==================== fifo_rr_ctrl
**fifo_rr_ctrl: sequential cells coloured by netlist name**

The bar under the picture is 20 um long. Other sequential cells in the stronger grey, the rest of the logic in the fainter grey.
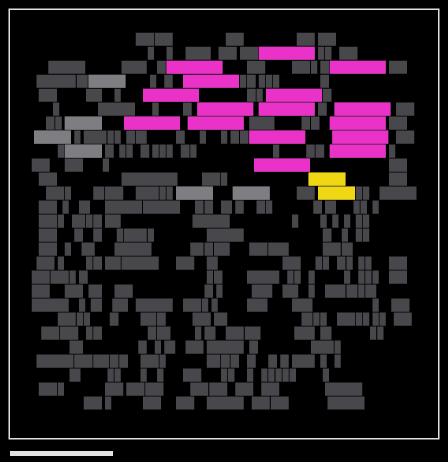
**fifo_rr_ctrl: the metal 2 layer**

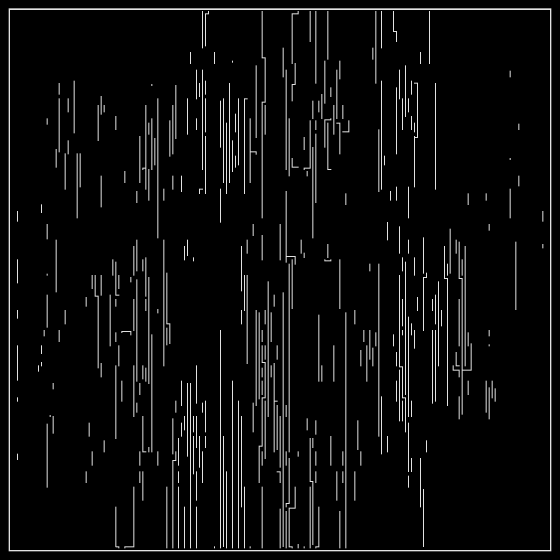
## config.mk

```make
export PLATFORM = sky130hd
export DESIGN_NAME = fifo_rr_ctrl
export DESIGN_NICKNAME = d
export VERILOG_FILES = /design/src/rtl/fifo_rr_ctrl.sv
export SDC_FILE = /design/constraint.sdc
export NUM_CORES = 1
export LEC_CHECK = 0
export ABC_AREA = 1
export CELL_PAD_IN_SITES_DETAIL_PLACEMENT = 0
export CELL_PAD_IN_SITES_GLOBAL_PLACEMENT = 1
export CORE_MARGIN = 4
export CORE_UTILIZATION = 33
export DETAILED_ROUTE_END_ITERATION = 8
export GPL_ROUTABILITY_DRIVEN = 0
export PLACE_DENSITY_LB_ADDON = 0.1
export SLEW_MARGIN = 20
export SYNTH_ARGS = -nofsm -noshare
export SYNTH_HDL_FRONTEND = slang
export SYNTH_SLANG_ARGS = --single-unit
```

## constraint.sdc

```tcl
create_clock -name clk_i -period 4.56 [get_ports clk_i]
set_clock_uncertainty 0.05 [all_clocks]
set_input_delay 0.912 -clock clk_i [delete_from_list [all_inputs] [get_ports clk_i]]
set_output_delay 0.912 -clock clk_i [all_outputs]
set_load 0.1 [all_outputs]
```

## src/rtl/fifo_rr_ctrl.sv

```systemverilog
// Round-robin write arbiter in front of a shared sync_fifo, with a 2-entry
// skid buffer on the read side that hides the FIFO's one-cycle read latency.
module fifo_rr_ctrl #(
  parameter  int NUM_REQ    = 4,
  parameter  int DATA_WIDTH = 8,
  localparam int PW         = $clog2(NUM_REQ)
) (
  input  logic                          clk_i,
  input  logic                          rst_i,
  input  logic [NUM_REQ-1:0]            req_valid_i,
  input  logic [NUM_REQ*DATA_WIDTH-1:0] req_data_i,
  output logic [NUM_REQ-1:0]            req_ready_o,
  output logic                          fifo_wr_en_o,
  output logic [DATA_WIDTH-1:0]         fifo_din_o,
  input  logic                          fifo_full_i,
  output logic                          fifo_rd_en_o,
  input  logic [DATA_WIDTH-1:0]         fifo_dout_i,
  input  logic                          fifo_empty_i,
  output logic                          out_valid_o,
  output logic [DATA_WIDTH-1:0]         out_data_o,
  input  logic                          out_ready_i,
  output logic [PW-1:0]                 last_grant_o
);

  logic [PW-1:0] rr_ptr, gnt_idx, srch, ptr_nxt;
  logic          gnt_any, gnt;

  // Walk offsets high to low so the closest valid requester to rr_ptr wins.
  always_comb begin
    gnt_any = 1'b0;
    gnt_idx = '0;
    srch    = '0;
    for (int k = NUM_REQ-1; k >= 0; k--) begin
      srch = PW'((int'(rr_ptr) + k) % NUM_REQ);
      if (req_valid_i[srch]) begin
        gnt_any = 1'b1;
        gnt_idx = srch;
      end
    end
  end

  assign gnt          = gnt_any & ~fifo_full_i & ~rst_i;
  assign ptr_nxt      = (gnt_idx == PW'(NUM_REQ-1)) ? '0 : gnt_idx + PW'(1);
  assign req_ready_o  = gnt ? (NUM_REQ'(1) << gnt_idx) : '0;
  assign fifo_wr_en_o = gnt;
  assign fifo_din_o   = gnt ? req_data_i[gnt_idx*DATA_WIDTH +: DATA_WIDTH] : '0;

  always_ff @(posedge clk_i) begin
    if (rst_i) begin
      rr_ptr       <= '0;
      last_grant_o <= '0;
    end else if (gnt) begin
      rr_ptr       <= ptr_nxt;
      last_grant_o <= gnt_idx;
    end
  end

  // Read side: occ words held, inflight read whose data lands next cycle.
  logic [1:0]            occ, occ_nxt;
  logic                  inflight, pop, slot;
  logic [2:0]            demand;
  logic [DATA_WIDTH-1:0] buf_q [2];

  assign pop          = out_valid_o & out_ready_i;
  assign demand       = 3'(occ) + 3'(inflight) - 3'(pop);
  assign fifo_rd_en_o = ~rst_i & ~fifo_empty_i & (demand < 3'd2);
  assign occ_nxt      = occ + 2'(inflight) - 2'(pop);
  // Tail position after any pop this cycle; space was reserved at issue time.
  assign slot         = (occ - 2'(pop)) != 2'd0;
  assign out_data_o   = buf_q[0];

  always_ff @(posedge clk_i) begin
    if (rst_i) begin
      occ         <= '0;
      inflight    <= 1'b0;
      out_valid_o <= 1'b0;
      buf_q[0]    <= '0;
      buf_q[1]    <= '0;
    end else begin
      inflight    <= fifo_rd_en_o;
      occ         <= occ_nxt;
      out_valid_o <= occ_nxt != 2'd0;
      if (pop)      buf_q[0]    <= buf_q[1];
      if (inflight) buf_q[slot] <= fifo_dout_i;
    end
  end

endmodule

```

==> results.env <==
TIMING.SLEW.HEADROOM=0.337
SEQ_POWER_SHARE=0.161
FINAL_LAYOUT_TOP_LOGIC_CELLS='clkdlybuf4s50_1, inv_1, nand2_1, nand3_1'
GRT_BUSIEST_LAYER='met2'
YOSYS_REGISTER_BITS=24
CTS_BUFS_INSERTED=3
HOLDCRITPATHCLASS='flop to flop'
CLOCKNETWORKAREASHARE=0.0250
GRT_SETUP_UNREPAIRED='no'
PATH_CLK_SLEW_NS=0.08
MET1_USAGE_IN_GLOBAL_ROUTING=0.170
FP_UTIL=0.339
TIMING.HOLD.WS_NS=0.443
HOLD_VIOLATIONS=0
FA_HA_MAJ_AREA_FRAC=0.0442
CRITPATHBUFINV=4
TIMING_WORST_SLEW_PIN_VALUE_NS=0.992
RUN_STATUS='complete, no violations'
CTS_MAX_LEVEL=1
PLACE.PORT_BUFFERS=73
FLIP_FLOPS_WITH_A_BUILT_IN_ENABLE=16
WORST_HOLD_PATH.NUM_CELLS=2
NETLIST_AREA_UM2=1870
HOLDBUFCOUNTCTS=0
DRV.MAX_CAP_VIOLATION_COUNT=0
DESIGN_POWER_TOTAL_mW=2.00
SYNTH-AREA-YOSYS_UM2=1870
About 'sequential cells coloured by netlist name' of fifo_rr_ctrl:
name in the netlist	colour	placed flops
buf_q	magenta	16
rr_ptr	yellow	2
not coloured	6
flip-flop and latch share of the layout cell area: 0.225
sequential logic power: 0.321 mW
core utilization of the finished layout: 0.517
Seq. cell area: 641 um2

About 'the metal 2 layer' of fifo_rr_ctrl:
longest straight run	39.1 um
wire length on this layer	2070 um
share of all routed wire	47%
nets with wire on the layer	278
main direction	vertical

[synthesized netlist by cell type, types with 2 or more instances]
cell type	n	area share
a21oi_1	3	0.0080
a21oi_2	7	0.033
buf_4	2	0.0080
buf_6	2	0.012
clkbuf_1	2	0.0040
dfxtp_1	8	0.086
edfxtp_1	16	0.26
ha_1	5	0.034
inv_1	47	0.095
inv_2	4	0.0080
nand2_1	43	0.086
nand2_2	12	0.040
nand2_4	4	0.024
nand3_1	35	0.094
nand3_2	7	0.038
nand3b_1	8	0.032
nor2_1	16	0.032
nor4_1	2	0.0067
o21ai_0	11	0.029

==================== fwd_hazard_ctrl
`config.mk`:
```
export PLATFORM = sky130hd
export DESIGN_NAME = fwd_hazard_ctrl
export DESIGN_NICKNAME = d
export VERILOG_FILES = /design/src/rtl/fwd_hazard_ctrl.sv
export SDC_FILE = /design/constraint.sdc
export NUM_CORES = 1
export LEC_CHECK = 0
export CORE_ASPECT_RATIO = 0.7
export CORE_MARGIN = 2
export CORE_UTILIZATION = 52
export DETAILED_ROUTE_END_ITERATION = 16
export PLACE_DENSITY = 0.82
export SYNTH_ARGS = -nofsm -noshare
export SYNTH_HDL_FRONTEND = slang
export SYNTH_SLANG_ARGS = --single-unit
export TNS_END_PERCENT = 10
```
`constraint.sdc`:
```
create_clock -name clk -period 4.3 [get_ports clk]
set_clock_uncertainty 0.2 [all_clocks]
set_input_delay 0.645 -clock clk [delete_from_list [all_inputs] [get_ports clk]]
set_output_delay 0.645 -clock clk [all_outputs]
set_load 0.01 [all_outputs]
```
`src/rtl/fwd_hazard_ctrl.sv`:
```
// fwd_hazard_ctrl: EX operand forwarding selects plus load-use stall/bubble control for a 5-stage pipeline.
// Latency: selects, stall and ex_bubble are combinational from the EX/MEM/WB slot shadows; slots advance every edge.
// Backpressure: stall holds PC and IF/ID for exactly one cycle per load-use pair; optional counters under FWD_HAZARD_STATS_EN.
module fwd_hazard_ctrl #(
  parameter int REG_AW = 5
`ifdef FWD_HAZARD_STATS_EN
  ,
  parameter int STAT_W = 32
`endif
) (
  input  logic              clk,
  input  logic              reset,
  input  logic              id_valid,
  input  logic [REG_AW-1:0] id_rs1,
  input  logic [REG_AW-1:0] id_rs2,
  input  logic              id_use_rs1,
  input  logic              id_use_rs2,
  input  logic [REG_AW-1:0] id_rd,
  input  logic              id_reg_write,
  input  logic              id_mem_read,
  input  logic              flush,
  output logic [1:0]        forward_a,
  output logic [1:0]        forward_b,
  output logic              stall,
  output logic              ex_bubble
`ifdef FWD_HAZARD_STATS_EN
  ,
  output logic [STAT_W-1:0] stat_stall_cycles,
  output logic [STAT_W-1:0] stat_fwd_exmem,
  output logic [STAT_W-1:0] stat_fwd_memwb
`endif
);

  // The EX slot is the consumer, so it keeps source operands; later slots only need producer info.
  typedef struct packed {
    logic              vld;
    logic [REG_AW-1:0] rs1;
    logic [REG_AW-1:0] rs2;
    logic              use_rs1;
    logic              use_rs2;
    logic [REG_AW-1:0] rd;
    logic              reg_write;
    logic              mem_read;
  } ex_slot_t;

  typedef struct packed {
    logic              vld;
    logic [REG_AW-1:0] rd;
    logic              reg_write;
  } prod_slot_t;

  ex_slot_t   ex_q, ex_d;
  prod_slot_t mem_q, mem_d;
  prod_slot_t wb_q, wb_d;
  logic       ld_use_hit;

  // Youngest producer wins: MEM (10) beats WB (01); x0 and bubbles never forward.
  function automatic logic [1:0] fwd_sel(input logic ex_vld, input logic use_rs,
                                         input logic [REG_AW-1:0] rs,
                                         input prod_slot_t mem, input prod_slot_t wb);
    logic [1:0] sel;
    sel = 2'b00;
    if (ex_vld && use_rs) begin
      if (mem.vld && mem.reg_write && (mem.rd != '0) && (mem.rd == rs)) begin
        sel = 2'b10;
      end else if (wb.vld && wb.reg_write && (wb.rd != '0) && (wb.rd == rs)) begin
        sel = 2'b01;
      end
    end
    return sel;
  endfunction

  // Load-use detection against the load sitting in EX, and operand selects for the EX instruction.
  always_comb begin
    ld_use_hit = ex_q.vld & ex_q.mem_read & (ex_q.rd != '0) & id_valid &
                 ((id_use_rs1 & (id_rs1 == ex_q.rd)) | (id_use_rs2 & (id_rs2 == ex_q.rd)));
    // A redirect kills the dependent ID instruction, so there is nothing to hold.
    stall      = ld_use_hit & ~flush;
    ex_bubble  = (stall | flush) & ~reset;
    forward_a  = fwd_sel(ex_q.vld, ex_q.use_rs1, ex_q.rs1, mem_q, wb_q);
    forward_b  = fwd_sel(ex_q.vld, ex_q.use_rs2, ex_q.rs2, mem_q, wb_q);
  end

  // Slot advance: ID enters EX unless it is stalled or flushed, in which case EX takes a bubble.
  always_comb begin
    ex_d = '{vld:       id_valid & ~stall & ~flush,
             rs1:       id_rs1,
             rs2:       id_rs2,
             use_rs1:   id_use_rs1,
             use_rs2:   id_use_rs2,
             rd:        id_rd,
             reg_write: id_reg_write,
             mem_read:  id_mem_read};
    mem_d = '{vld: ex_q.vld, rd: ex_q.rd, reg_write: ex_q.reg_write};
    wb_d  = mem_q;
  end

  // Slot registers; reset drops every in-flight instruction at once.
  always_ff @(posedge clk or posedge reset) begin
    if (reset) begin
      ex_q  <= '0;
      mem_q <= '0;
      wb_q  <= '0;
    end else begin
      ex_q  <= ex_d;
      mem_q <= mem_d;
      wb_q  <= wb_d;
    end
  end

`ifdef FWD_HAZARD_STATS_EN
  logic [STAT_W-1:0] stall_cnt_q, stall_cnt_d;
  logic [STAT_W-1:0] exmem_cnt_q, exmem_cnt_d;
  logic [STAT_W-1:0] memwb_cnt_q, memwb_cnt_d;

  // Saturating event counters; either operand using a path counts once per cycle.
  always_comb begin
    stall_cnt_d = stall_cnt_q;
    exmem_cnt_d = exmem_cnt_q;
    memwb_cnt_d = memwb_cnt_q;
    if (stall && (stall_cnt_q != '1)) begin
      stall_cnt_d = stall_cnt_q + STAT_W'(1);
    end
    if (((forward_a == 2'b10) || (forward_b == 2'b10)) && (exmem_cnt_q != '1)) begin
      exmem_cnt_d = exmem_cnt_q + STAT_W'(1);
    end
    if (((forward_a == 2'b01) || (forward_b == 2'b01)) && (memwb_cnt_q != '1)) begin
      memwb_cnt_d = memwb_cnt_q + STAT_W'(1);
    end
  end

  // Counter registers, cleared with the slots.
  always_ff @(posedge clk or posedge reset) begin
    if (reset) begin
      stall_cnt_q <= '0;
      exmem_cnt_q <= '0;
      memwb_cnt_q <= '0;
    end else begin
      stall_cnt_q <= stall_cnt_d;
      exmem_cnt_q <= exmem_cnt_d;
      memwb_cnt_q <= memwb_cnt_d;
    end
  end

  assign stat_stall_cycles = stall_cnt_q;
  assign stat_fwd_exmem    = exmem_cnt_q;
  assign stat_fwd_memwb    = memwb_cnt_q;
`endif

endmodule

```
**fwd_hazard_ctrl: the metal 1 layer**

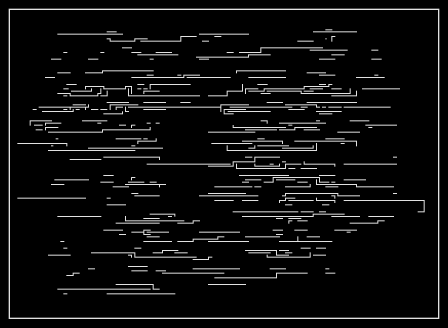
share of all routed wire	45%
main direction	horizontal
longest straight run	13.8 um
nets with wire on the layer	131
wire length on this layer	1050 um
via count: 822
detailed-route wire length: 2340 um
met1 usage in global routing: 0.239

## layout make-up
| cell class | count | area (um2) |
|---|---|---|
| clock inverter | 2 | 12.5 |
| multi-input combinational | 56 | 449 |
| clock buffer | 6 | 51.3 |
| timing repair buffer | 29 | 288 |
| fill | 168 | 719 |
| tap | 34 | 42.5 |
| sequential | 34 | 851 |
| inverter | 2 | 7.51 |
## sequential cells by signal (all words and copies together), names as in the netlist
| signal | cells |
|---|---|
| ex_q | 20 |
| wb_q | 7 |
| mem_q | 7 |
==> results.env <==
RUN_STATUS='complete, no violations'
TIMING.CRITICAL_PATH.REQUIRED_NS=3.45
GLOBALROUTETOTALUTIL=0.196
CTS_TREE='built'
FINAL_CORE_UTIL=0.703
AVGROUTEDWIREPERCELL_UM=14.3
DRV.MAX_CAP_VIOLATION_COUNT=0
FINAL_CRITICAL_PATH_TIME_INCLUDING_I_O_DELAYS_AND_SETUP_NS=3.44
CLOCK_POWER_SHARE=0.308
HOLDCRITPATHCLASS='flop to flop'
SYN_AVG_CELL_AREA_UM2=14.2
WORST_SLACK_AT_PLACEMENT_NS=0.869
HOLD_VIOLATIONS=0
DR.FIRST_ITER.DRC_COUNT=25
SWITCHING_SHARE=0.243
CTS_MAX_LEVEL=2

==================== systolic_host_seq
**systolic_host_seq: track usage over the die**

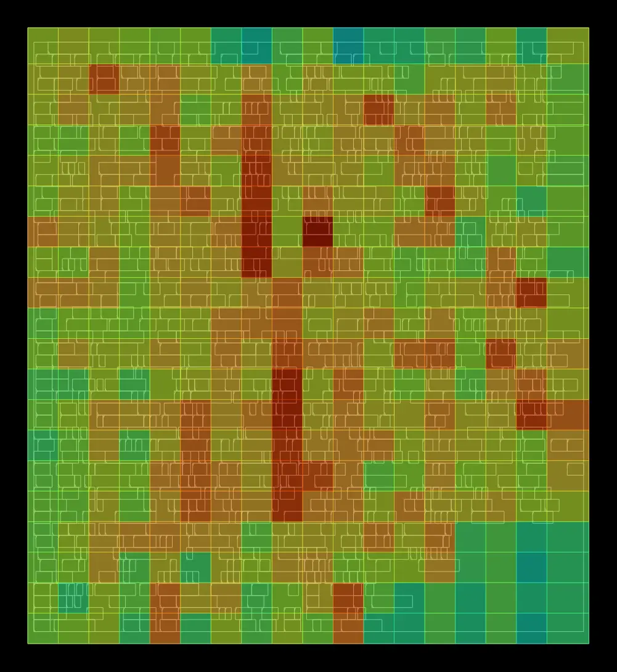
**systolic_host_seq: the metal 4 layer**

The bar under the picture is 50 um long.
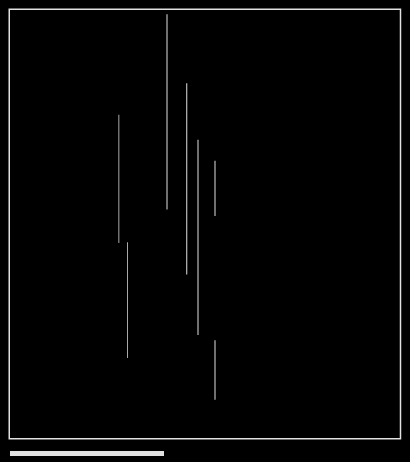
**systolic_host_seq: the metal 2 layer**

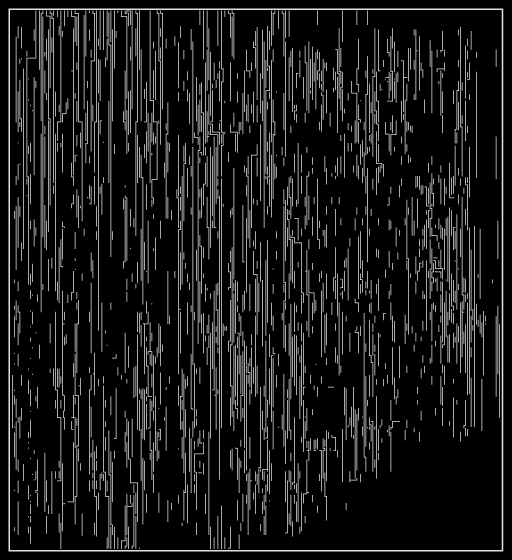
`src/rtl/systolic_host_pkg.sv`:
```
// Shared definitions for the systolic-array host sequencer: command opcodes,
// sequencer states and the default parameter set used by `top`.
package systolic_host_pkg;

    typedef enum logic [1:0] {
        OP_LOAD_A = 2'd0,
        OP_LOAD_B = 2'd1,
        OP_LOAD_I = 2'd2,
        OP_RUN    = 2'd3
    } op_e;

    typedef enum logic [2:0] {
        S_IDLE,
        S_LOAD,
        S_START,
        S_WAIT,
        S_READ,
        S_HOLD
    } state_e;

    localparam int DEF_DATA_W     = 16;
    localparam int DEF_ADDR_W     = 10;
    localparam int DEF_ROW_STRIDE = 256;
    localparam int DEF_INSTR_W    = 4;
    localparam int DEF_IADDR_W    = 3;
    localparam int DEF_OUT_W      = 32;
    localparam int DEF_OADDR_W    = 4;
    localparam int DEF_DIM_W      = 8;
    localparam int DEF_TIMEOUT    = 1024;

endpackage

```
`src/rtl/stride_addr_gen.sv`:
```
// Row/column walker for matrix loads: produces row*ROW_STRIDE + col and flags
// the final element. With use_stride_i low it degenerates to a single row of
// cols_i elements (used for the instruction memory).
module stride_addr_gen #(
    parameter int DIM_W      = 8,
    parameter int ADDR_W     = 10,
    parameter int ROW_STRIDE = 256
) (
    input  logic              clk,
    input  logic              rst,
    input  logic              clr_i,
    input  logic              step_i,
    input  logic              use_stride_i,
    input  logic [DIM_W-1:0]  rows_i,
    input  logic [DIM_W-1:0]  cols_i,
    output logic [ADDR_W-1:0] addr_o,
    output logic              last_o
);
    localparam int PW = 2 * DIM_W;

    logic [DIM_W-1:0] row_q, row_d;
    logic [DIM_W-1:0] col_q, col_d;
    logic             col_last;
    logic [PW-1:0]    offs;

    // Next row/col, last-element flag and the strided address
    always_comb begin
        col_last = (col_q == cols_i - DIM_W'(1));
        last_o   = col_last && (!use_stride_i || (row_q == rows_i - DIM_W'(1)));
        row_d    = row_q;
        col_d    = col_q;
        if (clr_i) begin
            row_d = '0;
            col_d = '0;
        end else if (step_i) begin
            if (col_last) begin
                col_d = '0;
                row_d = row_q + DIM_W'(1);
            end else begin
                col_d = col_q + DIM_W'(1);
            end
        end
        if (use_stride_i)
            offs = PW'(row_q) * PW'(ROW_STRIDE) + PW'(col_q);
        else
            offs = PW'(col_q);
        addr_o = offs[ADDR_W-1:0];
    end

    // Counter registers
    always_ff @(posedge clk or posedge rst) begin
        if (rst) begin
            row_q <= '0;
            col_q <= '0;
        end else begin
            row_q <= row_d;
            col_q <= col_d;
        end
    end

endmodule

```
`src/rtl/systolic_host_seq.sv`:
```
// Host-side sequencer for the systolic array: loads memA/memB/instruction
// memory from a word stream, runs the array with a done timeout and streams
// the output memory back over a valid/ready port.
module systolic_host_seq
    import systolic_host_pkg::*;
#(
    parameter int DATA_W     = DEF_DATA_W,
    parameter int ADDR_W     = DEF_ADDR_W,
    parameter int ROW_STRIDE = DEF_ROW_STRIDE,
    parameter int INSTR_W    = DEF_INSTR_W,
    parameter int IADDR_W    = DEF_IADDR_W,
    parameter int OUT_W      = DEF_OUT_W,
    parameter int OADDR_W    = DEF_OADDR_W,
    parameter int DIM_W      = DEF_DIM_W,
    parameter int TIMEOUT    = DEF_TIMEOUT
) (
    input  logic               clk,
    input  logic               rst,
    input  logic               cmd_valid,
    output logic               cmd_ready,
    input  logic [1:0]         cmd_op,
    input  logic [DIM_W-1:0]   cmd_rows,
    input  logic [DIM_W-1:0]   cmd_cols,
    input  logic               in_valid,
    output logic               in_ready,
    input  logic [DATA_W-1:0]  in_data,
    output logic               out_valid,
    input  logic               out_ready,
    output logic [OUT_W-1:0]   out_data,
    output logic [ADDR_W-1:0]  addrA,
    output logic [DATA_W-1:0]  dataA,
    output logic               enA,
    output logic [ADDR_W-1:0]  addrB,
    output logic [DATA_W-1:0]  dataB,
    output logic               enB,
    output logic [IADDR_W-1:0] addrI,
    output logic [INSTR_W-1:0] dataI,
    output logic               enI,
    output logic [OADDR_W-1:0] addrO,
    input  logic [OUT_W-1:0]   dataO,
    output logic               ap_start,
    input  logic               ap_done,
    output logic               busy,
    output logic               err_timeout
);
    localparam int TW = $clog2(TIMEOUT + 1);
    localparam int KW = OADDR_W + 1;
    localparam int PW = 2 * DIM_W;

    state_e             state_q, state_d;
    op_e                op_q, op_d;
    logic [DIM_W-1:0]   rows_q, rows_d, cols_q, cols_d;
    logic               err_q, err_d;
    logic [TW-1:0]      cnt_q, cnt_d;
    logic [KW-1:0]      k_q, k_d;
    logic               cap_q, cap_d;
    logic               ov_q, ov_d;
    logic [OUT_W-1:0]   od_q, od_d;
    logic               en_a_q, en_a_d, en_b_q, en_b_d, en_i_q, en_i_d;
    logic [ADDR_W-1:0]  waddr_q, waddr_d;
    logic [DATA_W-1:0]  wdata_q, wdata_d;
    logic               alive_q;

    logic               cmd_fire, beat, zero_dim, rd_last;
    logic               gen_clr, gen_step, gen_last;
    logic [ADDR_W-1:0]  gen_addr;
    logic [PW-1:0]      n_total, n_beats;

    stride_addr_gen #(
        .DIM_W      (DIM_W),
        .ADDR_W     (ADDR_W),
        .ROW_STRIDE (ROW_STRIDE)
    ) u_gen (
        .clk          (clk),
        .rst          (rst),
        .clr_i        (gen_clr),
        .step_i       (gen_step),
        .use_stride_i (op_q != OP_LOAD_I),
        .rows_i       (rows_q),
        .cols_i       (cols_q),
        .addr_o       (gen_addr),
        .last_o       (gen_last)
    );

    assign cmd_ready   = (state_q == S_IDLE) && alive_q;
    assign in_ready    = (state_q == S_LOAD);
    assign ap_start    = (state_q == S_START);
    assign busy        = (state_q != S_IDLE);
    assign err_timeout = err_q;
    assign out_valid   = ov_q;
    assign out_data    = od_q;
    assign addrO       = k_q[OADDR_W-1:0];
    assign addrA       = waddr_q;
    assign dataA       = wdata_q;
    assign enA         = en_a_q;
    assign addrB       = waddr_q;
    assign dataB       = wdata_q;
    assign enB         = en_b_q;
    assign addrI       = waddr_q[IADDR_W-1:0];
    assign dataI       = wdata_q[INSTR_W-1:0];
    assign enI         = en_i_q;

    // Next-state logic, command capture, readback sequencing and write staging
    always_comb begin
        state_d  = state_q;
        op_d     = op_q;
        rows_d   = rows_q;
        cols_d   = cols_q;
        err_d    = err_q;
        cnt_d    = cnt_q;
        k_d      = k_q;
        cap_d    = cap_q;
        ov_d     = ov_q;
        od_d     = od_q;
        gen_clr  = 1'b0;
        gen_step = 1'b0;

        cmd_fire = cmd_valid && cmd_ready;
        beat     = (state_q == S_LOAD) && in_valid;
        // LOAD_I only looks at cols; every other op needs both dimensions
        zero_dim = (cmd_cols == '0) || ((cmd_rows == '0) && (op_e'(cmd_op) != OP_LOAD_I));
        n_total  = PW'(rows_q) * PW'(cols_q);
        n_beats  = (n_total > PW'(2 ** OADDR_W)) ? PW'(2 ** OADDR_W) : n_total;
        rd_last  = (PW'(k_q) + PW'(1)) == n_beats;

        case (state_q)
            S_IDLE: begin
                if (cmd_fire) begin
                    op_d    = op_e'(cmd_op);
                    rows_d  = cmd_rows;
                    cols_d  = cmd_cols;
                    err_d   = 1'b0;
                    gen_clr = 1'b1;
                    if (zero_dim)
                        state_d = S_IDLE;
                    else if (op_e'(cmd_op) == OP_RUN)
                        state_d = S_START;
                    else
                        state_d = S_LOAD;
                end
            end
            S_LOAD: begin
                if (beat) begin
                    gen_step = 1'b1;
                    if (gen_last)
                        state_d = S_IDLE;
                end
            end
            S_START: begin
                cnt_d   = '0;
                state_d = S_WAIT;
            end
            S_WAIT: begin
                if (ap_done) begin
                    k_d     = '0;
                    state_d = S_READ;
                end else if (cnt_q == TW'(TIMEOUT - 1)) begin
                    err_d   = 1'b1;
                    state_d = S_IDLE;
                end else begin
                    cnt_d = cnt_q + TW'(1);
                end
            end
            S_READ: begin
                cap_d   = 1'b1;
                state_d = S_HOLD;
            end
            S_HOLD: begin
                // First HOLD cycle is the memory read slot; valid follows it
                if (cap_q) begin
                    od_d  = dataO;
                    ov_d  = 1'b1;
                    cap_d = 1'b0;
                end else if (out_ready) begin
                    ov_d    = 1'b0;
                    k_d     = k_q + KW'(1);
                    state_d = rd_last ? S_IDLE : S_READ;
                end
            end
            default: state_d = S_IDLE;
        endcase

        en_a_d  = beat && (op_q == OP_LOAD_A);
        en_b_d  = beat && (op_q == OP_LOAD_B);
        en_i_d  = beat && (op_q == OP_LOAD_I);
        waddr_d = beat ? gen_addr : waddr_q;
        wdata_d = beat ? in_data : wdata_q;
    end

    // State and datapath registers; reset clears every output immediately
    always_ff @(posedge clk or posedge rst) begin
        if (rst) begin
            state_q <= S_IDLE;
            op_q    <= OP_LOAD_A;
            rows_q  <= '0;
            cols_q  <= '0;
            err_q   <= 1'b0;
            cnt_q   <= '0;
            k_q     <= '0;
            cap_q   <= 1'b0;
            ov_q    <= 1'b0;
            od_q    <= '0;
            en_a_q  <= 1'b0;
            en_b_q  <= 1'b0;
            en_i_q  <= 1'b0;
            waddr_q <= '0;
            wdata_q <= '0;
            alive_q <= 1'b0;
        end else begin
            state_q <= state_d;
            op_q    <= op_d;
            rows_q  <= rows_d;
            cols_q  <= cols_d;
            err_q   <= err_d;
            cnt_q   <= cnt_d;
            k_q     <= k_d;
            cap_q   <= cap_d;
            ov_q    <= ov_d;
            od_q    <= od_d;
            en_a_q  <= en_a_d;
            en_b_q  <= en_b_d;
            en_i_q  <= en_i_d;
            waddr_q <= waddr_d;
            wdata_q <= wdata_d;
            alive_q <= 1'b1;
        end
    end

endmodule

```
`config.mk`:
```
export PLATFORM = sky130hd
export DESIGN_NAME = systolic_host_seq
export DESIGN_NICKNAME = d
export VERILOG_FILES = /design/src/rtl/systolic_host_pkg.sv /design/src/rtl/stride_addr_gen.sv /design/src/rtl/systolic_host_seq.sv
export SDC_FILE = /design/constraint.sdc
export NUM_CORES = 1
export LEC_CHECK = 0
export CORE_ASPECT_RATIO = 1.1
export CORE_MARGIN = 1
export CORE_UTILIZATION = 47
export CTS_BUF_LIST = sky130_fd_sc_hd__clkbuf_2 sky130_fd_sc_hd__clkbuf_4 sky130_fd_sc_hd__clkbuf_8
export DETAILED_ROUTE_END_ITERATION = 8
export PLACE_DENSITY_LB_ADDON = 0.08
export REMOVE_ABC_BUFFERS = 1
export SYNTH_ARGS = -nofsm -noshare
export SYNTH_HDL_FRONTEND = slang
export SYNTH_HIERARCHICAL = 1
export SYNTH_SLANG_ARGS = --single-unit
```
`constraint.sdc`:
```
create_clock -name clk -period 6.6 [get_ports clk]
set_input_delay 1.32 -clock clk [delete_from_list [all_inputs] [get_ports clk]]
set_output_delay 1.32 -clock clk [all_outputs]
set_load 0.1 [all_outputs]
```
==> results.env <==
RUN_STATUS='complete, no violations'
FINALNONFILLERCELLS=1219
LAYOUT.AREA.SEQ_UM2=2950
HOLD_VIOLATIONS=0
TAP_CELLS=204
FIN_SETUP_TNS_NS=0
MAXCLOCKFREQUENCY_MHz=183
HOLD-PATH-ENDPOINT='enA'
CRITICAL_PATH_PEAK_FANOUT=14
TIMING.CRITICAL_PATH.FROM_TYPE='flop'
DIE_AREA_UM2=17700
SYNTH-MAIN-FF-CELL='dfrtp_1'
WORSTREG2REGEND='state_q[2]'
LARGEST_REGISTER_FF_COUNT=32
DRIVE_ABOVE_1_SHARE=0.0837
SEQUENTIAL_CELL_TOTAL=118
PLACE_INST=1187
YOSYS_REGISTER_BITS=118
CLOCKNETWORKAREASHARE=0.0463
SEQ_AREA_FRAC_SYNTH=0.367
WORST_HOLD_PATH.NUM_CELLS=1
CTS-ROOT-BUF='clkbuf_8'
SYNTH_SIMPLE_GATE_AREA_SHARE=0.229
Notes on 'track usage over the die' of systolic_host_seq above:
met1 usage in global routing: 0.318
Total Routing Usage GR: 0.248

Notes on 'the metal 4 layer' of systolic_host_seq above:
main direction	vertical
share of all routed wire	1.5%
nets with wire on the layer	4
wire length on this layer	304 um

Notes on 'the metal 2 layer' of systolic_host_seq above:
longest straight run	73.1 um
wire length on this layer	9610 um
nets with wire on the layer	929
main direction	vertical
share of all routed wire	47%

how the worst max path moves through the flow:
stage,from,slack [ns],endpoint,cells past startpoint
3_5_place_dp,rows_q[0],1.10,state_q[2],16
4_1_cts,rows_q[0],1.10,state_q[2],16
5_1_grt,rows_q[0],0.83,state_q[2],16
2_1_floorplan,state_q[0],0.80,u_gen/row_q[7],6
3_3_place_gp,rows_q[0],1.24,state_q[2],16
6_report,rows_q[0],1.13,state_q[2],16

==================== popcount_acc_neuron_flat
**popcount_acc_neuron_flat: the metal 1 layer**

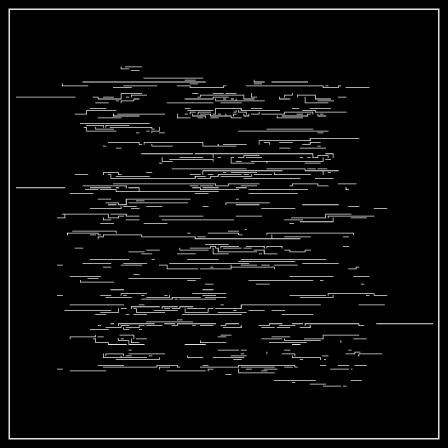
**src/rtl/popcount_acc_neuron_pkg.sv**
```systemverilog
// Shared types and helpers for the popcount accumulator neuron.
// Purely declarative: no logic, no latency.
// Used by the top and delta stage; sat_add serves the POPACC_SATURATE_EN build.
package popacc_pkg;

  typedef enum logic [1:0] {
    IDLE = 2'd0,
    ACC  = 2'd1,
    OUT  = 2'd2
  } state_t;

  // pos - neg with both in 0..3 spans -3..+3, so three signed bits suffice.
  localparam int DELTA_W = 3;

  // Signed add clamped to the range of an acc_w-bit two's-complement value.
  // Operands are pre-sign-extended to 32 bits so the raw sum never wraps.
  function automatic logic signed [31:0] sat_add(input logic signed [31:0] acc,
                                                 input logic signed [31:0] delta,
                                                 input int acc_w);
    logic signed [31:0] sum;
    logic signed [31:0] hi;
    logic signed [31:0] lo;
    sum = acc + delta;
    hi  = (32'sd1 <<< (acc_w - 1)) - 32'sd1;
    lo  = -hi - 32'sd1;
    if (sum > hi) begin
      return hi;
    end else if (sum < lo) begin
      return lo;
    end
    return sum;
  endfunction

endpackage

```
**src/rtl/popcount_acc_neuron_if.sv**
```systemverilog
// Beat-in / result-out bundle for the popcount accumulator neuron.
// No logic; master drives beats and out_ready, slave is the neuron.
// Both directions use valid/ready handshakes.
interface popcount_acc_neuron_if #(
  parameter int ACC_W = 8
);
  logic             in_valid;
  logic             in_ready;
  logic [1:0]       in_pos;
  logic [1:0]       in_neg;
  logic             in_last;
  logic             out_valid;
  logic             out_ready;
  logic             out_act;
  logic [ACC_W-1:0] out_sum;
  logic             out_overrun;

  modport master (
    output in_valid, in_pos, in_neg, in_last, out_ready,
    input  in_ready, out_valid, out_act, out_sum, out_overrun
  );

  modport slave (
    input  in_valid, in_pos, in_neg, in_last, out_ready,
    output in_ready, out_valid, out_act, out_sum, out_overrun
  );
endinterface

```
**src/rtl/popcount_acc_neuron_delta.sv**
```systemverilog
// Signed difference of two 2-bit popcounts (pos - neg), range -3..+3.
// Combinational, zero latency.
// No handshake; kept separate so an approximate subtractor can drop in here.
module popacc_delta
  import popacc_pkg::*;
(
  input  logic [1:0]                i_pos,
  input  logic [1:0]                i_neg,
  output logic signed [DELTA_W-1:0] o_delta
);

  assign o_delta = $signed({1'b0, i_pos}) - $signed({1'b0, i_neg});

endmodule

```
**src/rtl/popcount_acc_neuron.sv**
```systemverilog
// Accumulates (pos - neg) per beat until in_last or MAX_BEATS, then thresholds the sum.
// Result valid one cycle after the terminating beat; one result per N+1 cycles.
// in_ready drops while a result is held; define POPACC_SATURATE_EN to clamp instead of wrap.
module popcount_acc_neuron
  import popacc_pkg::*;
#(
  parameter int ACC_W     = 8,
  parameter int THRESH    = 0,
  parameter int MAX_BEATS = 16
) (
  input logic                  clk,
  input logic                  rst_n,
  popcount_acc_neuron_if.slave bus
);

  localparam logic signed [ACC_W-1:0] THRESH_V = ACC_W'(THRESH);
  localparam logic [7:0]              MAX_V    = 8'(MAX_BEATS);

  state_t                    r_state;
  state_t                    w_state_nxt;
  logic signed [ACC_W-1:0]   r_acc;
  logic signed [ACC_W-1:0]   r_out_sum;
  logic                      r_out_act;
  logic                      r_out_overrun;
  logic [7:0]                r_beat_cnt;
  logic [7:0]                w_cnt_nxt;
  logic signed [ACC_W-1:0]   w_base;
  logic signed [ACC_W-1:0]   w_next;
  logic signed [DELTA_W-1:0] w_delta;
  logic                      w_in_rdy;
  logic                      w_hs;
  logic                      w_term;

  popacc_delta u_delta (
    .i_pos   (bus.in_pos),
    .i_neg   (bus.in_neg),
    .o_delta (w_delta)
  );

  assign w_in_rdy = (r_state != OUT);
  assign w_hs     = bus.in_valid & w_in_rdy;

  // A fresh evaluation starts from zero regardless of leftover acc contents.
  assign w_base    = (r_state == IDLE) ? '0 : r_acc;
  assign w_cnt_nxt = ((r_state == IDLE) ? 8'd0 : r_beat_cnt) + 8'd1;

`ifdef POPACC_SATURATE_EN
  assign w_next = ACC_W'(sat_add(32'(w_base), 32'(w_delta), ACC_W));
`else
  logic signed [ACC_W-1:0] w_delta_ext;
  assign w_delta_ext = {{(ACC_W-DELTA_W){w_delta[DELTA_W-1]}}, w_delta};
  assign w_next      = w_base + w_delta_ext;
`endif

  assign w_term = w_hs & (bus.in_last | (w_cnt_nxt == MAX_V));

  // Next-state: accept beats until termination, hold the result until drained.
  always_comb begin
    w_state_nxt = r_state;
    case (r_state)
      IDLE, ACC: begin
        if (w_term) begin
          w_state_nxt = OUT;
        end else if (w_hs) begin
          w_state_nxt = ACC;
        end
      end
      OUT: begin
        if (bus.out_ready) begin
          w_state_nxt = IDLE;
        end
      end
      default: w_state_nxt = IDLE;
    endcase
  end

  // State register.
  always_ff @(posedge clk or negedge rst_n) begin
    if (!rst_n) begin
      r_state <= IDLE;
    end else begin
      r_state <= w_state_nxt;
    end
  end

  // Accumulator, beat counter and result registers; results persist after drain.
  always_ff @(posedge clk or negedge rst_n) begin
    if (!rst_n) begin
      r_acc         <= '0;
      r_beat_cnt    <= '0;
      r_out_sum     <= '0;
      r_out_act     <= 1'b0;
      r_out_overrun <= 1'b0;
    end else if (r_state == OUT) begin
      if (bus.out_ready) begin
        r_acc      <= '0;
        r_beat_cnt <= '0;
      end
    end else if (w_hs) begin
      r_acc      <= w_next;
      r_beat_cnt <= w_cnt_nxt;
      if (w_term) begin
        r_out_sum     <= w_next;
        r_out_act     <= (w_next >= THRESH_V);
        r_out_overrun <= ~bus.in_last;
      end
    end
  end

  assign bus.in_ready    = w_in_rdy;
  assign bus.out_valid   = (r_state == OUT);
  assign bus.out_sum     = r_out_sum;
  assign bus.out_act     = r_out_act;
  assign bus.out_overrun = r_out_overrun;

endmodule

```
**src/flat_wrapper.sv**
```systemverilog
// flat-port wrapper written by rule: the top's interface ports become plain ports
module popcount_acc_neuron_flat import popacc_pkg::*;
#(
  parameter int ACC_W     = 8,
  parameter int THRESH    = 0,
  parameter int MAX_BEATS = 16
)
  (clk, rst_n, bus_in_valid, bus_in_pos, bus_in_neg, bus_in_last, bus_out_ready, bus_in_ready, bus_out_valid, bus_out_act, bus_out_sum, bus_out_overrun);
  popcount_acc_neuron_if #(.ACC_W(ACC_W)) bus_i ();
  input logic clk;
  input logic rst_n;
  input wire logic [$bits(bus_i.in_valid)-1:0] bus_in_valid;
  input wire logic [$bits(bus_i.in_pos)-1:0] bus_in_pos;
  input wire logic [$bits(bus_i.in_neg)-1:0] bus_in_neg;
  input wire logic [$bits(bus_i.in_last)-1:0] bus_in_last;
  input wire logic [$bits(bus_i.out_ready)-1:0] bus_out_ready;
  output wire logic [$bits(bus_i.in_ready)-1:0] bus_in_ready;
  output wire logic [$bits(bus_i.out_valid)-1:0] bus_out_valid;
  output wire logic [$bits(bus_i.out_act)-1:0] bus_out_act;
  output wire logic [$bits(bus_i.out_sum)-1:0] bus_out_sum;
  output wire logic [$bits(bus_i.out_overrun)-1:0] bus_out_overrun;
  assign bus_i.in_valid = bus_in_valid;
  assign bus_i.in_pos = bus_in_pos;
  assign bus_i.in_neg = bus_in_neg;
  assign bus_i.in_last = bus_in_last;
  assign bus_i.out_ready = bus_out_ready;
  assign bus_in_ready = bus_i.in_ready;
  assign bus_out_valid = bus_i.out_valid;
  assign bus_out_act = bus_i.out_act;
  assign bus_out_sum = bus_i.out_sum;
  assign bus_out_overrun = bus_i.out_overrun;
  popcount_acc_neuron #(.ACC_W(ACC_W), .THRESH(THRESH), .MAX_BEATS(MAX_BEATS)) u_core (.clk(clk), .rst_n(rst_n), .bus(bus_i));
endmodule
```
**config.mk**
```make
export PLATFORM = sky130hd
export DESIGN_NAME = popcount_acc_neuron_flat
export DESIGN_NICKNAME = d
export VERILOG_FILES = /design/src/rtl/popcount_acc_neuron_pkg.sv /design/src/rtl/popcount_acc_neuron_if.sv /design/src/rtl/popcount_acc_neuron_delta.sv /design/src/rtl/popcount_acc_neuron.sv /design/src/flat_wrapper.sv
export SDC_FILE = /design/constraint.sdc
export NUM_CORES = 1
export LEC_CHECK = 0
export CELL_PAD_IN_SITES_DETAIL_PLACEMENT = 0
export CELL_PAD_IN_SITES_GLOBAL_PLACEMENT = 1
export CORE_MARGIN = 8
export CORE_UTILIZATION = 47
export DETAILED_ROUTE_END_ITERATION = 16
export PLACE_DENSITY_LB_ADDON = 0.08
export SLEW_MARGIN = 20
export SYNTH_ARGS = -nofsm -noshare
export SYNTH_HDL_FRONTEND = slang
export SYNTH_HIERARCHICAL = 1
export SYNTH_SLANG_ARGS = --single-unit
```
**constraint.sdc**
```tcl
create_clock -name clk -period 4.4 [get_ports clk]
set_input_delay 0.44 -clock clk [delete_from_list [all_inputs] [get_ports clk]]
set_output_delay 0.44 -clock clk [all_outputs]
set_load 0.01 [all_outputs]
```
==> results.env <==
RUN_STATUS='complete, no violations'
YOSYS.CELL_TYPES.COUNT=45
FF2FF_SETUP_SLACK_NS=1.64
ANTENNADIODECOUNT=0
P_COMB_mW=0.413
DRC=0
CTS_TREE='built'
LARGEST_NET_DEGREE_AT_THE_START_OF_GLOBAL_ROUTING=29
TOP_LAYOUT_CELL='dfrtp_1'
WORST_IR_DROP_VDD_mV=0.267
TOP_CONSUMER='combinational logic'
YOSYS-STAT-CELLS=167
GLOBAL_ROUTE_WIRE_LENGTH_BEFORE_REPAIR_UM=6200
GLOBALROUTETOTALUTIL=0.125
CRIT_START='bus_in_pos[0]'
P_COMB_FRAC=0.444
FLOORPLAN.DIE.WIDTH_UM=77.1
## Picture notes: 'the metal 1 layer' of popcount_acc_neuron_flat
nets with wire on the layer	180
wire length on this layer	1780 um
main direction	horizontal
share of all routed wire	51%
longest straight run	22.1 um

-- metal layers --
metal	wire [um]	part of all wire	GRT usage	vias to the layer above
met5	0	0	0	-
met4	17	0.0048	0.0226	0
met3	231	0.065	0.0478	2
met2	1500	0.42	0.180	23
met1	1780	0.50	0.174	626
li1	-	-	-	631
-- final cells by class --
type                    instances  area [um2]  share of cell area
flip-flops and latches         28         701               0.346
well taps                      48        60.1              0.0297
inverters                       9        33.8              0.0167
clock buffers                   3        41.3              0.0204
repair buffers                 22         215               0.106
multi-input cells             123         973               0.481

==================== fetch_controller
**fetch_controller: the metal 1 layer**

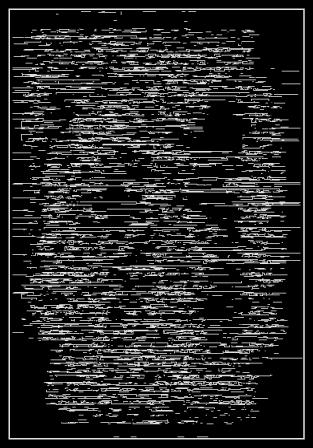
**fetch_controller: the metal 2 layer**

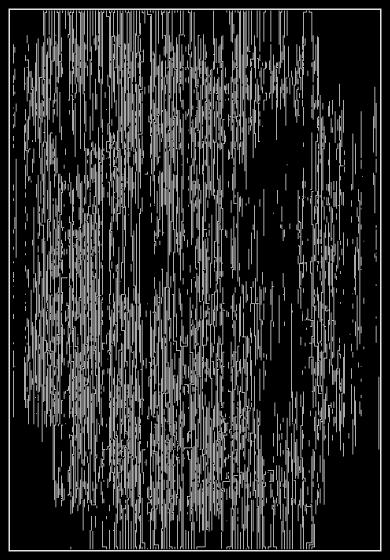
$ cat config.mk
export PLATFORM = sky130hd
export DESIGN_NAME = fetch_controller
export DESIGN_NICKNAME = d
export VERILOG_FILES = /design/src/rtl/fetch_pkg.sv /design/src/rtl/fetch_skid_buffer.sv /design/src/rtl/fetch_controller.sv
export SDC_FILE = /design/constraint.sdc
export NUM_CORES = 1
export LEC_CHECK = 0
export ABC_AREA = 1
export CAP_MARGIN = 30
export CORE_ASPECT_RATIO = 1.5
export CORE_MARGIN = 5
export CORE_UTILIZATION = 48
export DETAILED_ROUTE_END_ITERATION = 10
export PLACE_DENSITY = 0.92
export SLEW_MARGIN = 20
export SYNTH_ARGS = -nofsm -noshare
export SYNTH_HDL_FRONTEND = slang
export SYNTH_HIERARCHICAL = 1
export SYNTH_SLANG_ARGS = --single-unit
$ cat constraint.sdc
create_clock -name clk -period 2.4 [get_ports clk]
set_input_delay 0.72 -clock clk [delete_from_list [all_inputs] [get_ports clk]]
set_output_delay 0.72 -clock clk [all_outputs]
set_load 0.03 [all_outputs]
$ cat src/rtl/fetch_pkg.sv
// Shared definitions for the instruction-fetch controller: state encoding,
// instruction size and default boot address.
package fetch_pkg;

    typedef enum logic [1:0] {
        ST_IDLE  = 2'd0,
        ST_FETCH = 2'd1,
        ST_DRAIN = 2'd2
    } fetch_state_t;

    localparam int          INSTR_BYTES      = 4;
    localparam logic [31:0] DEFAULT_RESET_PC = 32'h0000_0000;

endpackage

$ cat src/rtl/fetch_skid_buffer.sv
// One-entry {instr, pc} holding register that catches a returning read
// when the output register is stalled.
module fetch_skid_buffer #(
    parameter int ADDR_W = 32,
    parameter int DATA_W = 32
) (
    input  logic              clk,
    input  logic              rst,
    input  logic              push,
    input  logic              pop,
    input  logic              flush,
    input  logic [DATA_W-1:0] in_instr,
    input  logic [ADDR_W-1:0] in_pc,
    output logic              valid,
    output logic [DATA_W-1:0] out_instr,
    output logic [ADDR_W-1:0] out_pc
);

    // Push wins over pop so a same-cycle pop/push keeps the new entry.
    always_ff @(posedge clk) begin
        if (rst) begin
            valid     <= 1'b0;
            out_instr <= '0;
            out_pc    <= '0;
        end else if (flush) begin
            valid <= 1'b0;
        end else if (push) begin
            valid     <= 1'b1;
            out_instr <= in_instr;
            out_pc    <= in_pc;
        end else if (pop) begin
            valid <= 1'b0;
        end
    end

endmodule

$ cat src/rtl/fetch_controller.sv
// Instruction-fetch sequencer: owns the PC and the shared instruction-memory
// port (loader writes in IDLE, fetch reads otherwise) and feeds decode.
module fetch_controller
    import fetch_pkg::*;
#(
    parameter int                ADDR_W   = 32,
    parameter int                DATA_W   = 32,
    parameter logic [ADDR_W-1:0] RESET_PC = ADDR_W'(DEFAULT_RESET_PC)
) (
    input  logic              clk,
    input  logic              rst,
    input  logic              start,
    input  logic              halt_req,
    input  logic              load_valid,
    input  logic [ADDR_W-1:0] load_addr,
    input  logic [DATA_W-1:0] load_data,
    output logic              load_ready,
    output logic              mem_rd,
    output logic              mem_wr,
    output logic [ADDR_W-1:0] mem_addr,
    output logic [DATA_W-1:0] mem_wdata,
    input  logic [DATA_W-1:0] mem_rdata,
    input  logic              stall,
    input  logic              redirect_valid,
    input  logic [ADDR_W-1:0] redirect_pc,
    output logic              instr_valid,
    output logic [DATA_W-1:0] instr,
    output logic [ADDR_W-1:0] instr_pc,
    output logic              busy,
    output fetch_state_t      state_dbg
);

    // Handshakes: a loader write transfers when load_valid & load_ready;
    // decode takes instr when instr_valid & !stall, otherwise instr is held.

    fetch_state_t      state, state_nxt;
    logic [ADDR_W-1:0] pc;
    logic [ADDR_W-1:0] pend_pc;
    logic              pending;
    logic              issue;
    logic              load_fire;
    logic              redirect_take;
    logic              out_accept;
    logic              skid_valid;
    logic              skid_push;
    logic              skid_pop;
    logic [DATA_W-1:0] skid_instr;
    logic [ADDR_W-1:0] skid_pc;

    assign load_ready    = (state == ST_IDLE);
    assign load_fire     = load_valid && load_ready && !rst;
    assign redirect_take = redirect_valid && (state != ST_IDLE);
    assign issue = (state == ST_FETCH) && !stall && !skid_valid &&
                   !redirect_valid && !halt_req;

    assign mem_rd    = issue && !rst;
    assign mem_wr    = load_fire;
    assign mem_addr  = load_fire ? load_addr : (mem_rd ? pc : '0);
    assign mem_wdata = load_fire ? load_data : '0;

    assign busy      = (state != ST_IDLE);
    assign state_dbg = state;

    // A returning read goes to the skid whenever the output register is
    // blocked, or when the skid's older entry is the one moving out.
    assign out_accept = !instr_valid || !stall;
    assign skid_pop   = !redirect_take && out_accept && skid_valid;
    assign skid_push  = !redirect_take && pending && (!out_accept || skid_valid);

    fetch_skid_buffer #(
        .ADDR_W(ADDR_W),
        .DATA_W(DATA_W)
    ) u_skid (
        .clk      (clk),
        .rst      (rst),
        .push     (skid_push),
        .pop      (skid_pop),
        .flush    (redirect_take),
        .in_instr (mem_rdata),
        .in_pc    (pend_pc),
        .valid    (skid_valid),
        .out_instr(skid_instr),
        .out_pc   (skid_pc)
    );

    always_comb begin
        state_nxt = state;
        case (state)
            ST_IDLE:  if (start) state_nxt = ST_FETCH;
            ST_FETCH: if (halt_req) state_nxt = ST_DRAIN;
            ST_DRAIN: if (!pending && !skid_valid && out_accept) state_nxt = ST_IDLE;
            default:  state_nxt = ST_IDLE;
        endcase
    end

    always_ff @(posedge clk) begin
        if (rst) begin
            state       <= ST_IDLE;
            pc          <= RESET_PC;
            pending     <= 1'b0;
            pend_pc     <= '0;
            instr_valid <= 1'b0;
            instr       <= '0;
            instr_pc    <= '0;
        end else begin
            state   <= state_nxt;
            pending <= issue;
            if (issue) pend_pc <= pc;

            if (redirect_take)
                pc <= {redirect_pc[ADDR_W-1:2], 2'b00};
            else if ((state == ST_IDLE) && start)
                pc <= RESET_PC;
            else if (issue)
                pc <= pc + ADDR_W'(INSTR_BYTES);

            if (redirect_take) begin
                instr_valid <= 1'b0;
            end else if (out_accept) begin
                if (skid_valid) begin
                    instr_valid <= 1'b1;
                    instr       <= skid_instr;
                    instr_pc    <= skid_pc;
                end else if (pending) begin
                    instr_valid <= 1'b1;
                    instr       <= mem_rdata;
                    instr_pc    <= pend_pc;
                end else begin
                    instr_valid <= 1'b0;
                end
            end
        end
    end

endmodule

==> results.env <==
CORE_REGION_AREA_UM2=19200
RUN_STATUS='finished, violations left'
WORST_SETUP_PATH_CATEGORY='flop to output port'
DRC=0
LAYOUT.CELLS.LARGEST_CLASS='multi-input combinational cells'
CP.DEPTH=10
SYNTH.LARGEST_AREA_CELL='dfxtp_1'
WORST_EP_ARRIVAL_TIME_NS=1.95
SYN_INST=1443
RESIDUAL_OVERFLOW_FROM_GLOBAL_ROUTING=0
VIOLATIONS='negative setup slack'
SETUP_VIOL_COUNT_FINAL=33
FINAL_CRITICAL_PATH_SETUP_SLACK_NS=-0.268
GLOBALROUTETOTALUTIL=0.277
NUMBER_OF_NON_CLOCK_BUFFERS=371
CLOCKNETWORKAREASHARE=0.0402
POSTPLACECELLAREA_UM2=12700
FINAL_CRITICAL_PATH_TIME_INCLUDING_I_O_DELAYS_AND_SETUP_NS=2.67
About 'the metal 1 layer' of fetch_controller:
share of all routed wire	35%
wire length on this layer	12100 um

About 'the metal 2 layer' of fetch_controller:
nets with wire on the layer	1532
main direction	vertical
share of all routed wire	53%
wire length on this layer	18400 um
global-route track usage on met2: 0.510
via count: 10800
detailed-route wire length: 34900 um

-- worst min path at each step --
| stage | startpoint | end | slack (ns) | depth (start not counted) |
|---|---|---|---|---|
| detailed placement | instr_pc[1] | instr_pc[1] | 0.46 | 2 |
| floorplan | u_skid/out_pc[0] | instr_pc[0] | 0.44 | 2 |
| CTS | instr_pc[1] | instr_pc[1] | 0.47 | 2 |
| global placement | instr_pc[0] | instr_pc[0] | 0.45 | 2 |
| finish | u_skid/out_pc[9] | instr_pc[9] | 0.48 | 2 |
| global route | u_skid/out_instr[2] | u_skid/out_instr[2] | 0.49 | 2 |

==================== lcd_seq
**lcd_seq: the metal 1 layer**

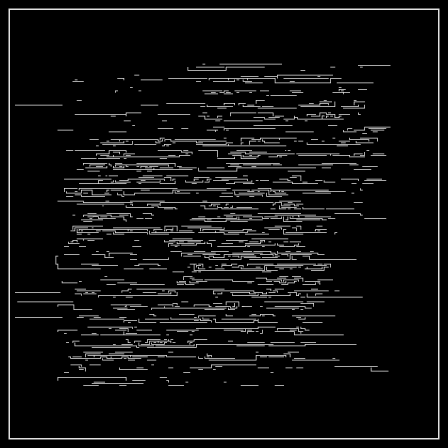
**lcd_seq: the metal 2 layer**

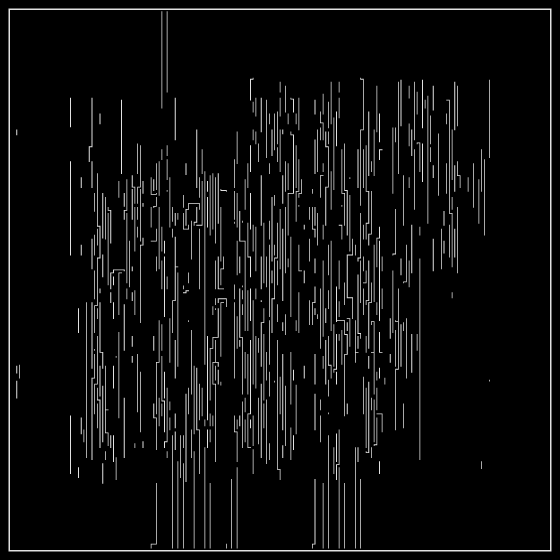
### src/rtl/lcd_seq.sv
// HD44780-style character LCD write sequencer: power-up init, then one byte per REQ toggle
// with a setup/enable/hold strobe and a command-dependent settle wait.
module lcd_seq #(
   parameter int SETUP_CYC      = 4,
   parameter int EN_CYC         = 25,
   parameter int HOLD_CYC       = 2,
   parameter int SHORT_WAIT_CYC = 2000,
   parameter int LONG_WAIT_CYC  = 82000,
   parameter int INIT_WAIT_CYC  = 750000
) (
   input  logic        clk_i,
   input  logic        rst_ni,
   input  logic [31:0] lcd_cmd_i,
   output logic        lcd_busy_o,
   output logic        lcd_ack_o,
   output logic [7:0]  lcd_data_o,
   output logic        lcd_rs_o,
   output logic        lcd_rw_o,
   output logic        lcd_en_o,
   output logic        lcd_on_o,
   output logic        lcd_blon_o
);

   typedef enum logic [2:0] {
      S_INIT_WAIT, S_INIT_LOAD, S_IDLE, S_SETUP, S_PULSE, S_HOLD, S_WAIT
   } state_e;

   state_e      state_q, state_d;
   logic [31:0] cnt_q, cnt_d;
   logic [1:0]  idx_q, idx_d;
   logic        init_q, init_d;
   logic        req_q, req_d;
   logic        ack_q, ack_d;
   logic        rs_q, rs_d;
   logic [7:0]  data_q, data_d;
   logic        on_q, blon_q;
   logic        cnt_last;
   logic        unused_cmd;

   assign unused_cmd = ^{lcd_cmd_i[29:12], lcd_cmd_i[10], lcd_cmd_i[8]};

   function automatic logic [7:0] init_byte(input logic [1:0] i);
      case (i)
         2'd0:    return 8'h38;
         2'd1:    return 8'h0C;
         2'd2:    return 8'h01;
         default: return 8'h06;
      endcase
   endfunction

   // Clear-display and return-home are the only slow instructions.
   function automatic logic is_long(input logic rs, input logic [7:0] d);
      return !rs && (d[7:2] == 6'd0) && (d[1:0] != 2'd0);
   endfunction

   assign cnt_last = (cnt_q <= 32'd1);

   always_comb begin
      state_d = state_q;
      cnt_d   = cnt_q - 32'd1;
      idx_d   = idx_q;
      init_d  = init_q;
      req_d   = req_q;
      ack_d   = ack_q;
      rs_d    = rs_q;
      data_d  = data_q;
      case (state_q)
         S_INIT_WAIT: if (cnt_last) state_d = S_INIT_LOAD;
         S_INIT_LOAD: begin
            // Init bytes carry the current ack as their REQ so completion leaves ack unchanged.
            data_d  = init_byte(idx_q);
            rs_d    = 1'b0;
            req_d   = ack_q;
            state_d = S_SETUP;
            cnt_d   = 32'(SETUP_CYC);
         end
         S_IDLE: begin
            cnt_d = cnt_q;
            if (lcd_cmd_i[11] != ack_q) begin
               data_d  = lcd_cmd_i[7:0];
               rs_d    = lcd_cmd_i[9];
               req_d   = lcd_cmd_i[11];
               state_d = S_SETUP;
               cnt_d   = 32'(SETUP_CYC);
            end
         end
         S_SETUP: if (cnt_last) begin
            state_d = S_PULSE;
            cnt_d   = 32'(EN_CYC);
         end
         S_PULSE: if (cnt_last) begin
            state_d = S_HOLD;
            cnt_d   = 32'(HOLD_CYC);
         end
         S_HOLD: if (cnt_last) begin
            state_d = S_WAIT;
            cnt_d   = is_long(rs_q, data_q) ? 32'(LONG_WAIT_CYC) : 32'(SHORT_WAIT_CYC);
         end
         S_WAIT: if (cnt_last) begin
            ack_d = req_q;
            if (init_q && idx_q != 2'd3) begin
               idx_d   = idx_q + 2'd1;
               state_d = S_INIT_LOAD;
            end else begin
               init_d  = 1'b0;
               state_d = S_IDLE;
            end
         end
         default: state_d = S_INIT_WAIT;
      endcase
   end

   always_ff @(posedge clk_i or negedge rst_ni) begin
      if (!rst_ni) begin
         state_q <= S_INIT_WAIT;
         cnt_q   <= 32'(INIT_WAIT_CYC);
         idx_q   <= 2'd0;
         init_q  <= 1'b1;
         req_q   <= 1'b0;
         ack_q   <= 1'b0;
         rs_q    <= 1'b0;
         data_q  <= 8'h00;
         on_q    <= 1'b0;
         blon_q  <= 1'b0;
      end else begin
         state_q <= state_d;
         cnt_q   <= cnt_d;
         idx_q   <= idx_d;
         init_q  <= init_d;
         req_q   <= req_d;
         ack_q   <= ack_d;
         rs_q    <= rs_d;
         data_q  <= data_d;
         on_q    <= lcd_cmd_i[31];
         blon_q  <= lcd_cmd_i[30];
      end
   end

   assign lcd_busy_o = (state_q != S_IDLE);
   assign lcd_ack_o  = ack_q;
   assign lcd_data_o = data_q;
   assign lcd_rs_o   = rs_q;
   assign lcd_rw_o   = 1'b0;
   assign lcd_en_o   = (state_q == S_PULSE);
   assign lcd_on_o   = on_q;
   assign lcd_blon_o = blon_q;

endmodule

### config.mk
export PLATFORM = sky130hd
export DESIGN_NAME = lcd_seq
export DESIGN_NICKNAME = d
export VERILOG_FILES = /design/src/rtl/lcd_seq.sv
export SDC_FILE = /design/constraint.sdc
export NUM_CORES = 1
export LEC_CHECK = 0
export CAP_MARGIN = 20
export CORE_MARGIN = 10
export CORE_UTILIZATION = 57
export DETAILED_ROUTE_END_ITERATION = 16
export PLACE_DENSITY_LB_ADDON = 0.3
export SKIP_LAST_GASP = 1
export SLEW_MARGIN = 20
export SYNTH_ARGS = -nofsm -noshare
export SYNTH_HDL_FRONTEND = slang
export SYNTH_SLANG_ARGS = --single-unit
### constraint.sdc
create_clock -name clk_i -period 5.6 [get_ports clk_i]
set_clock_uncertainty 0.2 [all_clocks]
set_input_delay 1.12 -clock clk_i [delete_from_list [all_inputs] [get_ports clk_i]]
set_output_delay 1.12 -clock clk_i [all_outputs]
set_load 0.05 [all_outputs]
==> results.env <==
RUN_STATUS='complete, no violations'
ANTENNA_FOUND_INITIAL=0
GLOBALROUTETOTALUTIL=0.158
CLOCK_POWER_SHARE=0.373
ANTENNADIODECOUNT=0
HOLD_VIOLATIONS=0
DRV.MAX_CAP_VIOLATION_COUNT=0
HOLDCRITPATHCLASS='flop to flop'
SYNTH_SIMPLE_GATE_AREA_SHARE=0.262
DIE_AREA_UM2=8540
POSTPLACECELLAREA_UM2=3290
COMB_SHARE=0.466
WL_MET3_UM=273
HIGHEST-SIGNAL-LAYER='met4'
FINAL_NET_COUNT=392
FP_UTIL=0.585
POST_CTS.RESIZED_INSTANCES=0
CLOCKNETWORKAREASHARE=0.0331
TAP_CELLS=70
About 'the metal 1 layer' of lcd_seq:
wire length on this layer	2950 um
nets with wire on the layer	337
longest straight run	24.4 um
detailed-route wire length: 6440 um
met1 usage in global routing: 0.196
via count: 2432

About 'the metal 2 layer' of lcd_seq:
main direction	vertical
longest straight run	34.3 um
nets with wire on the layer	309
share of all routed wire	48%
wire length on this layer	3100 um
global-route track usage on met2: 0.258

==> worst max-delay path by stage <==
stage                            end  slack [ns]  depth (start not counted)
after CTS                 lcd_busy_o        1.77                          4
after global placement    lcd_busy_o        2.11                          4
after global routing      lcd_busy_o        1.64                          4
final                     lcd_busy_o        1.75                          4
after floorplan             lcd_en_o        2.41                          3
after detailed placement  lcd_busy_o        2.12                          4
==> worst max-delay path: stages, from the launching register on <==
cell and delay [ns]:
dfrtp_1 0.55, nand2b_2 0.30, nor2_2 0.37, clkinv_2 0.24, clkdlybuf4s50_1 0.76

==================== mem_lane_gather_flat
File: src/rtl/mem_lane_gather_pkg.sv
// Shared package for the memory lane gather block: derived widths,
// the lane/slot to PE mapping and the end-of-loop FSM state type.
package mem_gather_pkg;

  typedef enum logic {
    EOL_WAIT  = 1'b0,   // watching for the PU set to complete
    EOL_FIRED = 1'b1    // eol already issued, waiting for eoc
  } eol_state_e;

  // Ceiling log2; clog2_f(1) == 0.
  function automatic int clog2_f(input int value);
    int r;
    int v;
    r = 0;
    v = value - 1;
    while (v > 0) begin
      r = r + 1;
      v = v >> 1;
    end
    return r;
  endfunction

  // Number of PE slots that share one memory lane.
  function automatic int per_lane_f(input int num_pu, input int num_pe,
                                    input int num_lanes);
    return (num_pu * num_pe) / num_lanes;
  endfunction

  // Slot select width, never narrower than one bit.
  function automatic int sel_w_f(input int per_lane);
    return (per_lane <= 1) ? 1 : clog2_f(per_lane);
  endfunction

  // Lane i, slot j reads PE i + j*NUM_LANES.
  function automatic int slot_to_pe(input int lane, input int slot,
                                    input int num_lanes);
    return lane + slot * num_lanes;
  endfunction

endpackage

File: src/rtl/mem_lane_gather_if.sv
// Bus bundle for mem_lane_gather: read request, PE data, loop control
// and the gathered result.
//
// Handshake: there is no ready. rd_v is a one-cycle request strobe that
// the block accepts on every cycle it is high; out_v is a one-cycle
// qualifier on out_data with no backpressure, and out_data holds while
// out_v is low. pu_done and eoc are single-cycle pulses, eol is a
// single-cycle pulse back to the sequencer.
interface mem_lane_gather_if
  import mem_gather_pkg::*;
#(
  parameter int NUM_PU    = 8,
  parameter int NUM_PE    = 8,
  parameter int NUM_LANES = 16,
  parameter int DATA_LEN  = 16
);
  localparam int PER_LANE = per_lane_f(NUM_PU, NUM_PE, NUM_LANES);
  localparam int SEL_W    = sel_w_f(PER_LANE);

  logic                              rd_v;
  logic [NUM_LANES*SEL_W-1:0]        rd_sel;
  logic [NUM_PU*NUM_PE*DATA_LEN-1:0] pe_data;
  logic [NUM_PU-1:0]                 pu_en;
  logic [NUM_PU-1:0]                 pu_done;
  logic                              eoc;
  logic [NUM_LANES*DATA_LEN-1:0]     out_data;
  logic                              out_v;
  logic                              busy;
  logic                              eol;
  eol_state_e                        eol_state;

  modport master (
    output rd_v, rd_sel, pe_data, pu_en, pu_done, eoc,
    input  out_data, out_v, busy, eol, eol_state
  );

  modport slave (
    input  rd_v, rd_sel, pe_data, pu_en, pu_done, eoc,
    output out_data, out_v, busy, eol, eol_state
  );

endinterface

File: src/rtl/mem_lane_gather_mux.sv
// One lane's slot selector: picks one of NUM_DATA words, zero when the
// select is past the last slot.
module gather_lane_mux
  import mem_gather_pkg::*;
#(
  parameter int  DATA_WIDTH = 16,
  parameter int  NUM_DATA   = 4,
  localparam int SEL_W      = sel_w_f(NUM_DATA)
) (
  input  logic [SEL_W-1:0]               sel_i,
  input  logic [NUM_DATA*DATA_WIDTH-1:0] data_i,
  output logic [DATA_WIDTH-1:0]          data_o
);

  // Compare-and-pick so out-of-range selects fall through to zero.
  always_comb begin
    data_o = '0;
    for (int j = 0; j < NUM_DATA; j++) begin
      if (sel_i == SEL_W'(j)) begin
        data_o = data_i[j*DATA_WIDTH +: DATA_WIDTH];
      end
    end
  end

endmodule

File: src/rtl/mem_lane_gather.sv
// Gathers PE read data onto memory lanes LAT+1 cycles after a read
// request, tracks reads in flight, and raises a one-cycle end-of-loop
// pulse once every enabled PU has reported done.
module mem_lane_gather
  import mem_gather_pkg::*;
#(
  parameter int NUM_PU    = 8,
  parameter int NUM_PE    = 8,
  parameter int NUM_LANES = 16,
  parameter int DATA_LEN  = 16,
  parameter int LAT       = 3
) (
  input logic               clk,
  input logic               reset,
  mem_lane_gather_if.slave  bus
);

  localparam int PER_LANE = per_lane_f(NUM_PU, NUM_PE, NUM_LANES);
  localparam int SEL_W    = sel_w_f(PER_LANE);
  localparam int SELS_W   = NUM_LANES * SEL_W;
  localparam int CNT_W    = clog2_f(LAT + 2);

  logic [LAT-1:0]                dl_v_q;
  logic [SELS_W-1:0]             dl_sel_q [LAT];
  logic [NUM_LANES*DATA_LEN-1:0] gathered;
  logic [NUM_LANES*DATA_LEN-1:0] out_data_q;
  logic                          out_v_q;
  logic [CNT_W-1:0]              cnt_q, cnt_d;
  logic [NUM_PU-1:0]             done_flag_q, done_flag_d;
  logic                          all_done_d;
  logic                          eol_q;
  eol_state_e                    eol_state_q;

  // Delay line carrying each request's select and valid bit for LAT cycles.
  always_ff @(posedge clk) begin
    if (reset) begin
      dl_v_q <= '0;
      for (int k = 0; k < LAT; k++) dl_sel_q[k] <= '0;
    end else begin
      dl_v_q[0]   <= bus.rd_v;
      dl_sel_q[0] <= bus.rd_sel;
      for (int k = 1; k < LAT; k++) begin
        dl_v_q[k]   <= dl_v_q[k-1];
        dl_sel_q[k] <= dl_sel_q[k-1];
      end
    end
  end

  // Per-lane slot muxes, driven by the select that has aged LAT cycles.
  for (genvar i = 0; i < NUM_LANES; i++) begin : g_lane
    logic [PER_LANE*DATA_LEN-1:0] lane_data;
    logic [SEL_W-1:0]             lane_sel;

    for (genvar j = 0; j < PER_LANE; j++) begin : g_slot
      assign lane_data[j*DATA_LEN +: DATA_LEN] =
        bus.pe_data[slot_to_pe(i, j, NUM_LANES)*DATA_LEN +: DATA_LEN];
    end

    // With a single slot per lane the select carries no information.
    assign lane_sel = (PER_LANE == 1) ? '0 : dl_sel_q[LAT-1][i*SEL_W +: SEL_W];

    gather_lane_mux #(
      .DATA_WIDTH (DATA_LEN),
      .NUM_DATA   (PER_LANE)
    ) u_mux (
      .sel_i  (lane_sel),
      .data_i (lane_data),
      .data_o (gathered[i*DATA_LEN +: DATA_LEN])
    );
  end

  // Output register; data only updates with a valid so it holds otherwise.
  always_ff @(posedge clk) begin
    if (reset) begin
      out_data_q <= '0;
      out_v_q    <= 1'b0;
    end else begin
      out_v_q <= dl_v_q[LAT-1];
      if (dl_v_q[LAT-1]) out_data_q <= gathered;
    end
  end

  // In-flight count: +1 per request, -1 per delivered word.
  always_comb begin
    cnt_d = cnt_q;
    case ({bus.rd_v, out_v_q})
      2'b10:   cnt_d = cnt_q + CNT_W'(1);
      2'b01:   cnt_d = cnt_q - CNT_W'(1);
      default: cnt_d = cnt_q;
    endcase
  end

  // In-flight counter register.
  always_ff @(posedge clk) begin
    if (reset) cnt_q <= '0;
    else       cnt_q <= cnt_d;
  end

  // Next done flags (eoc beats a same-cycle pu_done) and a look-ahead
  // all_done so eol lands on the cycle after the completing pu_done.
  always_comb begin
    done_flag_d = bus.eoc ? '0 : (done_flag_q | bus.pu_done);
    all_done_d  = (bus.pu_en != '0) && (&(done_flag_d | ~bus.pu_en));
  end

  // End-of-loop FSM: fire once per loop, re-arm only on eoc.
  always_ff @(posedge clk) begin
    if (reset) begin
      done_flag_q <= '0;
      eol_q       <= 1'b0;
      eol_state_q <= EOL_WAIT;
    end else begin
      done_flag_q <= done_flag_d;
      eol_q       <= 1'b0;
      case (eol_state_q)
        EOL_WAIT: begin
          if (all_done_d) begin
            eol_q       <= 1'b1;
            eol_state_q <= EOL_FIRED;
          end
        end
        EOL_FIRED: begin
          if (bus.eoc) eol_state_q <= EOL_WAIT;
        end
      endcase
    end
  end

  assign bus.out_data  = out_data_q;
  assign bus.out_v     = out_v_q;
  assign bus.busy      = (cnt_q != '0);
  assign bus.eol       = eol_q;
  assign bus.eol_state = eol_state_q;

endmodule

File: src/flat_wrapper.sv
// flat-port wrapper written by rule: the top's interface ports become plain ports
module mem_lane_gather_flat import mem_gather_pkg::*;
#(
  parameter int NUM_PU    = 8,
  parameter int NUM_PE    = 8,
  parameter int NUM_LANES = 16,
  parameter int DATA_LEN  = 16,
  parameter int LAT       = 3
)
  (clk, reset, bus_rd_v, bus_rd_sel, bus_pe_data, bus_pu_en, bus_pu_done, bus_eoc, bus_out_data, bus_out_v, bus_busy, bus_eol, bus_eol_state);
  mem_lane_gather_if #(.NUM_PU(NUM_PU), .NUM_PE(NUM_PE), .NUM_LANES(NUM_LANES), .DATA_LEN(DATA_LEN)) bus_i ();
  input logic clk;
  input logic reset;
  input wire logic [$bits(bus_i.rd_v)-1:0] bus_rd_v;
  input wire logic [$bits(bus_i.rd_sel)-1:0] bus_rd_sel;
  input wire logic [$bits(bus_i.pe_data)-1:0] bus_pe_data;
  input wire logic [$bits(bus_i.pu_en)-1:0] bus_pu_en;
  input wire logic [$bits(bus_i.pu_done)-1:0] bus_pu_done;
  input wire logic [$bits(bus_i.eoc)-1:0] bus_eoc;
  output wire logic [$bits(bus_i.out_data)-1:0] bus_out_data;
  output wire logic [$bits(bus_i.out_v)-1:0] bus_out_v;
  output wire logic [$bits(bus_i.busy)-1:0] bus_busy;
  output wire logic [$bits(bus_i.eol)-1:0] bus_eol;
  output wire logic [$bits(bus_i.eol_state)-1:0] bus_eol_state;
  assign bus_i.rd_v = bus_rd_v;
  assign bus_i.rd_sel = bus_rd_sel;
  assign bus_i.pe_data = bus_pe_data;
  assign bus_i.pu_en = bus_pu_en;
  assign bus_i.pu_done = bus_pu_done;
  assign bus_i.eoc = bus_eoc;
  assign bus_out_data = bus_i.out_data;
  assign bus_out_v = bus_i.out_v;
  assign bus_busy = bus_i.busy;
  assign bus_eol = bus_i.eol;
  assign bus_eol_state = bus_i.eol_state;
  mem_lane_gather #(.NUM_PU(NUM_PU), .NUM_PE(NUM_PE), .NUM_LANES(NUM_LANES), .DATA_LEN(DATA_LEN), .LAT(LAT)) u_core (.clk(clk), .reset(reset), .bus(bus_i));
endmodule
File: config.mk
export PLATFORM = sky130hd
export DESIGN_NAME = mem_lane_gather_flat
export DESIGN_NICKNAME = d
export VERILOG_FILES = /design/src/rtl/mem_lane_gather_pkg.sv /design/src/rtl/mem_lane_gather_if.sv /design/src/rtl/mem_lane_gather_mux.sv /design/src/rtl/mem_lane_gather.sv /design/src/flat_wrapper.sv
export SDC_FILE = /design/constraint.sdc
export NUM_CORES = 1
export LEC_CHECK = 0
export CORE_AREA = 2 2 515 517
export DETAILED_ROUTE_END_ITERATION = 10
export DIE_AREA = 0 0 517 519
export PLACE_DENSITY = 0.36
export SKIP_LAST_GASP = 1
export SYNTH_ARGS = -nofsm -noshare
export SYNTH_HDL_FRONTEND = slang
export SYNTH_SLANG_ARGS = --single-unit
File: constraint.sdc
create_clock -name clk -period 3.2 [get_ports clk]
set_clock_uncertainty 0.1 [all_clocks]
set_input_delay 0.32 -clock clk [delete_from_list [all_inputs] [get_ports clk]]
set_output_delay 0.32 -clock clk [all_outputs]
set_load 0.03 [all_outputs]
**mem_lane_gather_flat: signal wires on met3**

The bar under the picture is 200 um long.
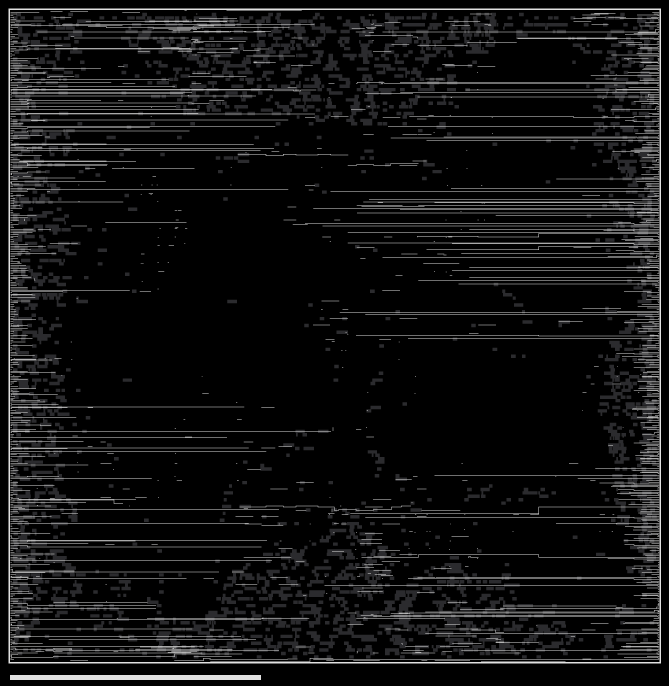
share of all routed wire	17%
main direction	horizontal
GRT met3 Usage: 0.105
via count: 19300
detailed-route wire length: 203000 um

==> results.env <==
RUN_STATUS='complete, no violations'
DRV.MAX_CAP_VIOLATION_COUNT=0
SYNTH-MAIN-FF-CELL='dfxtp_1'
LOG.WARNING_COUNT=26
YOSYS.CELL_TYPES.COUNT=26
HOLD_PATH_STARTPOINT='bus_rd_sel[6]'
POSTCTSSETUPREPAIRBUFS=0
POWER_LEAKAGE_nW=12.2
CRITICAL_PATH_PEAK_FANOUT=3
ASYNC_RESET_FF_FRAC=0
TIMING.CRITICAL_PATH.MAX_DELAY_FAMILY='buffers and inverters'
LAYOUT_WORST_PATH_CYCLE_SHARE=0.772
TIMING.SLEW.HEADROOM=0.329
CORE_REGION_AREA_UM2=263000
DR_VIAS_CELL=3.02
TOP_CELLS_BY_AREA='dfxtp_1, mux4_2, mux2i_1, mux4_1, nor2_1'
SYNTH.LARGEST_AREA_CELL='dfxtp_1'
ANTENNA_FOUND_INITIAL=301
CTS.SINKS=369
FINAL_LAYOUT_TOP_LOGIC_CELLS='clkdlybuf4s50_1, dfxtp_1, nor2_1, mux2i_1, mux4_2'
CRIT_START='u_core.cnt_q[0]'
TIMING.CRITICAL_PATH.FROM_TYPE='flop'
FIN_AREA_UM2=38400
DRT-MET1-WL_UM=72500
YOSYS_WARNINGS=0
HOLDCRITPATHCLASS='primary input to flop'
BOUNDARYPINS=1336
**mem_lane_gather_flat: the metal 1 layer**

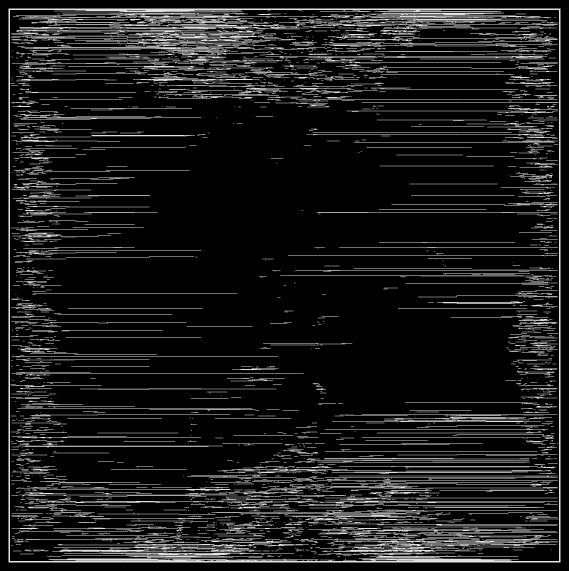
main direction	horizontal
longest straight run	275 um
share of all routed wire	36%
nets with wire on the layer	3427
wire length on this layer	72.5 mm

-- final cells by class --
| type | count | area share |
|---|---|---|
| Sequential cell | 369 | 0.193 |
| Tap cell | 3533 | 0.115 |
| Clock buffer | 77 | 0.0417 |
| Timing Repair Buffer | 1396 | 0.363 |
| Antenna cell | 66 | 0.00430 |
| Inverter | 4 | 0.000391 |
| Multi-Input combinational cell | 916 | 0.274 |
| Clock inverter | 28 | 0.00861 |
-- report_power, final --
part | switching (mW) | total, mW | internal, mW
Clock | 2.80 | 6.78 | 3.98
Combinational | 0.985 | 2.76 | 1.77
Sequential | 0.106 | 4.83 | 4.73

==================== constant_splitter
**constant_splitter: the metal 1 layer**

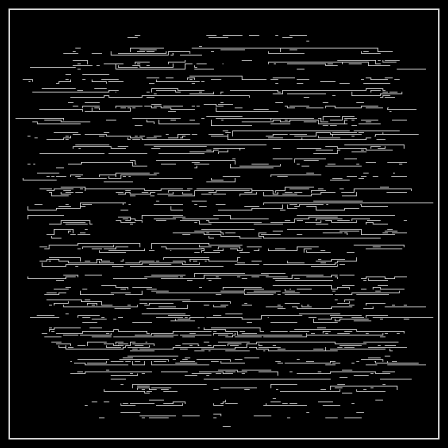
<file path="config.mk">
export PLATFORM = sky130hd
export DESIGN_NAME = constant_splitter
export DESIGN_NICKNAME = d
export VERILOG_FILES = /design/src/rtl/constant_splitter_pkg.sv /design/src/rtl/constant_splitter_imm_fit_check.sv /design/src/rtl/constant_splitter.sv
export SDC_FILE = /design/constraint.sdc
export NUM_CORES = 1
export LEC_CHECK = 0
export CAP_MARGIN = 10
export CORE_MARGIN = 2
export CORE_UTILIZATION = 44
export DETAILED_ROUTE_END_ITERATION = 8
export GPL_ROUTABILITY_DRIVEN = 0
export PLACE_DENSITY = 0.71
export SKIP_CTS_REPAIR_TIMING = 1
export SYNTH_ARGS = -nofsm -noshare
export SYNTH_HDL_FRONTEND = slang
export SYNTH_SLANG_ARGS = --single-unit
</file>
<file path="constraint.sdc">
create_clock -name Clock -period 1.4 [get_ports Clock]
set_clock_uncertainty 0.1 [all_clocks]
set_input_delay 0.21 -clock Clock [delete_from_list [all_inputs] [get_ports Clock]]
set_output_delay 0.21 -clock Clock [all_outputs]
set_load 0.01 [all_outputs]
</file>
<file path="src/rtl/constant_splitter_pkg.sv">
// -----------------------------------------------------------------------------
// constant_splitter_pkg
// Shared definitions for the constant-materialisation path:
//   - opcodes of the immediate-load words (LOADLIT / LCH / LCL)
//   - state encoding of the splitter FSM
//   - default widths of the constant, immediate field and register index
// -----------------------------------------------------------------------------
package constant_splitter_pkg;

  localparam int CS_IMM_WIDTH  = 16;
  localparam int CS_DATA_WIDTH = 2 * CS_IMM_WIDTH;
  localparam int CS_REG_WIDTH  = 5;

  typedef enum logic [1:0] {
    OP_LOADLIT = 2'b00,  // rd <= sign_extend(imm)
    OP_LCH     = 2'b01,  // rd[31:16] <= imm
    OP_LCL     = 2'b10   // rd[15:0]  <= imm
  } op_e;

  typedef enum logic [1:0] {
    ST_IDLE     = 2'b00,
    ST_EMIT_ONE = 2'b01,
    ST_EMIT_HI  = 2'b10,
    ST_EMIT_LO  = 2'b11
  } state_e;

endpackage : constant_splitter_pkg

</file>
<file path="src/rtl/constant_splitter_imm_fit_check.sv">
// -----------------------------------------------------------------------------
// imm_fit_check
// Combinational test of whether a VALUE_WIDTH-bit value is the sign extension
// of its low FIELD_WIDTH bits, i.e. whether it can be carried in a signed
// FIELD_WIDTH-bit immediate. Used with FIELD_WIDTH=16 for LOADLIT and can be
// reused with FIELD_WIDTH=12 for the jump range.
// Ports:
//   value_i  in  VALUE_WIDTH  value under test
//   fits_o   out 1            1 when all bits above the field equal its MSB
// -----------------------------------------------------------------------------
module imm_fit_check #(
  parameter int VALUE_WIDTH = 32,
  parameter int FIELD_WIDTH = 16
) (
  input  logic [VALUE_WIDTH-1:0] value_i,
  output logic                   fits_o
);

  localparam int UPPER_WIDTH = VALUE_WIDTH - FIELD_WIDTH;

  // Every bit above the field must replicate the field's sign bit.
  assign fits_o = (value_i[VALUE_WIDTH-1:FIELD_WIDTH] ==
                   {UPPER_WIDTH{value_i[FIELD_WIDTH-1]}});

endmodule : imm_fit_check

</file>
<file path="src/rtl/constant_splitter.sv">
// -----------------------------------------------------------------------------
// constant_splitter
// Turns a DATA_WIDTH-bit constant plus destination register into the shortest
// immediate-load word sequence:
//   - one LOADLIT word when the constant sign-extends from its low half;
//   - otherwise an LCH word (high half) followed by an LCL word (low half).
// All outputs are registered; the first word is valid one cycle after accept.
// Ports:
//   Clock     in  1           rising-edge clock
//   Reset     in  1           synchronous, active-low reset
//   InValid   in  1           constant request valid
//   InReady   out 1           request accepted when high (IDLE only)
//   ConstIn   in  DATA_WIDTH  constant to materialise
//   RdIn      in  REG_WIDTH   destination register
//   OutValid  out 1           output word valid
//   OutReady  in  1           consumer accepts the current word
//   OutOp     out 2           word opcode (op_e)
//   OutRd     out REG_WIDTH   destination register of the word
//   OutImm    out IMM_WIDTH   immediate field of the word
//   OutLast   out 1           final word of the current constant
// -----------------------------------------------------------------------------
module constant_splitter
  import constant_splitter_pkg::*;
#(
  parameter int DATA_WIDTH = CS_DATA_WIDTH,
  parameter int IMM_WIDTH  = CS_IMM_WIDTH,
  parameter int REG_WIDTH  = CS_REG_WIDTH
) (
  input  logic                  Clock,
  input  logic                  Reset,
  input  logic                  InValid,
  output logic                  InReady,
  input  logic [DATA_WIDTH-1:0] ConstIn,
  input  logic [REG_WIDTH-1:0]  RdIn,
  output logic                  OutValid,
  input  logic                  OutReady,
  output logic [1:0]            OutOp,
  output logic [REG_WIDTH-1:0]  OutRd,
  output logic [IMM_WIDTH-1:0]  OutImm,
  output logic                  OutLast
);

  state_e                 state_q,     state_d;
  logic                   in_ready_q,  in_ready_d;
  logic [IMM_WIDTH-1:0]   lo_q,        lo_d;   // low half kept for the LCL word
  logic [REG_WIDTH-1:0]   rd_q,        rd_d;
  logic                   out_valid_q, out_valid_d;
  op_e                    out_op_q,    out_op_d;
  logic [REG_WIDTH-1:0]   out_rd_q,    out_rd_d;
  logic [IMM_WIDTH-1:0]   out_imm_q,   out_imm_d;
  logic                   out_last_q,  out_last_d;

  logic                   fits;
  logic                   accept;

  imm_fit_check #(
    .VALUE_WIDTH (DATA_WIDTH),
    .FIELD_WIDTH (IMM_WIDTH)
  ) u_fit (
    .value_i (ConstIn),
    .fits_o  (fits)
  );

  // InReady is registered, so it is low for the first cycle after reset
  // release even though the FSM already sits in IDLE.
  assign accept = (state_q == ST_IDLE) && in_ready_q && InValid;

  always_comb begin
    state_d     = state_q;
    in_ready_d  = in_ready_q;
    lo_d        = lo_q;
    rd_d        = rd_q;
    out_valid_d = out_valid_q;
    out_op_d    = out_op_q;
    out_rd_d    = out_rd_q;
    out_imm_d   = out_imm_q;
    out_last_d  = out_last_q;

    case (state_q)
      ST_IDLE: begin
        in_ready_d = 1'b1;
        if (accept) begin
          // Capture the request and load the first word on the same edge.
          lo_d        = ConstIn[IMM_WIDTH-1:0];
          rd_d        = RdIn;
          in_ready_d  = 1'b0;
          out_valid_d = 1'b1;
          out_rd_d    = RdIn;
          if (fits) begin
            state_d    = ST_EMIT_ONE;
            out_op_d   = OP_LOADLIT;
            out_imm_d  = ConstIn[IMM_WIDTH-1:0];
            out_last_d = 1'b1;
          end else begin
            state_d    = ST_EMIT_HI;
            out_op_d   = OP_LCH;
            out_imm_d  = ConstIn[DATA_WIDTH-1:IMM_WIDTH];
            out_last_d = 1'b0;
          end
        end
      end

      ST_EMIT_HI: begin
        if (OutReady) begin
          state_d    = ST_EMIT_LO;
          out_op_d   = OP_LCL;
          out_rd_d   = rd_q;
          out_imm_d  = lo_q;
          out_last_d = 1'b1;
        end
      end

      ST_EMIT_ONE, ST_EMIT_LO: begin
        if (OutReady) begin
          // Final word consumed; ready for the next request next cycle.
          state_d     = ST_IDLE;
          in_ready_d  = 1'b1;
          out_valid_d = 1'b0;
          out_last_d  = 1'b0;
        end
      end

      default: begin
        state_d     = ST_IDLE;
        in_ready_d  = 1'b0;
        out_valid_d = 1'b0;
        out_last_d  = 1'b0;
      end
    endcase
  end

  always_ff @(posedge Clock) begin
    if (!Reset) begin
      state_q     <= ST_IDLE;
      in_ready_q  <= 1'b0;
      lo_q        <= '0;
      rd_q        <= '0;
      out_valid_q <= 1'b0;
      out_op_q    <= OP_LOADLIT;
      out_rd_q    <= '0;
      out_imm_q   <= '0;
      out_last_q  <= 1'b0;
    end else begin
      state_q     <= state_d;
      in_ready_q  <= in_ready_d;
      lo_q        <= lo_d;
      rd_q        <= rd_d;
      out_valid_q <= out_valid_d;
      out_op_q    <= out_op_d;
      out_rd_q    <= out_rd_d;
      out_imm_q   <= out_imm_d;
      out_last_q  <= out_last_d;
    end
  end

  assign InReady  = in_ready_q;
  assign OutValid = out_valid_q;
  assign OutOp    = out_op_q;
  assign OutRd    = out_rd_q;
  assign OutImm   = out_imm_q;
  assign OutLast  = out_last_q;

endmodule : constant_splitter

</file>
==> results.env <==
RUN_STATUS='finished, violations left'
VIOLATIONS='negative setup slack'
HOLD_PATH_STARTPOINT='ConstIn[15]'
DR.FIRST_ITER.DRC_COUNT=108
LAYOUT.AREA.SEQ_UM2=966
FINAL_CRITICAL_PATH_SETUP_SLACK_NS=-0.123
SWITCHING_SHARE=0.312
CRITPATHBUFINV=1
CTS.SINKS=48
CTS_BUFS_INSERTED=5
SLOWEST_STAGE_DELAY_ON_CRITICAL_PATH_NS=0.38
SETUP_VIOL_COUNT_FINAL=42
ANTENNA_FOUND_INITIAL=0
WORST_IR_DROP_VDD_mV=0.776
COMBGATEAREA_UM2=1920
CLOCK_BUFFERS=5
GRT_PASS1_VIAS=2471
GROUTE.LAYER.MET3.USAGE=0.0587
NETLIST_AREA_UM2=2720
CTS-ROOT-BUF='clkbuf_8'
HOLDCRITPATHCLASS='primary input to flop'
CLOCKNETWORKAREASHARE=0.0251
CRIT_START='state_q[1]'
AVGROUTEDWIREPERCELL_UM=16.4
About 'the metal 1 layer' of constant_splitter:
share of all routed wire	43%
nets with wire on the layer	414
main direction	horizontal
longest straight run	35.9 um
met1 usage in global routing: 0.278
via count: 2662
detailed-route wire length: 8170 um

-- state kept, by name (all words and copies together), names as in the netlist --
| register | count |
|---|---|
| OutRd | 5 |
| OutOp | 2 |
| InReady | 1 |
| lo_q | 16 |
| OutValid | 1 |
| OutImm | 16 |
| state_q | 2 |
| rd_q | 5 |
-- synth_stat cells (all sizes together) --
master  number
o22ai        2
nand4        2
nor2         9
nor2b       16
o21ai        5
nand2b       2
and4         2
or2          1
dfxtp       48
inv         33
mux2i       50
o22a         1
o21a         1
nand2       47
nand3        3
buf         20
a21oi       25
and2        15
a211oi      35
o221ai       1
clkbuf       6
nand3b       1
nor3         2
nor4         4

==================== multi_timer_mmio
**multi_timer_mmio: the metal 1 layer**

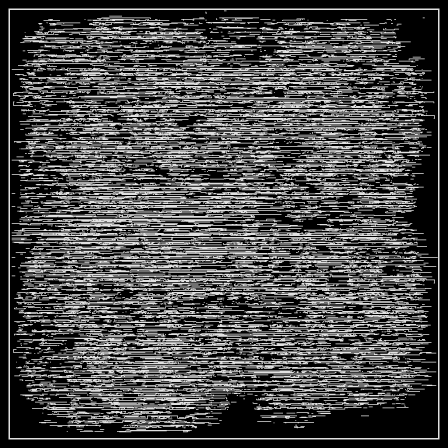
**multi_timer_mmio: the metal 2 layer**

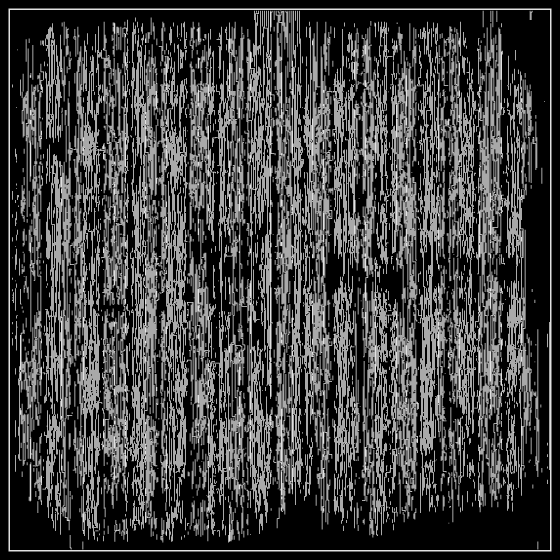
==> src/rtl/timer_pkg.sv <==
// timer_pkg: register map, control/status bit positions and byte-lane write helper for multi_timer_mmio
package timer_pkg;
    typedef enum logic [4:0] {
        REG_CTRL      = 5'h00,
        REG_COMPARE   = 5'h04,
        REG_COUNTER   = 5'h08,
        REG_PRESCALER = 5'h0C,
        REG_STATUS    = 5'h10,
        REG_DUTY      = 5'h14
    } reg_off_e;
    localparam logic [31:0] CH_STRIDE       = 32'h20;
    localparam logic [31:0] GLB_IRQ_PENDING = 32'h100;
    localparam logic [31:0] GLB_START       = 32'h104;
    localparam int CTRL_EN          = 0;
    localparam int CTRL_AUTO_RELOAD = 1;
    localparam int CTRL_CMP_IE      = 2;
    localparam int CTRL_OVF_IE      = 3;
    localparam int CTRL_PSC_EN      = 4;
    localparam int CTRL_ONESHOT     = 5;
    localparam int CTRL_PWM_EN      = 6;
    localparam int STATUS_CMP       = 0;
    localparam int STATUS_OVF       = 1;
    function automatic logic [31:0] lane_merge(input logic [31:0] old, input logic [31:0] wdata,
                                               input logic [3:0] wstrb);
        logic [31:0] m;
        for (int i = 0; i < 4; i++) m[8*i +: 8] = {8{wstrb[i]}};
        return (old & ~m) | (wdata & m);
    endfunction
endpackage

==> src/rtl/timer_channel.sv <==
// timer_channel: one timer channel (prescaler, counter, sticky flags, irq, optional PWM).
// Ports: clk, resetn (sync, active-low); *_we register write strobes with wdata/wstrb;
// start forces EN; ctrl/compare/counter/prescaler/duty/status register contents; irq, pwm.
// PWM is compiled in only when TIMER_PWM_EN is defined; otherwise DUTY and CTRL[6] stay 0.
module timer_channel
    import timer_pkg::*;
#(
    parameter int          CNT_W         = 32,
    parameter logic [31:0] DEF_PRESCALER = 32'd99_999
) (
    input  logic             clk,
    input  logic             resetn,
    input  logic             ctrl_we,
    input  logic             compare_we,
    input  logic             counter_we,
    input  logic             prescaler_we,
    input  logic             status_we,
    input  logic             duty_we,
    input  logic             start,
    input  logic [31:0]      wdata,
    input  logic [3:0]       wstrb,
    output logic [6:0]       ctrl,
    output logic [CNT_W-1:0] compare,
    output logic [CNT_W-1:0] counter,
    output logic [CNT_W-1:0] prescaler,
    output logic [CNT_W-1:0] duty,
    output logic [1:0]       status,
    output logic             irq,
    output logic             pwm
);
`ifdef TIMER_PWM_EN
    localparam logic PWM_ON = 1'b1;
`else
    localparam logic PWM_ON = 1'b0;
`endif
    localparam logic [6:0]       CTRL_MASK = {PWM_ON, 6'h3F};
    localparam logic [CNT_W-1:0] ONES      = '1;

    logic [CNT_W-1:0] psc_cnt, counter_next;
    logic [6:0]       ctrl_next;
    logic             tick, match, ovf_set;

    always_comb begin
        tick    = ctrl[CTRL_EN] && (!ctrl[CTRL_PSC_EN] || psc_cnt == '0);
        match   = counter == compare;
        // compare match wins; with AUTO_RELOAD on an all-ones compare only CMP is raised
        ovf_set = tick && counter == ONES && !(match && ctrl[CTRL_AUTO_RELOAD]);
        // all-ones + 1 wraps to 0, which covers both the overflow and the non-reloading match on all-ones
        counter_next = counter_we ? CNT_W'(lane_merge(32'(counter), wdata, wstrb))
                     : !tick ? counter
                     : (match && ctrl[CTRL_AUTO_RELOAD]) ? '0 : counter + 1'b1;
        ctrl_next = ctrl_we ? 7'(lane_merge(32'(ctrl), wdata, wstrb)) & CTRL_MASK : ctrl;
        if (!ctrl_we && tick && match && ctrl[CTRL_ONESHOT]) ctrl_next[CTRL_EN] = 1'b0;
        if (start) ctrl_next[CTRL_EN] = 1'b1;
    end

    always_ff @(posedge clk) begin
        if (!resetn) begin
            ctrl      <= '0;
            compare   <= ONES;
            counter   <= '0;
            prescaler <= CNT_W'(DEF_PRESCALER);
            duty      <= '0;
            status    <= '0;
            psc_cnt   <= '0;
            irq       <= 1'b0;
            pwm       <= 1'b0;
        end else begin
            ctrl      <= ctrl_next;
            compare   <= compare_we ? CNT_W'(lane_merge(32'(compare), wdata, wstrb)) : compare;
            counter   <= counter_next;
            prescaler <= prescaler_we ? CNT_W'(lane_merge(32'(prescaler), wdata, wstrb)) : prescaler;
            duty      <= (duty_we ? CNT_W'(lane_merge(32'(duty), wdata, wstrb)) : duty) & {CNT_W{PWM_ON}};
            // hardware set is OR-ed in after the W1C so it wins a same-cycle clear
            status    <= (status & ~(status_we ? wdata[1:0] & {2{wstrb[0]}} : 2'b00)) | {ovf_set, tick && match};
            psc_cnt   <= (!ctrl[CTRL_EN] || !ctrl[CTRL_PSC_EN]) ? '0
                       : psc_cnt == '0 ? prescaler : psc_cnt - 1'b1;
            irq       <= (status[STATUS_CMP] && ctrl[CTRL_CMP_IE]) || (status[STATUS_OVF] && ctrl[CTRL_OVF_IE]);
            pwm       <= PWM_ON && ctrl[CTRL_EN] && ctrl[CTRL_PWM_EN] && counter < duty;
        end
    end
endmodule

==> src/rtl/multi_timer_mmio.sv <==
// multi_timer_mmio: N_CH-channel memory-mapped timer with compare/overflow irqs and optional PWM.
// Ports: clk, resetn (sync, active-low); picorv32-style bus mem_valid/mem_instr/mem_ready/
// mem_addr/mem_wdata/mem_wstrb/mem_rdata; irq per channel, timer_irq (OR of irq), pwm_out.
// Macro TIMER_PWM_EN enables the PWM outputs and DUTY registers.
module multi_timer_mmio
    import timer_pkg::*;
#(
    parameter logic [31:0] BASE_ADDR     = 32'h8100_7000,
    parameter int          N_CH          = 4,
    parameter int          CNT_W         = 32,
    parameter logic [31:0] DEF_PRESCALER = 32'd99_999
) (
    input  logic            clk,
    input  logic            resetn,
    input  logic            mem_valid,
    input  logic            mem_instr,
    output logic            mem_ready,
    input  logic [31:0]     mem_addr,
    input  logic [31:0]     mem_wdata,
    input  logic [3:0]      mem_wstrb,
    output logic [31:0]     mem_rdata,
    output logic [N_CH-1:0] irq,
    output logic            timer_irq,
    output logic [N_CH-1:0] pwm_out
);
    logic [31:0]      off, rd_val;
    logic [2:0]       ch_sel;
    logic             pending, accept, wr, ch_hit;
    logic [N_CH-1:0]  start;
    logic [6:0]       ctrl      [N_CH];
    logic [CNT_W-1:0] compare   [N_CH];
    logic [CNT_W-1:0] counter   [N_CH];
    logic [CNT_W-1:0] prescaler [N_CH];
    logic [CNT_W-1:0] duty      [N_CH];
    logic [1:0]       status    [N_CH];

    always_comb begin
        off    = mem_addr - BASE_ADDR;
        ch_sel = off[7:5];
        ch_hit = off < 32'(N_CH) * CH_STRIDE;
        // pending blocks a second ready until mem_valid has dropped
        accept = mem_valid && !mem_instr && !pending;
        wr     = accept && mem_wstrb != 4'b0;
        start  = (wr && off == GLB_START) ? mem_wdata[N_CH-1:0] & {N_CH{mem_wstrb[0]}} : '0;
        rd_val = off == GLB_IRQ_PENDING ? 32'(irq) : 32'b0;
        for (int c = 0; c < N_CH; c++) begin
            if (ch_hit && ch_sel == 3'(c)) begin
                case (off[4:0])
                    REG_CTRL:      rd_val = 32'(ctrl[c]);
                    REG_COMPARE:   rd_val = 32'(compare[c]);
                    REG_COUNTER:   rd_val = 32'(counter[c]);
                    REG_PRESCALER: rd_val = 32'(prescaler[c]);
                    REG_STATUS:    rd_val = 32'(status[c]);
                    REG_DUTY:      rd_val = 32'(duty[c]);
                    default:       rd_val = 32'b0;
                endcase
            end
        end
    end

    always_ff @(posedge clk) begin
        if (!resetn) begin
            pending   <= 1'b0;
            mem_ready <= 1'b0;
            mem_rdata <= 32'b0;
        end else begin
            pending   <= mem_valid && (pending || accept);
            mem_ready <= accept;
            mem_rdata <= accept ? rd_val : 32'b0;
        end
    end

    assign timer_irq = |irq;

    for (genvar g = 0; g < N_CH; g++) begin : g_ch
        logic sel;
        assign sel = wr && ch_hit && ch_sel == 3'(g);
        timer_channel #(.CNT_W(CNT_W), .DEF_PRESCALER(DEF_PRESCALER)) u_ch (
            .clk          (clk),
            .resetn       (resetn),
            .ctrl_we      (sel && off[4:0] == REG_CTRL),
            .compare_we   (sel && off[4:0] == REG_COMPARE),
            .counter_we   (sel && off[4:0] == REG_COUNTER),
            .prescaler_we (sel && off[4:0] == REG_PRESCALER),
            .status_we    (sel && off[4:0] == REG_STATUS),
            .duty_we      (sel && off[4:0] == REG_DUTY),
            .start        (start[g]),
            .wdata        (mem_wdata),
            .wstrb        (mem_wstrb),
            .ctrl         (ctrl[g]),
            .compare      (compare[g]),
            .counter      (counter[g]),
            .prescaler    (prescaler[g]),
            .duty         (duty[g]),
            .status       (status[g]),
            .irq          (irq[g]),
            .pwm          (pwm_out[g])
        );
    end
endmodule
==> config.mk <==
export PLATFORM = sky130hd
export DESIGN_NAME = multi_timer_mmio
export DESIGN_NICKNAME = d
export VERILOG_FILES = /design/src/rtl/timer_pkg.sv /design/src/rtl/timer_channel.sv /design/src/rtl/multi_timer_mmio.sv
export SDC_FILE = /design/constraint.sdc
export NUM_CORES = 2
export LEC_CHECK = 0
export CORE_MARGIN = 2
export CORE_UTILIZATION = 56
export DETAILED_ROUTE_END_ITERATION = 8
export PLACE_DENSITY_LB_ADDON = 0.15
export REMOVE_ABC_BUFFERS = 1
export SYNTH_ARGS = -nofsm -noshare
export SYNTH_HDL_FRONTEND = slang
export SYNTH_HIERARCHICAL = 1
export SYNTH_SLANG_ARGS = --single-unit
==> constraint.sdc <==
create_clock -name clk -period 4.9 [get_ports clk]
set_clock_uncertainty 0.05 [all_clocks]
set_input_delay 0.735 -clock clk [delete_from_list [all_inputs] [get_ports clk]]
set_output_delay 0.735 -clock clk [all_outputs]
set_load 0.1 [all_outputs]
==> results.env <==
RUN_STATUS='complete, no violations'
TIMING.CRITICAL_PATH.FROM_TYPE='primary input'
FIN_SETUP_TNS_NS=0
TIMING.CRITICAL_PATH.REQUIRED_NS=5.40
TOP_LAYOUT_CELL='nand2_1'
WORST_HOLD_PATH.NUM_CELLS=2
ROW_COUNT=91
DR.FIRST_ITER.DRC_COUNT=4856
PLACE_HPWL_UM=91800
SEQ_POWER_SHARE=0.438
DRT.ANTENNA.VIOLATING_NETS=0
CRIT-REG2REG-LAUNCH='g_ch[0].u_ch/psc_cnt[0]'
PLACE.PORT_BUFFERS=109
AREA.SHARE.SEQUENTIAL=0.303
CRITICAL_PATH_PEAK_FANOUT=14
NUMBER_OF_NON_CLOCK_BUFFERS=221
FINAL_CORE_UTIL=0.622
About 'the metal 1 layer' of multi_timer_mmio:
longest straight run	94.8 um
main direction	horizontal
share of all routed wire	41%
nets with wire on the layer	4172

About 'the metal 2 layer' of multi_timer_mmio:
wire length on this layer	53.7 mm
longest straight run	107 um
share of all routed wire	40%
nets with wire on the layer	3478
main direction	vertical

power by group through the flow:
| stage | sequential, mW | combinational (mW) | clock (mW) |
|---|---|---|---|
| final | 4.73 | 0.639 | 5.44 |
| after global placement | 4.84 | 0.597 | 0 |
| after detailed placement | 4.84 | 0.597 | 0 |
| after floorplan | 4.84 | 0.178 | 0 |
| after global routing | 4.73 | 0.643 | 5.66 |
| after CTS | 4.73 | 0.598 | 5.46 |

==================== cdac_load_arb
[config.mk]
export PLATFORM = sky130hd
export DESIGN_NAME = cdac_load_arb
export DESIGN_NICKNAME = d
export VERILOG_FILES = /design/src/rtl/cdac_load_arb.sv
export SDC_FILE = /design/constraint.sdc
export NUM_CORES = 1
export LEC_CHECK = 0
export CAP_MARGIN = 20
export CORE_UTILIZATION = 25
export DETAILED_ROUTE_END_ITERATION = 16
export PLACE_DENSITY_LB_ADDON = 0.05
export SLEW_MARGIN = 0
export SYNTH_ARGS = -nofsm -noshare
export SYNTH_HDL_FRONTEND = slang
export SYNTH_SLANG_ARGS = --single-unit
export TNS_END_PERCENT = 5
[constraint.sdc]
create_clock -name CLK40 -period 2.7 [get_ports CLK40]
set_input_delay 0.54 -clock CLK40 [delete_from_list [all_inputs] [get_ports CLK40]]
set_output_delay 0.54 -clock CLK40 [all_outputs]
set_load 0.01 [all_outputs]
[src/rtl/cdac_load_arb.sv]
// rtl/cdac_load_arb.sv - round-robin arbiter and 16-bit serial frame driver for the comparator-threshold DAC
// Optional: CDAC_SKIP_DUP_EN skips the frame when the granted value equals the last loaded value.
module cdac_load_arb #(
    parameter int NREQ = 3,
    parameter int DIV  = 20,
    parameter int GAP  = 2
) (
    input  logic               CLK40,
    input  logic               RST_B,
    input  logic [NREQ-1:0]    REQ,
    input  logic [12*NREQ-1:0] DATA,
    output logic [NREQ-1:0]    ACK,
    output logic               BUSY,
    output logic               SCLK,
    output logic               SDATA,
    output logic               DAC_ENB,
    output logic [11:0]        LAST_VAL,
    output logic [2:0]         LAST_SRC,
    output logic [7:0]         LOAD_CNT
);
    localparam int IW      = $clog2(NREQ);
    localparam int DW      = (DIV > 1) ? $clog2(DIV) : 1;
    localparam int GAP_CYC = 2 * GAP * DIV;
    localparam int GW      = $clog2(GAP_CYC + 1);

    typedef enum logic [2:0] {
        S_IDLE,
        S_GRANT,
        S_SHIFT,
        S_GAP,
        S_DONE
    } state_t;

    state_t            r_state;
    state_t            w_state_nxt;
    logic [IW-1:0]     r_gnt_idx;
    logic [IW-1:0]     r_src;
    logic [IW-1:0]     r_ptr;
    logic              r_mask_vld;
    logic [15:0]       r_shreg;
    logic [11:0]       r_val;
    logic [DW-1:0]     r_div_cnt;
    logic [3:0]        r_bit_cnt;
    logic [GW-1:0]     r_gap_cnt;
    logic              r_sclk;
    logic              r_enb;
    logic [11:0]       r_last_val;
    logic [2:0]        r_last_src;
    logic [7:0]        r_load_cnt;

    logic              w_pick_vld;
    logic [IW-1:0]     w_pick_idx;
    logic [11:0]       w_gnt_data;
    logic              w_div_wrap;
    logic              w_fall;
    logic              w_last_fall;
    logic              w_gap_end;
    logic              w_skip;
    logic [NREQ-1:0]   w_ack;

`ifdef CDAC_SKIP_DUP_EN
    logic              r_last_valid;
    logic              r_skip;
    assign w_skip = r_last_valid && (w_gnt_data == r_last_val);
`else
    assign w_skip = 1'b0;
`endif

    // Search starts just after the pointer; the index acked last is hidden for one IDLE cycle
    always_comb begin
        int cand;
        cand       = 0;
        w_pick_vld = 1'b0;
        w_pick_idx = '0;
        for (int k = 1; k <= NREQ; k++) begin
            cand = int'(r_ptr) + k;
            if (cand >= NREQ) begin
                cand = cand - NREQ;
            end
            for (int i = 0; i < NREQ; i++) begin
                if (!w_pick_vld && (i == cand) && REQ[i] &&
                    !(r_mask_vld && (r_src == IW'(i)))) begin
                    w_pick_vld = 1'b1;
                    w_pick_idx = IW'(i);
                end
            end
        end
    end

    always_comb begin
        w_gnt_data = '0;
        for (int i = 0; i < NREQ; i++) begin
            if (r_gnt_idx == IW'(i)) begin
                w_gnt_data = DATA[12*i +: 12];
            end
        end
    end

    always_comb begin
        w_ack = '0;
        for (int i = 0; i < NREQ; i++) begin
            if ((r_state == S_DONE) && (r_src == IW'(i))) begin
                w_ack[i] = 1'b1;
            end
        end
    end

    assign w_div_wrap  = (r_div_cnt == DW'(DIV - 1));
    assign w_fall      = w_div_wrap && r_sclk;
    assign w_last_fall = w_fall && (r_bit_cnt == 4'd15);
    assign w_gap_end   = (r_gap_cnt == GW'(GAP_CYC - 1));

    always_ff @(posedge CLK40) begin
        if (!RST_B) begin
            r_state <= S_IDLE;
        end else begin
            r_state <= w_state_nxt;
        end
    end

    always_comb begin
        w_state_nxt = r_state;
        case (r_state)
            S_IDLE: begin
                if (w_pick_vld) begin
                    w_state_nxt = S_GRANT;
                end
            end
            S_GRANT: begin
                w_state_nxt = w_skip ? S_DONE : S_SHIFT;
            end
            S_SHIFT: begin
                if (w_last_fall) begin
                    w_state_nxt = S_GAP;
                end
            end
            S_GAP: begin
                if (w_gap_end) begin
                    w_state_nxt = S_DONE;
                end
            end
            S_DONE: begin
                w_state_nxt = S_IDLE;
            end
            default: begin
                w_state_nxt = S_IDLE;
            end
        endcase
    end

    always_ff @(posedge CLK40) begin
        if (!RST_B) begin
            r_gnt_idx    <= '0;
            r_src        <= '0;
            r_ptr        <= IW'(NREQ - 1);
            r_mask_vld   <= 1'b0;
            r_shreg      <= '0;
            r_val        <= '0;
            r_div_cnt    <= '0;
            r_bit_cnt    <= '0;
            r_gap_cnt    <= '0;
            r_sclk       <= 1'b0;
            r_enb        <= 1'b0;
            r_last_val   <= '0;
            r_last_src   <= '0;
            r_load_cnt   <= '0;
`ifdef CDAC_SKIP_DUP_EN
            r_last_valid <= 1'b0;
            r_skip       <= 1'b0;
`endif
        end else begin
            case (r_state)
                S_IDLE: begin
                    r_mask_vld <= 1'b0;
                    if (w_pick_vld) begin
                        r_gnt_idx <= w_pick_idx;
                    end
                end
                S_GRANT: begin
                    r_src     <= r_gnt_idx;
                    r_ptr     <= r_gnt_idx;
                    r_val     <= w_gnt_data;
                    r_div_cnt <= '0;
                    r_bit_cnt <= '0;
                    r_sclk    <= 1'b0;
`ifdef CDAC_SKIP_DUP_EN
                    r_skip    <= w_skip;
`endif
                    if (!w_skip) begin
                        r_shreg <= {3'b000, w_gnt_data, 1'b0};
                        r_enb   <= 1'b1;
                    end
                end
                S_SHIFT: begin
                    r_div_cnt <= w_div_wrap ? '0 : r_div_cnt + 1'b1;
                    if (w_div_wrap) begin
                        r_sclk <= ~r_sclk;
                    end
                    // Data moves only on the falling toggle so it is settled at every rise
                    if (w_fall) begin
                        r_shreg   <= {r_shreg[14:0], 1'b0};
                        r_bit_cnt <= r_bit_cnt + 1'b1;
                    end
                    if (w_last_fall) begin
                        r_enb     <= 1'b0;
                        r_gap_cnt <= '0;
                    end
                end
                S_GAP: begin
                    r_gap_cnt <= r_gap_cnt + 1'b1;
                end
                S_DONE: begin
                    r_last_val <= r_val;
                    r_last_src <= 3'(r_src);
                    r_mask_vld <= 1'b1;
`ifdef CDAC_SKIP_DUP_EN
                    if (!r_skip) begin
                        r_load_cnt   <= r_load_cnt + 1'b1;
                        r_last_valid <= 1'b1;
                    end
`else
                    r_load_cnt <= r_load_cnt + 1'b1;
`endif
                end
                default: begin
                    r_mask_vld <= 1'b0;
                end
            endcase
        end
    end

    assign ACK      = w_ack;
    assign BUSY     = (r_state != S_IDLE);
    assign SCLK     = r_sclk;
    assign SDATA    = r_shreg[15];
    assign DAC_ENB  = r_enb;
    assign LAST_VAL = r_last_val;
    assign LAST_SRC = r_last_src;
    assign LOAD_CNT = r_load_cnt;

endmodule

**cdac_load_arb: the metal 1 layer**

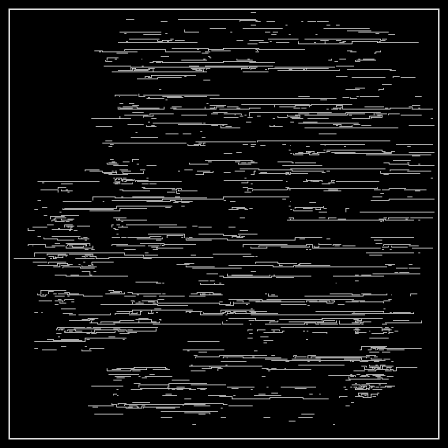
main direction	horizontal
share of all routed wire	52%

**cdac_load_arb: the metal 2 layer**

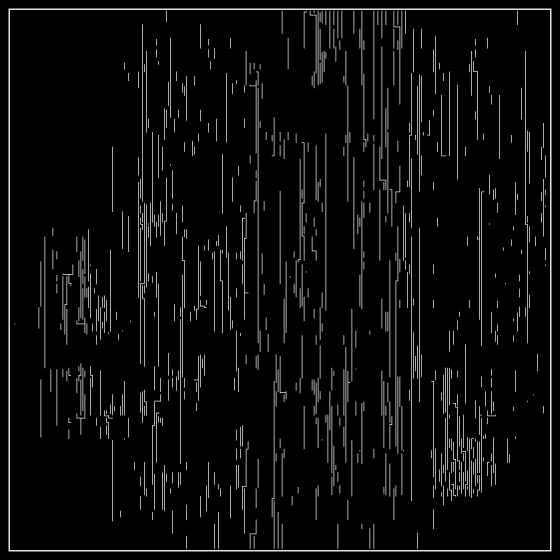
longest straight run	60.9 um
main direction	vertical
share of all routed wire	42%
wire length on this layer	4100 um
nets with wire on the layer	449

==> results.env <==
RUN_STATUS='complete, no violations'
TIMING.HOLD.WS_NS=0.449
TIMING.SLEW.HEADROOM=0.466
FINAL_CORE_UTIL=0.335
SYNTHDOMINANTCELLAREASHARE=0.405
SEQUENTIAL_CELL_TOTAL=76
MUX_CONTRIBUTION_TO_SYNTHESIZED_AREA=0.0666
LAYOUT.COMB_GATES.MULTI_INPUT=333
HIGHEST-SIGNAL-LAYER='met4'
GP_CONGESTION=0.747
CRIT_START='r_state[0]'
YOSYS-STAT-CELLS=444
RESIDUAL_OVERFLOW_FROM_GLOBAL_ROUTING=0
SYNTH-XOR-AREA-SHARE=0.0186
SYNTHTOLAYOUTAREAGROWTH_PCT=29.9
TOTAL_SWITCHING_POWER_mW=1.02
SEQ_AREA_FRAC_SYNTH=0.405
**cdac_load_arb: signal wires on met3**

The bar under the picture is 20 um long.
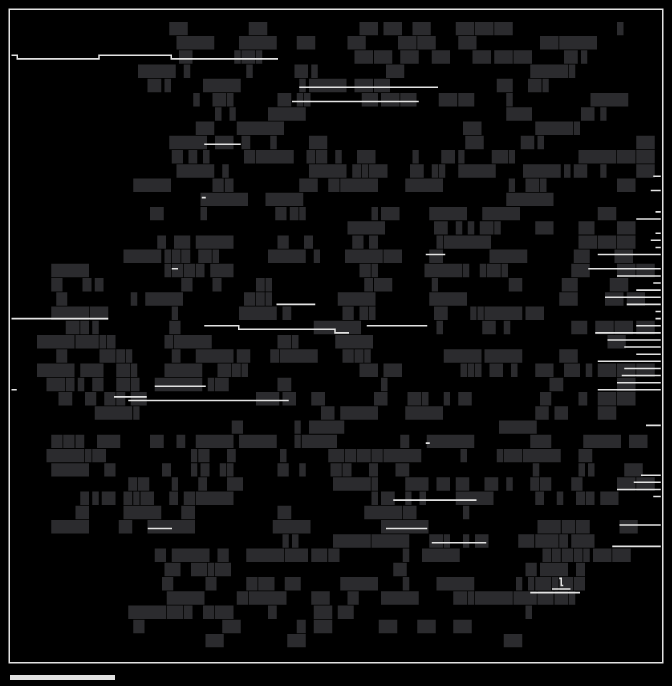
share of all routed wire	4.8%
nets with wire on the layer	46
wire length on this layer	465 um
via count: 3253
GRT met3 Usage: 0.0326
detailed-route wire length: 9790 um

## power by group through the flow
stage	clock network, mW	registers (mW)	logic [mW]
floorplan	0	1.32	0.666
global placement	0	1.36	0.903
detailed placement	0	1.36	0.913
CTS	1.11	1.33	0.918
global route	1.15	1.36	1.01
finish	1.05	1.33	0.898
## registers in the layout, indices dropped and copies added, names as in the netlist
name and flops:
LAST_SRC 2, r_gap_cnt 7, r_ptr 1, r_gnt_idx 2, r_src 2, r_shreg 15, LAST_VAL 12, r_state 3
r_mask_vld 1, DAC_ENB 1, r_div_cnt 5, LOAD_CNT 8, SCLK 1, r_bit_cnt 4, r_val 12

==================== mu0_sequencer_flat
==> src/rtl/mu0_sequencer_if.sv <==
// rtl/mu0_sequencer_if.sv - decoder/memory/debug signal bundle for the MU0 cycle sequencer
interface mu0_sequencer_if #(
  parameter int INSTR_CNT_W = 16,
  parameter int CYCLE_CNT_W = 32
);
  logic [3:0]             IR_OP;
  logic                   EXTRA;
  logic                   MEM_READY;
  logic                   RUN;
  logic                   STEP;
  logic                   FETCH;
  logic                   EXEC1;
  logic                   EXEC2;
  logic                   IR_LOAD;
  logic                   HALTED;
  logic                   PAUSED;
  logic [INSTR_CNT_W-1:0] INSTR_COUNT;
  logic [CYCLE_CNT_W-1:0] CYCLE_COUNT;

  modport master (
    output IR_OP, EXTRA, MEM_READY, RUN, STEP,
    input  FETCH, EXEC1, EXEC2, IR_LOAD, HALTED, PAUSED, INSTR_COUNT, CYCLE_COUNT
  );

  modport slave (
    input  IR_OP, EXTRA, MEM_READY, RUN, STEP,
    output FETCH, EXEC1, EXEC2, IR_LOAD, HALTED, PAUSED, INSTR_COUNT, CYCLE_COUNT
  );
endinterface

==> src/rtl/mu0_sequencer.sv <==
// rtl/mu0_sequencer.sv - MU0 FETCH/EXEC1/EXEC2 phase generator with stall, halt and counters
// Single-step pause/STEP control is built only when MU0_SINGLE_STEP_EN is defined.
module mu0_sequencer #(
  parameter int INSTR_CNT_W = 16,
  parameter int CYCLE_CNT_W = 32
) (
  input  logic           CLOCK,
  input  logic           RESET_N,
  mu0_sequencer_if.slave bus
);

  localparam logic [3:0] OP_STP = 4'b0111;

  typedef enum logic [2:0] {
    S_FETCH,
    S_EXEC1,
    S_EXEC2,
    S_PAUSE,
    S_HALT
  } state_t;

  state_t                 state;
  state_t                 state_nxt;
  state_t                 after_retire;
  logic                   retire;
  logic                   active;
  logic                   pause_exit;
  logic [INSTR_CNT_W-1:0] instr_cnt;
  logic [CYCLE_CNT_W-1:0] cycle_cnt;

`ifdef MU0_SINGLE_STEP_EN
  logic step_q;

  // Sampled every cycle so a STEP edge outside S_PAUSE is simply lost.
  always_ff @(posedge CLOCK) begin
    if (!RESET_N) step_q <= 1'b0;
    else          step_q <= bus.STEP;
  end

  assign pause_exit   = bus.RUN | (bus.STEP & ~step_q);
  assign after_retire = bus.RUN ? S_FETCH : S_PAUSE;
  assign bus.PAUSED   = (state == S_PAUSE);
`else
  logic unused_step_ctl;

  assign unused_step_ctl = bus.RUN ^ bus.STEP;
  assign pause_exit      = 1'b1;
  assign after_retire    = S_FETCH;
  assign bus.PAUSED      = 1'b0;
`endif

  always_comb begin
    state_nxt = state;
    retire    = 1'b0;
    case (state)
      S_FETCH: begin
        if (bus.MEM_READY) state_nxt = S_EXEC1;
      end
      S_EXEC1: begin
        // STP wins over EXTRA and never counts as retired.
        if (bus.IR_OP == OP_STP) begin
          state_nxt = S_HALT;
        end else if (bus.EXTRA) begin
          state_nxt = S_EXEC2;
        end else begin
          retire    = 1'b1;
          state_nxt = after_retire;
        end
      end
      S_EXEC2: begin
        if (bus.MEM_READY) begin
          retire    = 1'b1;
          state_nxt = after_retire;
        end
      end
      S_PAUSE: begin
        if (pause_exit) state_nxt = S_FETCH;
      end
      S_HALT: begin
        state_nxt = S_HALT;
      end
      default: begin
        state_nxt = S_FETCH;
      end
    endcase
  end

  assign active = (state == S_FETCH) || (state == S_EXEC1) || (state == S_EXEC2);

  always_ff @(posedge CLOCK) begin
    if (!RESET_N) begin
      state     <= S_FETCH;
      instr_cnt <= '0;
      cycle_cnt <= '0;
    end else begin
      state <= state_nxt;
      if (retire) instr_cnt <= instr_cnt + INSTR_CNT_W'(1);
      if (active) cycle_cnt <= cycle_cnt + CYCLE_CNT_W'(1);
    end
  end

  assign bus.FETCH       = (state == S_FETCH);
  assign bus.EXEC1       = (state == S_EXEC1);
  assign bus.EXEC2       = (state == S_EXEC2);
  assign bus.HALTED      = (state == S_HALT);
  assign bus.IR_LOAD     = bus.FETCH & bus.MEM_READY;
  assign bus.INSTR_COUNT = instr_cnt;
  assign bus.CYCLE_COUNT = cycle_cnt;

endmodule

==> src/flat_wrapper.sv <==
// flat-port wrapper written by rule: the top's interface ports become plain ports
module mu0_sequencer_flat 
#(
  parameter int INSTR_CNT_W = 16,
  parameter int CYCLE_CNT_W = 32
)
  (CLOCK, RESET_N, bus_IR_OP, bus_EXTRA, bus_MEM_READY, bus_RUN, bus_STEP, bus_FETCH, bus_EXEC1, bus_EXEC2, bus_IR_LOAD, bus_HALTED, bus_PAUSED, bus_INSTR_COUNT, bus_CYCLE_COUNT);
  mu0_sequencer_if #(.INSTR_CNT_W(INSTR_CNT_W), .CYCLE_CNT_W(CYCLE_CNT_W)) bus_i ();
  input  logic CLOCK;
  input  logic RESET_N;
  input wire logic [$bits(bus_i.IR_OP)-1:0] bus_IR_OP;
  input wire logic [$bits(bus_i.EXTRA)-1:0] bus_EXTRA;
  input wire logic [$bits(bus_i.MEM_READY)-1:0] bus_MEM_READY;
  input wire logic [$bits(bus_i.RUN)-1:0] bus_RUN;
  input wire logic [$bits(bus_i.STEP)-1:0] bus_STEP;
  output wire logic [$bits(bus_i.FETCH)-1:0] bus_FETCH;
  output wire logic [$bits(bus_i.EXEC1)-1:0] bus_EXEC1;
  output wire logic [$bits(bus_i.EXEC2)-1:0] bus_EXEC2;
  output wire logic [$bits(bus_i.IR_LOAD)-1:0] bus_IR_LOAD;
  output wire logic [$bits(bus_i.HALTED)-1:0] bus_HALTED;
  output wire logic [$bits(bus_i.PAUSED)-1:0] bus_PAUSED;
  output wire logic [$bits(bus_i.INSTR_COUNT)-1:0] bus_INSTR_COUNT;
  output wire logic [$bits(bus_i.CYCLE_COUNT)-1:0] bus_CYCLE_COUNT;
  assign bus_i.IR_OP = bus_IR_OP;
  assign bus_i.EXTRA = bus_EXTRA;
  assign bus_i.MEM_READY = bus_MEM_READY;
  assign bus_i.RUN = bus_RUN;
  assign bus_i.STEP = bus_STEP;
  assign bus_FETCH = bus_i.FETCH;
  assign bus_EXEC1 = bus_i.EXEC1;
  assign bus_EXEC2 = bus_i.EXEC2;
  assign bus_IR_LOAD = bus_i.IR_LOAD;
  assign bus_HALTED = bus_i.HALTED;
  assign bus_PAUSED = bus_i.PAUSED;
  assign bus_INSTR_COUNT = bus_i.INSTR_COUNT;
  assign bus_CYCLE_COUNT = bus_i.CYCLE_COUNT;
  mu0_sequencer #(.INSTR_CNT_W(INSTR_CNT_W), .CYCLE_CNT_W(CYCLE_CNT_W)) u_core (.CLOCK(CLOCK), .RESET_N(RESET_N), .bus(bus_i));
endmodule
==> config.mk <==
export PLATFORM = sky130hd
export DESIGN_NAME = mu0_sequencer_flat
export DESIGN_NICKNAME = d
export VERILOG_FILES = /design/src/rtl/mu0_sequencer_if.sv /design/src/rtl/mu0_sequencer.sv /design/src/flat_wrapper.sv
export SDC_FILE = /design/constraint.sdc
export NUM_CORES = 1
export LEC_CHECK = 0
export CAP_MARGIN = 20
export CORE_MARGIN = 3
export CORE_UTILIZATION = 40
export CTS_BUF_LIST = sky130_fd_sc_hd__clkbuf_2
export CTS_CLUSTER_DIAMETER = 80
export DETAILED_ROUTE_END_ITERATION = 8
export GPL_TIMING_DRIVEN = 1
export PLACE_DENSITY = 0.67
export SLEW_MARGIN = 20
export SYNTH_ARGS = -nofsm -noshare
export SYNTH_HDL_FRONTEND = slang
export SYNTH_SLANG_ARGS = --single-unit
==> constraint.sdc <==
create_clock -name CLOCK -period 2.95 [get_ports CLOCK]
set_input_delay 0.59 -clock CLOCK [delete_from_list [all_inputs] [get_ports CLOCK]]
set_output_delay 0.59 -clock CLOCK [all_outputs]
set_load 0.05 [all_outputs]
**mu0_sequencer_flat: sequential cells coloured by netlist name**

The bar under the picture is 20 um long. Other cells in grey.
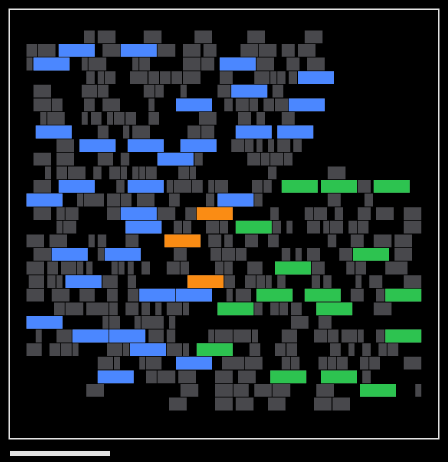
name in the netlist	colour	placed flops
u_core.bus.INSTR_COUNT	green	16
u_core.state	orange	3
u_core.bus.CYCLE_COUNT	blue	32
Seq. cell area: 1020 um2
flip-flop and latch share of the layout cell area: 0.320
sequential logic power: 0.708 mW

==> results.env <==
GRT_SETUP_UNREPAIRED='no'
FINALWIRELENGTH_UM=6020
CRIT_START='u_core.state[1]'
DR_VIAS_CELL=5.61
HOLDCRITPATHCLASS='flop to flop'
YOSYS.CELL_TYPES.COUNT=36
P_INT_mW=0.793
TIMING.CRITICAL_PATH.FROM_TYPE='flop'
FA_HA_MAJ_AREA_FRAC=0.00987
TIMING.SLEW.HEADROOM=0.645
COMBGATEAREA_UM2=1380
FINAL_CRITICAL_PATH_SETUP_SLACK_NS=0.122
YOSYS.AREA_SHARE.AOI=0.130
YOSYS-STAT-CELLS=303
YOSYS-DOMINANT-COMB-FAMILY='simple AND/OR/NAND/NOR gates'
ANTENNADIODECOUNT=0
CTS.SINKS=51
P_COMB_FRAC=0.101
CTS_BUFS_INSERTED=5
CRITICAL_PATH_PEAK_FANOUT=9
SWITCHING_SHARE=0.273
AVGROUTEDWIREPERCELL_UM=14.1
POSTCTSSETUPREPAIRBUFS=0
TIMING_WORST_SLEW_PIN_VALUE_NS=0.531
WORST_IR_DROP_VDD_mV=0.187
FINAL_CORE_UTIL=0.529
SEQ_AREA_FRAC_SYNTH=0.403
RUN_STATUS='complete, no violations'
CLOCK_SKEW_NS=0.0204
CORE_REGION_AREA_UM2=6030
## sequential cells by signal (all words and copies together), names as in the netlist
register,flops
u_core.bus.CYCLE_COUNT,32
u_core.state,3
u_core.bus.INSTR_COUNT,16
## repair_timing
item,in CTS,in global routing
hold buffers,0,0
setup endpoints to repair,0,1
gates resized,0,1
## layout make-up
type / instances / area share
inverters: 6 / 0.00706
clock buffers: 6 / 0.00942
well taps: 75 / 0.0294
flip-flops and latches: 51 / 0.320
repair buffers: 64 / 0.198
clock inverters: 2 / 0.00235
multi-input cells: 223 / 0.434

==================== branch_pred_ctrl
`config.mk`:
```
export PLATFORM = sky130hd
export DESIGN_NAME = branch_pred_ctrl
export DESIGN_NICKNAME = d
export VERILOG_FILES = /design/src/rtl/branch_pred_ctrl.sv
export SDC_FILE = /design/constraint.sdc
export NUM_CORES = 1
export LEC_CHECK = 0
export CORE_MARGIN = 2
export CORE_UTILIZATION = 46
export DETAILED_ROUTE_END_ITERATION = 12
export PLACE_DENSITY_LB_ADDON = 0.3
export SLEW_MARGIN = 25
export SYNTH_ARGS = -nofsm -noshare
export SYNTH_HDL_FRONTEND = slang
export SYNTH_SLANG_ARGS = --single-unit
```
`constraint.sdc`:
```
create_clock -name i_clk -period 5.9 [get_ports i_clk]
set_input_delay 0.885 -clock i_clk [delete_from_list [all_inputs] [get_ports i_clk]]
set_output_delay 0.885 -clock i_clk [all_outputs]
set_load 0.05 [all_outputs]
```
`src/rtl/branch_pred_ctrl.sv`:
```
// Fetch-stage next-PC controller: owns the PC, predicts beq/bne with a table of
// 2-bit saturating counters, redirects on jal and recovers on EX mispredicts.
module branch_pred_ctrl #(
   parameter int          IDX_W    = 2,
   parameter logic [31:0] RESET_PC = 32'h0000_0000,
   parameter int          CNT_W    = 16
) (
   input  logic             i_clk,
   input  logic             i_rst,
   input  logic             i_stall,
   input  logic             i_if_br,
   input  logic             i_if_jal,
   input  logic [31:0]      i_if_imm,
   input  logic             i_ex_valid,
   input  logic             i_ex_br,
   input  logic             i_ex_taken,
   input  logic             i_ex_pred,
   input  logic [31:0]      i_ex_pc,
   input  logic [31:0]      i_ex_target,
   output logic [31:0]      o_pc,
   output logic             o_pred_taken,
   output logic             o_flush,
   output logic [CNT_W-1:0] o_br_cnt,
   output logic [CNT_W-1:0] o_miss_cnt
);
   localparam int PHT_N = 1 << IDX_W;

   logic [31:0]      pc_q, pc_d, rec_pc;
   logic             flush_q;
   logic [CNT_W-1:0] br_cnt_q, br_cnt_d, miss_cnt_q, miss_cnt_d;
   logic [1:0]       pht_q [PHT_N];
   logic [IDX_W-1:0] idx_if, idx_ex;
   logic             res, miss, pred;

   assign idx_if = pc_q[IDX_W+1:2];
   assign idx_ex = i_ex_pc[IDX_W+1:2];
   assign res    = i_ex_valid & i_ex_br;
   assign miss   = res & (i_ex_taken ^ i_ex_pred);
   assign rec_pc = i_ex_taken ? i_ex_target : i_ex_pc + 32'd4;
   assign pred   = i_if_jal | (i_if_br & pht_q[idx_if][1]);

   always_comb begin
      pc_d       = pc_q + 32'd4;
      br_cnt_d   = br_cnt_q;
      miss_cnt_d = miss_cnt_q;
      // A resolved mispredict outranks whatever the fetch stage predicted.
      if (miss)      pc_d = rec_pc;
      else if (pred) pc_d = pc_q + i_if_imm;
      if (res && (br_cnt_q != '1))    br_cnt_d   = br_cnt_q + 1'b1;
      if (miss && (miss_cnt_q != '1)) miss_cnt_d = miss_cnt_q + 1'b1;
   end

   always_ff @(posedge i_clk or posedge i_rst) begin
      if (i_rst) begin
         pc_q       <= RESET_PC;
         flush_q    <= 1'b0;
         br_cnt_q   <= '0;
         miss_cnt_q <= '0;
      end else if (!i_stall) begin
         pc_q       <= pc_d;
         flush_q    <= miss;
         br_cnt_q   <= br_cnt_d;
         miss_cnt_q <= miss_cnt_d;
      end
   end

   for (genvar k = 0; k < PHT_N; k++) begin : g_pht
      logic [1:0] cnt_d;
      always_comb begin
         cnt_d = pht_q[k];
         if (i_ex_taken && (pht_q[k] != 2'b11))       cnt_d = pht_q[k] + 2'b01;
         else if (!i_ex_taken && (pht_q[k] != 2'b00)) cnt_d = pht_q[k] - 2'b01;
      end
      always_ff @(posedge i_clk or posedge i_rst) begin
         if (i_rst)                                          pht_q[k] <= 2'b01;
         else if (!i_stall && res && (idx_ex == IDX_W'(k)))  pht_q[k] <= cnt_d;
      end
   end

   assign o_pc         = pc_q;
   assign o_pred_taken = pred;
   assign o_flush      = flush_q;
   assign o_br_cnt     = br_cnt_q;
   assign o_miss_cnt   = miss_cnt_q;
endmodule

```
**branch_pred_ctrl: track usage over the die**

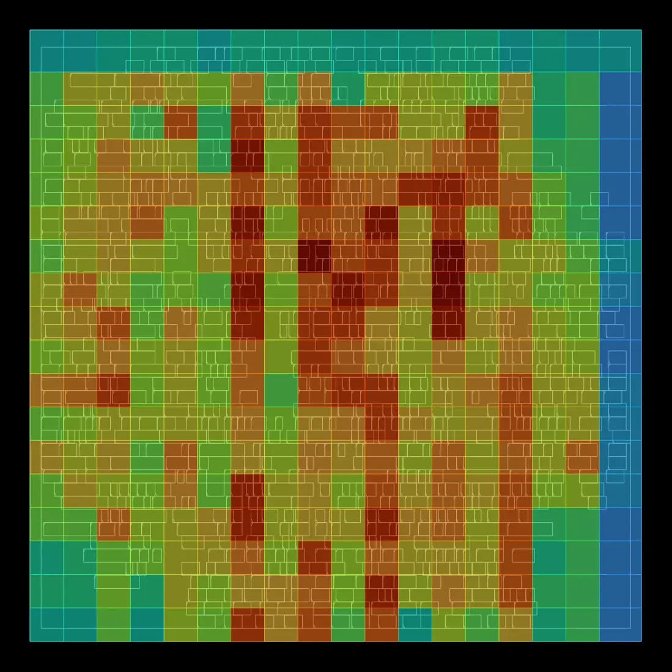
met1 usage in global routing: 0.356
Total Routing Usage GR: 0.267
core utilization of the finished layout: 0.617

## sequential cells by signal, summed over array words and instances (netlist names)
name / flops
o_br_cnt: 16
o_flush: 1
o_miss_cnt: 16
o_pc: 32
pht_q: 8
## per-stage QoR
step,std cells,util,cell area (um2),total power [mW]
after floorplan,872,-,6840,2.59
after global placement,1193,0.597,8670,3.33
after detailed placement,1193,0.597,8670,3.35
after CTS,1209,0.617,8970,3.92
after global routing,1209,0.617,8970,4.19
final,1209,0.617,8970,3.95
==> results.env <==
SYN_AVG_CELL_AREA_UM2=7.84
RUN_STATUS='complete, no violations'
P_INT_mW=1.95
TIMING.HOLD.WS_NS=0.489
MET2_USAGE=0.416
WORST_PATH_CELL_CHAIN='mux4_2 > a21oi_2 > buf_4 > inv_1 > clkdlybuf4s50_1'
NFILLCELLS=1318
SEQ_AREA_FRAC_SYNTH=0.268
TIMING.CRITICAL_PATH.MAX_DELAY_FAMILY='buffers and inverters'
SYNTH-MAIN-FF-CELL='dfrtp_1'
FINAL_NET_COUNT=1164
AVGROUTEDWIREPERCELL_UM=17.8
LAYOUT_WORST_PATH_CYCLE_SHARE=0.680
CTS_MAX_LEVEL=3
PLACE_HPWL_UM=16500
SYNTHTOLAYOUTAREAGROWTH_PCT=31.2

==================== id_ex_issue_stage
### src/rtl/mips_pkg.sv
// Shared encodings, ALU select codes and the decoded-entry record for the
// MIPS-subset ID/EX boundary.
package mips_pkg;

   localparam int WORD_W    = 32;
   localparam int ALU_SEL_W = 4;

   localparam logic [5:0] OP_RTYPE = 6'b000000;
   localparam logic [5:0] OP_ADDI  = 6'b001000;
   localparam logic [5:0] OP_SLTI  = 6'b001010;
   localparam logic [5:0] OP_ANDI  = 6'b001100;
   localparam logic [5:0] OP_ORI   = 6'b001101;
   localparam logic [5:0] OP_LW    = 6'b100011;
   localparam logic [5:0] OP_SW    = 6'b101011;
   localparam logic [5:0] OP_BEQ   = 6'b000100;

   localparam logic [5:0] FN_ADD  = 6'b100000;
   localparam logic [5:0] FN_SUB  = 6'b100010;
   localparam logic [5:0] FN_AND  = 6'b100100;
   localparam logic [5:0] FN_OR   = 6'b100101;
   localparam logic [5:0] FN_SLT  = 6'b101010;
   localparam logic [5:0] FN_MULT = 6'b011000;
   localparam logic [5:0] FN_DIV  = 6'b011010;

   localparam logic [ALU_SEL_W-1:0] ALU_ADD  = 4'd0;
   localparam logic [ALU_SEL_W-1:0] ALU_SUB  = 4'd1;
   localparam logic [ALU_SEL_W-1:0] ALU_AND  = 4'd2;
   localparam logic [ALU_SEL_W-1:0] ALU_OR   = 4'd3;
   localparam logic [ALU_SEL_W-1:0] ALU_SLT  = 4'd4;
   localparam logic [ALU_SEL_W-1:0] ALU_MUL  = 4'd5;
   localparam logic [ALU_SEL_W-1:0] ALU_DIV  = 4'd6;
   localparam logic [ALU_SEL_W-1:0] ALU_NOP  = 4'd7;
   localparam logic [ALU_SEL_W-1:0] ALU_ADDI = 4'd9;
   localparam logic [ALU_SEL_W-1:0] ALU_SLTI = 4'd10;
   localparam logic [ALU_SEL_W-1:0] ALU_ANDI = 4'd11;
   localparam logic [ALU_SEL_W-1:0] ALU_ORI  = 4'd12;

   typedef enum logic [1:0] {ST_EMPTY, ST_MAIN, ST_FULL} state_t;

   typedef struct packed {
      logic [WORD_W-1:0]    x;
      logic [WORD_W-1:0]    y;
      logic [ALU_SEL_W-1:0] sel;
      logic [4:0]           dest;
      logic                 reg_write;
      logic                 mem_read;
      logic                 mem_write;
      logic                 branch;
      logic [WORD_W-1:0]    store_data;
      logic                 illegal;
   } entry_t;

   function automatic logic [WORD_W-1:0] sign_ext(input logic [15:0] imm);
      return {{(WORD_W-16){imm[15]}}, imm};
   endfunction

   function automatic logic [WORD_W-1:0] zero_ext(input logic [15:0] imm);
      return {{(WORD_W-16){1'b0}}, imm};
   endfunction

endpackage

### src/rtl/id_decode.sv
// Combinational decoder: turns opcode/funct plus register and immediate
// fields into one fully decoded ALU/EX entry.
module id_decode
   import mips_pkg::*;
(
   input  logic [5:0]        opcode,
   input  logic [5:0]        funct,
   input  logic [WORD_W-1:0] rs_data,
   input  logic [WORD_W-1:0] rt_data,
   input  logic [15:0]       imm,
   input  logic [4:0]        rt_addr,
   input  logic [4:0]        rd_addr,
   output entry_t            entry
);

   always_comb begin
      // NOTE: every field gets a default first so no path leaves a latch.
      entry     = '0;
      entry.x   = rs_data;
      entry.y   = rt_data;
      entry.sel = ALU_NOP;

      case (opcode)
         OP_RTYPE: begin
            entry.dest      = rd_addr;
            entry.reg_write = 1'b1;
            case (funct)
               FN_ADD:  entry.sel = ALU_ADD;
               FN_SUB:  entry.sel = ALU_SUB;
               FN_AND:  entry.sel = ALU_AND;
               FN_OR:   entry.sel = ALU_OR;
               FN_SLT:  entry.sel = ALU_SLT;
               FN_MULT: entry.sel = ALU_MUL;
               FN_DIV:  entry.sel = ALU_DIV;
               default: entry.illegal = 1'b1;
            endcase
         end
         OP_ADDI, OP_SLTI, OP_ANDI, OP_ORI: begin
            entry.dest      = rt_addr;
            entry.reg_write = 1'b1;
            case (opcode)
               OP_ADDI: begin entry.sel = ALU_ADDI; entry.y = sign_ext(imm); end
               OP_SLTI: begin entry.sel = ALU_SLTI; entry.y = sign_ext(imm); end
               OP_ANDI: begin entry.sel = ALU_ANDI; entry.y = zero_ext(imm); end
               default: begin entry.sel = ALU_ORI;  entry.y = zero_ext(imm); end
            endcase
         end
         OP_LW: begin
            entry.sel       = ALU_ADD;
            entry.y         = sign_ext(imm);
            entry.dest      = rt_addr;
            entry.mem_read  = 1'b1;
            entry.reg_write = 1'b1;
         end
         OP_SW: begin
            entry.sel        = ALU_ADD;
            entry.y          = sign_ext(imm);
            entry.mem_write  = 1'b1;
            entry.store_data = rt_data;
         end
         OP_BEQ: begin
            entry.sel    = ALU_SUB;
            entry.branch = 1'b1;
         end
         default: entry.illegal = 1'b1;
      endcase

      // Illegal entries still flow downstream but must not touch any state.
      if (entry.illegal) begin
         entry.x         = rs_data;
         entry.y         = rt_data;
         entry.sel       = ALU_NOP;
         entry.dest      = '0;
         entry.reg_write = 1'b0;
      end

      if (entry.dest == 5'd0) entry.reg_write = 1'b0;
   end

endmodule

### src/rtl/id_ex_issue_stage.sv
// Registered ID/EX boundary with a 2-entry skid buffer feeding the ALU.
// Optional ID_EX_STATS_EN adds issue/stall counters.
module id_ex_issue_stage
   import mips_pkg::*;
#(
   parameter int DATA_W = WORD_W,
   parameter int SEL_W  = ALU_SEL_W
) (
   input  logic              clk,
   input  logic              rst_n,
   input  logic              flush,
   input  logic              in_valid,
   output logic              in_ready,
   input  logic [5:0]        in_opcode,
   input  logic [5:0]        in_funct,
   input  logic [DATA_W-1:0] in_rs_data,
   input  logic [DATA_W-1:0] in_rt_data,
   input  logic [15:0]       in_imm,
   input  logic [4:0]        in_rt_addr,
   input  logic [4:0]        in_rd_addr,
   output logic              out_valid,
   input  logic              out_ready,
   output logic [DATA_W-1:0] alu_x,
   output logic [DATA_W-1:0] alu_y,
   output logic [SEL_W-1:0]  alu_sel,
   output logic [4:0]        out_dest,
   output logic              out_reg_write,
   output logic              out_mem_read,
   output logic              out_mem_write,
   output logic              out_branch,
   output logic [DATA_W-1:0] out_store_data,
`ifdef ID_EX_STATS_EN
   output logic [31:0]       stat_issued,
   output logic [31:0]       stat_stall,
`endif
   output logic              out_illegal
);

   entry_t dec, main_q, skid_q;
   state_t state, state_n;
   logic   in_ready_q, out_valid_q;
   logic   accept, present, load_in, load_skid, skid_to_main;

   id_decode u_decode (
      .opcode  (in_opcode),
      .funct   (in_funct),
      .rs_data (in_rs_data),
      .rt_data (in_rt_data),
      .imm     (in_imm),
      .rt_addr (in_rt_addr),
      .rd_addr (in_rd_addr),
      .entry   (dec)
   );

   assign accept  = in_valid & in_ready_q;
   assign present = out_valid_q & out_ready;

   always_comb begin
      state_n      = state;
      load_in      = 1'b0;
      load_skid    = 1'b0;
      skid_to_main = 1'b0;
      case (state)
         ST_EMPTY: if (accept) begin state_n = ST_MAIN; load_in = 1'b1; end
         ST_MAIN: begin
            if (accept && present)      load_in = 1'b1;
            else if (accept)            begin state_n = ST_FULL; load_skid = 1'b1; end
            else if (present)           state_n = ST_EMPTY;
         end
         ST_FULL: if (present) begin state_n = ST_MAIN; skid_to_main = 1'b1; end
         default: state_n = ST_EMPTY;
      endcase
      if (flush) begin
         state_n      = ST_EMPTY;
         load_in      = 1'b0;
         load_skid    = 1'b0;
         skid_to_main = 1'b0;
      end
   end

   // Handshake flags are flopped from the next state so neither is combinational.
   always_ff @(posedge clk or negedge rst_n) begin
      if (!rst_n) begin
         state       <= ST_EMPTY;
         in_ready_q  <= 1'b1;
         out_valid_q <= 1'b0;
      end else begin
         state       <= state_n;
         in_ready_q  <= (state_n != ST_FULL);
         out_valid_q <= (state_n != ST_EMPTY);
      end
   end

   always_ff @(posedge clk or negedge rst_n) begin
      if (!rst_n)            main_q <= '0;
      else if (load_in)      main_q <= dec;
      else if (skid_to_main) main_q <= skid_q;
   end

   // NOTE: skid is payload only; its validity lives in state, so it needs no reset.
   always_ff @(posedge clk) begin
      if (load_skid) skid_q <= dec;
   end

   assign in_ready       = in_ready_q;
   assign out_valid      = out_valid_q;
   assign alu_x          = main_q.x;
   assign alu_y          = main_q.y;
   assign alu_sel        = main_q.sel;
   assign out_dest       = main_q.dest;
   assign out_reg_write  = main_q.reg_write;
   assign out_mem_read   = main_q.mem_read;
   assign out_mem_write  = main_q.mem_write;
   assign out_branch     = main_q.branch;
   assign out_store_data = main_q.store_data;
   assign out_illegal    = main_q.illegal;

`ifdef ID_EX_STATS_EN
   logic [31:0] issued_q, stall_q;

   // Counters survive flush; only reset clears them.
   always_ff @(posedge clk or negedge rst_n) begin
      if (!rst_n) begin
         issued_q <= '0;
         stall_q  <= '0;
      end else begin
         if (present)                   issued_q <= issued_q + 32'd1;
         if (out_valid_q && !out_ready) stall_q  <= stall_q + 32'd1;
      end
   end

   assign stat_issued = issued_q;
   assign stat_stall  = stall_q;
`endif

endmodule

### config.mk
export PLATFORM = sky130hd
export DESIGN_NAME = id_ex_issue_stage
export DESIGN_NICKNAME = d
export VERILOG_FILES = /design/src/rtl/mips_pkg.sv /design/src/rtl/id_decode.sv /design/src/rtl/id_ex_issue_stage.sv
export SDC_FILE = /design/constraint.sdc
export NUM_CORES = 1
export LEC_CHECK = 0
export CORE_ASPECT_RATIO = 0.5
export CORE_UTILIZATION = 45
export CTS_BUF_LIST = sky130_fd_sc_hd__clkbuf_16
export DETAILED_ROUTE_END_ITERATION = 7
export PLACE_DENSITY = 0.76
export SKIP_LAST_GASP = 1
export SLEW_MARGIN = 10
export SYNTH_ARGS = -nofsm -noshare
export SYNTH_HDL_FRONTEND = slang
export SYNTH_SLANG_ARGS = --single-unit
### constraint.sdc
create_clock -name clk -period 8.1 [get_ports clk]
set_input_delay 2.025 -clock clk [delete_from_list [all_inputs] [get_ports clk]]
set_output_delay 2.025 -clock clk [all_outputs]
set_load 0.02 [all_outputs]
==> results.env <==
MUX_CONTRIBUTION_TO_SYNTHESIZED_AREA=0.0231
SYNTH.LARGEST_AREA_CELL='edfxtp_1'
INSERTION_DELAY_NS=0.50
LAYOUT_WORST_PATH_CYCLE_SHARE=0.574
CTS_MAX_LEVEL=1
RUN_STATUS='complete, no violations'
FLOORPLAN.DIE.WIDTH_UM=207
RESIDUAL_OVERFLOW_FROM_GLOBAL_ROUTING=0
POSTCTSSETUPREPAIRBUFS=0
SLEW_VIOL_FINAL=0
PLACE_HPWL_UM=16200
SLOWEST_STAGE_DELAY_ON_CRITICAL_PATH_NS=0.83
CRITICAL_PATH.ENDPOINT_TYPE='flop'
WORST_SLACK_AT_PLACEMENT_NS=2.65
CTS_TREE='built'
NUMBER_OF_NETS_AT_FLOORPLAN=891
FINAL_CORE_UTIL=0.607
FIN_SETUP_TNS_NS=0
CTS-ROOT-BUF='clkbuf_16'
HOLDCRITPATHCLASS='flop to flop'
CRIT-REG2REG-LAUNCH='in_ready'
CP.DEPTH=8
FLIP_FLOPS_WITH_A_BUILT_IN_ENABLE=110
PLACE_INST=1228
LAYOUT.CELLS.LARGEST_CLASS='registers'
GROUTE.LAYER.MET3.USAGE=0.0301
WL_MET2_UM=12500
DESIGN_POWER_TOTAL_mW=3.03
CRITPATHBUFINV=3
HOLD_VIOLATIONS=0
==> cell families (layout without fill, tap and decap cells) <==
family | after synthesis | count (layout)
and+or+nand+nor | 209 | 209
buffers and inverters | 64 | 273
AOI/OAI and AO/OA | 269 | 269
muxes | 18 | 18
DFF | 224 | 224
==> power by group <==
part / internal [mW] / switching, mW
logic: 0.338 / 0.373
clock network: 0.505 / 0.419
registers: 1.32 / 0.0743
**id_ex_issue_stage: the metal 1 layer**

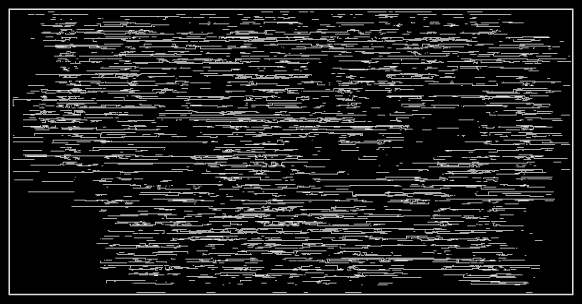
wire length on this layer	11400 um
main direction	horizontal
longest straight run	50.6 um
nets with wire on the layer	999


==================== ask_demodulator
<file path="src/rtl/ask_demodulator_pkg.sv">
// ask_demodulator_pkg: shared types and defaults for the ASK demodulator.
package ask_demodulator_pkg;

    typedef enum logic [1:0] {
        ST_IDLE  = 2'd0,
        ST_START = 2'd1,
        ST_DATA  = 2'd2,
        ST_STOP  = 2'd3
    } state_e;

    localparam int FRAME_BITS      = 8;
    localparam int DEF_WIN_LEN     = 4096;
    localparam int DEF_EDGE_THRESH = 4;
    localparam int DEF_BIT_LEN     = 16384;

endpackage

</file>
<file path="src/rtl/ask_demodulator_carrier_detect.sv">
// ask_carrier_detect: synchronizes the comparator output, counts rising edges
// over a fixed window and flags carrier presence at each window end.
// Optional feature: ASK_DEMOD_GLITCH_FILTER_EN inserts a 3-tap majority
// filter after the synchronizer, rejecting single-cycle pulses.
module ask_carrier_detect
    import ask_demodulator_pkg::*;
#(
    parameter int WIN_LEN     = DEF_WIN_LEN,
    parameter int EDGE_THRESH = DEF_EDGE_THRESH
) (
    input  logic i_clk,
    input  logic i_rst,
    input  logic i_rx,
    output logic o_carrier
);

    localparam int WW = $clog2(WIN_LEN);

    logic [1:0]    sync_q, sync_d;
    logic          lvl_prev_q, lvl_prev_d;
    logic [WW-1:0] win_cnt_q, win_cnt_d;
    logic [7:0]    edge_cnt_q, edge_cnt_d;
    logic          carrier_q, carrier_d;
    logic          lvl;
    logic          rise;
    logic          win_last;
    logic [8:0]    edges_now;
    logic [7:0]    edges_sat;

`ifdef ASK_DEMOD_GLITCH_FILTER_EN
    logic [1:0] tap_q, tap_d;

    // Majority of the current and two previous synchronized samples.
    always_comb begin
        tap_d = {tap_q[0], sync_q[1]};
        lvl   = (sync_q[1] & tap_q[0]) | (sync_q[1] & tap_q[1]) | (tap_q[0] & tap_q[1]);
    end

    // Filter tap registers.
    always_ff @(posedge i_clk) begin
        if (i_rst) tap_q <= '0;
        else       tap_q <= tap_d;
    end
`else
    // Edges are taken straight from the synchronizer output.
    always_comb begin
        lvl = sync_q[1];
    end
`endif

    // Edge detection, window counting and carrier decision.
    always_comb begin
        sync_d     = {sync_q[0], i_rx};
        lvl_prev_d = lvl;
        rise       = lvl & ~lvl_prev_q;
        win_last   = (win_cnt_q == WW'(WIN_LEN - 1));
        win_cnt_d  = win_last ? '0 : win_cnt_q + WW'(1);
        edges_now  = {1'b0, edge_cnt_q} + {8'b0, rise};
        edges_sat  = edges_now[8] ? 8'hFF : edges_now[7:0];
        edge_cnt_d = win_last ? 8'h00 : edges_sat;
        carrier_d  = win_last ? (edges_sat >= 8'(EDGE_THRESH)) : carrier_q;
    end

    // Detector state registers.
    always_ff @(posedge i_clk) begin
        if (i_rst) begin
            sync_q     <= '0;
            lvl_prev_q <= 1'b0;
            win_cnt_q  <= '0;
            edge_cnt_q <= '0;
            carrier_q  <= 1'b0;
        end else begin
            sync_q     <= sync_d;
            lvl_prev_q <= lvl_prev_d;
            win_cnt_q  <= win_cnt_d;
            edge_cnt_q <= edge_cnt_d;
            carrier_q  <= carrier_d;
        end
    end

    assign o_carrier = carrier_q;

endmodule

</file>
<file path="src/rtl/ask_demodulator.sv">
// ask_demodulator: on/off-keyed UART-style receiver. Carrier presence is
// detected by ask_carrier_detect and framed here (start, 8 data LSB first,
// stop = no carrier). Optional feature ASK_DEMOD_GLITCH_FILTER_EN lives in
// the carrier detector.
//
// state | meaning
// IDLE  | waiting for carrier 0->1 (after a frame error, first needs 1->0)
// START | timing to the start-bit midpoint, rejecting false starts
// DATA  | sampling 8 data bits, one per bit period
// STOP  | sampling the stop bit, then strobing byte or frame error
module ask_demodulator
    import ask_demodulator_pkg::*;
#(
    parameter int WIN_LEN     = DEF_WIN_LEN,
    parameter int EDGE_THRESH = DEF_EDGE_THRESH,
    parameter int BIT_LEN     = DEF_BIT_LEN
) (
    input  logic       i_clk,
    input  logic       i_rst,
    input  logic       i_rx,
    output logic       o_carrier,
    output logic [7:0] o_byte,
    output logic       o_byte_valid,
    output logic       o_frame_err,
    output logic       o_clk_en,
    output logic [7:0] o_byte_oe
);

    localparam int TW = $clog2(BIT_LEN);
    localparam int CW = $clog2(FRAME_BITS);

    state_e        state_q, state_d;
    logic [TW-1:0] tmr_q, tmr_d;
    logic [CW-1:0] bit_cnt_q, bit_cnt_d;
    logic [7:0]    shift_q, shift_d;
    logic [7:0]    byte_q, byte_d;
    logic          valid_q, valid_d;
    logic          ferr_q, ferr_d;
    logic          car_prev_q;
    logic          err_wait_q, err_wait_d;
    logic          carrier;

    ask_carrier_detect #(
        .WIN_LEN     (WIN_LEN),
        .EDGE_THRESH (EDGE_THRESH)
    ) u_carrier_detect (
        .i_clk     (i_clk),
        .i_rst     (i_rst),
        .i_rx      (i_rx),
        .o_carrier (carrier)
    );

    // Framing FSM next-state, bit timing and strobe generation.
    always_comb begin
        state_d    = state_q;
        tmr_d      = tmr_q + TW'(1);
        bit_cnt_d  = bit_cnt_q;
        shift_d    = shift_q;
        byte_d     = byte_q;
        valid_d    = 1'b0;
        ferr_d     = 1'b0;
        err_wait_d = err_wait_q;
        case (state_q)
            ST_IDLE: begin
                tmr_d = '0;
                if (err_wait_q) begin
                    if (!carrier) err_wait_d = 1'b0;
                end else if (carrier && !car_prev_q) begin
                    state_d = ST_START;
                end
            end
            ST_START: begin
                if (tmr_q == TW'(BIT_LEN / 2 - 1)) begin
                    tmr_d     = '0;
                    bit_cnt_d = '0;
                    state_d   = carrier ? ST_DATA : ST_IDLE;
                end
            end
            ST_DATA: begin
                if (tmr_q == TW'(BIT_LEN - 1)) begin
                    tmr_d     = '0;
                    shift_d   = {carrier, shift_q[7:1]};
                    bit_cnt_d = bit_cnt_q + CW'(1);
                    if (bit_cnt_q == CW'(FRAME_BITS - 1)) state_d = ST_STOP;
                end
            end
            ST_STOP: begin
                if (tmr_q == TW'(BIT_LEN - 1)) begin
                    tmr_d   = '0;
                    state_d = ST_IDLE;
                    if (!carrier) begin
                        byte_d  = shift_q;
                        valid_d = 1'b1;
                    end else begin
                        ferr_d     = 1'b1;
                        err_wait_d = 1'b1;
                    end
                end
            end
            default: state_d = ST_IDLE;
        endcase
    end

    // Framing state registers.
    always_ff @(posedge i_clk) begin
        if (i_rst) begin
            state_q    <= ST_IDLE;
            tmr_q      <= '0;
            bit_cnt_q  <= '0;
            shift_q    <= '0;
            byte_q     <= 8'h00;
            valid_q    <= 1'b0;
            ferr_q     <= 1'b0;
            car_prev_q <= 1'b0;
            err_wait_q <= 1'b0;
        end else begin
            state_q    <= state_d;
            tmr_q      <= tmr_d;
            bit_cnt_q  <= bit_cnt_d;
            shift_q    <= shift_d;
            byte_q     <= byte_d;
            valid_q    <= valid_d;
            ferr_q     <= ferr_d;
            car_prev_q <= carrier;
            err_wait_q <= err_wait_d;
        end
    end

    assign o_carrier    = carrier;
    assign o_byte       = byte_q;
    assign o_byte_valid = valid_q;
    assign o_frame_err  = ferr_q;
    assign o_clk_en     = 1'b1;
    assign o_byte_oe    = 8'hFF;

endmodule

</file>
<file path="config.mk">
export PLATFORM = sky130hd
export DESIGN_NAME = ask_demodulator
export DESIGN_NICKNAME = d
export VERILOG_FILES = /design/src/rtl/ask_demodulator_pkg.sv /design/src/rtl/ask_demodulator_carrier_detect.sv /design/src/rtl/ask_demodulator.sv
export SDC_FILE = /design/constraint.sdc
export NUM_CORES = 1
export LEC_CHECK = 0
export CORE_MARGIN = 8
export CORE_UTILIZATION = 60
export CTS_CLUSTER_SIZE = 25
export DETAILED_ROUTE_END_ITERATION = 10
export GPL_ROUTABILITY_DRIVEN = 0
export MAX_ROUTING_LAYER = met4
export PLACE_DENSITY = 0.84
export SLEW_MARGIN = 30
export SYNTH_ARGS = -nofsm -noshare
export SYNTH_HDL_FRONTEND = slang
export SYNTH_HIERARCHICAL = 1
export SYNTH_SLANG_ARGS = --single-unit
</file>
<file path="constraint.sdc">
create_clock -name i_clk -period 3.5 [get_ports i_clk]
set_input_delay 0.875 -clock i_clk [delete_from_list [all_inputs] [get_ports i_clk]]
set_output_delay 0.875 -clock i_clk [all_outputs]
set_load 0.05 [all_outputs]
</file>
==> results.env <==
RUN_STATUS='complete, no violations'
CORE_REGION_AREA_UM2=4630
POST_CTS.RESIZED_INSTANCES=0
TIMING.HOLD.WS_NS=0.438
NETLIST_AREA_UM2=2830
TAP_CELLS=54
DRV.MAX_CAP_VIOLATION_COUNT=0
LOG.WARNING_COUNT=26
GRT_BUSIEST_LAYER='met2'
CRIT_START='u_carrier_detect/o_carrier'
YOSYS_REGISTER_BITS=63
PWR_DENSITY_CELL_nW_PER_UM2=447
PLACE.PORT_BUFFERS=13
TIMING.CRITICAL_PATH.REQUIRED_NS=2.62
POWER_LEAKAGE_nW=1.02
CTS.SINKS=63
CTS_MAX_LEVEL=3
DRC=0
YOSYS_WARNINGS=6
NUMBER_OF_NON_CLOCK_BUFFERS=16
CLOCK_SKEW_NS=0.0109
DRIVE_ABOVE_1_SHARE=0.0970
DIE_H_UM=84.7
SYNTH-AREA-YOSYS_UM2=2830
## logic make-up (layout without fill, tap and decap cells)
family | count (synthesis) | in the layout | share of synthesized area
simple gates | 135 | 135 | 0.259
xor+xnor | 21 | 21 | 0.0649
fa+ha+maj | 6 | 6 | 0.0265
buf+inv | 34 | 41 | 0.0711
flops | 63 | 63 | 0.445
compound gates | 45 | 45 | 0.0967
mux | 10 | 10 | 0.0353
other cells | 1 | 9 | 0.00132
## report_power, final
part           switching [mW]  internal, mW
registers             0.00366         0.722
clock network           0.296         0.329
logic                  0.0343       0.00852
**ask_demodulator: the metal 1 layer**

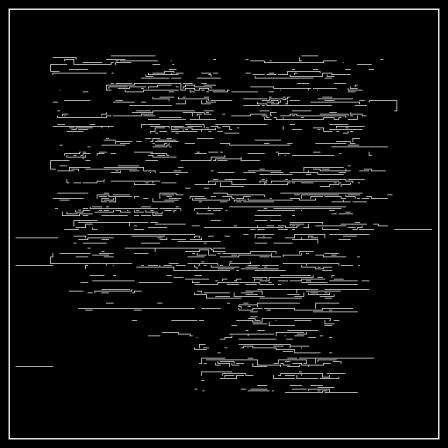
main direction	horizontal
share of all routed wire	46%
nets with wire on the layer	311
wire length on this layer	2430 um
longest straight run	23.0 um
via count: 2156
detailed-route wire length: 5290 um
met1 usage in global routing: 0.180


==================== control_unit_flat
**control_unit_flat: the metal 1 layer**

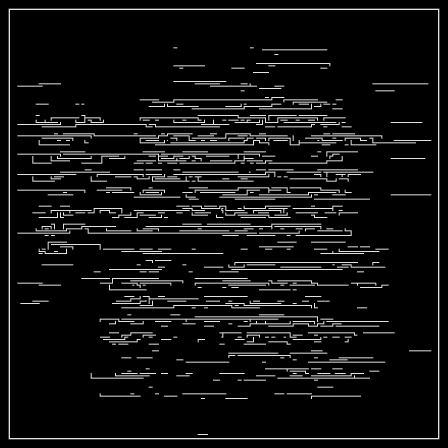
**control_unit_flat: the metal 2 layer**

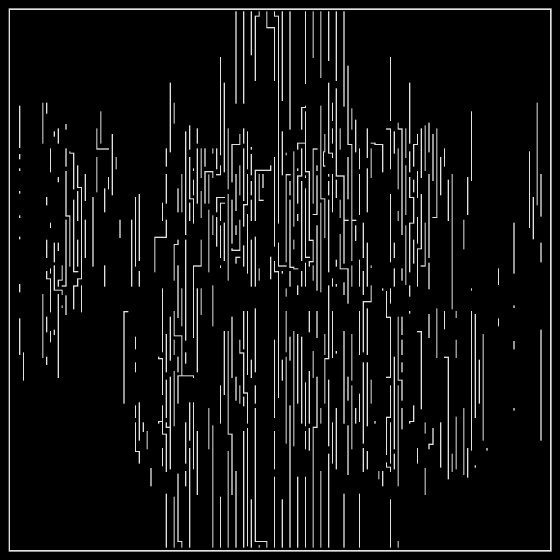
==> config.mk <==
export PLATFORM = sky130hd
export DESIGN_NAME = control_unit_flat
export DESIGN_NICKNAME = d
export VERILOG_FILES = /design/src/rtl/control_unit_if.sv /design/src/rtl/control_unit.sv /design/src/flat_wrapper.sv
export SDC_FILE = /design/constraint.sdc
export NUM_CORES = 1
export LEC_CHECK = 0
export CORE_MARGIN = 3
export CORE_UTILIZATION = 39
export CTS_CLUSTER_DIAMETER = 80
export CTS_CLUSTER_SIZE = 10
export DETAILED_ROUTE_END_ITERATION = 8
export PLACE_DENSITY = 0.84
export SKIP_CTS_REPAIR_TIMING = 1
export SKIP_LAST_GASP = 1
export SLEW_MARGIN = 10
export SYNTH_ARGS = -nofsm -noshare
export SYNTH_HDL_FRONTEND = slang
export SYNTH_SLANG_ARGS = --single-unit
==> constraint.sdc <==
create_clock -name clk -period 3.25 [get_ports clk]
set_input_delay 0.325 -clock clk [delete_from_list [all_inputs] [get_ports clk]]
set_output_delay 0.325 -clock clk [all_outputs]
set_load 0.05 [all_outputs]
==> src/rtl/control_unit_if.sv <==
// Control-unit bundle: sequencing inputs from the datapath side and every strobe the sequencer drives.
interface control_unit_if;
    logic        run;
    logic        mem_rdy;
    logic [31:0] ir;
    logic        PCout;
    logic        Zlowout;
    logic        Zhighout;
    logic        MDRout;
    logic        MARin;
    logic        PCin;
    logic        MDRin;
    logic        IRin;
    logic        Yin;
    logic        Zin;
    logic        LOin;
    logic        HIin;
    logic        IncPC;
    logic        Read;
    logic [15:0] reg_out_sel;
    logic [15:0] reg_in_sel;
    logic [4:0]  alu_op;
    logic        instr_done;
    logic        halted;

    modport master (
        input  run, mem_rdy, ir,
        output PCout, Zlowout, Zhighout, MDRout, MARin, PCin, MDRin, IRin,
               Yin, Zin, LOin, HIin, IncPC, Read, reg_out_sel, reg_in_sel,
               alu_op, instr_done, halted
    );

    modport slave (
        output run, mem_rdy, ir,
        input  PCout, Zlowout, Zhighout, MDRout, MARin, PCin, MDRin, IRin,
               Yin, Zin, LOin, HIin, IncPC, Read, reg_out_sel, reg_in_sel,
               alu_op, instr_done, halted
    );
endinterface

==> src/rtl/control_unit.sv <==
// Moore sequencer for fetch + register-register ALU ops: one state per step, T1 stalls until mem_rdy.
// Unary 5, binary 6, mul/div 7 cycles from T0; illegal opcode parks in HALT until rst.
module control_unit (
    input  logic            clk,
    input  logic            rst,
    control_unit_if.master  bus
);

    typedef enum logic [3:0] {
        S_IDLE, S_T0, S_T1, S_T2, S_T3, S_T4, S_T5, S_T6, S_HALT
    } state_t;

    typedef enum logic [1:0] {C_BIN, C_MULDIV, C_UNARY, C_ILLEGAL} op_class_t;

    state_t    state_q, state_d;
    op_class_t op_class;

    logic [4:0]  opcode;
    logic [15:0] ra_hot, rb_hot, rc_hot;
    logic        unused_ir_bits;

    assign opcode         = bus.ir[31:27];
    assign ra_hot         = 16'h0001 << bus.ir[26:23];
    assign rb_hot         = 16'h0001 << bus.ir[22:19];
    assign rc_hot         = 16'h0001 << bus.ir[18:15];
    assign unused_ir_bits = ^bus.ir[14:0];

    always_comb begin
        case (opcode)
            5'b00011, 5'b00100, 5'b00101, 5'b00110,
            5'b00111, 5'b01000, 5'b01001, 5'b01010: op_class = C_BIN;
            5'b01110, 5'b01111:                     op_class = C_MULDIV;
            5'b10000, 5'b10001:                     op_class = C_UNARY;
            default:                                op_class = C_ILLEGAL;
        endcase
    end

    always_ff @(posedge clk) begin
        if (rst) state_q <= S_IDLE;
        else     state_q <= state_d;
    end

    always_comb begin
        state_d         = state_q;
        bus.PCout       = 1'b0;
        bus.Zlowout     = 1'b0;
        bus.Zhighout    = 1'b0;
        bus.MDRout      = 1'b0;
        bus.MARin       = 1'b0;
        bus.PCin        = 1'b0;
        bus.MDRin       = 1'b0;
        bus.IRin        = 1'b0;
        bus.Yin         = 1'b0;
        bus.Zin         = 1'b0;
        bus.LOin        = 1'b0;
        bus.HIin        = 1'b0;
        bus.IncPC       = 1'b0;
        bus.Read        = 1'b0;
        bus.reg_out_sel = 16'h0000;
        bus.reg_in_sel  = 16'h0000;
        bus.alu_op      = 5'b00000;
        bus.instr_done  = 1'b0;
        bus.halted      = 1'b0;

        case (state_q)
            S_IDLE: if (bus.run) state_d = S_T0;
            S_T0: begin
                bus.PCout = 1'b1;
                bus.MARin = 1'b1;
                bus.IncPC = 1'b1;
                bus.Zin   = 1'b1;
                state_d   = S_T1;
            end
            S_T1: begin
                bus.Zlowout = 1'b1;
                bus.PCin    = 1'b1;
                bus.Read    = 1'b1;
                bus.MDRin   = 1'b1;
                if (bus.mem_rdy) state_d = S_T2;
            end
            S_T2: begin
                bus.MDRout = 1'b1;
                bus.IRin   = 1'b1;
                state_d    = S_T3;
            end
            S_T3: begin
                case (op_class)
                    C_BIN: begin
                        bus.reg_out_sel = rb_hot;
                        bus.Yin         = 1'b1;
                        state_d         = S_T4;
                    end
                    C_MULDIV: begin
                        bus.reg_out_sel = ra_hot;
                        bus.Yin         = 1'b1;
                        state_d         = S_T4;
                    end
                    C_UNARY: begin
                        bus.reg_out_sel = rb_hot;
                        bus.alu_op      = opcode;
                        bus.Zin         = 1'b1;
                        state_d         = S_T4;
                    end
                    default: state_d = S_HALT;
                endcase
            end
            S_T4: begin
                case (op_class)
                    C_BIN: begin
                        bus.reg_out_sel = rc_hot;
                        bus.alu_op      = opcode;
                        bus.Zin         = 1'b1;
                        state_d         = S_T5;
                    end
                    C_MULDIV: begin
                        bus.reg_out_sel = rb_hot;
                        bus.alu_op      = opcode;
                        bus.Zin         = 1'b1;
                        state_d         = S_T5;
                    end
                    C_UNARY: begin
                        bus.Zlowout    = 1'b1;
                        bus.reg_in_sel = ra_hot;
                        bus.instr_done = 1'b1;
                        state_d        = bus.run ? S_T0 : S_IDLE;
                    end
                    // IR cannot legally change after T3; treat it as a fault
                    default: state_d = S_HALT;
                endcase
            end
            S_T5: begin
                case (op_class)
                    C_BIN: begin
                        bus.Zlowout    = 1'b1;
                        bus.reg_in_sel = ra_hot;
                        bus.instr_done = 1'b1;
                        state_d        = bus.run ? S_T0 : S_IDLE;
                    end
                    C_MULDIV: begin
                        bus.Zlowout = 1'b1;
                        bus.LOin    = 1'b1;
                        state_d     = S_T6;
                    end
                    default: state_d = S_HALT;
                endcase
            end
            S_T6: begin
                bus.Zhighout   = 1'b1;
                bus.HIin       = 1'b1;
                bus.instr_done = 1'b1;
                state_d        = bus.run ? S_T0 : S_IDLE;
            end
            S_HALT:  bus.halted = 1'b1;
            default: state_d = S_IDLE;
        endcase
    end

endmodule

==> src/flat_wrapper.sv <==
// flat-port wrapper written by rule: the top's interface ports become plain ports
module control_unit_flat 
  (clk, rst, bus_run, bus_mem_rdy, bus_ir, bus_PCout, bus_Zlowout, bus_Zhighout, bus_MDRout, bus_MARin, bus_PCin, bus_MDRin, bus_IRin, bus_Yin, bus_Zin, bus_LOin, bus_HIin, bus_IncPC, bus_Read, bus_reg_out_sel, bus_reg_in_sel, bus_alu_op, bus_instr_done, bus_halted);
  control_unit_if bus_i ();
  input  logic clk;
  input  logic rst;
  input wire logic [$bits(bus_i.run)-1:0] bus_run;
  input wire logic [$bits(bus_i.mem_rdy)-1:0] bus_mem_rdy;
  input wire logic [$bits(bus_i.ir)-1:0] bus_ir;
  output wire logic [$bits(bus_i.PCout)-1:0] bus_PCout;
  output wire logic [$bits(bus_i.Zlowout)-1:0] bus_Zlowout;
  output wire logic [$bits(bus_i.Zhighout)-1:0] bus_Zhighout;
  output wire logic [$bits(bus_i.MDRout)-1:0] bus_MDRout;
  output wire logic [$bits(bus_i.MARin)-1:0] bus_MARin;
  output wire logic [$bits(bus_i.PCin)-1:0] bus_PCin;
  output wire logic [$bits(bus_i.MDRin)-1:0] bus_MDRin;
  output wire logic [$bits(bus_i.IRin)-1:0] bus_IRin;
  output wire logic [$bits(bus_i.Yin)-1:0] bus_Yin;
  output wire logic [$bits(bus_i.Zin)-1:0] bus_Zin;
  output wire logic [$bits(bus_i.LOin)-1:0] bus_LOin;
  output wire logic [$bits(bus_i.HIin)-1:0] bus_HIin;
  output wire logic [$bits(bus_i.IncPC)-1:0] bus_IncPC;
  output wire logic [$bits(bus_i.Read)-1:0] bus_Read;
  output wire logic [$bits(bus_i.reg_out_sel)-1:0] bus_reg_out_sel;
  output wire logic [$bits(bus_i.reg_in_sel)-1:0] bus_reg_in_sel;
  output wire logic [$bits(bus_i.alu_op)-1:0] bus_alu_op;
  output wire logic [$bits(bus_i.instr_done)-1:0] bus_instr_done;
  output wire logic [$bits(bus_i.halted)-1:0] bus_halted;
  assign bus_i.run = bus_run;
  assign bus_i.mem_rdy = bus_mem_rdy;
  assign bus_i.ir = bus_ir;
  assign bus_PCout = bus_i.PCout;
  assign bus_Zlowout = bus_i.Zlowout;
  assign bus_Zhighout = bus_i.Zhighout;
  assign bus_MDRout = bus_i.MDRout;
  assign bus_MARin = bus_i.MARin;
  assign bus_PCin = bus_i.PCin;
  assign bus_MDRin = bus_i.MDRin;
  assign bus_IRin = bus_i.IRin;
  assign bus_Yin = bus_i.Yin;
  assign bus_Zin = bus_i.Zin;
  assign bus_LOin = bus_i.LOin;
  assign bus_HIin = bus_i.HIin;
  assign bus_IncPC = bus_i.IncPC;
  assign bus_Read = bus_i.Read;
  assign bus_reg_out_sel = bus_i.reg_out_sel;
  assign bus_reg_in_sel = bus_i.reg_in_sel;
  assign bus_alu_op = bus_i.alu_op;
  assign bus_instr_done = bus_i.instr_done;
  assign bus_halted = bus_i.halted;
  control_unit u_core (.clk(clk), .rst(rst), .bus(bus_i));
endmodule
==> results.env <==
WORST_PATH_CELL_CHAIN='clkdlybuf4s50_1 > or2_2 > a21oi_1 > nor3_2 > nand2_1 > nand3b_1 > clkdlybuf4s50_1'
SYN_INST=197
CRITICAL-PATH-TOP-CELL-BY-COUNT='clkdlybuf4s50_1'
CTS_MAX_LEVEL=1
SLOWEST_STAGE_DELAY_ON_CRITICAL_PATH_NS=0.80
SYNTH-XOR-AREA-SHARE=0.0198
FIN_AREA_UM2=2140
YOSYS.AREA_SHARE.AOI=0.312
DRC=0
CRITICAL_PATH_S_SLOWEST_CELL='clkdlybuf4s50_1'
CLOCKNETWORKAREASHARE=0.0105
RUN_STATUS='complete, no violations'
LARGEST_REGISTER_FF_COUNT=4
DRT.ANTENNA.VIOLATING_NETS=0
CTS.PATH.MAX_BUFFERS=2
LEADING_REGISTERS_BY_FLOP_COUNT='u_core.state_q: 4 flops'
DR_VIAS_CELL=5.82
NUMBER_OF_NETS_AT_FLOORPLAN=233
GRT_BUSIEST_LAYER='met2'
GRT_SETUP_UNREPAIRED='no'
WL_MET3_UM=365
ASYNC_RESET_FF_FRAC=0
HOLD_VIOLATIONS=0
FLOORPLAN.DIE.WIDTH_UM=64.3
PLACE_HPWL_UM=3590
PLACE_INST=299
ANTENNA_FOUND_INITIAL=0
DIE_H_UM=64.3
## Picture notes: 'the metal 1 layer' of control_unit_flat
nets with wire on the layer	245
share of all routed wire	43%
wire length on this layer	1910 um
longest straight run	25.3 um
met1 usage in global routing: 0.315
via count: 1759

## Picture notes: 'the metal 2 layer' of control_unit_flat
nets with wire on the layer	255
wire length on this layer	2090 um
share of all routed wire	48%
longest straight run	24.6 um
detailed-route wire length: 4390 um
global-route track usage on met2: 0.352

## power by group
group / switching [mW] / internal [mW]
logic: 0.179 / 0.107
registers: 0.0271 / 0.0563
clock network: 0.0204 / 0.0413
total: 0.227 / 0.204
## metrics by stage
| stage | hold WS (ns) | setup WS, ns | power, mW |
|---|---|---|---|
| floorplan | 0.394 | 0.594 | 0.293 |
| CTS | 0.707 | 0.401 | 0.432 |
| global route | 0.740 | 0.243 | 0.459 |
| detailed placement | 0.721 | 0.405 | 0.369 |
| finish | 0.712 | 0.411 | 0.431 |
| global placement | 0.719 | 0.440 | 0.363 |

==================== lenet_weight_loader
$ cat src/rtl/lenet_pkg.sv
// Shared LeNet weight-loading definitions: loader states, layer IDs and the
// per-layer memory map used by the weight loader and the sequencing controller.
package lenet_pkg;

    typedef enum logic [2:0] {
        ST_IDLE         = 3'd0,
        ST_FETCH_W      = 3'd1,
        ST_FETCH_B      = 3'd2,
        ST_DRAIN        = 3'd3,
        ST_DONE         = 3'd4,
        ST_WAIT_RELEASE = 3'd5
    } state_e;

    localparam logic [3:0] LAYER_ID_1 = 4'd1;
    localparam logic [3:0] LAYER_ID_2 = 4'd2;
    localparam logic [3:0] LAYER_ID_3 = 4'd3;
    localparam logic [3:0] LAYER_ID_4 = 4'd4;

    localparam int W_CNT_W = 10;
    localparam int B_CNT_W = 5;

    localparam logic [15:0] L1_WBASE = 16'h0000;
    localparam logic [9:0]  L1_NW    = 10'd150;
    localparam logic [15:0] L1_BBASE = 16'h0100;
    localparam logic [2:0]  L1_NB    = 3'd6;

    localparam logic [15:0] L2_WBASE = 16'h0200;
    localparam logic [9:0]  L2_NW    = 10'd900;
    localparam logic [15:0] L2_BBASE = 16'h0600;
    localparam logic [2:0]  L2_NB    = 3'd6;

    localparam logic [15:0] L3_WBASE = 16'h0700;
    localparam logic [9:0]  L3_NW    = 10'd900;
    localparam logic [15:0] L3_BBASE = 16'h0B00;
    localparam logic [2:0]  L3_NB    = 3'd6;

    localparam logic [15:0] L4_WBASE = 16'h0C00;
    localparam logic [9:0]  L4_NW    = 10'd600;
    localparam logic [15:0] L4_BBASE = 16'h0F00;
    localparam logic [2:0]  L4_NB    = 3'd4;

    typedef struct packed {
        logic        valid;
        logic [15:0] wbase;
        logic [9:0]  nw;
        logic [15:0] bbase;
        logic [2:0]  nb;
    } layer_cfg_t;

    function automatic logic layer_id_valid(input logic [3:0] id);
        return (id == LAYER_ID_1) || (id == LAYER_ID_2) ||
               (id == LAYER_ID_3) || (id == LAYER_ID_4);
    endfunction

    // An unknown ID yields an all-zero entry with valid cleared.
    function automatic layer_cfg_t layer_lookup(input logic [3:0] id);
        layer_cfg_t cfg;
        case (id)
            LAYER_ID_1: cfg = '{valid: 1'b1, wbase: L1_WBASE, nw: L1_NW, bbase: L1_BBASE, nb: L1_NB};
            LAYER_ID_2: cfg = '{valid: 1'b1, wbase: L2_WBASE, nw: L2_NW, bbase: L2_BBASE, nb: L2_NB};
            LAYER_ID_3: cfg = '{valid: 1'b1, wbase: L3_WBASE, nw: L3_NW, bbase: L3_BBASE, nb: L3_NB};
            LAYER_ID_4: cfg = '{valid: 1'b1, wbase: L4_WBASE, nw: L4_NW, bbase: L4_BBASE, nb: L4_NB};
            default:    cfg = '0;
        endcase
        return cfg;
    endfunction

endpackage

$ cat src/rtl/lenet_weight_loader.sv
// Streams one layer's weights and biases from byte-wide weight memory into the
// weight buffer and bias registers, with a one-cycle-latency read pipeline.
module lenet_weight_loader
    import lenet_pkg::*;
#(
    parameter int WMEM_AW = 16,
    parameter int WBUF_AW = 10
) (
    input  logic               clk_i,
    input  logic               rst_async_n_i,
    input  logic               req_load_weight_i,
    input  logic [3:0]         layer_id_i,
    output logic               weight_loaded_o,
    output logic               err_layer_o,
    output logic               wmem_rd_en_o,
    output logic [WMEM_AW-1:0] wmem_addr_o,
    input  logic [7:0]         wmem_rdata_i,
    output logic               wbuf_we_o,
    output logic [WBUF_AW-1:0] wbuf_addr_o,
    output logic [7:0]         wbuf_wdata_o,
    output logic               bias_we_o,
    output logic [2:0]         bias_addr_o,
    output logic [31:0]        bias_wdata_o
);

    state_e               state_q, state_d;
    logic [3:0]           id_q, id_d;
    logic [W_CNT_W-1:0]   w_cnt_q, w_cnt_d;
    logic [B_CNT_W-1:0]   b_cnt_q, b_cnt_d;
    logic                 rsp_w_q, rsp_w_d;
    logic                 rsp_b_q, rsp_b_d;
    logic [W_CNT_W-1:0]   rsp_idx_q, rsp_idx_d;
    logic [23:0]          bias_sr_q, bias_sr_d;

    layer_cfg_t           cfg;
    logic                 w_last;
    logic                 b_last;
    logic                 bias_word_done;

    assign cfg    = layer_lookup(id_q);
    assign w_last = (w_cnt_q == (cfg.nw - 10'd1));
    assign b_last = (b_cnt_q == B_CNT_W'({cfg.nb, 2'b00} - 5'd1));

    // NOTE: every signal driven here gets a default before the case so that no
    // path leaves it unassigned; a missing default would infer a latch.
    always_comb begin
        state_d      = state_q;
        id_d         = id_q;
        w_cnt_d      = w_cnt_q;
        b_cnt_d      = b_cnt_q;
        rsp_w_d      = 1'b0;
        rsp_b_d      = 1'b0;
        rsp_idx_d    = '0;
        wmem_rd_en_o = 1'b0;
        wmem_addr_o  = '0;

        case (state_q)
            ST_IDLE: begin
                if (req_load_weight_i) begin
                    id_d    = layer_id_i;
                    w_cnt_d = '0;
                    b_cnt_d = '0;
                    state_d = layer_id_valid(layer_id_i) ? ST_FETCH_W : ST_DONE;
                end
            end
            ST_FETCH_W: begin
                wmem_rd_en_o = 1'b1;
                wmem_addr_o  = WMEM_AW'(cfg.wbase) + WMEM_AW'(w_cnt_q);
                rsp_w_d      = 1'b1;
                rsp_idx_d    = w_cnt_q;
                if (w_last) begin
                    state_d = ST_FETCH_B;
                end else begin
                    w_cnt_d = w_cnt_q + 10'd1;
                end
            end
            ST_FETCH_B: begin
                wmem_rd_en_o = 1'b1;
                wmem_addr_o  = WMEM_AW'(cfg.bbase) + WMEM_AW'(b_cnt_q);
                rsp_b_d      = 1'b1;
                rsp_idx_d    = W_CNT_W'(b_cnt_q);
                if (b_last) begin
                    state_d = ST_DRAIN;
                end else begin
                    b_cnt_d = b_cnt_q + 5'd1;
                end
            end
            ST_DRAIN:        state_d = ST_DONE;
            ST_DONE:         state_d = ST_WAIT_RELEASE;
            ST_WAIT_RELEASE: if (!req_load_weight_i) state_d = ST_IDLE;
            default:         state_d = ST_IDLE;
        endcase
    end

    // Response side: data arriving this cycle belongs to last cycle's strobe.
    assign bias_word_done = rsp_b_q && (rsp_idx_q[1:0] == 2'b11);
    assign bias_sr_d      = rsp_b_q ? {wmem_rdata_i, bias_sr_q[23:8]} : bias_sr_q;

    assign wbuf_we_o    = rsp_w_q;
    assign wbuf_addr_o  = rsp_w_q ? WBUF_AW'(rsp_idx_q) : '0;
    assign wbuf_wdata_o = rsp_w_q ? wmem_rdata_i : 8'h00;

    // Little-endian: the shift register holds bytes 0..2, the 4th byte is on the bus.
    assign bias_we_o    = bias_word_done;
    assign bias_addr_o  = bias_word_done ? rsp_idx_q[4:2] : 3'd0;
    assign bias_wdata_o = bias_word_done ? {wmem_rdata_i, bias_sr_q} : 32'h0;

    assign weight_loaded_o = (state_q == ST_DONE);
    assign err_layer_o     = (state_q == ST_DONE) && !cfg.valid;

    // NOTE: state uses non-blocking assignments so every flop samples the
    // pre-edge values; all flops, including the bias shift register, reset so
    // an abandoned load leaves nothing behind.
    always_ff @(posedge clk_i or negedge rst_async_n_i) begin
        if (!rst_async_n_i) begin
            state_q   <= ST_IDLE;
            id_q      <= '0;
            w_cnt_q   <= '0;
            b_cnt_q   <= '0;
            rsp_w_q   <= 1'b0;
            rsp_b_q   <= 1'b0;
            rsp_idx_q <= '0;
            bias_sr_q <= '0;
        end else begin
            state_q   <= state_d;
            id_q      <= id_d;
            w_cnt_q   <= w_cnt_d;
            b_cnt_q   <= b_cnt_d;
            rsp_w_q   <= rsp_w_d;
            rsp_b_q   <= rsp_b_d;
            rsp_idx_q <= rsp_idx_d;
            bias_sr_q <= bias_sr_d;
        end
    end

endmodule

$ cat config.mk
export PLATFORM = sky130hd
export DESIGN_NAME = lenet_weight_loader
export DESIGN_NICKNAME = d
export VERILOG_FILES = /design/src/rtl/lenet_pkg.sv /design/src/rtl/lenet_weight_loader.sv
export SDC_FILE = /design/constraint.sdc
export NUM_CORES = 1
export LEC_CHECK = 0
export CORE_ASPECT_RATIO = 0.9
export CORE_MARGIN = 4
export CORE_UTILIZATION = 45
export CTS_BUF_LIST = sky130_fd_sc_hd__clkbuf_8 sky130_fd_sc_hd__clkbuf_16
export CTS_CLUSTER_DIAMETER = 30
export CTS_CLUSTER_SIZE = 24
export DETAILED_ROUTE_END_ITERATION = 7
export PLACE_DENSITY_LB_ADDON = 0.15
export SLEW_MARGIN = 20
export SYNTH_ARGS = -nofsm -noshare
export SYNTH_HDL_FRONTEND = slang
export SYNTH_SLANG_ARGS = --single-unit
$ cat constraint.sdc
create_clock -name clk_i -period 3 [get_ports clk_i]
set_input_delay 0.6 -clock clk_i [delete_from_list [all_inputs] [get_ports clk_i]]
set_output_delay 0.6 -clock clk_i [all_outputs]
set_load 0.05 [all_outputs]
==> results.env <==
WORST_SETUP_PATH_CATEGORY='flop to output port'
CTS.PATH.MAX_BUFFERS=2
FINAL_CRITICAL_PATH_SETUP_SLACK_NS=0.103
YOSYS_REGISTER_BITS=58
GLOBALROUTETOTALUTIL=0.193
RUN_STATUS='complete, no violations'
GRT_BUSIEST_LAYER='met2'
LAYOUT.AREA.SEQ_UM2=1450
FINAL_LAYOUT_TOP_LOGIC_CELLS='and2_1, dfrtp_1, buf_12, clkdlybuf4s50_1, nand2_1'
DR_VIAS_CELL=5.27
FA_HA_MAJ_AREA_FRAC=0.0237
TIMING.CRITICAL_PATH.REQUIRED_NS=2.40
YOSYS.CELL_TYPES.COUNT=59
SETUP_VIOL_COUNT_FINAL=0
R2R.WORST_PATH.CELLS=10
MET1_USAGE_IN_GLOBAL_ROUTING=0.261
POSTCTSSETUPREPAIRBUFS=0
GRT_PASS1_VIAS=2712
SYN_AVG_CELL_AREA_UM2=9.89
PWR_DENSITY_CELL_nW_PER_UM2=659
TOTAL_SWITCHING_POWER_mW=1.40
FIN_SETUP_TNS_NS=0
PATH_CLK_SLEW_NS=0.07
DRIVE_ABOVE_1_SHARE=0.293
AREA.SHARE.SEQUENTIAL=0.282
SYNTH.TOP_CELLS.BY_COUNT='and2_1, dfrtp_1, nand2_1'
[registers in the layout (all words and copies together), names as in the netlist]
signal	cells
wbuf_we_o	1
rsp_b_q	1
w_cnt_q	10
id_q	4
rsp_idx_q	10
bias_sr_q	24
state_q	3
b_cnt_q	5
[layer usage]
layer / wire length, um / part of all wire
met3: 382 / 0.044
met2: 4390 / 0.51
met5: 0 / 0
met4: 90 / 0.010
met1: 3760 / 0.44
**lenet_weight_loader: the metal 1 layer**

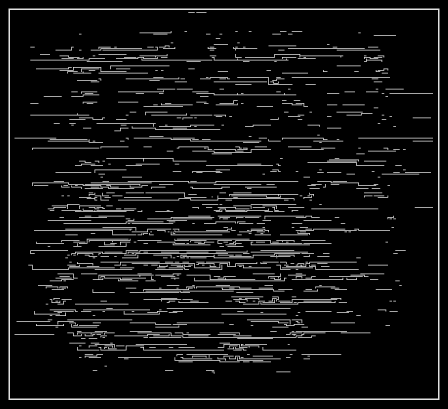
main direction	horizontal
longest straight run	29.0 um
share of all routed wire	44%


==================== lane_fifo
**lane_fifo: the metal 1 layer**

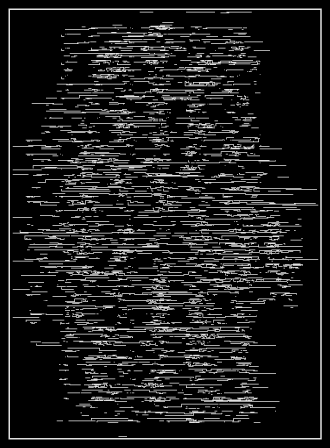
**lane_fifo: the metal 2 layer**

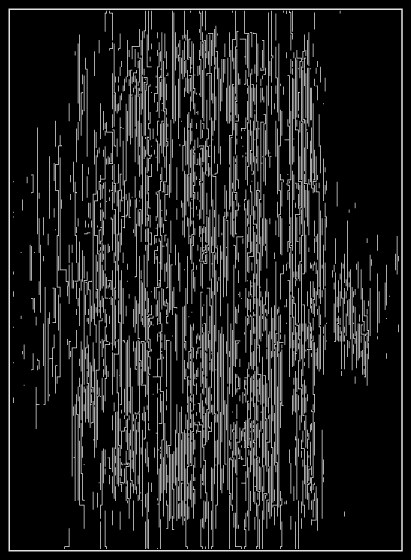
==> config.mk <==
export PLATFORM = sky130hd
export DESIGN_NAME = lane_fifo
export DESIGN_NICKNAME = d
export VERILOG_FILES = /design/src/rtl/lane_fifo.sv
export SDC_FILE = /design/constraint.sdc
export NUM_CORES = 1
export LEC_CHECK = 0
export ABC_AREA = 1
export CORE_ASPECT_RATIO = 1.4
export CORE_MARGIN = 3
export CORE_UTILIZATION = 58
export CTS_CLUSTER_DIAMETER = 120
export DETAILED_ROUTE_END_ITERATION = 16
export HOLD_SLACK_MARGIN = 0.06
export PLACE_DENSITY = 0.91
export RECOVER_POWER = 50
export SYNTH_ARGS = -nofsm -noshare
export SYNTH_HDL_FRONTEND = slang
export SYNTH_SLANG_ARGS = --single-unit
==> constraint.sdc <==
create_clock -name clk -period 3.9 [get_ports clk]
set_input_delay 0.78 -clock clk [delete_from_list [all_inputs] [get_ports clk]]
set_output_delay 0.78 -clock clk [all_outputs]
set_load 0.005 [all_outputs]
==> src/rtl/lane_fifo.sv <==
// rtl/lane_fifo.sv - FWFT instruction buffer for one execution lane.
// Define LANE_FIFO_ERR_EN to add the sticky overflow/underflow flags.
module lane_fifo #(
  parameter int DATA_W    = 32,
  parameter int DEPTH     = 8,
  parameter int ADDR_W    = 3,
  parameter int AF_THRESH = 6
) (
  input  logic              clk,
  input  logic              resetn,
  input  logic              flush,
  input  logic              wr_en,
  input  logic [DATA_W-1:0] wr_data,
  output logic              full,
  output logic              almost_full,
  input  logic              rd_en,
  output logic [DATA_W-1:0] rd_data,
  output logic              empty,
  output logic [ADDR_W:0]   count
`ifdef LANE_FIFO_ERR_EN
  ,
  output logic              overflow,
  output logic              underflow
`endif
);

  localparam logic [ADDR_W:0]   FULL_CNT = (ADDR_W + 1)'(DEPTH);
  localparam logic [ADDR_W:0]   AF_CNT   = (ADDR_W + 1)'(AF_THRESH);
  localparam logic [ADDR_W:0]   CNT_ONE  = {{ADDR_W{1'b0}}, 1'b1};
  localparam logic [ADDR_W-1:0] PTR_ONE  = {{(ADDR_W - 1){1'b0}}, 1'b1};

  logic [DATA_W-1:0] mem_q [DEPTH];
  logic [ADDR_W-1:0] wr_ptr_q, wr_ptr_d;
  logic [ADDR_W-1:0] rd_ptr_q, rd_ptr_d;
  logic [ADDR_W:0]   count_q, count_d;
  logic              wr_acc;
  logic              rd_acc;

  assign full        = (count_q == FULL_CNT);
  assign empty       = (count_q == '0);
  assign almost_full = (count_q >= AF_CNT);
  assign count       = count_q;
  assign rd_data     = empty ? '0 : mem_q[rd_ptr_q];

  // A full FIFO still takes a write when the head leaves in the same cycle.
  assign wr_acc = wr_en & (~full | rd_en);
  assign rd_acc = rd_en & ~empty;

  always_comb begin
    wr_ptr_d = wr_ptr_q;
    rd_ptr_d = rd_ptr_q;
    count_d  = count_q;
    if (flush) begin
      wr_ptr_d = '0;
      rd_ptr_d = '0;
      count_d  = '0;
    end else begin
      if (wr_acc) wr_ptr_d = wr_ptr_q + PTR_ONE;
      if (rd_acc) rd_ptr_d = rd_ptr_q + PTR_ONE;
      case ({wr_acc, rd_acc})
        2'b10:   count_d = count_q + CNT_ONE;
        2'b01:   count_d = count_q - CNT_ONE;
        default: count_d = count_q;
      endcase
    end
  end

  always_ff @(posedge clk or negedge resetn) begin
    if (!resetn) begin
      wr_ptr_q <= '0;
      rd_ptr_q <= '0;
      count_q  <= '0;
    end else begin
      wr_ptr_q <= wr_ptr_d;
      rd_ptr_q <= rd_ptr_d;
      count_q  <= count_d;
    end
  end

  // Storage is deliberately not reset; occupancy alone defines validity.
  always_ff @(posedge clk) begin
    if (wr_acc && !flush) mem_q[wr_ptr_q] <= wr_data;
  end

`ifdef LANE_FIFO_ERR_EN
  logic overflow_q, overflow_d;
  logic underflow_q, underflow_d;

  always_comb begin
    overflow_d  = overflow_q | (wr_en & full & ~rd_en);
    underflow_d = underflow_q | (rd_en & empty);
    if (flush) begin
      overflow_d  = 1'b0;
      underflow_d = 1'b0;
    end
  end

  always_ff @(posedge clk or negedge resetn) begin
    if (!resetn) begin
      overflow_q  <= 1'b0;
      underflow_q <= 1'b0;
    end else begin
      overflow_q  <= overflow_d;
      underflow_q <= underflow_d;
    end
  end

  assign overflow  = overflow_q;
  assign underflow = underflow_q;
`endif

endmodule

==> results.env <==
CTS.PATH.MAX_BUFFERS=3
FINALNONFILLERCELLS=1139
DIE_AREA_UM2=19900
PLACE.PORT_BUFFERS=75
SYN_INST=825
CTS_TREE='built'
GLOBALROUTETOTALUTIL=0.237
RUN_STATUS='complete, no violations'
PLACE_HPWL_UM=12800
CLOCK_POWER_SHARE=0.280
POWER_LEAKAGE_nW=4.12
INSERTION_DELAY_NS=0.50
P_COMB_mW=2.37
POST_CTS.RESIZED_INSTANCES=0
SYNTH-XOR-AREA-SHARE=0
DETAILEDROUTE.FIRSTPASSITERATIONCOUNT=5
SYNTH_SIMPLE_GATE_AREA_SHARE=0.0942
NFILLCELLS=1083
LAYOUT.CELLS.LARGEST_CLASS='registers'
HIGHEST-SIGNAL-LAYER='met5'
YOSYS.CELL_COUNT.TOP_TYPE='edfxtp_1'
DRIVE_ABOVE_1_SHARE=0.0764
Notes on 'the metal 1 layer' of lane_fifo above:
main direction	horizontal
wire length on this layer	8410 um
nets with wire on the layer	863
longest straight run	30.8 um
share of all routed wire	35%

Notes on 'the metal 2 layer' of lane_fifo above:
main direction	vertical
longest straight run	47.3 um
share of all routed wire	52%
nets with wire on the layer	789

flip-flops by register name, summed over array words and instances (netlist names):
signal    cells
mem_q       256
count         4
rd_ptr_q      3
wr_ptr_q      3
cell families after synthesis:
group | Yosys count
compound gates | 237
fa+ha+maj | 4
buf+inv | 72
flops | 266
simple gates | 246
worst max-delay path, cell delays in order, from the launching register on:
cell             delay [ns]
dfrtp_2                0.37
buf_4                  0.59
o21ai_0                0.35
o22ai_1                0.30
o21ai_1                0.10
a31oi_1                0.19
clkdlybuf4s50_1        0.54

==================== shake_block_assembler_flat
**config.mk**
```make
export PLATFORM = sky130hd
export DESIGN_NAME = shake_block_assembler_flat
export DESIGN_NICKNAME = d
export VERILOG_FILES = /design/src/rtl/shake_block_assembler_if.sv /design/src/rtl/shake_block_assembler.sv /design/src/flat_wrapper.sv
export SDC_FILE = /design/constraint.sdc
export NUM_CORES = 2
export LEC_CHECK = 0
export CORE_AREA = 3 3 455 457
export CTS_CLUSTER_SIZE = 10
export DETAILED_ROUTE_END_ITERATION = 10
export DIE_AREA = 0 0 458 460
export SKIP_LAST_GASP = 1
export SYNTH_ARGS = -nofsm -noshare
export SYNTH_HDL_FRONTEND = slang
export SYNTH_SLANG_ARGS = --single-unit
```
**constraint.sdc**
```tcl
create_clock -name clk -period 2.2 [get_ports clk]
set_input_delay 0.33 -clock clk [delete_from_list [all_inputs] [get_ports clk]]
set_output_delay 0.33 -clock clk [all_outputs]
set_load 0.01 [all_outputs]
```
**src/rtl/shake_block_assembler_if.sv**
```systemverilog
// Stream bundle around the SHAKE256 block assembler: 64-bit message words in, rate-sized blocks out.
// The assembler takes the slave view; whatever feeds words and drains blocks takes the master view.
interface shake_block_assembler_if #(
    parameter int W    = 64,
    parameter int RATE = 1088
);
    logic [W-1:0]    s_data;
    logic            s_valid;
    logic            s_ready;
    logic            s_last;
    logic [6:0]      s_bits;
    logic [RATE-1:0] blk_data;
    logic [10:0]     blk_len;
    logic            blk_last;
    logic            blk_valid;
    logic            blk_ready;

    modport slave (
        input  s_data, s_valid, s_last, s_bits, blk_ready,
        output s_ready, blk_data, blk_len, blk_last, blk_valid
    );

    modport master (
        output s_data, s_valid, s_last, s_bits, blk_ready,
        input  s_ready, blk_data, blk_len, blk_last, blk_valid
    );
endinterface

```
**src/rtl/shake_block_assembler.sv**
```systemverilog
// Packs a stream of 64-bit message words MSB-first into 1088-bit rate blocks, tagging each
// block with its valid-bit length and whether it closes the message.
module shake_block_assembler #(
    parameter int RATE  = 1088,
    parameter int W     = 64,
    parameter int WORDS = 17
) (
    input  logic                    clk,
    input  logic                    rst,
    shake_block_assembler_if.slave  bus
);
    localparam int KW     = $clog2(WORDS);
    localparam int LEN_W  = 11;
    localparam int BITS_W = 7;

    typedef enum logic {
        FILL,
        HOLD
    } state_t;

    state_t            state;
    logic [KW-1:0]     k;
    logic [RATE-1:0]   buffer;
    logic [LEN_W-1:0]  len_q;
    logic              last_q;
    logic              valid_q;
    logic              ready_q;

    logic [BITS_W-1:0] eff;
    logic [W-1:0]      masked;
    logic [RATE-1:0]   buffer_fill;
    logic [LEN_W-1:0]  len_next;
    logic              accept;
    logic              closes_block;

    // Oversized s_bits on a last word clamp to a full word; non-last words are always full.
    always_comb begin
        eff = BITS_W'(W);
        if (bus.s_last && (bus.s_bits < BITS_W'(W))) begin
            eff = bus.s_bits;
        end
    end

    always_comb begin
        masked = bus.s_data;
        if (eff < BITS_W'(W)) begin
            masked = bus.s_data & ~({W{1'b1}} >> eff);
        end
    end

    // Unrolled slot select keeps every buffer slice at a constant position.
    always_comb begin
        buffer_fill = buffer;
        for (int i = 0; i < WORDS; i++) begin
            if (k == KW'(i)) begin
                buffer_fill[RATE-1-W*i -: W] = masked;
            end
        end
    end

    assign len_next     = LEN_W'(W) * LEN_W'(k) + LEN_W'(eff);
    assign accept       = bus.s_valid && ready_q;
    assign closes_block = bus.s_last || (k == KW'(WORDS - 1));

    always_ff @(posedge clk) begin
        if (rst) begin
            state   <= FILL;
            k       <= '0;
            buffer  <= '0;
            len_q   <= '0;
            last_q  <= 1'b0;
            valid_q <= 1'b0;
            ready_q <= 1'b1;
        end else begin
            case (state)
                FILL: begin
                    if (accept) begin
                        buffer <= buffer_fill;
                        if (closes_block) begin
                            state   <= HOLD;
                            k       <= '0;
                            len_q   <= len_next;
                            last_q  <= bus.s_last;
                            valid_q <= 1'b1;
                            ready_q <= 1'b0;
                        end else begin
                            k <= k + 1'b1;
                        end
                    end
                end
                // Clearing on release means the next message always starts from a zero block.
                HOLD: begin
                    if (bus.blk_ready) begin
                        state   <= FILL;
                        buffer  <= '0;
                        valid_q <= 1'b0;
                        ready_q <= 1'b1;
                    end
                end
                default: begin
                    state <= FILL;
                end
            endcase
        end
    end

    assign bus.s_ready   = ready_q & ~rst;
    assign bus.blk_data  = buffer;
    assign bus.blk_len   = len_q;
    assign bus.blk_last  = last_q;
    assign bus.blk_valid = valid_q;
endmodule

```
**src/flat_wrapper.sv**
```systemverilog
// flat-port wrapper written by rule: the top's interface ports become plain ports
module shake_block_assembler_flat 
#(
    parameter int RATE  = 1088,
    parameter int W     = 64,
    parameter int WORDS = 17
)
  (clk, rst, bus_s_data, bus_s_valid, bus_s_last, bus_s_bits, bus_blk_ready, bus_s_ready, bus_blk_data, bus_blk_len, bus_blk_last, bus_blk_valid);
  shake_block_assembler_if #(.W(W), .RATE(RATE)) bus_i ();
  input  logic clk;
  input  logic rst;
  input wire logic [$bits(bus_i.s_data)-1:0] bus_s_data;
  input wire logic [$bits(bus_i.s_valid)-1:0] bus_s_valid;
  input wire logic [$bits(bus_i.s_last)-1:0] bus_s_last;
  input wire logic [$bits(bus_i.s_bits)-1:0] bus_s_bits;
  input wire logic [$bits(bus_i.blk_ready)-1:0] bus_blk_ready;
  output wire logic [$bits(bus_i.s_ready)-1:0] bus_s_ready;
  output wire logic [$bits(bus_i.blk_data)-1:0] bus_blk_data;
  output wire logic [$bits(bus_i.blk_len)-1:0] bus_blk_len;
  output wire logic [$bits(bus_i.blk_last)-1:0] bus_blk_last;
  output wire logic [$bits(bus_i.blk_valid)-1:0] bus_blk_valid;
  assign bus_i.s_data = bus_s_data;
  assign bus_i.s_valid = bus_s_valid;
  assign bus_i.s_last = bus_s_last;
  assign bus_i.s_bits = bus_s_bits;
  assign bus_i.blk_ready = bus_blk_ready;
  assign bus_s_ready = bus_i.s_ready;
  assign bus_blk_data = bus_i.blk_data;
  assign bus_blk_len = bus_i.blk_len;
  assign bus_blk_last = bus_i.blk_last;
  assign bus_blk_valid = bus_i.blk_valid;
  shake_block_assembler #(.RATE(RATE), .W(W), .WORDS(WORDS)) u_core (.clk(clk), .rst(rst), .bus(bus_i));
endmodule
```
**shake_block_assembler_flat: the metal 1 layer**

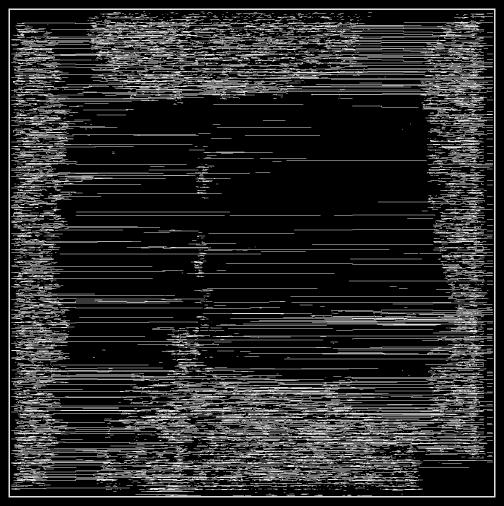
longest straight run	230 um
wire length on this layer	89.0 mm
met1 usage in global routing: 0.242
via count: 40600

**shake_block_assembler_flat: the metal 2 layer**

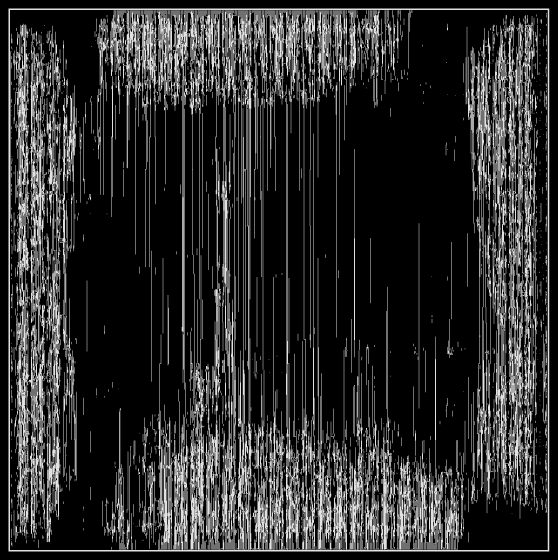
longest straight run	283 um
share of all routed wire	45%
main direction	vertical
wire length on this layer	100 mm
detailed-route wire length: 221000 um
global-route track usage on met2: 0.318

==> results.env <==
FINAL_NET_COUNT=6080
PWR_DENSITY_CELL_nW_PER_UM2=765
DIE_H_UM=460
DRC=0
R2R.WORST_PATH.CELLS=9
FINAL_CORE_UTIL=0.307
PLACE.PORT_BUFFERS=1177
MUX_CONTRIBUTION_TO_SYNTHESIZED_AREA=0
TIMING.HOLD.WS_NS=0.151
DRV.MAX_CAP_VIOLATION_COUNT=0
MAXCLOCKFREQUENCY_MHz=464
CTS.SINKS=1108
ASYNC_RESET_FF_FRAC=0
DRT-MET1-WL_UM=89000
POSTCTSSETUPREPAIRBUFS=4
FIN_AREA_UM2=62600
HOLDBUFCOUNTCTS=1
WORST_SLACK_AT_PLACEMENT_NS=-0.423
SLEW_VIOL_FINAL=0
CLOCK_NETWORK_POWER_CONSUMPTION_mW=20.6
FP_UTIL=0.192
YOSYS.CELL_COUNT.TOP_TYPE='nand2_1'
AVGROUTEDWIREPERCELL_UM=25.3
RUN_STATUS='complete, no violations'
HIGHEST-SIGNAL-LAYER='met5'
CRITICAL_PATH_S_SLOWEST_CELL='clkdlybuf4s50_1'
how the worst max path moves through the flow:
stage | start | depth (start not counted) | end
after global routing | u_core.k[0] | 9 | u_core.bus.blk_data[654]
after global placement | bus_s_bits[6] | 9 | u_core.bus.blk_data[209]
final | u_core.bus.blk_data[498] | 1 | bus_blk_data[498]
after CTS | u_core.bus.blk_last | 1 | bus_blk_last
after detailed placement | bus_s_last | 7 | u_core.bus.blk_data[963]
after floorplan | bus_s_bits[4] | 7 | u_core.bus.blk_data[437]

==================== encoder4_2_event
**encoder4_2_event: the metal 1 layer**

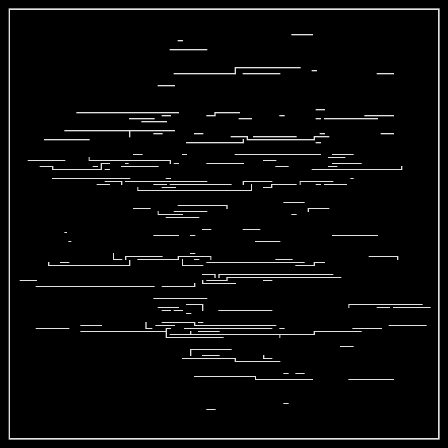
**encoder4_2_event: sequential cells coloured by netlist name**

The bar under the picture is 10 um long. Other sequential cells in the stronger grey, the rest of the logic in the fainter grey.
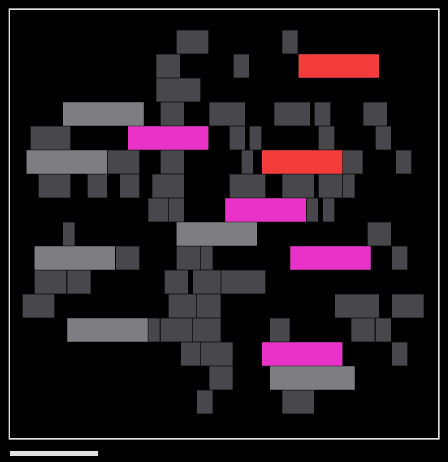
**encoder4_2_event: track usage over the die**

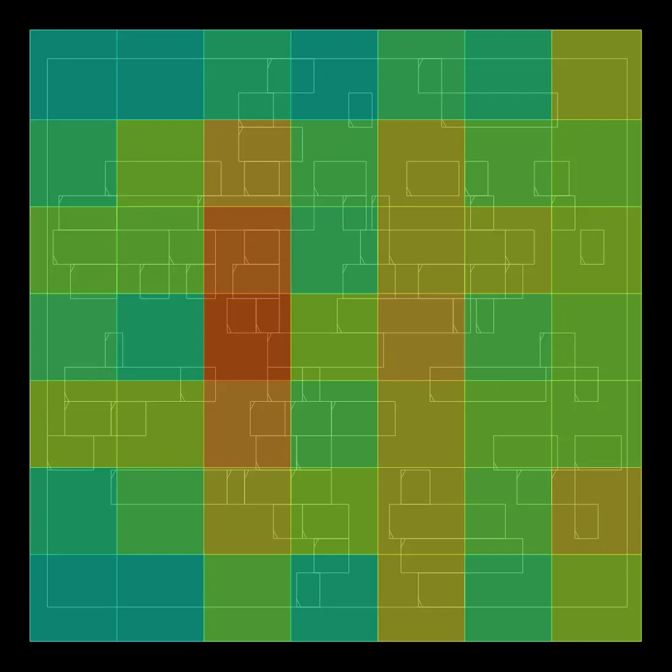
$ cat src/rtl/encoder4_2_event.sv
// rtl/encoder4_2_event.sv - 4-to-2 event encoder: edge capture, pending queue, valid/ready index output
// Optional: define ROUND_ROBIN_EN for rotating priority; default is fixed lowest-index priority.
module encoder4_2_event #(
  parameter int NUM_IN = 4,
  parameter int IDX_W  = 2
) (
  input  logic              clk,
  input  logic              rst,
  input  logic              enable,
  input  logic [NUM_IN-1:0] D,
  input  logic              out_ready,
  input  logic              ovf_clr,
  output logic              out_valid,
  output logic [IDX_W-1:0]  Y,
  output logic [NUM_IN-1:0] pending,
  output logic              overflow
);

  typedef enum logic {ST_EMPTY, ST_FULL} state_t;

  state_t            r_state;
  logic [NUM_IN-1:0] r_d_prev;
  logic [NUM_IN-1:0] r_pending;
  logic              r_ovf;
  logic [IDX_W-1:0]  r_y;

  logic [NUM_IN-1:0] w_rise;
  logic [NUM_IN-1:0] w_grant;
  logic [IDX_W-1:0]  w_sel_idx;
  logic              w_sel_found;
  logic              w_load;

`ifdef ROUND_ROBIN_EN
  logic [IDX_W-1:0]  r_ptr;
  logic [IDX_W-1:0]  w_cand;
`endif

  // d_prev follows D even when disabled, so re-enabling with D high does not look like a rise
  assign w_rise = D & ~r_d_prev & {NUM_IN{enable}};

  // Pick the next pending index; only registered pending is considered
  always_comb begin
    w_sel_found = 1'b0;
    w_sel_idx   = '0;
`ifdef ROUND_ROBIN_EN
    w_cand      = '0;
    for (int k = 0; k < NUM_IN; k++) begin
      w_cand = r_ptr + IDX_W'(k);
      if (!w_sel_found && r_pending[w_cand]) begin
        w_sel_found = 1'b1;
        w_sel_idx   = w_cand;
      end
    end
`else
    for (int k = NUM_IN - 1; k >= 0; k--) begin
      if (r_pending[k]) begin
        w_sel_found = 1'b1;
        w_sel_idx   = IDX_W'(k);
      end
    end
`endif
  end

  // Load happens when the output slot is free or being freed this cycle
  assign w_load = w_sel_found && ((r_state == ST_EMPTY) || out_ready);

  // One-hot grant of the loaded index
  always_comb begin
    w_grant            = '0;
    w_grant[w_sel_idx] = w_load;
  end

  // Edge history, pending set/clear (rise beats grant) and sticky overflow (set beats clear)
  always_ff @(posedge clk or posedge rst) begin
    if (rst) begin
      r_d_prev  <= '0;
      r_pending <= '0;
      r_ovf     <= 1'b0;
    end else begin
      r_d_prev  <= D;
      r_pending <= (r_pending & ~w_grant) | w_rise;
      if (|(w_rise & r_pending & ~w_grant)) begin
        r_ovf <= 1'b1;
      end else if (ovf_clr) begin
        r_ovf <= 1'b0;
      end
    end
  end

  // Output slot: EMPTY loads when something is pending, FULL holds until accepted
  always_ff @(posedge clk or posedge rst) begin
    if (rst) begin
      r_state <= ST_EMPTY;
      r_y     <= '0;
    end else begin
      case (r_state)
        ST_EMPTY: begin
          if (w_load) begin
            r_state <= ST_FULL;
            r_y     <= w_sel_idx;
          end
        end
        ST_FULL: begin
          if (out_ready) begin
            if (w_load) begin
              r_y <= w_sel_idx;
            end else begin
              r_state <= ST_EMPTY;
            end
          end
        end
        default: r_state <= ST_EMPTY;
      endcase
    end
  end

`ifdef ROUND_ROBIN_EN
  // Search start moves to the index after the last one loaded
  always_ff @(posedge clk or posedge rst) begin
    if (rst) begin
      r_ptr <= '0;
    end else if (w_load) begin
      r_ptr <= w_sel_idx + IDX_W'(1);
    end
  end
`endif

  assign out_valid = (r_state == ST_FULL);
  assign Y         = r_y;
  assign pending   = r_pending;
  assign overflow  = r_ovf;

endmodule
$ cat config.mk
export PLATFORM = sky130hd
export DESIGN_NAME = encoder4_2_event
export DESIGN_NICKNAME = d
export VERILOG_FILES = /design/src/rtl/encoder4_2_event.sv
export SDC_FILE = /design/constraint.sdc
export NUM_CORES = 1
export LEC_CHECK = 0
export CELL_PAD_IN_SITES_DETAIL_PLACEMENT = 0
export CELL_PAD_IN_SITES_GLOBAL_PLACEMENT = 2
export CORE_UTILIZATION = 24
export DETAILED_ROUTE_END_ITERATION = 8
export PLACE_DENSITY_LB_ADDON = 0.1
export SYNTH_ARGS = -nofsm -noshare
export SYNTH_HDL_FRONTEND = slang
export SYNTH_SLANG_ARGS = --single-unit
$ cat constraint.sdc
create_clock -name clk -period 1.2 [get_ports clk]
set_input_delay 0.24 -clock clk [delete_from_list [all_inputs] [get_ports clk]]
set_output_delay 0.24 -clock clk [all_outputs]
set_load 0.02 [all_outputs]
==> results.env <==
SYN_INST=44
INSERTION_DELAY_NS=0.28
NUMBER_OF_NON_CLOCK_BUFFERS=25
CRIT-REG2REG-LAUNCH='pending[1]'
CLOCK_SKEW_NS=0.00192
SYNTH_SIMPLE_GATE_AREA_SHARE=0.229
FIN_AREA_UM2=785
TIMING.SLEW.HEADROOM=0.864
TOP_CELLS_BY_AREA='dfrtp_1, a21oi_1, inv_1, nand3b_1, nand2b_4'
PATH_CLK_SLEW_NS=0.08
PLACE_INST=95
RUN_STATUS='complete, no violations'
TIMING.CRITICAL_PATH.FROM_TYPE='flop'
CORE_REGION_AREA_UM2=2000
CLOCK_POWER_SHARE=0.267
YOSYS-DOMINANT-COMB-FAMILY='simple AND/OR/NAND/NOR gates'
About 'the metal 1 layer' of encoder4_2_event:
share of all routed wire	47%
longest straight run	16.3 um
wire length on this layer	537 um
main direction	horizontal
nets with wire on the layer	68
detailed-route wire length: 1130 um
met1 usage in global routing: 0.155

About 'sequential cells coloured by netlist name' of encoder4_2_event:
name in the netlist	colour	placed flops
Y	red	2
pending	magenta	4
not coloured	6

About 'track usage over the die' of encoder4_2_event:
layer with the highest usage after global routing: met2
Total Routing Usage GR: 0.122
WL per Instance: 11.4 um
core utilization of the finished layout: 0.392

## through the flow
| stage | utilization | setup WS (ns) | power [mW] |
|---|---|---|---|
| after floorplan | - | -0.0415 | 0.731 |
| after global placement | 0.385 | -0.212 | 0.963 |
| after detailed placement | 0.385 | -0.211 | 0.965 |
| after CTS | 0.405 | 0.00210 | 1.28 |
| after global routing | 0.392 | -0.00631 | 1.33 |
| final | 0.392 | 0.0490 | 1.24 |
## critical path, delay by kind of cell (launching register included)
kind	cells	cell delay, ns
buf+inv	1	0.13
flops	1	0.40
simple gates	3	0.51

==================== uart_cmd_executor
**uart_cmd_executor: the metal 4 layer**

The bar under the picture is 20 um long.
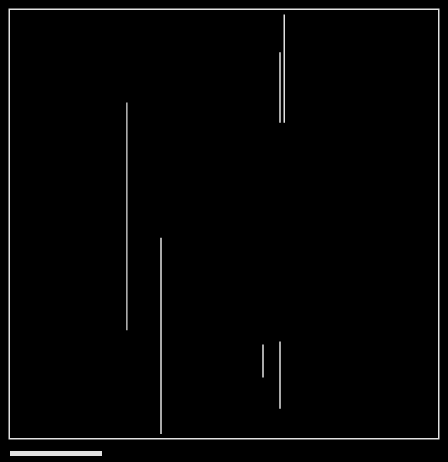
**uart_cmd_executor: track usage over the die**

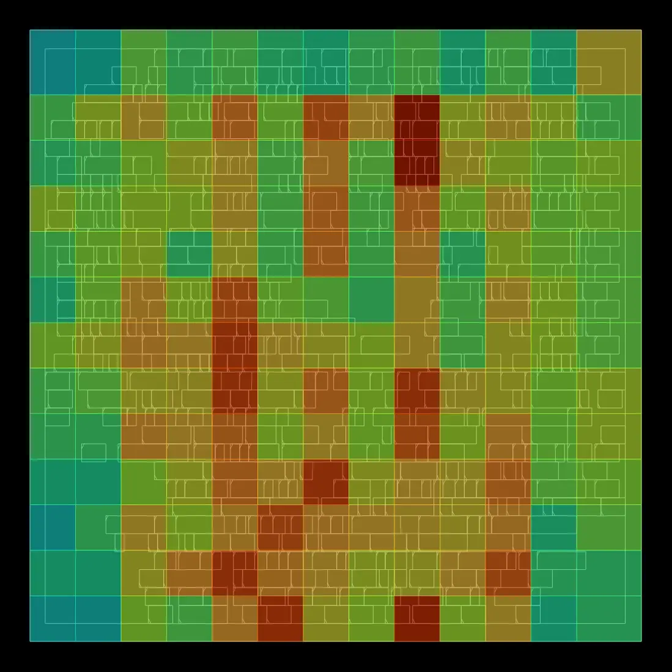
==> src/rtl/uart_cmd_executor_pkg.sv <==
// Shared constants for the UART command executor: state encoding, memory select,
// read/write flag encoding and the default write acknowledge byte.
package uart_cmd_executor_pkg;

  localparam int unsigned STATE_W = 3;
  localparam int unsigned CNT_W   = 3;

  localparam logic [2:0] ST_IDLE  = 3'd0;
  localparam logic [2:0] ST_WRITE = 3'd1;
  localparam logic [2:0] ST_READ  = 3'd2;
  localparam logic [2:0] ST_ACK   = 3'd3;
  localparam logic [2:0] ST_SEND  = 3'd4;

  localparam logic MEM_INSTR = 1'b0;
  localparam logic MEM_DATA  = 1'b1;

  localparam logic RW_READ  = 1'b0;
  localparam logic RW_WRITE = 1'b1;

  localparam logic [7:0] ACK_BYTE_DEFAULT = 8'hA5;

endpackage

==> src/rtl/tx_byte_serializer.sv <==
// Shifts a loaded word out MSB byte first over a valid/ready byte handshake;
// tx_valid and tx_byte are register outputs and never depend on tx_ready.
module tx_byte_serializer
  import uart_cmd_executor_pkg::*;
#(
  parameter int unsigned BYTE_COUNT = 4
) (
  input  logic                    clk,
  input  logic                    reset,
  input  logic                    load,
  input  logic [8*BYTE_COUNT-1:0] load_word,
  input  logic [CNT_W-1:0]        load_count,
  output logic [7:0]              tx_byte,
  output logic                    tx_valid,
  input  logic                    tx_ready,
  output logic                    done_c
);

  localparam int unsigned WORD_W = 8 * BYTE_COUNT;

  logic [WORD_W-1:0] shreg;
  logic [CNT_W-1:0]  cnt;

  always_ff @(posedge clk) begin
    if (reset) begin
      shreg    <= '0;
      cnt      <= '0;
      tx_valid <= 1'b0;
    end else if (load) begin
      shreg    <= load_word;
      cnt      <= load_count;
      tx_valid <= 1'b1;
    end else if (tx_valid && tx_ready) begin
      shreg    <= {shreg[WORD_W-9:0], 8'h00};
      cnt      <= cnt - CNT_W'(1);
      tx_valid <= (cnt != CNT_W'(1));
    end
  end

  assign tx_byte = shreg[WORD_W-1 -: 8];
  // Final byte of the burst is being accepted this cycle
  assign done_c  = tx_valid && tx_ready && (cnt == CNT_W'(1));

endmodule

==> src/rtl/uart_cmd_executor.sv <==
// Executes one received UART command against the instruction/data memory port and
// returns an ack byte (write) or the read word (MSB first) through the byte transmitter.
module uart_cmd_executor
  import uart_cmd_executor_pkg::*;
#(
  parameter int unsigned BYTE_COUNT = 4,
  parameter int unsigned ADDR_WIDTH = 9,
  parameter int unsigned RD_LATENCY = 1,
  parameter logic [7:0]  ACK_BYTE   = ACK_BYTE_DEFAULT
) (
  input  logic                    clk,
  input  logic                    reset,
  input  logic                    rx_done,
  input  logic [8*BYTE_COUNT-1:0] rx_data,
  input  logic [ADDR_WIDTH-1:0]   rx_addr,
  input  logic                    rx_mem_type,
  input  logic                    rx_rw_flag,
  output logic                    mem_req,
  output logic                    mem_we,
  output logic                    mem_sel,
  output logic [ADDR_WIDTH-1:0]   mem_addr,
  output logic [8*BYTE_COUNT-1:0] mem_wdata,
  input  logic [8*BYTE_COUNT-1:0] mem_rdata,
  output logic [7:0]              tx_byte,
  output logic                    tx_valid,
  input  logic                    tx_ready,
  output logic                    busy,
  output logic                    err_overrun
);

  localparam int unsigned WORD_W = 8 * BYTE_COUNT;

  logic [STATE_W-1:0]    state, state_d;
  logic                  rw_q, rw_d;
  logic [CNT_W-1:0]      lat_cnt, lat_d;
  logic                  issued, issued_d;
  logic                  mem_req_d, mem_we_d, mem_sel_d, busy_d, err_d;
  logic [ADDR_WIDTH-1:0] mem_addr_d;
  logic [WORD_W-1:0]     mem_wdata_d;
  logic                  ser_load_c;
  logic [WORD_W-1:0]     ser_word_c;
  logic [CNT_W-1:0]      ser_count_c;
  logic                  ser_done_c;

  // Next-state and next-output logic; issued marks that a state's one-shot action has fired
  always_comb begin
    state_d     = state;
    rw_d        = rw_q;
    lat_d       = lat_cnt;
    issued_d    = issued;
    mem_req_d   = 1'b0;
    mem_we_d    = 1'b0;
    mem_sel_d   = mem_sel;
    mem_addr_d  = mem_addr;
    mem_wdata_d = mem_wdata;
    err_d       = err_overrun | (rx_done & (state != ST_IDLE));
    ser_load_c  = 1'b0;
    ser_word_c  = '0;
    ser_count_c = '0;
    case (state)
      ST_IDLE: begin
        if (rx_done) begin
          mem_addr_d  = rx_addr;
          mem_sel_d   = rx_mem_type;
          mem_wdata_d = rx_data;
          rw_d        = rx_rw_flag;
          issued_d    = 1'b0;
          state_d     = (rx_rw_flag == RW_WRITE) ? ST_WRITE : ST_READ;
        end
      end
      ST_WRITE: begin
        mem_req_d = 1'b1;
        mem_we_d  = (rw_q == RW_WRITE);
        issued_d  = 1'b0;
        state_d   = ST_ACK;
      end
      ST_READ: begin
        if (!issued) begin
          mem_req_d = 1'b1;
          mem_we_d  = (rw_q == RW_WRITE);
          issued_d  = 1'b1;
          lat_d     = CNT_W'(RD_LATENCY);
        end else if (lat_cnt == '0) begin
          ser_load_c  = 1'b1;
          ser_word_c  = mem_rdata;
          ser_count_c = CNT_W'(BYTE_COUNT);
          state_d     = ST_SEND;
        end else begin
          lat_d = lat_cnt - CNT_W'(1);
        end
      end
      ST_ACK: begin
        if (!issued) begin
          ser_load_c  = 1'b1;
          ser_word_c  = {ACK_BYTE, {(WORD_W-8){1'b0}}};
          ser_count_c = CNT_W'(1);
          issued_d    = 1'b1;
        end else if (ser_done_c) begin
          state_d = ST_IDLE;
        end
      end
      ST_SEND: begin
        if (ser_done_c) state_d = ST_IDLE;
      end
      default: state_d = ST_IDLE;
    endcase
    busy_d = (state_d != ST_IDLE);
  end

  always_ff @(posedge clk) begin
    if (reset) begin
      state       <= ST_IDLE;
      rw_q        <= 1'b0;
      lat_cnt     <= '0;
      issued      <= 1'b0;
      mem_req     <= 1'b0;
      mem_we      <= 1'b0;
      mem_sel     <= 1'b0;
      mem_addr    <= '0;
      mem_wdata   <= '0;
      busy        <= 1'b0;
      err_overrun <= 1'b0;
    end else begin
      state       <= state_d;
      rw_q        <= rw_d;
      lat_cnt     <= lat_d;
      issued      <= issued_d;
      mem_req     <= mem_req_d;
      mem_we      <= mem_we_d;
      mem_sel     <= mem_sel_d;
      mem_addr    <= mem_addr_d;
      mem_wdata   <= mem_wdata_d;
      busy        <= busy_d;
      err_overrun <= err_d;
    end
  end

  tx_byte_serializer #(
    .BYTE_COUNT(BYTE_COUNT)
  ) u_ser (
    .clk       (clk),
    .reset     (reset),
    .load      (ser_load_c),
    .load_word (ser_word_c),
    .load_count(ser_count_c),
    .tx_byte   (tx_byte),
    .tx_valid  (tx_valid),
    .tx_ready  (tx_ready),
    .done_c    (ser_done_c)
  );

endmodule

==> config.mk <==
export PLATFORM = sky130hd
export DESIGN_NAME = uart_cmd_executor
export DESIGN_NICKNAME = d
export VERILOG_FILES = /design/src/rtl/uart_cmd_executor_pkg.sv /design/src/rtl/tx_byte_serializer.sv /design/src/rtl/uart_cmd_executor.sv
export SDC_FILE = /design/constraint.sdc
export NUM_CORES = 1
export LEC_CHECK = 0
export CORE_MARGIN = 2
export CORE_UTILIZATION = 48
export CTS_CLUSTER_DIAMETER = 30
export DETAILED_ROUTE_END_ITERATION = 8
export GPL_ROUTABILITY_DRIVEN = 0
export MAX_ROUTING_LAYER = met4
export PLACE_DENSITY = 0.85
export SYNTH_ARGS = -nofsm -noshare
export SYNTH_HDL_FRONTEND = slang
export SYNTH_SLANG_ARGS = --single-unit
==> constraint.sdc <==
create_clock -name clk -period 4.3 [get_ports clk]
set_clock_uncertainty 0.05 [all_clocks]
set_input_delay 0.86 -clock clk [delete_from_list [all_inputs] [get_ports clk]]
set_output_delay 0.86 -clock clk [all_outputs]
set_load 0.03 [all_outputs]
==> results.env <==
RUN_STATUS='complete, no violations'
WORST_SETUP_PATH_CATEGORY='primary input to flop'
CTS_MAX_LEVEL=3
TIMING.HOLD.WS_NS=0.407
HOLD-PATH-ENDPOINT='mem_addr[4]'
WORSTREG2REGEND='u_ser.shreg[24]'
POWER_LEAKAGE_nW=1.84
CRITICAL_PATH_S_SLOWEST_CELL='nand2_1'
GRT_PASS1_VIAS=3307
SYNTHDOMINANTCELLAREASHARE=0.478
SYN_INST=446
LAYOUT.COMB_GATES.MULTI_INPUT=307
TIMING.CRITICAL_PATH.FROM_TYPE='primary input'
SYNTH-XOR-AREA-SHARE=0.00465
WORST_EP_ARRIVAL_TIME_NS=2.71
POST_CTS.RESIZED_INSTANCES=0
CTS-ROOT-BUF='clkbuf_8'
ROW_COUNT=32
LEADING_REGISTERS_BY_FLOP_COUNT='mem_wdata: 32 flops, u_ser.shreg: 32 flops, mem_addr: 9 flops'
SYNTH-MAIN-FF-CELL='dfxtp_1'
CRITICAL_PATH_PEAK_FANOUT=39
DRIVE_ABOVE_1_SHARE=0.0775
WORST_SLACK_AT_PLACEMENT_NS=1.37
TOP_CELLS_BY_AREA='dfxtp_1, nand2_1, a2111oi_2, a21oi_1, nor2_1'
NUMBER_OF_NETS_AT_FLOORPLAN=529
ANTENNA_FOUND_INITIAL=0
CRITPATHBUFINV=2
HOLDCRITPATHCLASS='flop to flop'
## Picture notes: 'the metal 4 layer' of uart_cmd_executor
main direction	vertical
longest straight run	49.0 um
share of all routed wire	1.6%
wire length on this layer	150 um

## Picture notes: 'track usage over the die' of uart_cmd_executor
layer with the highest usage after global routing: met2
global-route track usage on met2: 0.379
met1 usage in global routing: 0.296
GRT met3 Usage: 0.0358
core utilization of the finished layout: 0.684

stage by stage:
step / std cells / utilization
2_1_floorplan: 446 / -
3_3_place_gp: 641 / 0.657
3_5_place_dp: 641 / 0.657
4_1_cts: 657 / 0.684
5_1_grt: 657 / 0.684
6_report: 657 / 0.684
metal layers:
layer	vias to the layer above	wire, um	GRT usage
li1	1740	-	-
met1	1628	4150	0.296
met2	114	4740	0.379
met3	15	468	0.0358
met4	0	150	0.0808
met5	-	0	-
where the power goes:
group / switching (mW) / internal [mW]
registers: 0.0388 / 0.900
clock network: 0.284 / 0.327
logic: 0.259 / 0.213

==================== prt_scaler_hbs_ctl
--- src/rtl/prt_scaler_hbs_ctl_pkg.sv ---
// Shared types and constants for the scaler horizontal-block-sequencer control.
// Holds the control FSM state encoding and the length of the line-end drain phase.
package prt_scaler_hbs_ctl_pkg;

   // Control FSM states
   typedef enum logic [1:0] {
      ST_IDLE   = 2'd0,
      ST_LSTART = 2'd1,
      ST_READ   = 2'd2,
      ST_LEND   = 2'd3
   } hbs_state_e;

   // Cycles spent in LEND so the final write's second half can drain
   localparam int unsigned LEND_CYCLES = 2;

   // Width of the completed-line status counter
   localparam int unsigned LINES_W = 16;

endpackage

--- src/rtl/prt_scaler_hbs_ctl.sv ---
// Line FIFO to 2x-upsampling scaler feeder.
// Reads one word every other cycle from the line FIFO, forwards it to the scaler
// with a write strobe one cycle later, brackets each line with a line-start pulse
// and a two-cycle drain, and keeps underflow / completed-line status.
//
// Ports:
//   CLK_IN, RST_IN         clock, asynchronous active-low reset
//   CTL_RUN_IN             run enable (sampled only at line boundaries)
//   CFG_HWORDS_IN          words per line, latched at line start
//   FIFO_EP_IN/RD_OUT/DAT_IN  line FIFO empty / read strobe / data (1-cycle latency)
//   HBS_HS_OUT/DAT_OUT/WR_OUT scaler line start / data / write strobe
//   STA_UFL_OUT            sticky underflow, cleared in IDLE with run low
//   STA_LINES_OUT          completed-line counter, wraps at 16 bits
module prt_scaler_hbs_ctl
   import prt_scaler_hbs_ctl_pkg::*;
#(
   parameter int unsigned P_PPC = 4,
   parameter int unsigned P_BPC = 8,
   parameter int unsigned P_HW  = 16
) (
   input  logic                     CLK_IN,
   input  logic                     RST_IN,
   input  logic                     CTL_RUN_IN,
   input  logic [P_HW-1:0]          CFG_HWORDS_IN,
   input  logic                     FIFO_EP_IN,
   output logic                     FIFO_RD_OUT,
   input  logic [P_PPC*P_BPC-1:0]   FIFO_DAT_IN,
   output logic                     HBS_HS_OUT,
   output logic [P_PPC*P_BPC-1:0]   HBS_DAT_OUT,
   output logic                     HBS_WR_OUT,
   output logic                     STA_UFL_OUT,
   output logic [LINES_W-1:0]       STA_LINES_OUT
);

   localparam int unsigned DW     = P_PPC * P_BPC;
   localparam int unsigned LEND_W = (LEND_CYCLES > 1) ? $clog2(LEND_CYCLES) : 1;

   hbs_state_e          state_q, state_d;
   logic [P_HW-1:0]     limit_q, limit_d;
   logic [P_HW-1:0]     wcnt_q, wcnt_d;
   logic [P_HW-1:0]     wcnt_inc;
   logic                phase_q, phase_d;
   logic [LEND_W-1:0]   lend_q, lend_d;
   logic                hs_q, hs_d;
   logic                wr_q, wr_d;
   logic [DW-1:0]       dat_q, dat_d;
   logic                ufl_q, ufl_d;
   logic                ufl_set, ufl_clr;
   logic [LINES_W-1:0]  lines_q, lines_d;
   logic                rd_c;

   // State and status registers
   always_ff @(posedge CLK_IN or negedge RST_IN) begin
      if (!RST_IN) begin
         state_q <= ST_IDLE;
         limit_q <= '0;
         wcnt_q  <= '0;
         phase_q <= 1'b0;
         lend_q  <= '0;
         hs_q    <= 1'b0;
         wr_q    <= 1'b0;
         dat_q   <= '0;
         ufl_q   <= 1'b0;
         lines_q <= '0;
      end else begin
         state_q <= state_d;
         limit_q <= limit_d;
         wcnt_q  <= wcnt_d;
         phase_q <= phase_d;
         lend_q  <= lend_d;
         hs_q    <= hs_d;
         wr_q    <= wr_d;
         dat_q   <= dat_d;
         ufl_q   <= ufl_d;
         lines_q <= lines_d;
      end
   end

   // Next-state and datapath decode
   always_comb begin
      state_d  = state_q;
      limit_d  = limit_q;
      wcnt_d   = wcnt_q;
      phase_d  = phase_q;
      lend_d   = lend_q;
      lines_d  = lines_q;
      ufl_set  = 1'b0;
      ufl_clr  = 1'b0;
      rd_c     = 1'b0;
      wcnt_inc = P_HW'(wcnt_q + P_HW'(1));

      case (state_q)
         ST_IDLE: begin
            ufl_clr = !CTL_RUN_IN;
            if (CTL_RUN_IN && (CFG_HWORDS_IN != '0)) begin
               limit_d = CFG_HWORDS_IN;
               state_d = ST_LSTART;
            end
         end
         ST_LSTART: begin
            wcnt_d  = '0;
            phase_d = 1'b0;
            state_d = ST_READ;
         end
         ST_READ: begin
            // Phase 1 is the mandatory gap after every read
            if (phase_q) begin
               phase_d = 1'b0;
            end else if (FIFO_EP_IN) begin
               ufl_set = 1'b1;
            end else begin
               rd_c    = 1'b1;
               phase_d = 1'b1;
               wcnt_d  = wcnt_inc;
               if (wcnt_inc == limit_q) begin
                  lend_d  = '0;
                  state_d = ST_LEND;
               end
            end
         end
         ST_LEND: begin
            if (lend_q == LEND_W'(LEND_CYCLES - 1)) begin
               lend_d  = '0;
               lines_d = LINES_W'(lines_q + LINES_W'(1));
               // Back-to-back lines re-sample the word count here
               if (CTL_RUN_IN && (CFG_HWORDS_IN != '0)) begin
                  limit_d = CFG_HWORDS_IN;
                  state_d = ST_LSTART;
               end else begin
                  state_d = ST_IDLE;
               end
            end else begin
               lend_d = LEND_W'(lend_q + LEND_W'(1));
            end
         end
         default: state_d = ST_IDLE;
      endcase

      // Set has priority over clear
      ufl_d = (ufl_q && !ufl_clr) || ufl_set;
      hs_d  = (state_d == ST_LSTART);
      wr_d  = rd_c;
      // FIFO word is valid in the cycle after the read strobe
      dat_d = wr_q ? FIFO_DAT_IN : dat_q;
   end

   assign FIFO_RD_OUT   = rd_c;
   assign HBS_HS_OUT    = hs_q;
   assign HBS_WR_OUT    = wr_q;
   assign HBS_DAT_OUT   = dat_q;
   assign STA_UFL_OUT   = ufl_q;
   assign STA_LINES_OUT = lines_q;

endmodule

--- config.mk ---
export PLATFORM = sky130hd
export DESIGN_NAME = prt_scaler_hbs_ctl
export DESIGN_NICKNAME = d
export VERILOG_FILES = /design/src/rtl/prt_scaler_hbs_ctl_pkg.sv /design/src/rtl/prt_scaler_hbs_ctl.sv
export SDC_FILE = /design/constraint.sdc
export NUM_CORES = 1
export LEC_CHECK = 0
export CAP_MARGIN = 20
export CORE_ASPECT_RATIO = 0.8
export CORE_UTILIZATION = 49
export DETAILED_ROUTE_END_ITERATION = 6
export PLACE_DENSITY = 0.8
export SLEW_MARGIN = 20
export SYNTH_ARGS = -nofsm -noshare
export SYNTH_HDL_FRONTEND = slang
export SYNTH_SLANG_ARGS = --single-unit
--- constraint.sdc ---
create_clock -name CLK_IN -period 3.4 [get_ports CLK_IN]
set_clock_uncertainty 0.2 [all_clocks]
set_input_delay 0.34 -clock CLK_IN [delete_from_list [all_inputs] [get_ports CLK_IN]]
set_output_delay 0.34 -clock CLK_IN [all_outputs]
set_load 0.02 [all_outputs]
**prt_scaler_hbs_ctl: the metal 1 layer**

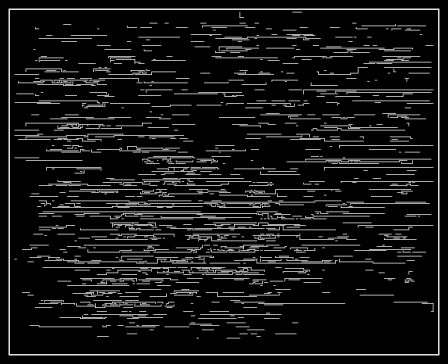
wire length on this layer	4220 um
main direction	horizontal
nets with wire on the layer	450
share of all routed wire	46%
detailed-route wire length: 9160 um
met1 usage in global routing: 0.307
via count: 3150

==> results.env <==
WORST_SLACK_AT_PLACEMENT_NS=0.554
DRT.ANTENNA.VIOLATING_NETS=0
MAXCLOCKFREQUENCY_MHz=325
DRV.MAX_CAP_VIOLATION_COUNT=0
SEQ_AREA_FRAC_SYNTH=0.524
SYNTH_SIMPLE_GATE_AREA_SHARE=0.117
COMBGATEAREA_UM2=1850
CTS.PATH.MAX_BUFFERS=2
RUN_STATUS='complete, no violations'
GRT_PASS1_VIAS=3054
YOSYS.CELL_COUNT.TOP_TYPE='dfrtp_1'
TOP_CELLS_BY_AREA='dfrtp_1, mux2_2, xnor2_1, xor2_1, o21ai_0'
FINAL_CRITICAL_PATH_TIME_INCLUDING_I_O_DELAYS_AND_SETUP_NS=3.08
TIMING.SLEW.HEADROOM=0.541
WORST_PATH_CELL_CHAIN='inv_1 > ha_1 > inv_1 > or3_1 > inv_1 > clkdlybuf4s50_1'
SEQUENTIALPOWER_mW=1.67
SYN_AVG_CELL_AREA_UM2=11.8
CTS_BUFS_INSERTED=9
GLOBAL_ROUTE_WIRE_LENGTH_BEFORE_REPAIR_UM=15300
final timing paths:
kind,startpoint,endpoint,slack (ns),cells after the start
worst max-delay path,state_q[0],FIFO_RD_OUT,0.32,6
worst min-delay path,STA_LINES_OUT[15],STA_LINES_OUT[15],0.27,1
worst max register to register,state_q[0],HBS_HS_OUT,0.50,9
worst min register to register,STA_LINES_OUT[15],STA_LINES_OUT[15],0.27,1
max in group asynchronous,RST_IN,HBS_DAT_OUT[15],1.93,3
min in group asynchronous,RST_IN,limit_q[12],0.36,2

==================== alineador_flat
**alineador_flat: track usage over the die**

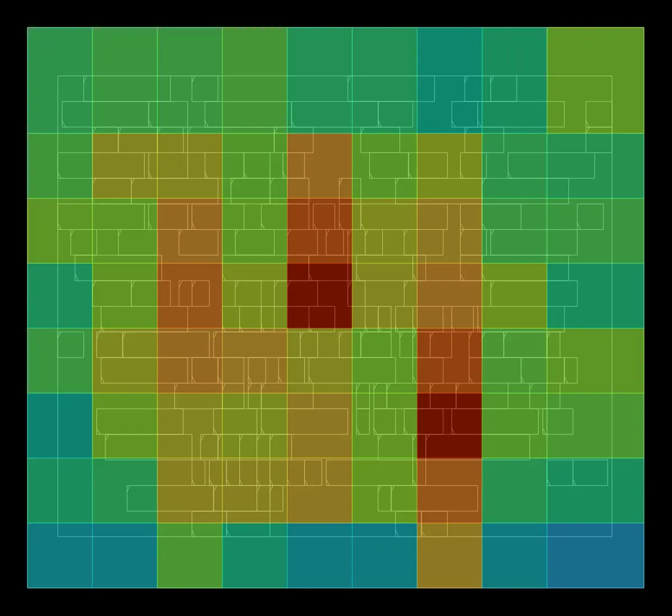
===== config.mk =====
export PLATFORM = sky130hd
export DESIGN_NAME = alineador_flat
export DESIGN_NICKNAME = d
export VERILOG_FILES = /design/src/rtl/alineador_if.sv /design/src/rtl/alineador.sv /design/src/flat_wrapper.sv
export SDC_FILE = /design/constraint.sdc
export NUM_CORES = 1
export LEC_CHECK = 0
export CAP_MARGIN = 20
export CORE_ASPECT_RATIO = 0.9
export CORE_MARGIN = 3
export CORE_UTILIZATION = 50
export CTS_BUF_LIST = sky130_fd_sc_hd__clkbuf_4 sky130_fd_sc_hd__clkbuf_8
export DETAILED_ROUTE_END_ITERATION = 10
export GPL_ROUTABILITY_DRIVEN = 0
export PLACE_DENSITY = 0.73
export REMOVE_ABC_BUFFERS = 1
export SLEW_MARGIN = 15
export SYNTH_ARGS = -nofsm -noshare
export SYNTH_HDL_FRONTEND = slang
export SYNTH_SLANG_ARGS = --single-unit

===== constraint.sdc =====
create_clock -name CLK -period 2.8 [get_ports CLK]
set_input_delay 0.28 -clock CLK [delete_from_list [all_inputs] [get_ports CLK]]
set_output_delay 0.28 -clock CLK [all_outputs]
set_load 0.1 [all_outputs]

===== src/rtl/alineador_if.sv =====
// alineador_if: serial-in / framed-symbol-out bundle for the comma aligner
interface alineador_if;
  logic       ENB;
  logic       in_serial;
  logic [9:0] out_10b;
  logic       valid;
  logic       comma;
  logic       sync;
  modport master (output ENB, in_serial, input out_10b, valid, comma, sync);
  modport slave  (input ENB, in_serial, output out_10b, valid, comma, sync);
endinterface


===== src/rtl/alineador.sv =====
// alineador: K28.5 comma search and 10b symbol-boundary lock for a 1-bit serial line
module alineador #(
  parameter int LOCK_CNT = 3,
  parameter int LOSS_CNT = 2
) (
  input logic       CLK,
  input logic       reset,
  alineador_if.slave bus
);
  localparam logic [1:0] SEARCH = 2'd0, CHECK = 2'd1, LOCKED = 2'd2;
  localparam logic [9:0] K_NEG = 10'b0011111010, K_POS = 10'b1100000101;
  logic [9:0] win_q, win_d, out_q;
  logic [3:0] bit_q, bit_d;
  logic [1:0] st_q, st_d, err_q, err_d, err_inc;
  logic [2:0] good_q, good_d, good_inc;
  logic       valid_q, comma_q, hit, on_bnd, realign, emit;
  always_comb begin
    win_d    = {win_q[8:0], bus.in_serial};
    hit      = win_d == K_NEG || win_d == K_POS;
    on_bnd   = bit_q == 4'd9;
    good_inc = good_q + 3'd1;
    err_inc  = err_q + 2'd1;
    st_d     = st_q;
    good_d   = good_q;
    err_d    = err_q;
    realign  = 1'b0;
    if (hit) begin
      if (st_q == SEARCH) begin
        realign = 1'b1;
        good_d  = 3'd1;
        err_d   = 2'd0;
        st_d    = LOCK_CNT == 1 ? LOCKED : CHECK;
      end else if (st_q == CHECK) begin
        if (on_bnd) begin
          good_d = good_inc;
          if (int'(good_q) + 1 >= LOCK_CNT) begin
            st_d  = LOCKED;
            err_d = 2'd0;
          end
        end else begin
          realign = 1'b1;
          good_d  = 3'd1;
        end
      end else if (on_bnd) begin
        err_d = 2'd0;
      end else if (int'(err_q) + 1 >= LOSS_CNT) begin
        // loss of lock re-anchors on the offending comma instead of going back to SEARCH
        realign = 1'b1;
        good_d  = 3'd1;
        err_d   = 2'd0;
        st_d    = CHECK;
      end else begin
        err_d = err_inc;
      end
    end
    bit_d = realign || on_bnd ? 4'd0 : bit_q + 4'd1;
    emit  = st_q != SEARCH && bit_q == 4'd0;
  end
  always_ff @(posedge CLK or negedge reset) begin
    if (!reset) begin
      win_q   <= '0;
      bit_q   <= '0;
      st_q    <= SEARCH;
      good_q  <= '0;
      err_q   <= '0;
      out_q   <= '0;
      valid_q <= 1'b0;
      comma_q <= 1'b0;
    end else if (bus.ENB) begin
      win_q   <= win_d;
      bit_q   <= bit_d;
      st_q    <= st_d;
      good_q  <= good_d;
      err_q   <= err_d;
      valid_q <= emit;
      comma_q <= emit && (win_q == K_NEG || win_q == K_POS);
      if (emit) out_q <= win_q;
    end else begin
      valid_q <= 1'b0;
      comma_q <= 1'b0;
    end
  end
  assign bus.out_10b = out_q;
  assign bus.valid   = valid_q;
  assign bus.comma   = comma_q;
  assign bus.sync    = st_q == LOCKED;
endmodule


===== src/flat_wrapper.sv =====
// flat-port wrapper written by rule: the top's interface ports become plain ports
module alineador_flat 
#(
  parameter int LOCK_CNT = 3,
  parameter int LOSS_CNT = 2
)
  (CLK, reset, bus_ENB, bus_in_serial, bus_out_10b, bus_valid, bus_comma, bus_sync);
  alineador_if bus_i ();
  input logic CLK;
  input logic reset;
  input wire logic [$bits(bus_i.ENB)-1:0] bus_ENB;
  input wire logic [$bits(bus_i.in_serial)-1:0] bus_in_serial;
  output wire logic [$bits(bus_i.out_10b)-1:0] bus_out_10b;
  output wire logic [$bits(bus_i.valid)-1:0] bus_valid;
  output wire logic [$bits(bus_i.comma)-1:0] bus_comma;
  output wire logic [$bits(bus_i.sync)-1:0] bus_sync;
  assign bus_i.ENB = bus_ENB;
  assign bus_i.in_serial = bus_in_serial;
  assign bus_out_10b = bus_i.out_10b;
  assign bus_valid = bus_i.valid;
  assign bus_comma = bus_i.comma;
  assign bus_sync = bus_i.sync;
  alineador #(.LOCK_CNT(LOCK_CNT), .LOSS_CNT(LOSS_CNT)) u_core (.CLK(CLK), .reset(reset), .bus(bus_i));
endmodule

==> results.env <==
FINAL_NET_COUNT=168
WORST_IR_DROP_VDD_mV=0.428
CTS.PATH.MAX_BUFFERS=2
RUN_STATUS='complete, no violations'
SEQUENTIALPOWER_mW=0.639
CRITICAL_PATH_PEAK_FANOUT=5
SYN_AVG_CELL_AREA_UM2=11.8
CLOCK_SKEW_NS=0.00892
NETLIST_AREA_UM2=1590
COMB_SHARE=0.385
BOUNDARYPINS=17
DETAILEDROUTE.FIRSTPASSITERATIONCOUNT=5
SEQUENTIAL_CELL_TOTAL=33
LAYOUT_WORST_PATH_CYCLE_SHARE=0.810
FINAL_CRITICAL_PATH_SETUP_SLACK_NS=0.531
YOSYS-STAT-CELLS=135
TIMING_WORST_SLEW_PIN_VALUE_NS=0.555
CTS_BUFS_INSERTED=5
WORST_SLACK_AT_PLACEMENT_NS=0.550
## Picture notes: 'track usage over the die' of alineador_flat
met1 usage in global routing: 0.213
GRT met3 Usage: 0.0474
global-route track usage on met2: 0.267
core utilization of the finished layout: 0.652
WL per Instance: 14.2 um

==> per-stage QoR <==
stage,util,instances
finish,0.652,199
global route,0.652,199
CTS,0.652,199
detailed placement,0.621,191
global placement,0.621,191
floorplan,-,131
==> synth_stat cells (all sizes together) (3+ instances only) <==
cell   count  area, um2
mux2      22        255
nor2b      4       25.0
nand4      3       18.8
ha         6       75.1
inv        9       33.8
dfrtp     33        826
nand2      8       30.0
nor3       3       15.0
nor2       6       22.5
nor4b      3       26.3
o21ai     10       50.1

==================== mem_bus_decoder
**mem_bus_decoder: the metal 2 layer**

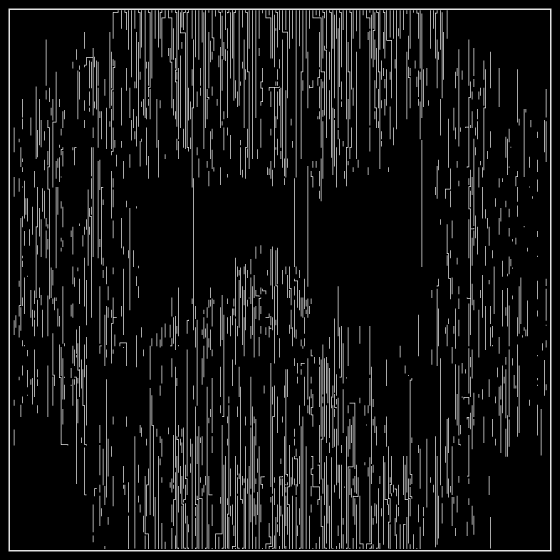
==> config.mk <==
export PLATFORM = sky130hd
export DESIGN_NAME = mem_bus_decoder
export DESIGN_NICKNAME = d
export VERILOG_FILES = /design/src/rtl/mem_bus_decoder.sv
export SDC_FILE = /design/constraint.sdc
export NUM_CORES = 1
export LEC_CHECK = 0
export CELL_PAD_IN_SITES_DETAIL_PLACEMENT = 0
export CELL_PAD_IN_SITES_GLOBAL_PLACEMENT = 1
export CORE_MARGIN = 2
export CORE_UTILIZATION = 25
export CTS_BUF_LIST = sky130_fd_sc_hd__clkbuf_2
export CTS_CLUSTER_DIAMETER = 60
export DETAILED_ROUTE_END_ITERATION = 12
export PLACE_DENSITY = 0.75
export SYNTH_ARGS = -nofsm -noshare
export SYNTH_HDL_FRONTEND = slang
export SYNTH_SLANG_ARGS = --single-unit
export TNS_END_PERCENT = 30
==> constraint.sdc <==
create_clock -name clk -period 1.6 [get_ports clk]
set_clock_uncertainty 0.15 [all_clocks]
set_input_delay 0.48 -clock clk [delete_from_list [all_inputs] [get_ports clk]]
set_output_delay 0.48 -clock clk [all_outputs]
set_load 0.05 [all_outputs]
==> src/rtl/mem_bus_decoder.sv <==
// Routes CPU memory commands to block RAM (1-cycle read) or peripheral registers (ack/timeout).
// One read in flight; mem_cmd_ready depends only on state and drops while a peripheral access is open.
module mem_bus_decoder #(
    parameter int          RAM_ADDR_BITS  = 11,
    parameter int          PERIPH_TIMEOUT = 255,
    parameter logic [31:0] ERR_RDATA      = 32'hdead_beef
) (
    input  logic                     clk,
    input  logic                     reset_,
    input  logic                     mem_cmd_valid,
    output logic                     mem_cmd_ready,
    input  logic                     mem_cmd_instr,
    input  logic                     mem_cmd_wr,
    input  logic [31:0]              mem_cmd_addr,
    input  logic [31:0]              mem_cmd_wdata,
    input  logic [3:0]               mem_cmd_be,
    output logic                     mem_rsp_ready,
    output logic [31:0]              mem_rsp_rdata,
    output logic                     ram_en,
    output logic [3:0]               ram_we,
    output logic [RAM_ADDR_BITS-1:0] ram_addr,
    output logic [31:0]              ram_wdata,
    input  logic [31:0]              ram_rdata,
    output logic                     periph_req,
    output logic                     periph_wr,
    output logic [31:0]              periph_addr,
    output logic [31:0]              periph_wdata,
    output logic [3:0]               periph_be,
    input  logic                     periph_ack,
    input  logic [31:0]              periph_rdata,
    output logic                     bus_err
);

    typedef enum logic [1:0] {IDLE, RAM_RD, PERIPH, P_RSP} state_t;

    state_t      state_q, state_d;
    logic [7:0]  cnt_q, cnt_d;
    logic        p_wr_q, p_wr_d;
    logic [31:0] p_addr_q, p_addr_d;
    logic [31:0] p_wdata_q, p_wdata_d;
    logic [3:0]  p_be_q, p_be_d;
    logic [31:0] rdata_q, rdata_d;
    logic        bus_err_q, bus_err_d;
    logic        accept;
    logic        timeout_hit;
    logic        instr_unused;

    // Instruction fetches decode exactly like data accesses.
    assign instr_unused = mem_cmd_instr;

    assign mem_cmd_ready = (state_q == IDLE) || (state_q == RAM_RD);
    assign accept        = mem_cmd_valid && mem_cmd_ready;

    assign ram_en    = accept && !mem_cmd_addr[31];
    assign ram_we    = mem_cmd_wr ? mem_cmd_be : 4'b0000;
    assign ram_addr  = mem_cmd_addr[RAM_ADDR_BITS+1:2];
    assign ram_wdata = mem_cmd_wdata;

    assign periph_req   = (state_q == PERIPH);
    assign periph_wr    = p_wr_q;
    assign periph_addr  = p_addr_q;
    assign periph_wdata = p_wdata_q;
    assign periph_be    = p_be_q;
    assign bus_err      = bus_err_q;

    assign timeout_hit = (cnt_q == 8'(PERIPH_TIMEOUT - 1));

    always_comb begin
        mem_rsp_ready = 1'b0;
        mem_rsp_rdata = 32'h0;
        if (state_q == RAM_RD) begin
            mem_rsp_ready = 1'b1;
            mem_rsp_rdata = ram_rdata;
        end else if (state_q == P_RSP) begin
            mem_rsp_ready = 1'b1;
            mem_rsp_rdata = rdata_q;
        end
    end

    always_comb begin
        state_d   = state_q;
        cnt_d     = cnt_q;
        p_wr_d    = p_wr_q;
        p_addr_d  = p_addr_q;
        p_wdata_d = p_wdata_q;
        p_be_d    = p_be_q;
        rdata_d   = rdata_q;
        bus_err_d = 1'b0;
        case (state_q)
            IDLE, RAM_RD: begin
                state_d = IDLE;
                if (accept) begin
                    if (mem_cmd_addr[31]) begin
                        state_d   = PERIPH;
                        cnt_d     = 8'd0;
                        p_wr_d    = mem_cmd_wr;
                        p_addr_d  = mem_cmd_addr;
                        p_wdata_d = mem_cmd_wdata;
                        p_be_d    = mem_cmd_be;
                    end else if (!mem_cmd_wr) begin
                        state_d = RAM_RD;
                    end
                end
            end
            PERIPH: begin
                cnt_d = cnt_q + 8'd1;
                // Ack takes priority over a timeout landing in the same cycle.
                if (periph_ack) begin
                    if (p_wr_q) begin
                        state_d = IDLE;
                    end else begin
                        rdata_d = periph_rdata;
                        state_d = P_RSP;
                    end
                end else if (timeout_hit) begin
                    bus_err_d = 1'b1;
                    if (p_wr_q) begin
                        state_d = IDLE;
                    end else begin
                        rdata_d = ERR_RDATA;
                        state_d = P_RSP;
                    end
                end
            end
            P_RSP:   state_d = IDLE;
            default: state_d = IDLE;
        endcase
    end

    always_ff @(posedge clk) begin
        if (!reset_) begin
            state_q   <= IDLE;
            cnt_q     <= 8'd0;
            p_wr_q    <= 1'b0;
            p_addr_q  <= 32'h0;
            p_wdata_q <= 32'h0;
            p_be_q    <= 4'h0;
            rdata_q   <= 32'h0;
            bus_err_q <= 1'b0;
        end else begin
            state_q   <= state_d;
            cnt_q     <= cnt_d;
            p_wr_q    <= p_wr_d;
            p_addr_q  <= p_addr_d;
            p_wdata_q <= p_wdata_d;
            p_be_q    <= p_be_d;
            rdata_q   <= rdata_d;
            bus_err_q <= bus_err_d;
        end
    end

endmodule

==> results.env <==
RUN_STATUS='finished, violations left'
VIOLATIONS='negative setup slack'
SETUP_VIOL_COUNT_FINAL=213
DIE_H_UM=148
FINAL_CORE_UTIL=0.550
TOP_CONSUMER='sequential cells'
CRITICAL_PATH.ENDPOINT_TYPE='output port'
WORST_EP_ARRIVAL_TIME_NS=1.78
LAYOUT.AREA.SEQ_UM2=2340
FINAL_CRITICAL_PATH_SETUP_SLACK_NS=-0.810
CLOCK_NETWORK_POWER_CONSUMPTION_mW=1.23
SYNTH_SIMPLE_GATE_AREA_SHARE=0.191
CORE_REGION_AREA_UM2=20300
MUX_CONTRIBUTION_TO_SYNTHESIZED_AREA=0.0617
DETAILEDROUTE.FIRSTPASSITERATIONCOUNT=7
DIE_AREA_UM2=21900
NONCLKBUFAREAFRAC=0.480
## Picture notes: 'the metal 2 layer' of mem_bus_decoder
main direction	vertical
share of all routed wire	52%
via count: 5378
detailed-route wire length: 18600 um
global-route track usage on met2: 0.281

==> through the flow <==
| step | area, um2 | instances | setup WS, ns | power [mW] |
|---|---|---|---|---|
| floorplan | 5480 | 603 | -0.119 | 4.34 |
| global placement | 10400 | 1154 | -0.484 | 5.74 |
| detailed placement | 10400 | 1154 | -0.543 | 5.77 |
| CTS | 10900 | 1178 | -0.889 | 7.16 |
| global route | 11200 | 1185 | -0.940 | 7.45 |
| finish | 11200 | 1185 | -0.810 | 7.12 |

==================== mem_arbiter
==> src/rtl/mem_arb_pkg.sv <==
// Shared types for the two-port memory arbiter: FSM states, port IDs, default widths.
package mem_arb_pkg;

  localparam int unsigned DEF_DATA_WIDTH = 32;
  localparam int unsigned DEF_ADDR_WIDTH = 16;

  typedef enum logic [1:0] {
    IDLE   = 2'd0,
    ACCESS = 2'd1,
    RESP   = 2'd2
  } state_t;

  typedef enum logic {
    PORT_I = 1'b0,
    PORT_D = 1'b1
  } port_t;

endpackage

==> src/rtl/mem_arb_grant.sv <==
// Two-requester grant logic. Round-robin on conflict by default;
// MEM_ARB_DATA_PRIORITY_EN makes the data port win every conflict (no last-grant state).
module mem_arb_grant
  import mem_arb_pkg::*;
(
  input  logic clock,
  input  logic reset_n,
  input  logic en,
  input  logic i_valid,
  input  logic d_valid,
  output logic gnt_i_c,
  output logic gnt_d_c
);

`ifdef MEM_ARB_DATA_PRIORITY_EN

  logic unused_clk_rst;
  assign unused_clk_rst = &{1'b0, clock, reset_n};

  always_comb begin
    gnt_i_c = 1'b0;
    gnt_d_c = 1'b0;
    if (en) begin
      gnt_d_c = d_valid;
      gnt_i_c = i_valid & ~d_valid;
    end
  end

`else

  port_t last_q;

  // On conflict the port that was not granted last wins.
  always_comb begin
    gnt_i_c = 1'b0;
    gnt_d_c = 1'b0;
    if (en) begin
      if (i_valid && d_valid) begin
        if (last_q == PORT_D) gnt_i_c = 1'b1;
        else                  gnt_d_c = 1'b1;
      end else begin
        gnt_i_c = i_valid;
        gnt_d_c = d_valid;
      end
    end
  end

  // Resets to data so the first conflict goes to instruction fetch.
  always_ff @(posedge clock or negedge reset_n) begin
    if (!reset_n)     last_q <= PORT_D;
    else if (gnt_i_c) last_q <= PORT_I;
    else if (gnt_d_c) last_q <= PORT_D;
  end

`endif

endmodule

==> src/rtl/mem_arbiter.sv <==
// Arbitrates an instruction-fetch port and a data port onto one single-port RAM.
// Optional build macro: MEM_ARB_DATA_PRIORITY_EN (data port always wins conflicts).
module mem_arbiter
  import mem_arb_pkg::*;
#(
  parameter int unsigned DATA_WIDTH = DEF_DATA_WIDTH,
  parameter int unsigned ADDR_WIDTH = DEF_ADDR_WIDTH
) (
  input  logic                  clock,
  input  logic                  reset_n,
  input  logic                  i_req_valid,
  output logic                  i_req_ready,
  input  logic [ADDR_WIDTH-1:0] i_address,
  output logic                  i_resp_valid,
  output logic [DATA_WIDTH-1:0] i_read_data,
  input  logic                  d_req_valid,
  output logic                  d_req_ready,
  input  logic                  d_wEn,
  input  logic [ADDR_WIDTH-1:0] d_address,
  input  logic [DATA_WIDTH-1:0] d_write_data,
  output logic                  d_resp_valid,
  output logic [DATA_WIDTH-1:0] d_read_data,
  output logic                  mem_en,
  output logic                  mem_wEn,
  output logic [ADDR_WIDTH-1:0] mem_address,
  output logic [DATA_WIDTH-1:0] mem_write_data,
  input  logic [DATA_WIDTH-1:0] mem_read_data
);

  state_t                state_q, state_d;
  port_t                 port_q;
  logic                  wen_q;
  logic [ADDR_WIDTH-1:0] addr_q;
  logic [DATA_WIDTH-1:0] wdata_q;
  logic                  accept_en_c;
  logic                  gnt_i_c, gnt_d_c;

  // Reset gates acceptance so ready stays low while reset_n is asserted.
  assign accept_en_c = reset_n & ((state_q == IDLE) | (state_q == RESP));
  assign i_req_ready = gnt_i_c;
  assign d_req_ready = gnt_d_c;

  mem_arb_grant u_grant (
    .clock   (clock),
    .reset_n (reset_n),
    .en      (accept_en_c),
    .i_valid (i_req_valid),
    .d_valid (d_req_valid),
    .gnt_i_c (gnt_i_c),
    .gnt_d_c (gnt_d_c)
  );

  always_ff @(posedge clock or negedge reset_n) begin
    if (!reset_n) state_q <= IDLE;
    else          state_q <= state_d;
  end

  // Capture the granted request; instruction fetches never carry write data.
  always_ff @(posedge clock or negedge reset_n) begin
    if (!reset_n) begin
      port_q  <= PORT_I;
      wen_q   <= 1'b0;
      addr_q  <= '0;
      wdata_q <= '0;
    end else if (gnt_d_c) begin
      port_q  <= PORT_D;
      wen_q   <= d_wEn;
      addr_q  <= d_address;
      wdata_q <= d_write_data;
    end else if (gnt_i_c) begin
      port_q  <= PORT_I;
      wen_q   <= 1'b0;
      addr_q  <= i_address;
      wdata_q <= '0;
    end
  end

  always_comb begin
    state_d        = state_q;
    mem_en         = 1'b0;
    mem_wEn        = 1'b0;
    mem_address    = '0;
    mem_write_data = '0;
    i_resp_valid   = 1'b0;
    i_read_data    = '0;
    d_resp_valid   = 1'b0;
    d_read_data    = '0;
    case (state_q)
      IDLE: begin
        if (gnt_i_c || gnt_d_c) state_d = ACCESS;
      end
      ACCESS: begin
        state_d        = RESP;
        mem_en         = 1'b1;
        mem_wEn        = wen_q;
        mem_address    = addr_q;
        mem_write_data = wdata_q;
      end
      RESP: begin
        state_d = (gnt_i_c || gnt_d_c) ? ACCESS : IDLE;
        if (port_q == PORT_I) begin
          i_resp_valid = 1'b1;
          i_read_data  = mem_read_data;
        end else begin
          d_resp_valid = 1'b1;
          d_read_data  = wen_q ? '0 : mem_read_data;
        end
      end
      default: state_d = IDLE;
    endcase
  end

endmodule
==> config.mk <==
export PLATFORM = sky130hd
export DESIGN_NAME = mem_arbiter
export DESIGN_NICKNAME = d
export VERILOG_FILES = /design/src/rtl/mem_arb_pkg.sv /design/src/rtl/mem_arb_grant.sv /design/src/rtl/mem_arbiter.sv
export SDC_FILE = /design/constraint.sdc
export NUM_CORES = 1
export LEC_CHECK = 0
export ABC_AREA = 1
export CAP_MARGIN = 20
export CORE_ASPECT_RATIO = 0.9
export CORE_UTILIZATION = 38
export CTS_CLUSTER_DIAMETER = 50
export DETAILED_ROUTE_END_ITERATION = 16
export MAX_ROUTING_LAYER = met4
export PLACE_DENSITY = 0.95
export SYNTH_ARGS = -nofsm -noshare
export SYNTH_HDL_FRONTEND = slang
export SYNTH_SLANG_ARGS = --single-unit
==> constraint.sdc <==
create_clock -name clock -period 2.8 [get_ports clock]
set_clock_uncertainty 0.05 [all_clocks]
set_input_delay 0.42 -clock clock [delete_from_list [all_inputs] [get_ports clock]]
set_output_delay 0.42 -clock clock [all_outputs]
set_load 0.01 [all_outputs]
**mem_arbiter: the metal 1 layer**

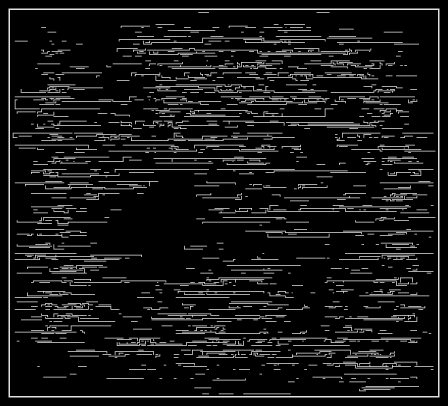
wire length on this layer	4310 um
longest straight run	25.3 um

==> results.env <==
SYN_INST=457
LAYOUT.AREA.SEQ_UM2=1330
SYNTH-AREA-YOSYS_UM2=3060
GLOBAL_ROUTE_WIRE_LENGTH_BEFORE_REPAIR_UM=17500
CRITPATHBUFINV=3
POSTCTSSETUPREPAIRBUFS=4
SWITCHING_SHARE=0.311
BOUNDARYPINS=219
RUN_STATUS='complete, no violations'
CTS-ROOT-BUF='clkbuf_8'
DRV.MAX_CAP_VIOLATION_COUNT=0
TOP_CELLS_BY_AREA='dfrtp_1, nor2_1, inv_1, nand2_1, nand3_1'
P_COMB_FRAC=0.373
SETUP_VIOL_COUNT_FINAL=0
YOSYS.AREA_SHARE.AOI=0.0589
COMB_SHARE=0.218
YOSYS_REGISTER_BITS=53
CLOCK_POWER_SHARE=0.222
FLIP_FLOPS_WITH_A_BUILT_IN_ENABLE=0
DR_VIAS_CELL=4.87
WORST_IR_DROP_VDD_mV=0.344
FINAL_NET_COUNT=779
DRC=0
**mem_arbiter: the metal 2 layer**

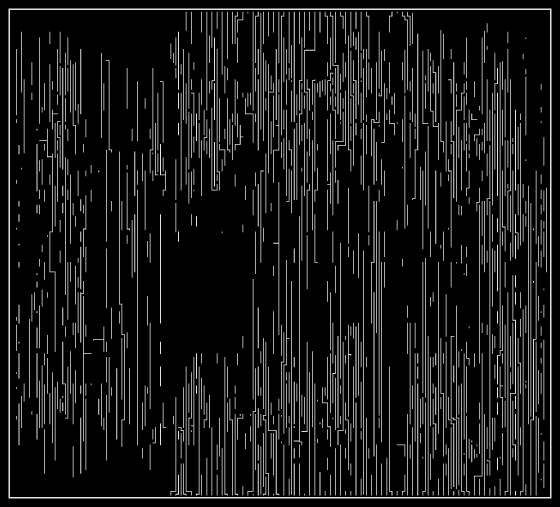
longest straight run	51.0 um
wire length on this layer	6180 um
main direction	vertical
nets with wire on the layer	644
share of all routed wire	52%
detailed-route wire length: 11800 um
via count: 3776

[metal layers]
metal  share of wire  up-vias  global-route usage  wire [um]
met1            0.36     1745               0.304       4310
met3           0.075       34              0.0454        893
met2            0.52      205               0.533       6180
met5               0        -                   -          0
li1                -     1792                   -          -
met4           0.038        0               0.108        453
[worst min path at each step]
stage,startpoint,endpoint,cells past startpoint
6_report,reset_n,addr_q[4],2
5_1_grt,reset_n,addr_q[15],2
2_1_floorplan,reset_n,addr_q[0],0
3_3_place_gp,state_q[1],state_q[1],1
4_1_cts,reset_n,addr_q[4],2
3_5_place_dp,state_q[1],state_q[1],1

==================== io_channel_unit
**io_channel_unit: the metal 1 layer**

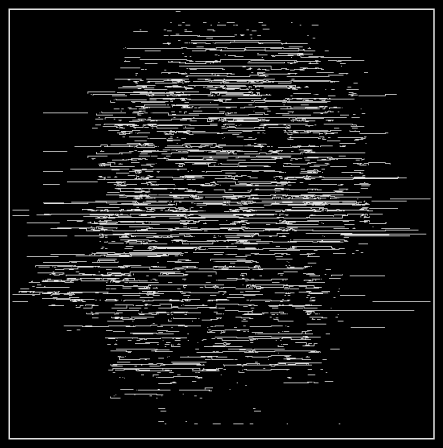
**io_channel_unit: the metal 2 layer**

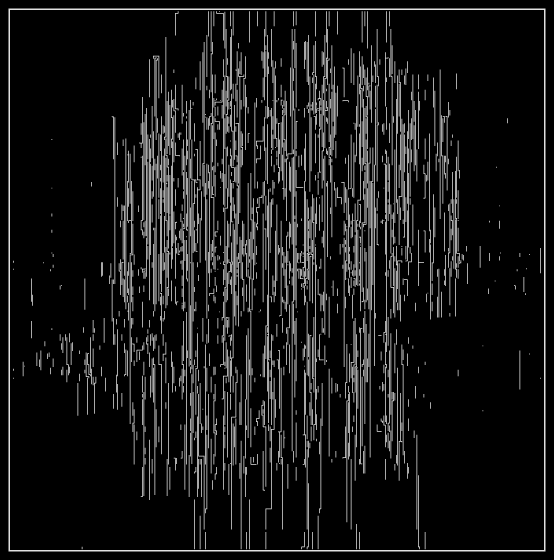
--- src/rtl/io_channel_unit.sv ---
// Eight-channel I/O register file with an outbound peripheral queue.
// Optional same-cycle core-write read bypass: define IO_READ_BYPASS_EN.
module io_channel_unit #(
    parameter int DEPTH = 4
) (
    input  logic        clock,
    input  logic        reset,
    input  logic        IO_write_en,
    input  logic [2:0]  IO_write_sel,
    input  logic [14:0] IO_write_data,
    input  logic [2:0]  IO_read_sel,
    output logic [14:0] IO_read_data,
    input  logic        in_valid,
    input  logic [2:0]  in_chan,
    input  logic [14:0] in_data,
    output logic        periph_valid,
    input  logic        periph_ready,
    output logic [2:0]  periph_chan,
    output logic [14:0] periph_data,
    output logic        io_stall,
    output logic        overflow
);

    localparam int PW = (DEPTH > 1) ? $clog2(DEPTH) : 1;
    localparam int CW = PW + 1;

    logic [14:0]   ch_q  [8];
    logic [17:0]   mem_q [DEPTH];
    logic [PW-1:0] head_q;
    logic [PW-1:0] tail_q;
    logic [CW-1:0] count_q;
    logic          overflow_q;

    logic wr_ok;
    logic deq;
    logic full;
    logic enq;
    logic drop;

    always_comb begin
        wr_ok = IO_write_en && (IO_write_sel != 3'd0);
        full  = (count_q == CW'(DEPTH));
        deq   = (count_q != '0) && periph_ready;
        // A full queue still takes the write when the head leaves this cycle.
        enq   = wr_ok && (!full || deq);
        drop  = wr_ok && full && !deq;
    end

    always_ff @(posedge clock) begin
        if (reset) begin
            for (int unsigned i = 0; i < 8; i++) begin
                ch_q[i[2:0]] <= '0;
            end
            for (int unsigned i = 0; i < DEPTH; i++) begin
                mem_q[i[PW-1:0]] <= '0;
            end
            head_q     <= '0;
            tail_q     <= '0;
            count_q    <= '0;
            overflow_q <= 1'b0;
        end else begin
            // CH0 is never written; core write outranks inbound on a collision.
            for (int unsigned i = 1; i < 8; i++) begin
                if (wr_ok && (IO_write_sel == i[2:0])) begin
                    ch_q[i[2:0]] <= IO_write_data;
                end else if (in_valid && (in_chan == i[2:0])) begin
                    ch_q[i[2:0]] <= in_data;
                end
            end

            if (enq) begin
                mem_q[tail_q] <= {IO_write_sel, IO_write_data};
                tail_q        <= tail_q + 1'b1;
            end
            if (deq) begin
                head_q <= head_q + 1'b1;
            end
            if (enq && !deq) begin
                count_q <= count_q + 1'b1;
            end else if (deq && !enq) begin
                count_q <= count_q - 1'b1;
            end

            if (drop) begin
                overflow_q <= 1'b1;
            end
        end
    end

    always_comb begin
`ifdef IO_READ_BYPASS_EN
        if (wr_ok && (IO_write_sel == IO_read_sel)) begin
            IO_read_data = IO_write_data;
        end else begin
            IO_read_data = ch_q[IO_read_sel];
        end
`else
        IO_read_data = ch_q[IO_read_sel];
`endif
    end

    always_comb begin
        periph_valid              = (count_q != '0);
        {periph_chan, periph_data} = mem_q[head_q];
        io_stall                  = full;
        overflow                  = overflow_q;
    end

endmodule

--- config.mk ---
export PLATFORM = sky130hd
export DESIGN_NAME = io_channel_unit
export DESIGN_NICKNAME = d
export VERILOG_FILES = /design/src/rtl/io_channel_unit.sv
export SDC_FILE = /design/constraint.sdc
export NUM_CORES = 1
export LEC_CHECK = 0
export ABC_AREA = 0
export ABC_CLOCK_PERIOD_IN_PS = 4500
export CAP_MARGIN = 20
export CORE_AREA = 2 2 177 179
export DETAILED_ROUTE_END_ITERATION = 8
export DIE_AREA = 0 0 179 181
export GPL_TIMING_DRIVEN = 0
export SLEW_MARGIN = 20
export SYNTH_ARGS = -nofsm -noshare
export SYNTH_HDL_FRONTEND = slang
export SYNTH_SLANG_ARGS = --single-unit
--- constraint.sdc ---
create_clock -name clock -period 4.5 [get_ports clock]
set_input_delay 1.35 -clock clock [delete_from_list [all_inputs] [get_ports clock]]
set_output_delay 1.35 -clock clock [all_outputs]
set_load 0.01 [all_outputs]
==> results.env <==
FINAL_CRITICAL_PATH_SETUP_SLACK_NS=0.0749
TOP_CELLS_BY_AREA='edfxtp_1, mux4_2, mux2_2, nor2_1, o22ai_1'
RUN_STATUS='complete, no violations'
SYNTH.LARGEST_AREA_CELL='edfxtp_1'
P_COMB_FRAC=0.197
CRITICAL_PATH.ENDPOINT_TYPE='output port'
TOP_CONSUMER='sequential cells'
GP_CONGESTION=0.814
CRIT-REG2REG-LAUNCH='count_q[0]'
LOG.WARNING_COUNT=27
HOLD_PATH_STARTPOINT='overflow'
SEQUENTIALPOWER_mW=2.16
HIGHEST-SIGNAL-LAYER='met4'
CTS_MAX_LEVEL=4
YOSYS-DOMINANT-COMB-FAMILY='multiplexers'
SEQ_POWER_SHARE=0.440
DR.FIRST_ITER.DRC_COUNT=690
HOLD-PATH-ENDPOINT='overflow'
INSERTION_DELAY_NS=0.43
Notes on 'the metal 1 layer' of io_channel_unit above:
longest straight run	46.9 um
share of all routed wire	41%
nets with wire on the layer	770
main direction	horizontal
detailed-route wire length: 26300 um
met1 usage in global routing: 0.218

Notes on 'the metal 2 layer' of io_channel_unit above:
wire length on this layer	12700 um
main direction	vertical
share of all routed wire	48%
longest straight run	85.8 um

[cell usage after synthesis, types with 2 or more instances]
master / number
nand4bb_1: 2
a22o_1: 30
a22oi_1: 14
xor2_1: 4
a41oi_1: 2
nand3_1: 2
nor2_1: 80
dfxtp_1: 10
clkbuf_1: 25
a21oi_1: 5
mux4_2: 33
or3_1: 3
o22ai_1: 45
mux2_2: 34
o31ai_1: 3
inv_1: 3
mux2_4: 10
buf_4: 2
mux2i_1: 2
nor3b_1: 2
buf_2: 18
nor2b_1: 17
or4_1: 2
nand2b_1: 23
buf_1: 7
nand3b_1: 2
o21ai_0: 19
edfxtp_1: 177
nand2_1: 63


## Gallery

Sequential cells coloured by netlist name.
The bar under the picture is 20 um long. Other sequential cells in the stronger grey, the rest of the logic in the fainter grey.
panel A
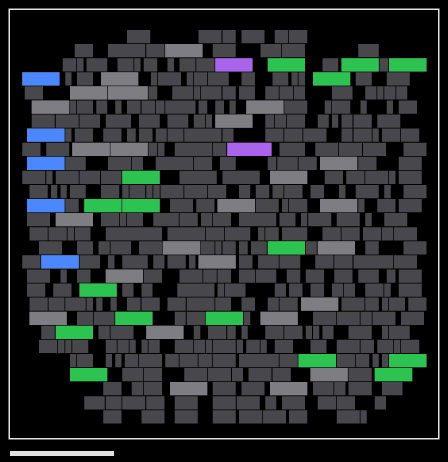
panel B
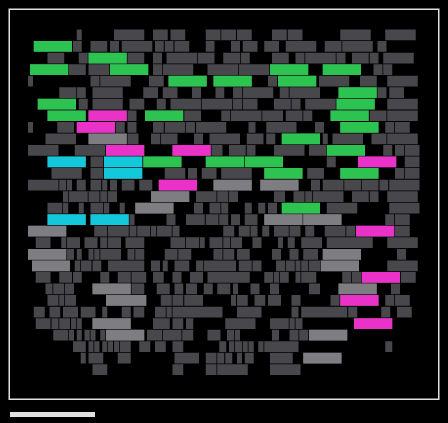
panel C
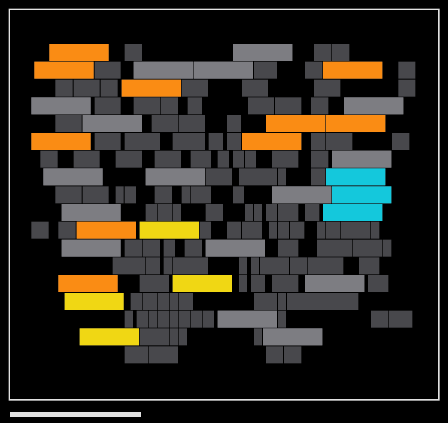
panel D
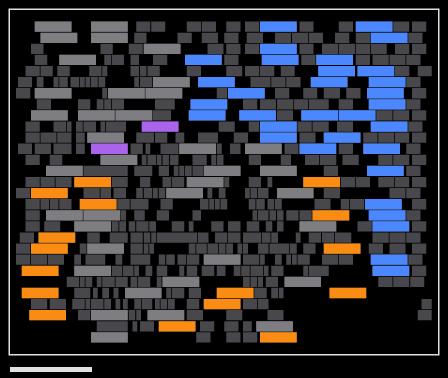
panel E
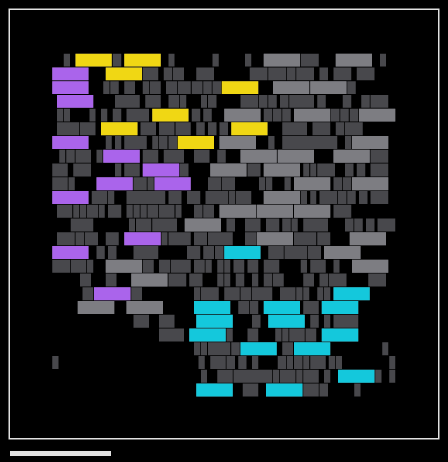
panel F
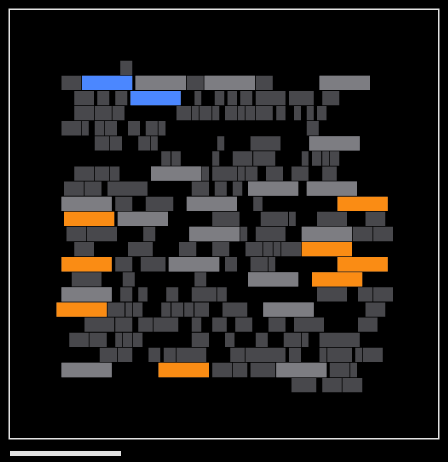
popcount_acc_neuron_flat -> panel F
constant_splitter -> panel A
lenet_weight_loader -> panel B
alineador_flat -> panel C
prt_scaler_hbs_ctl -> panel D
ask_demodulator -> panel E

Key to panel E:
name in the netlist	colour	placed flops
u_carrier_detect/edge_cnt_q	yellow	8
u_carrier_detect/win_cnt_q	purple	12
tmr_q	cyan	14


==> gallery <==
The metal 2 layer.
shot_01.png
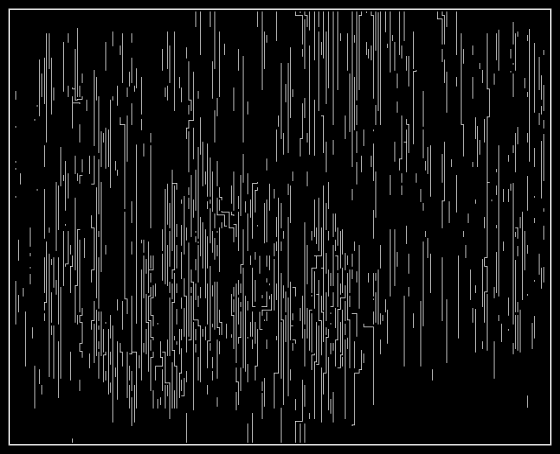
shot_02.png
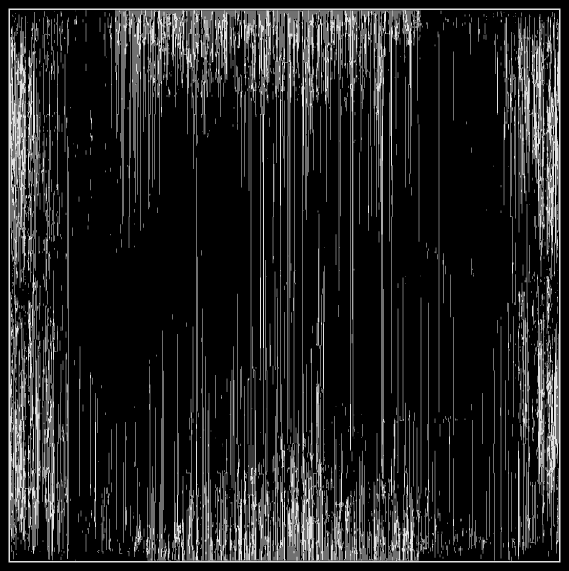
shot_03.png
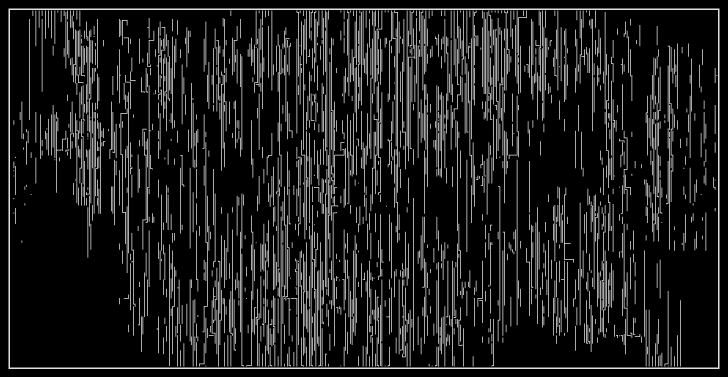
shot_04.png
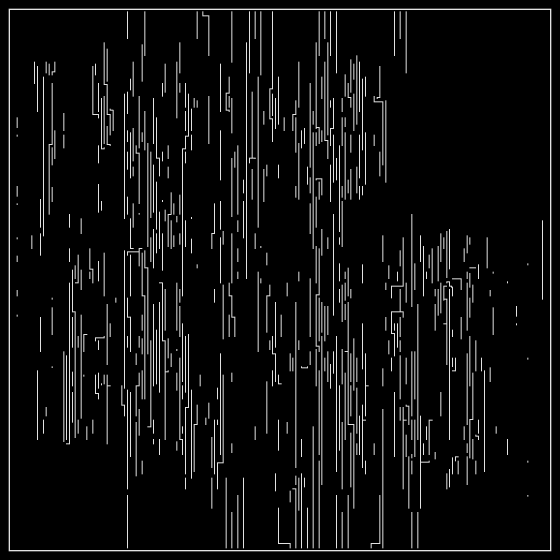
shot_05.png
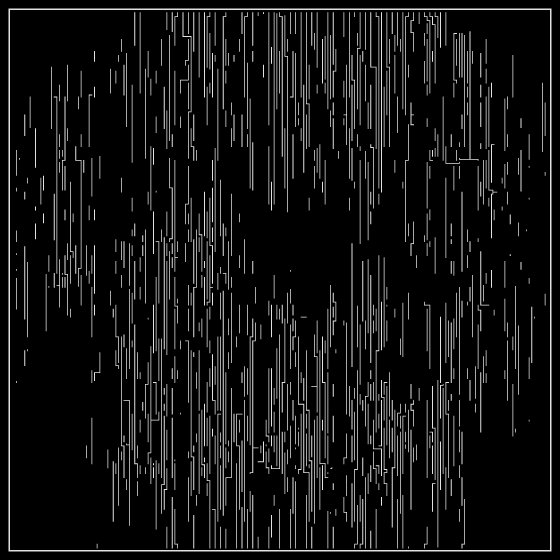
shot_06.png
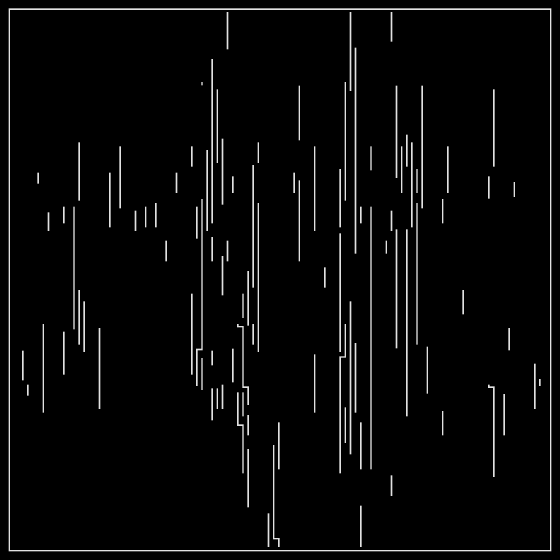
shot_04.png comes from mu0_sequencer_flat.
shot_06.png comes from encoder4_2_event.
shot_03.png comes from id_ex_issue_stage.
shot_01.png comes from prt_scaler_hbs_ctl.
shot_05.png comes from uart_cmd_executor.
shot_02.png comes from mem_lane_gather_flat.

No activity file was given, so power comes from the tool's default toggle rates.
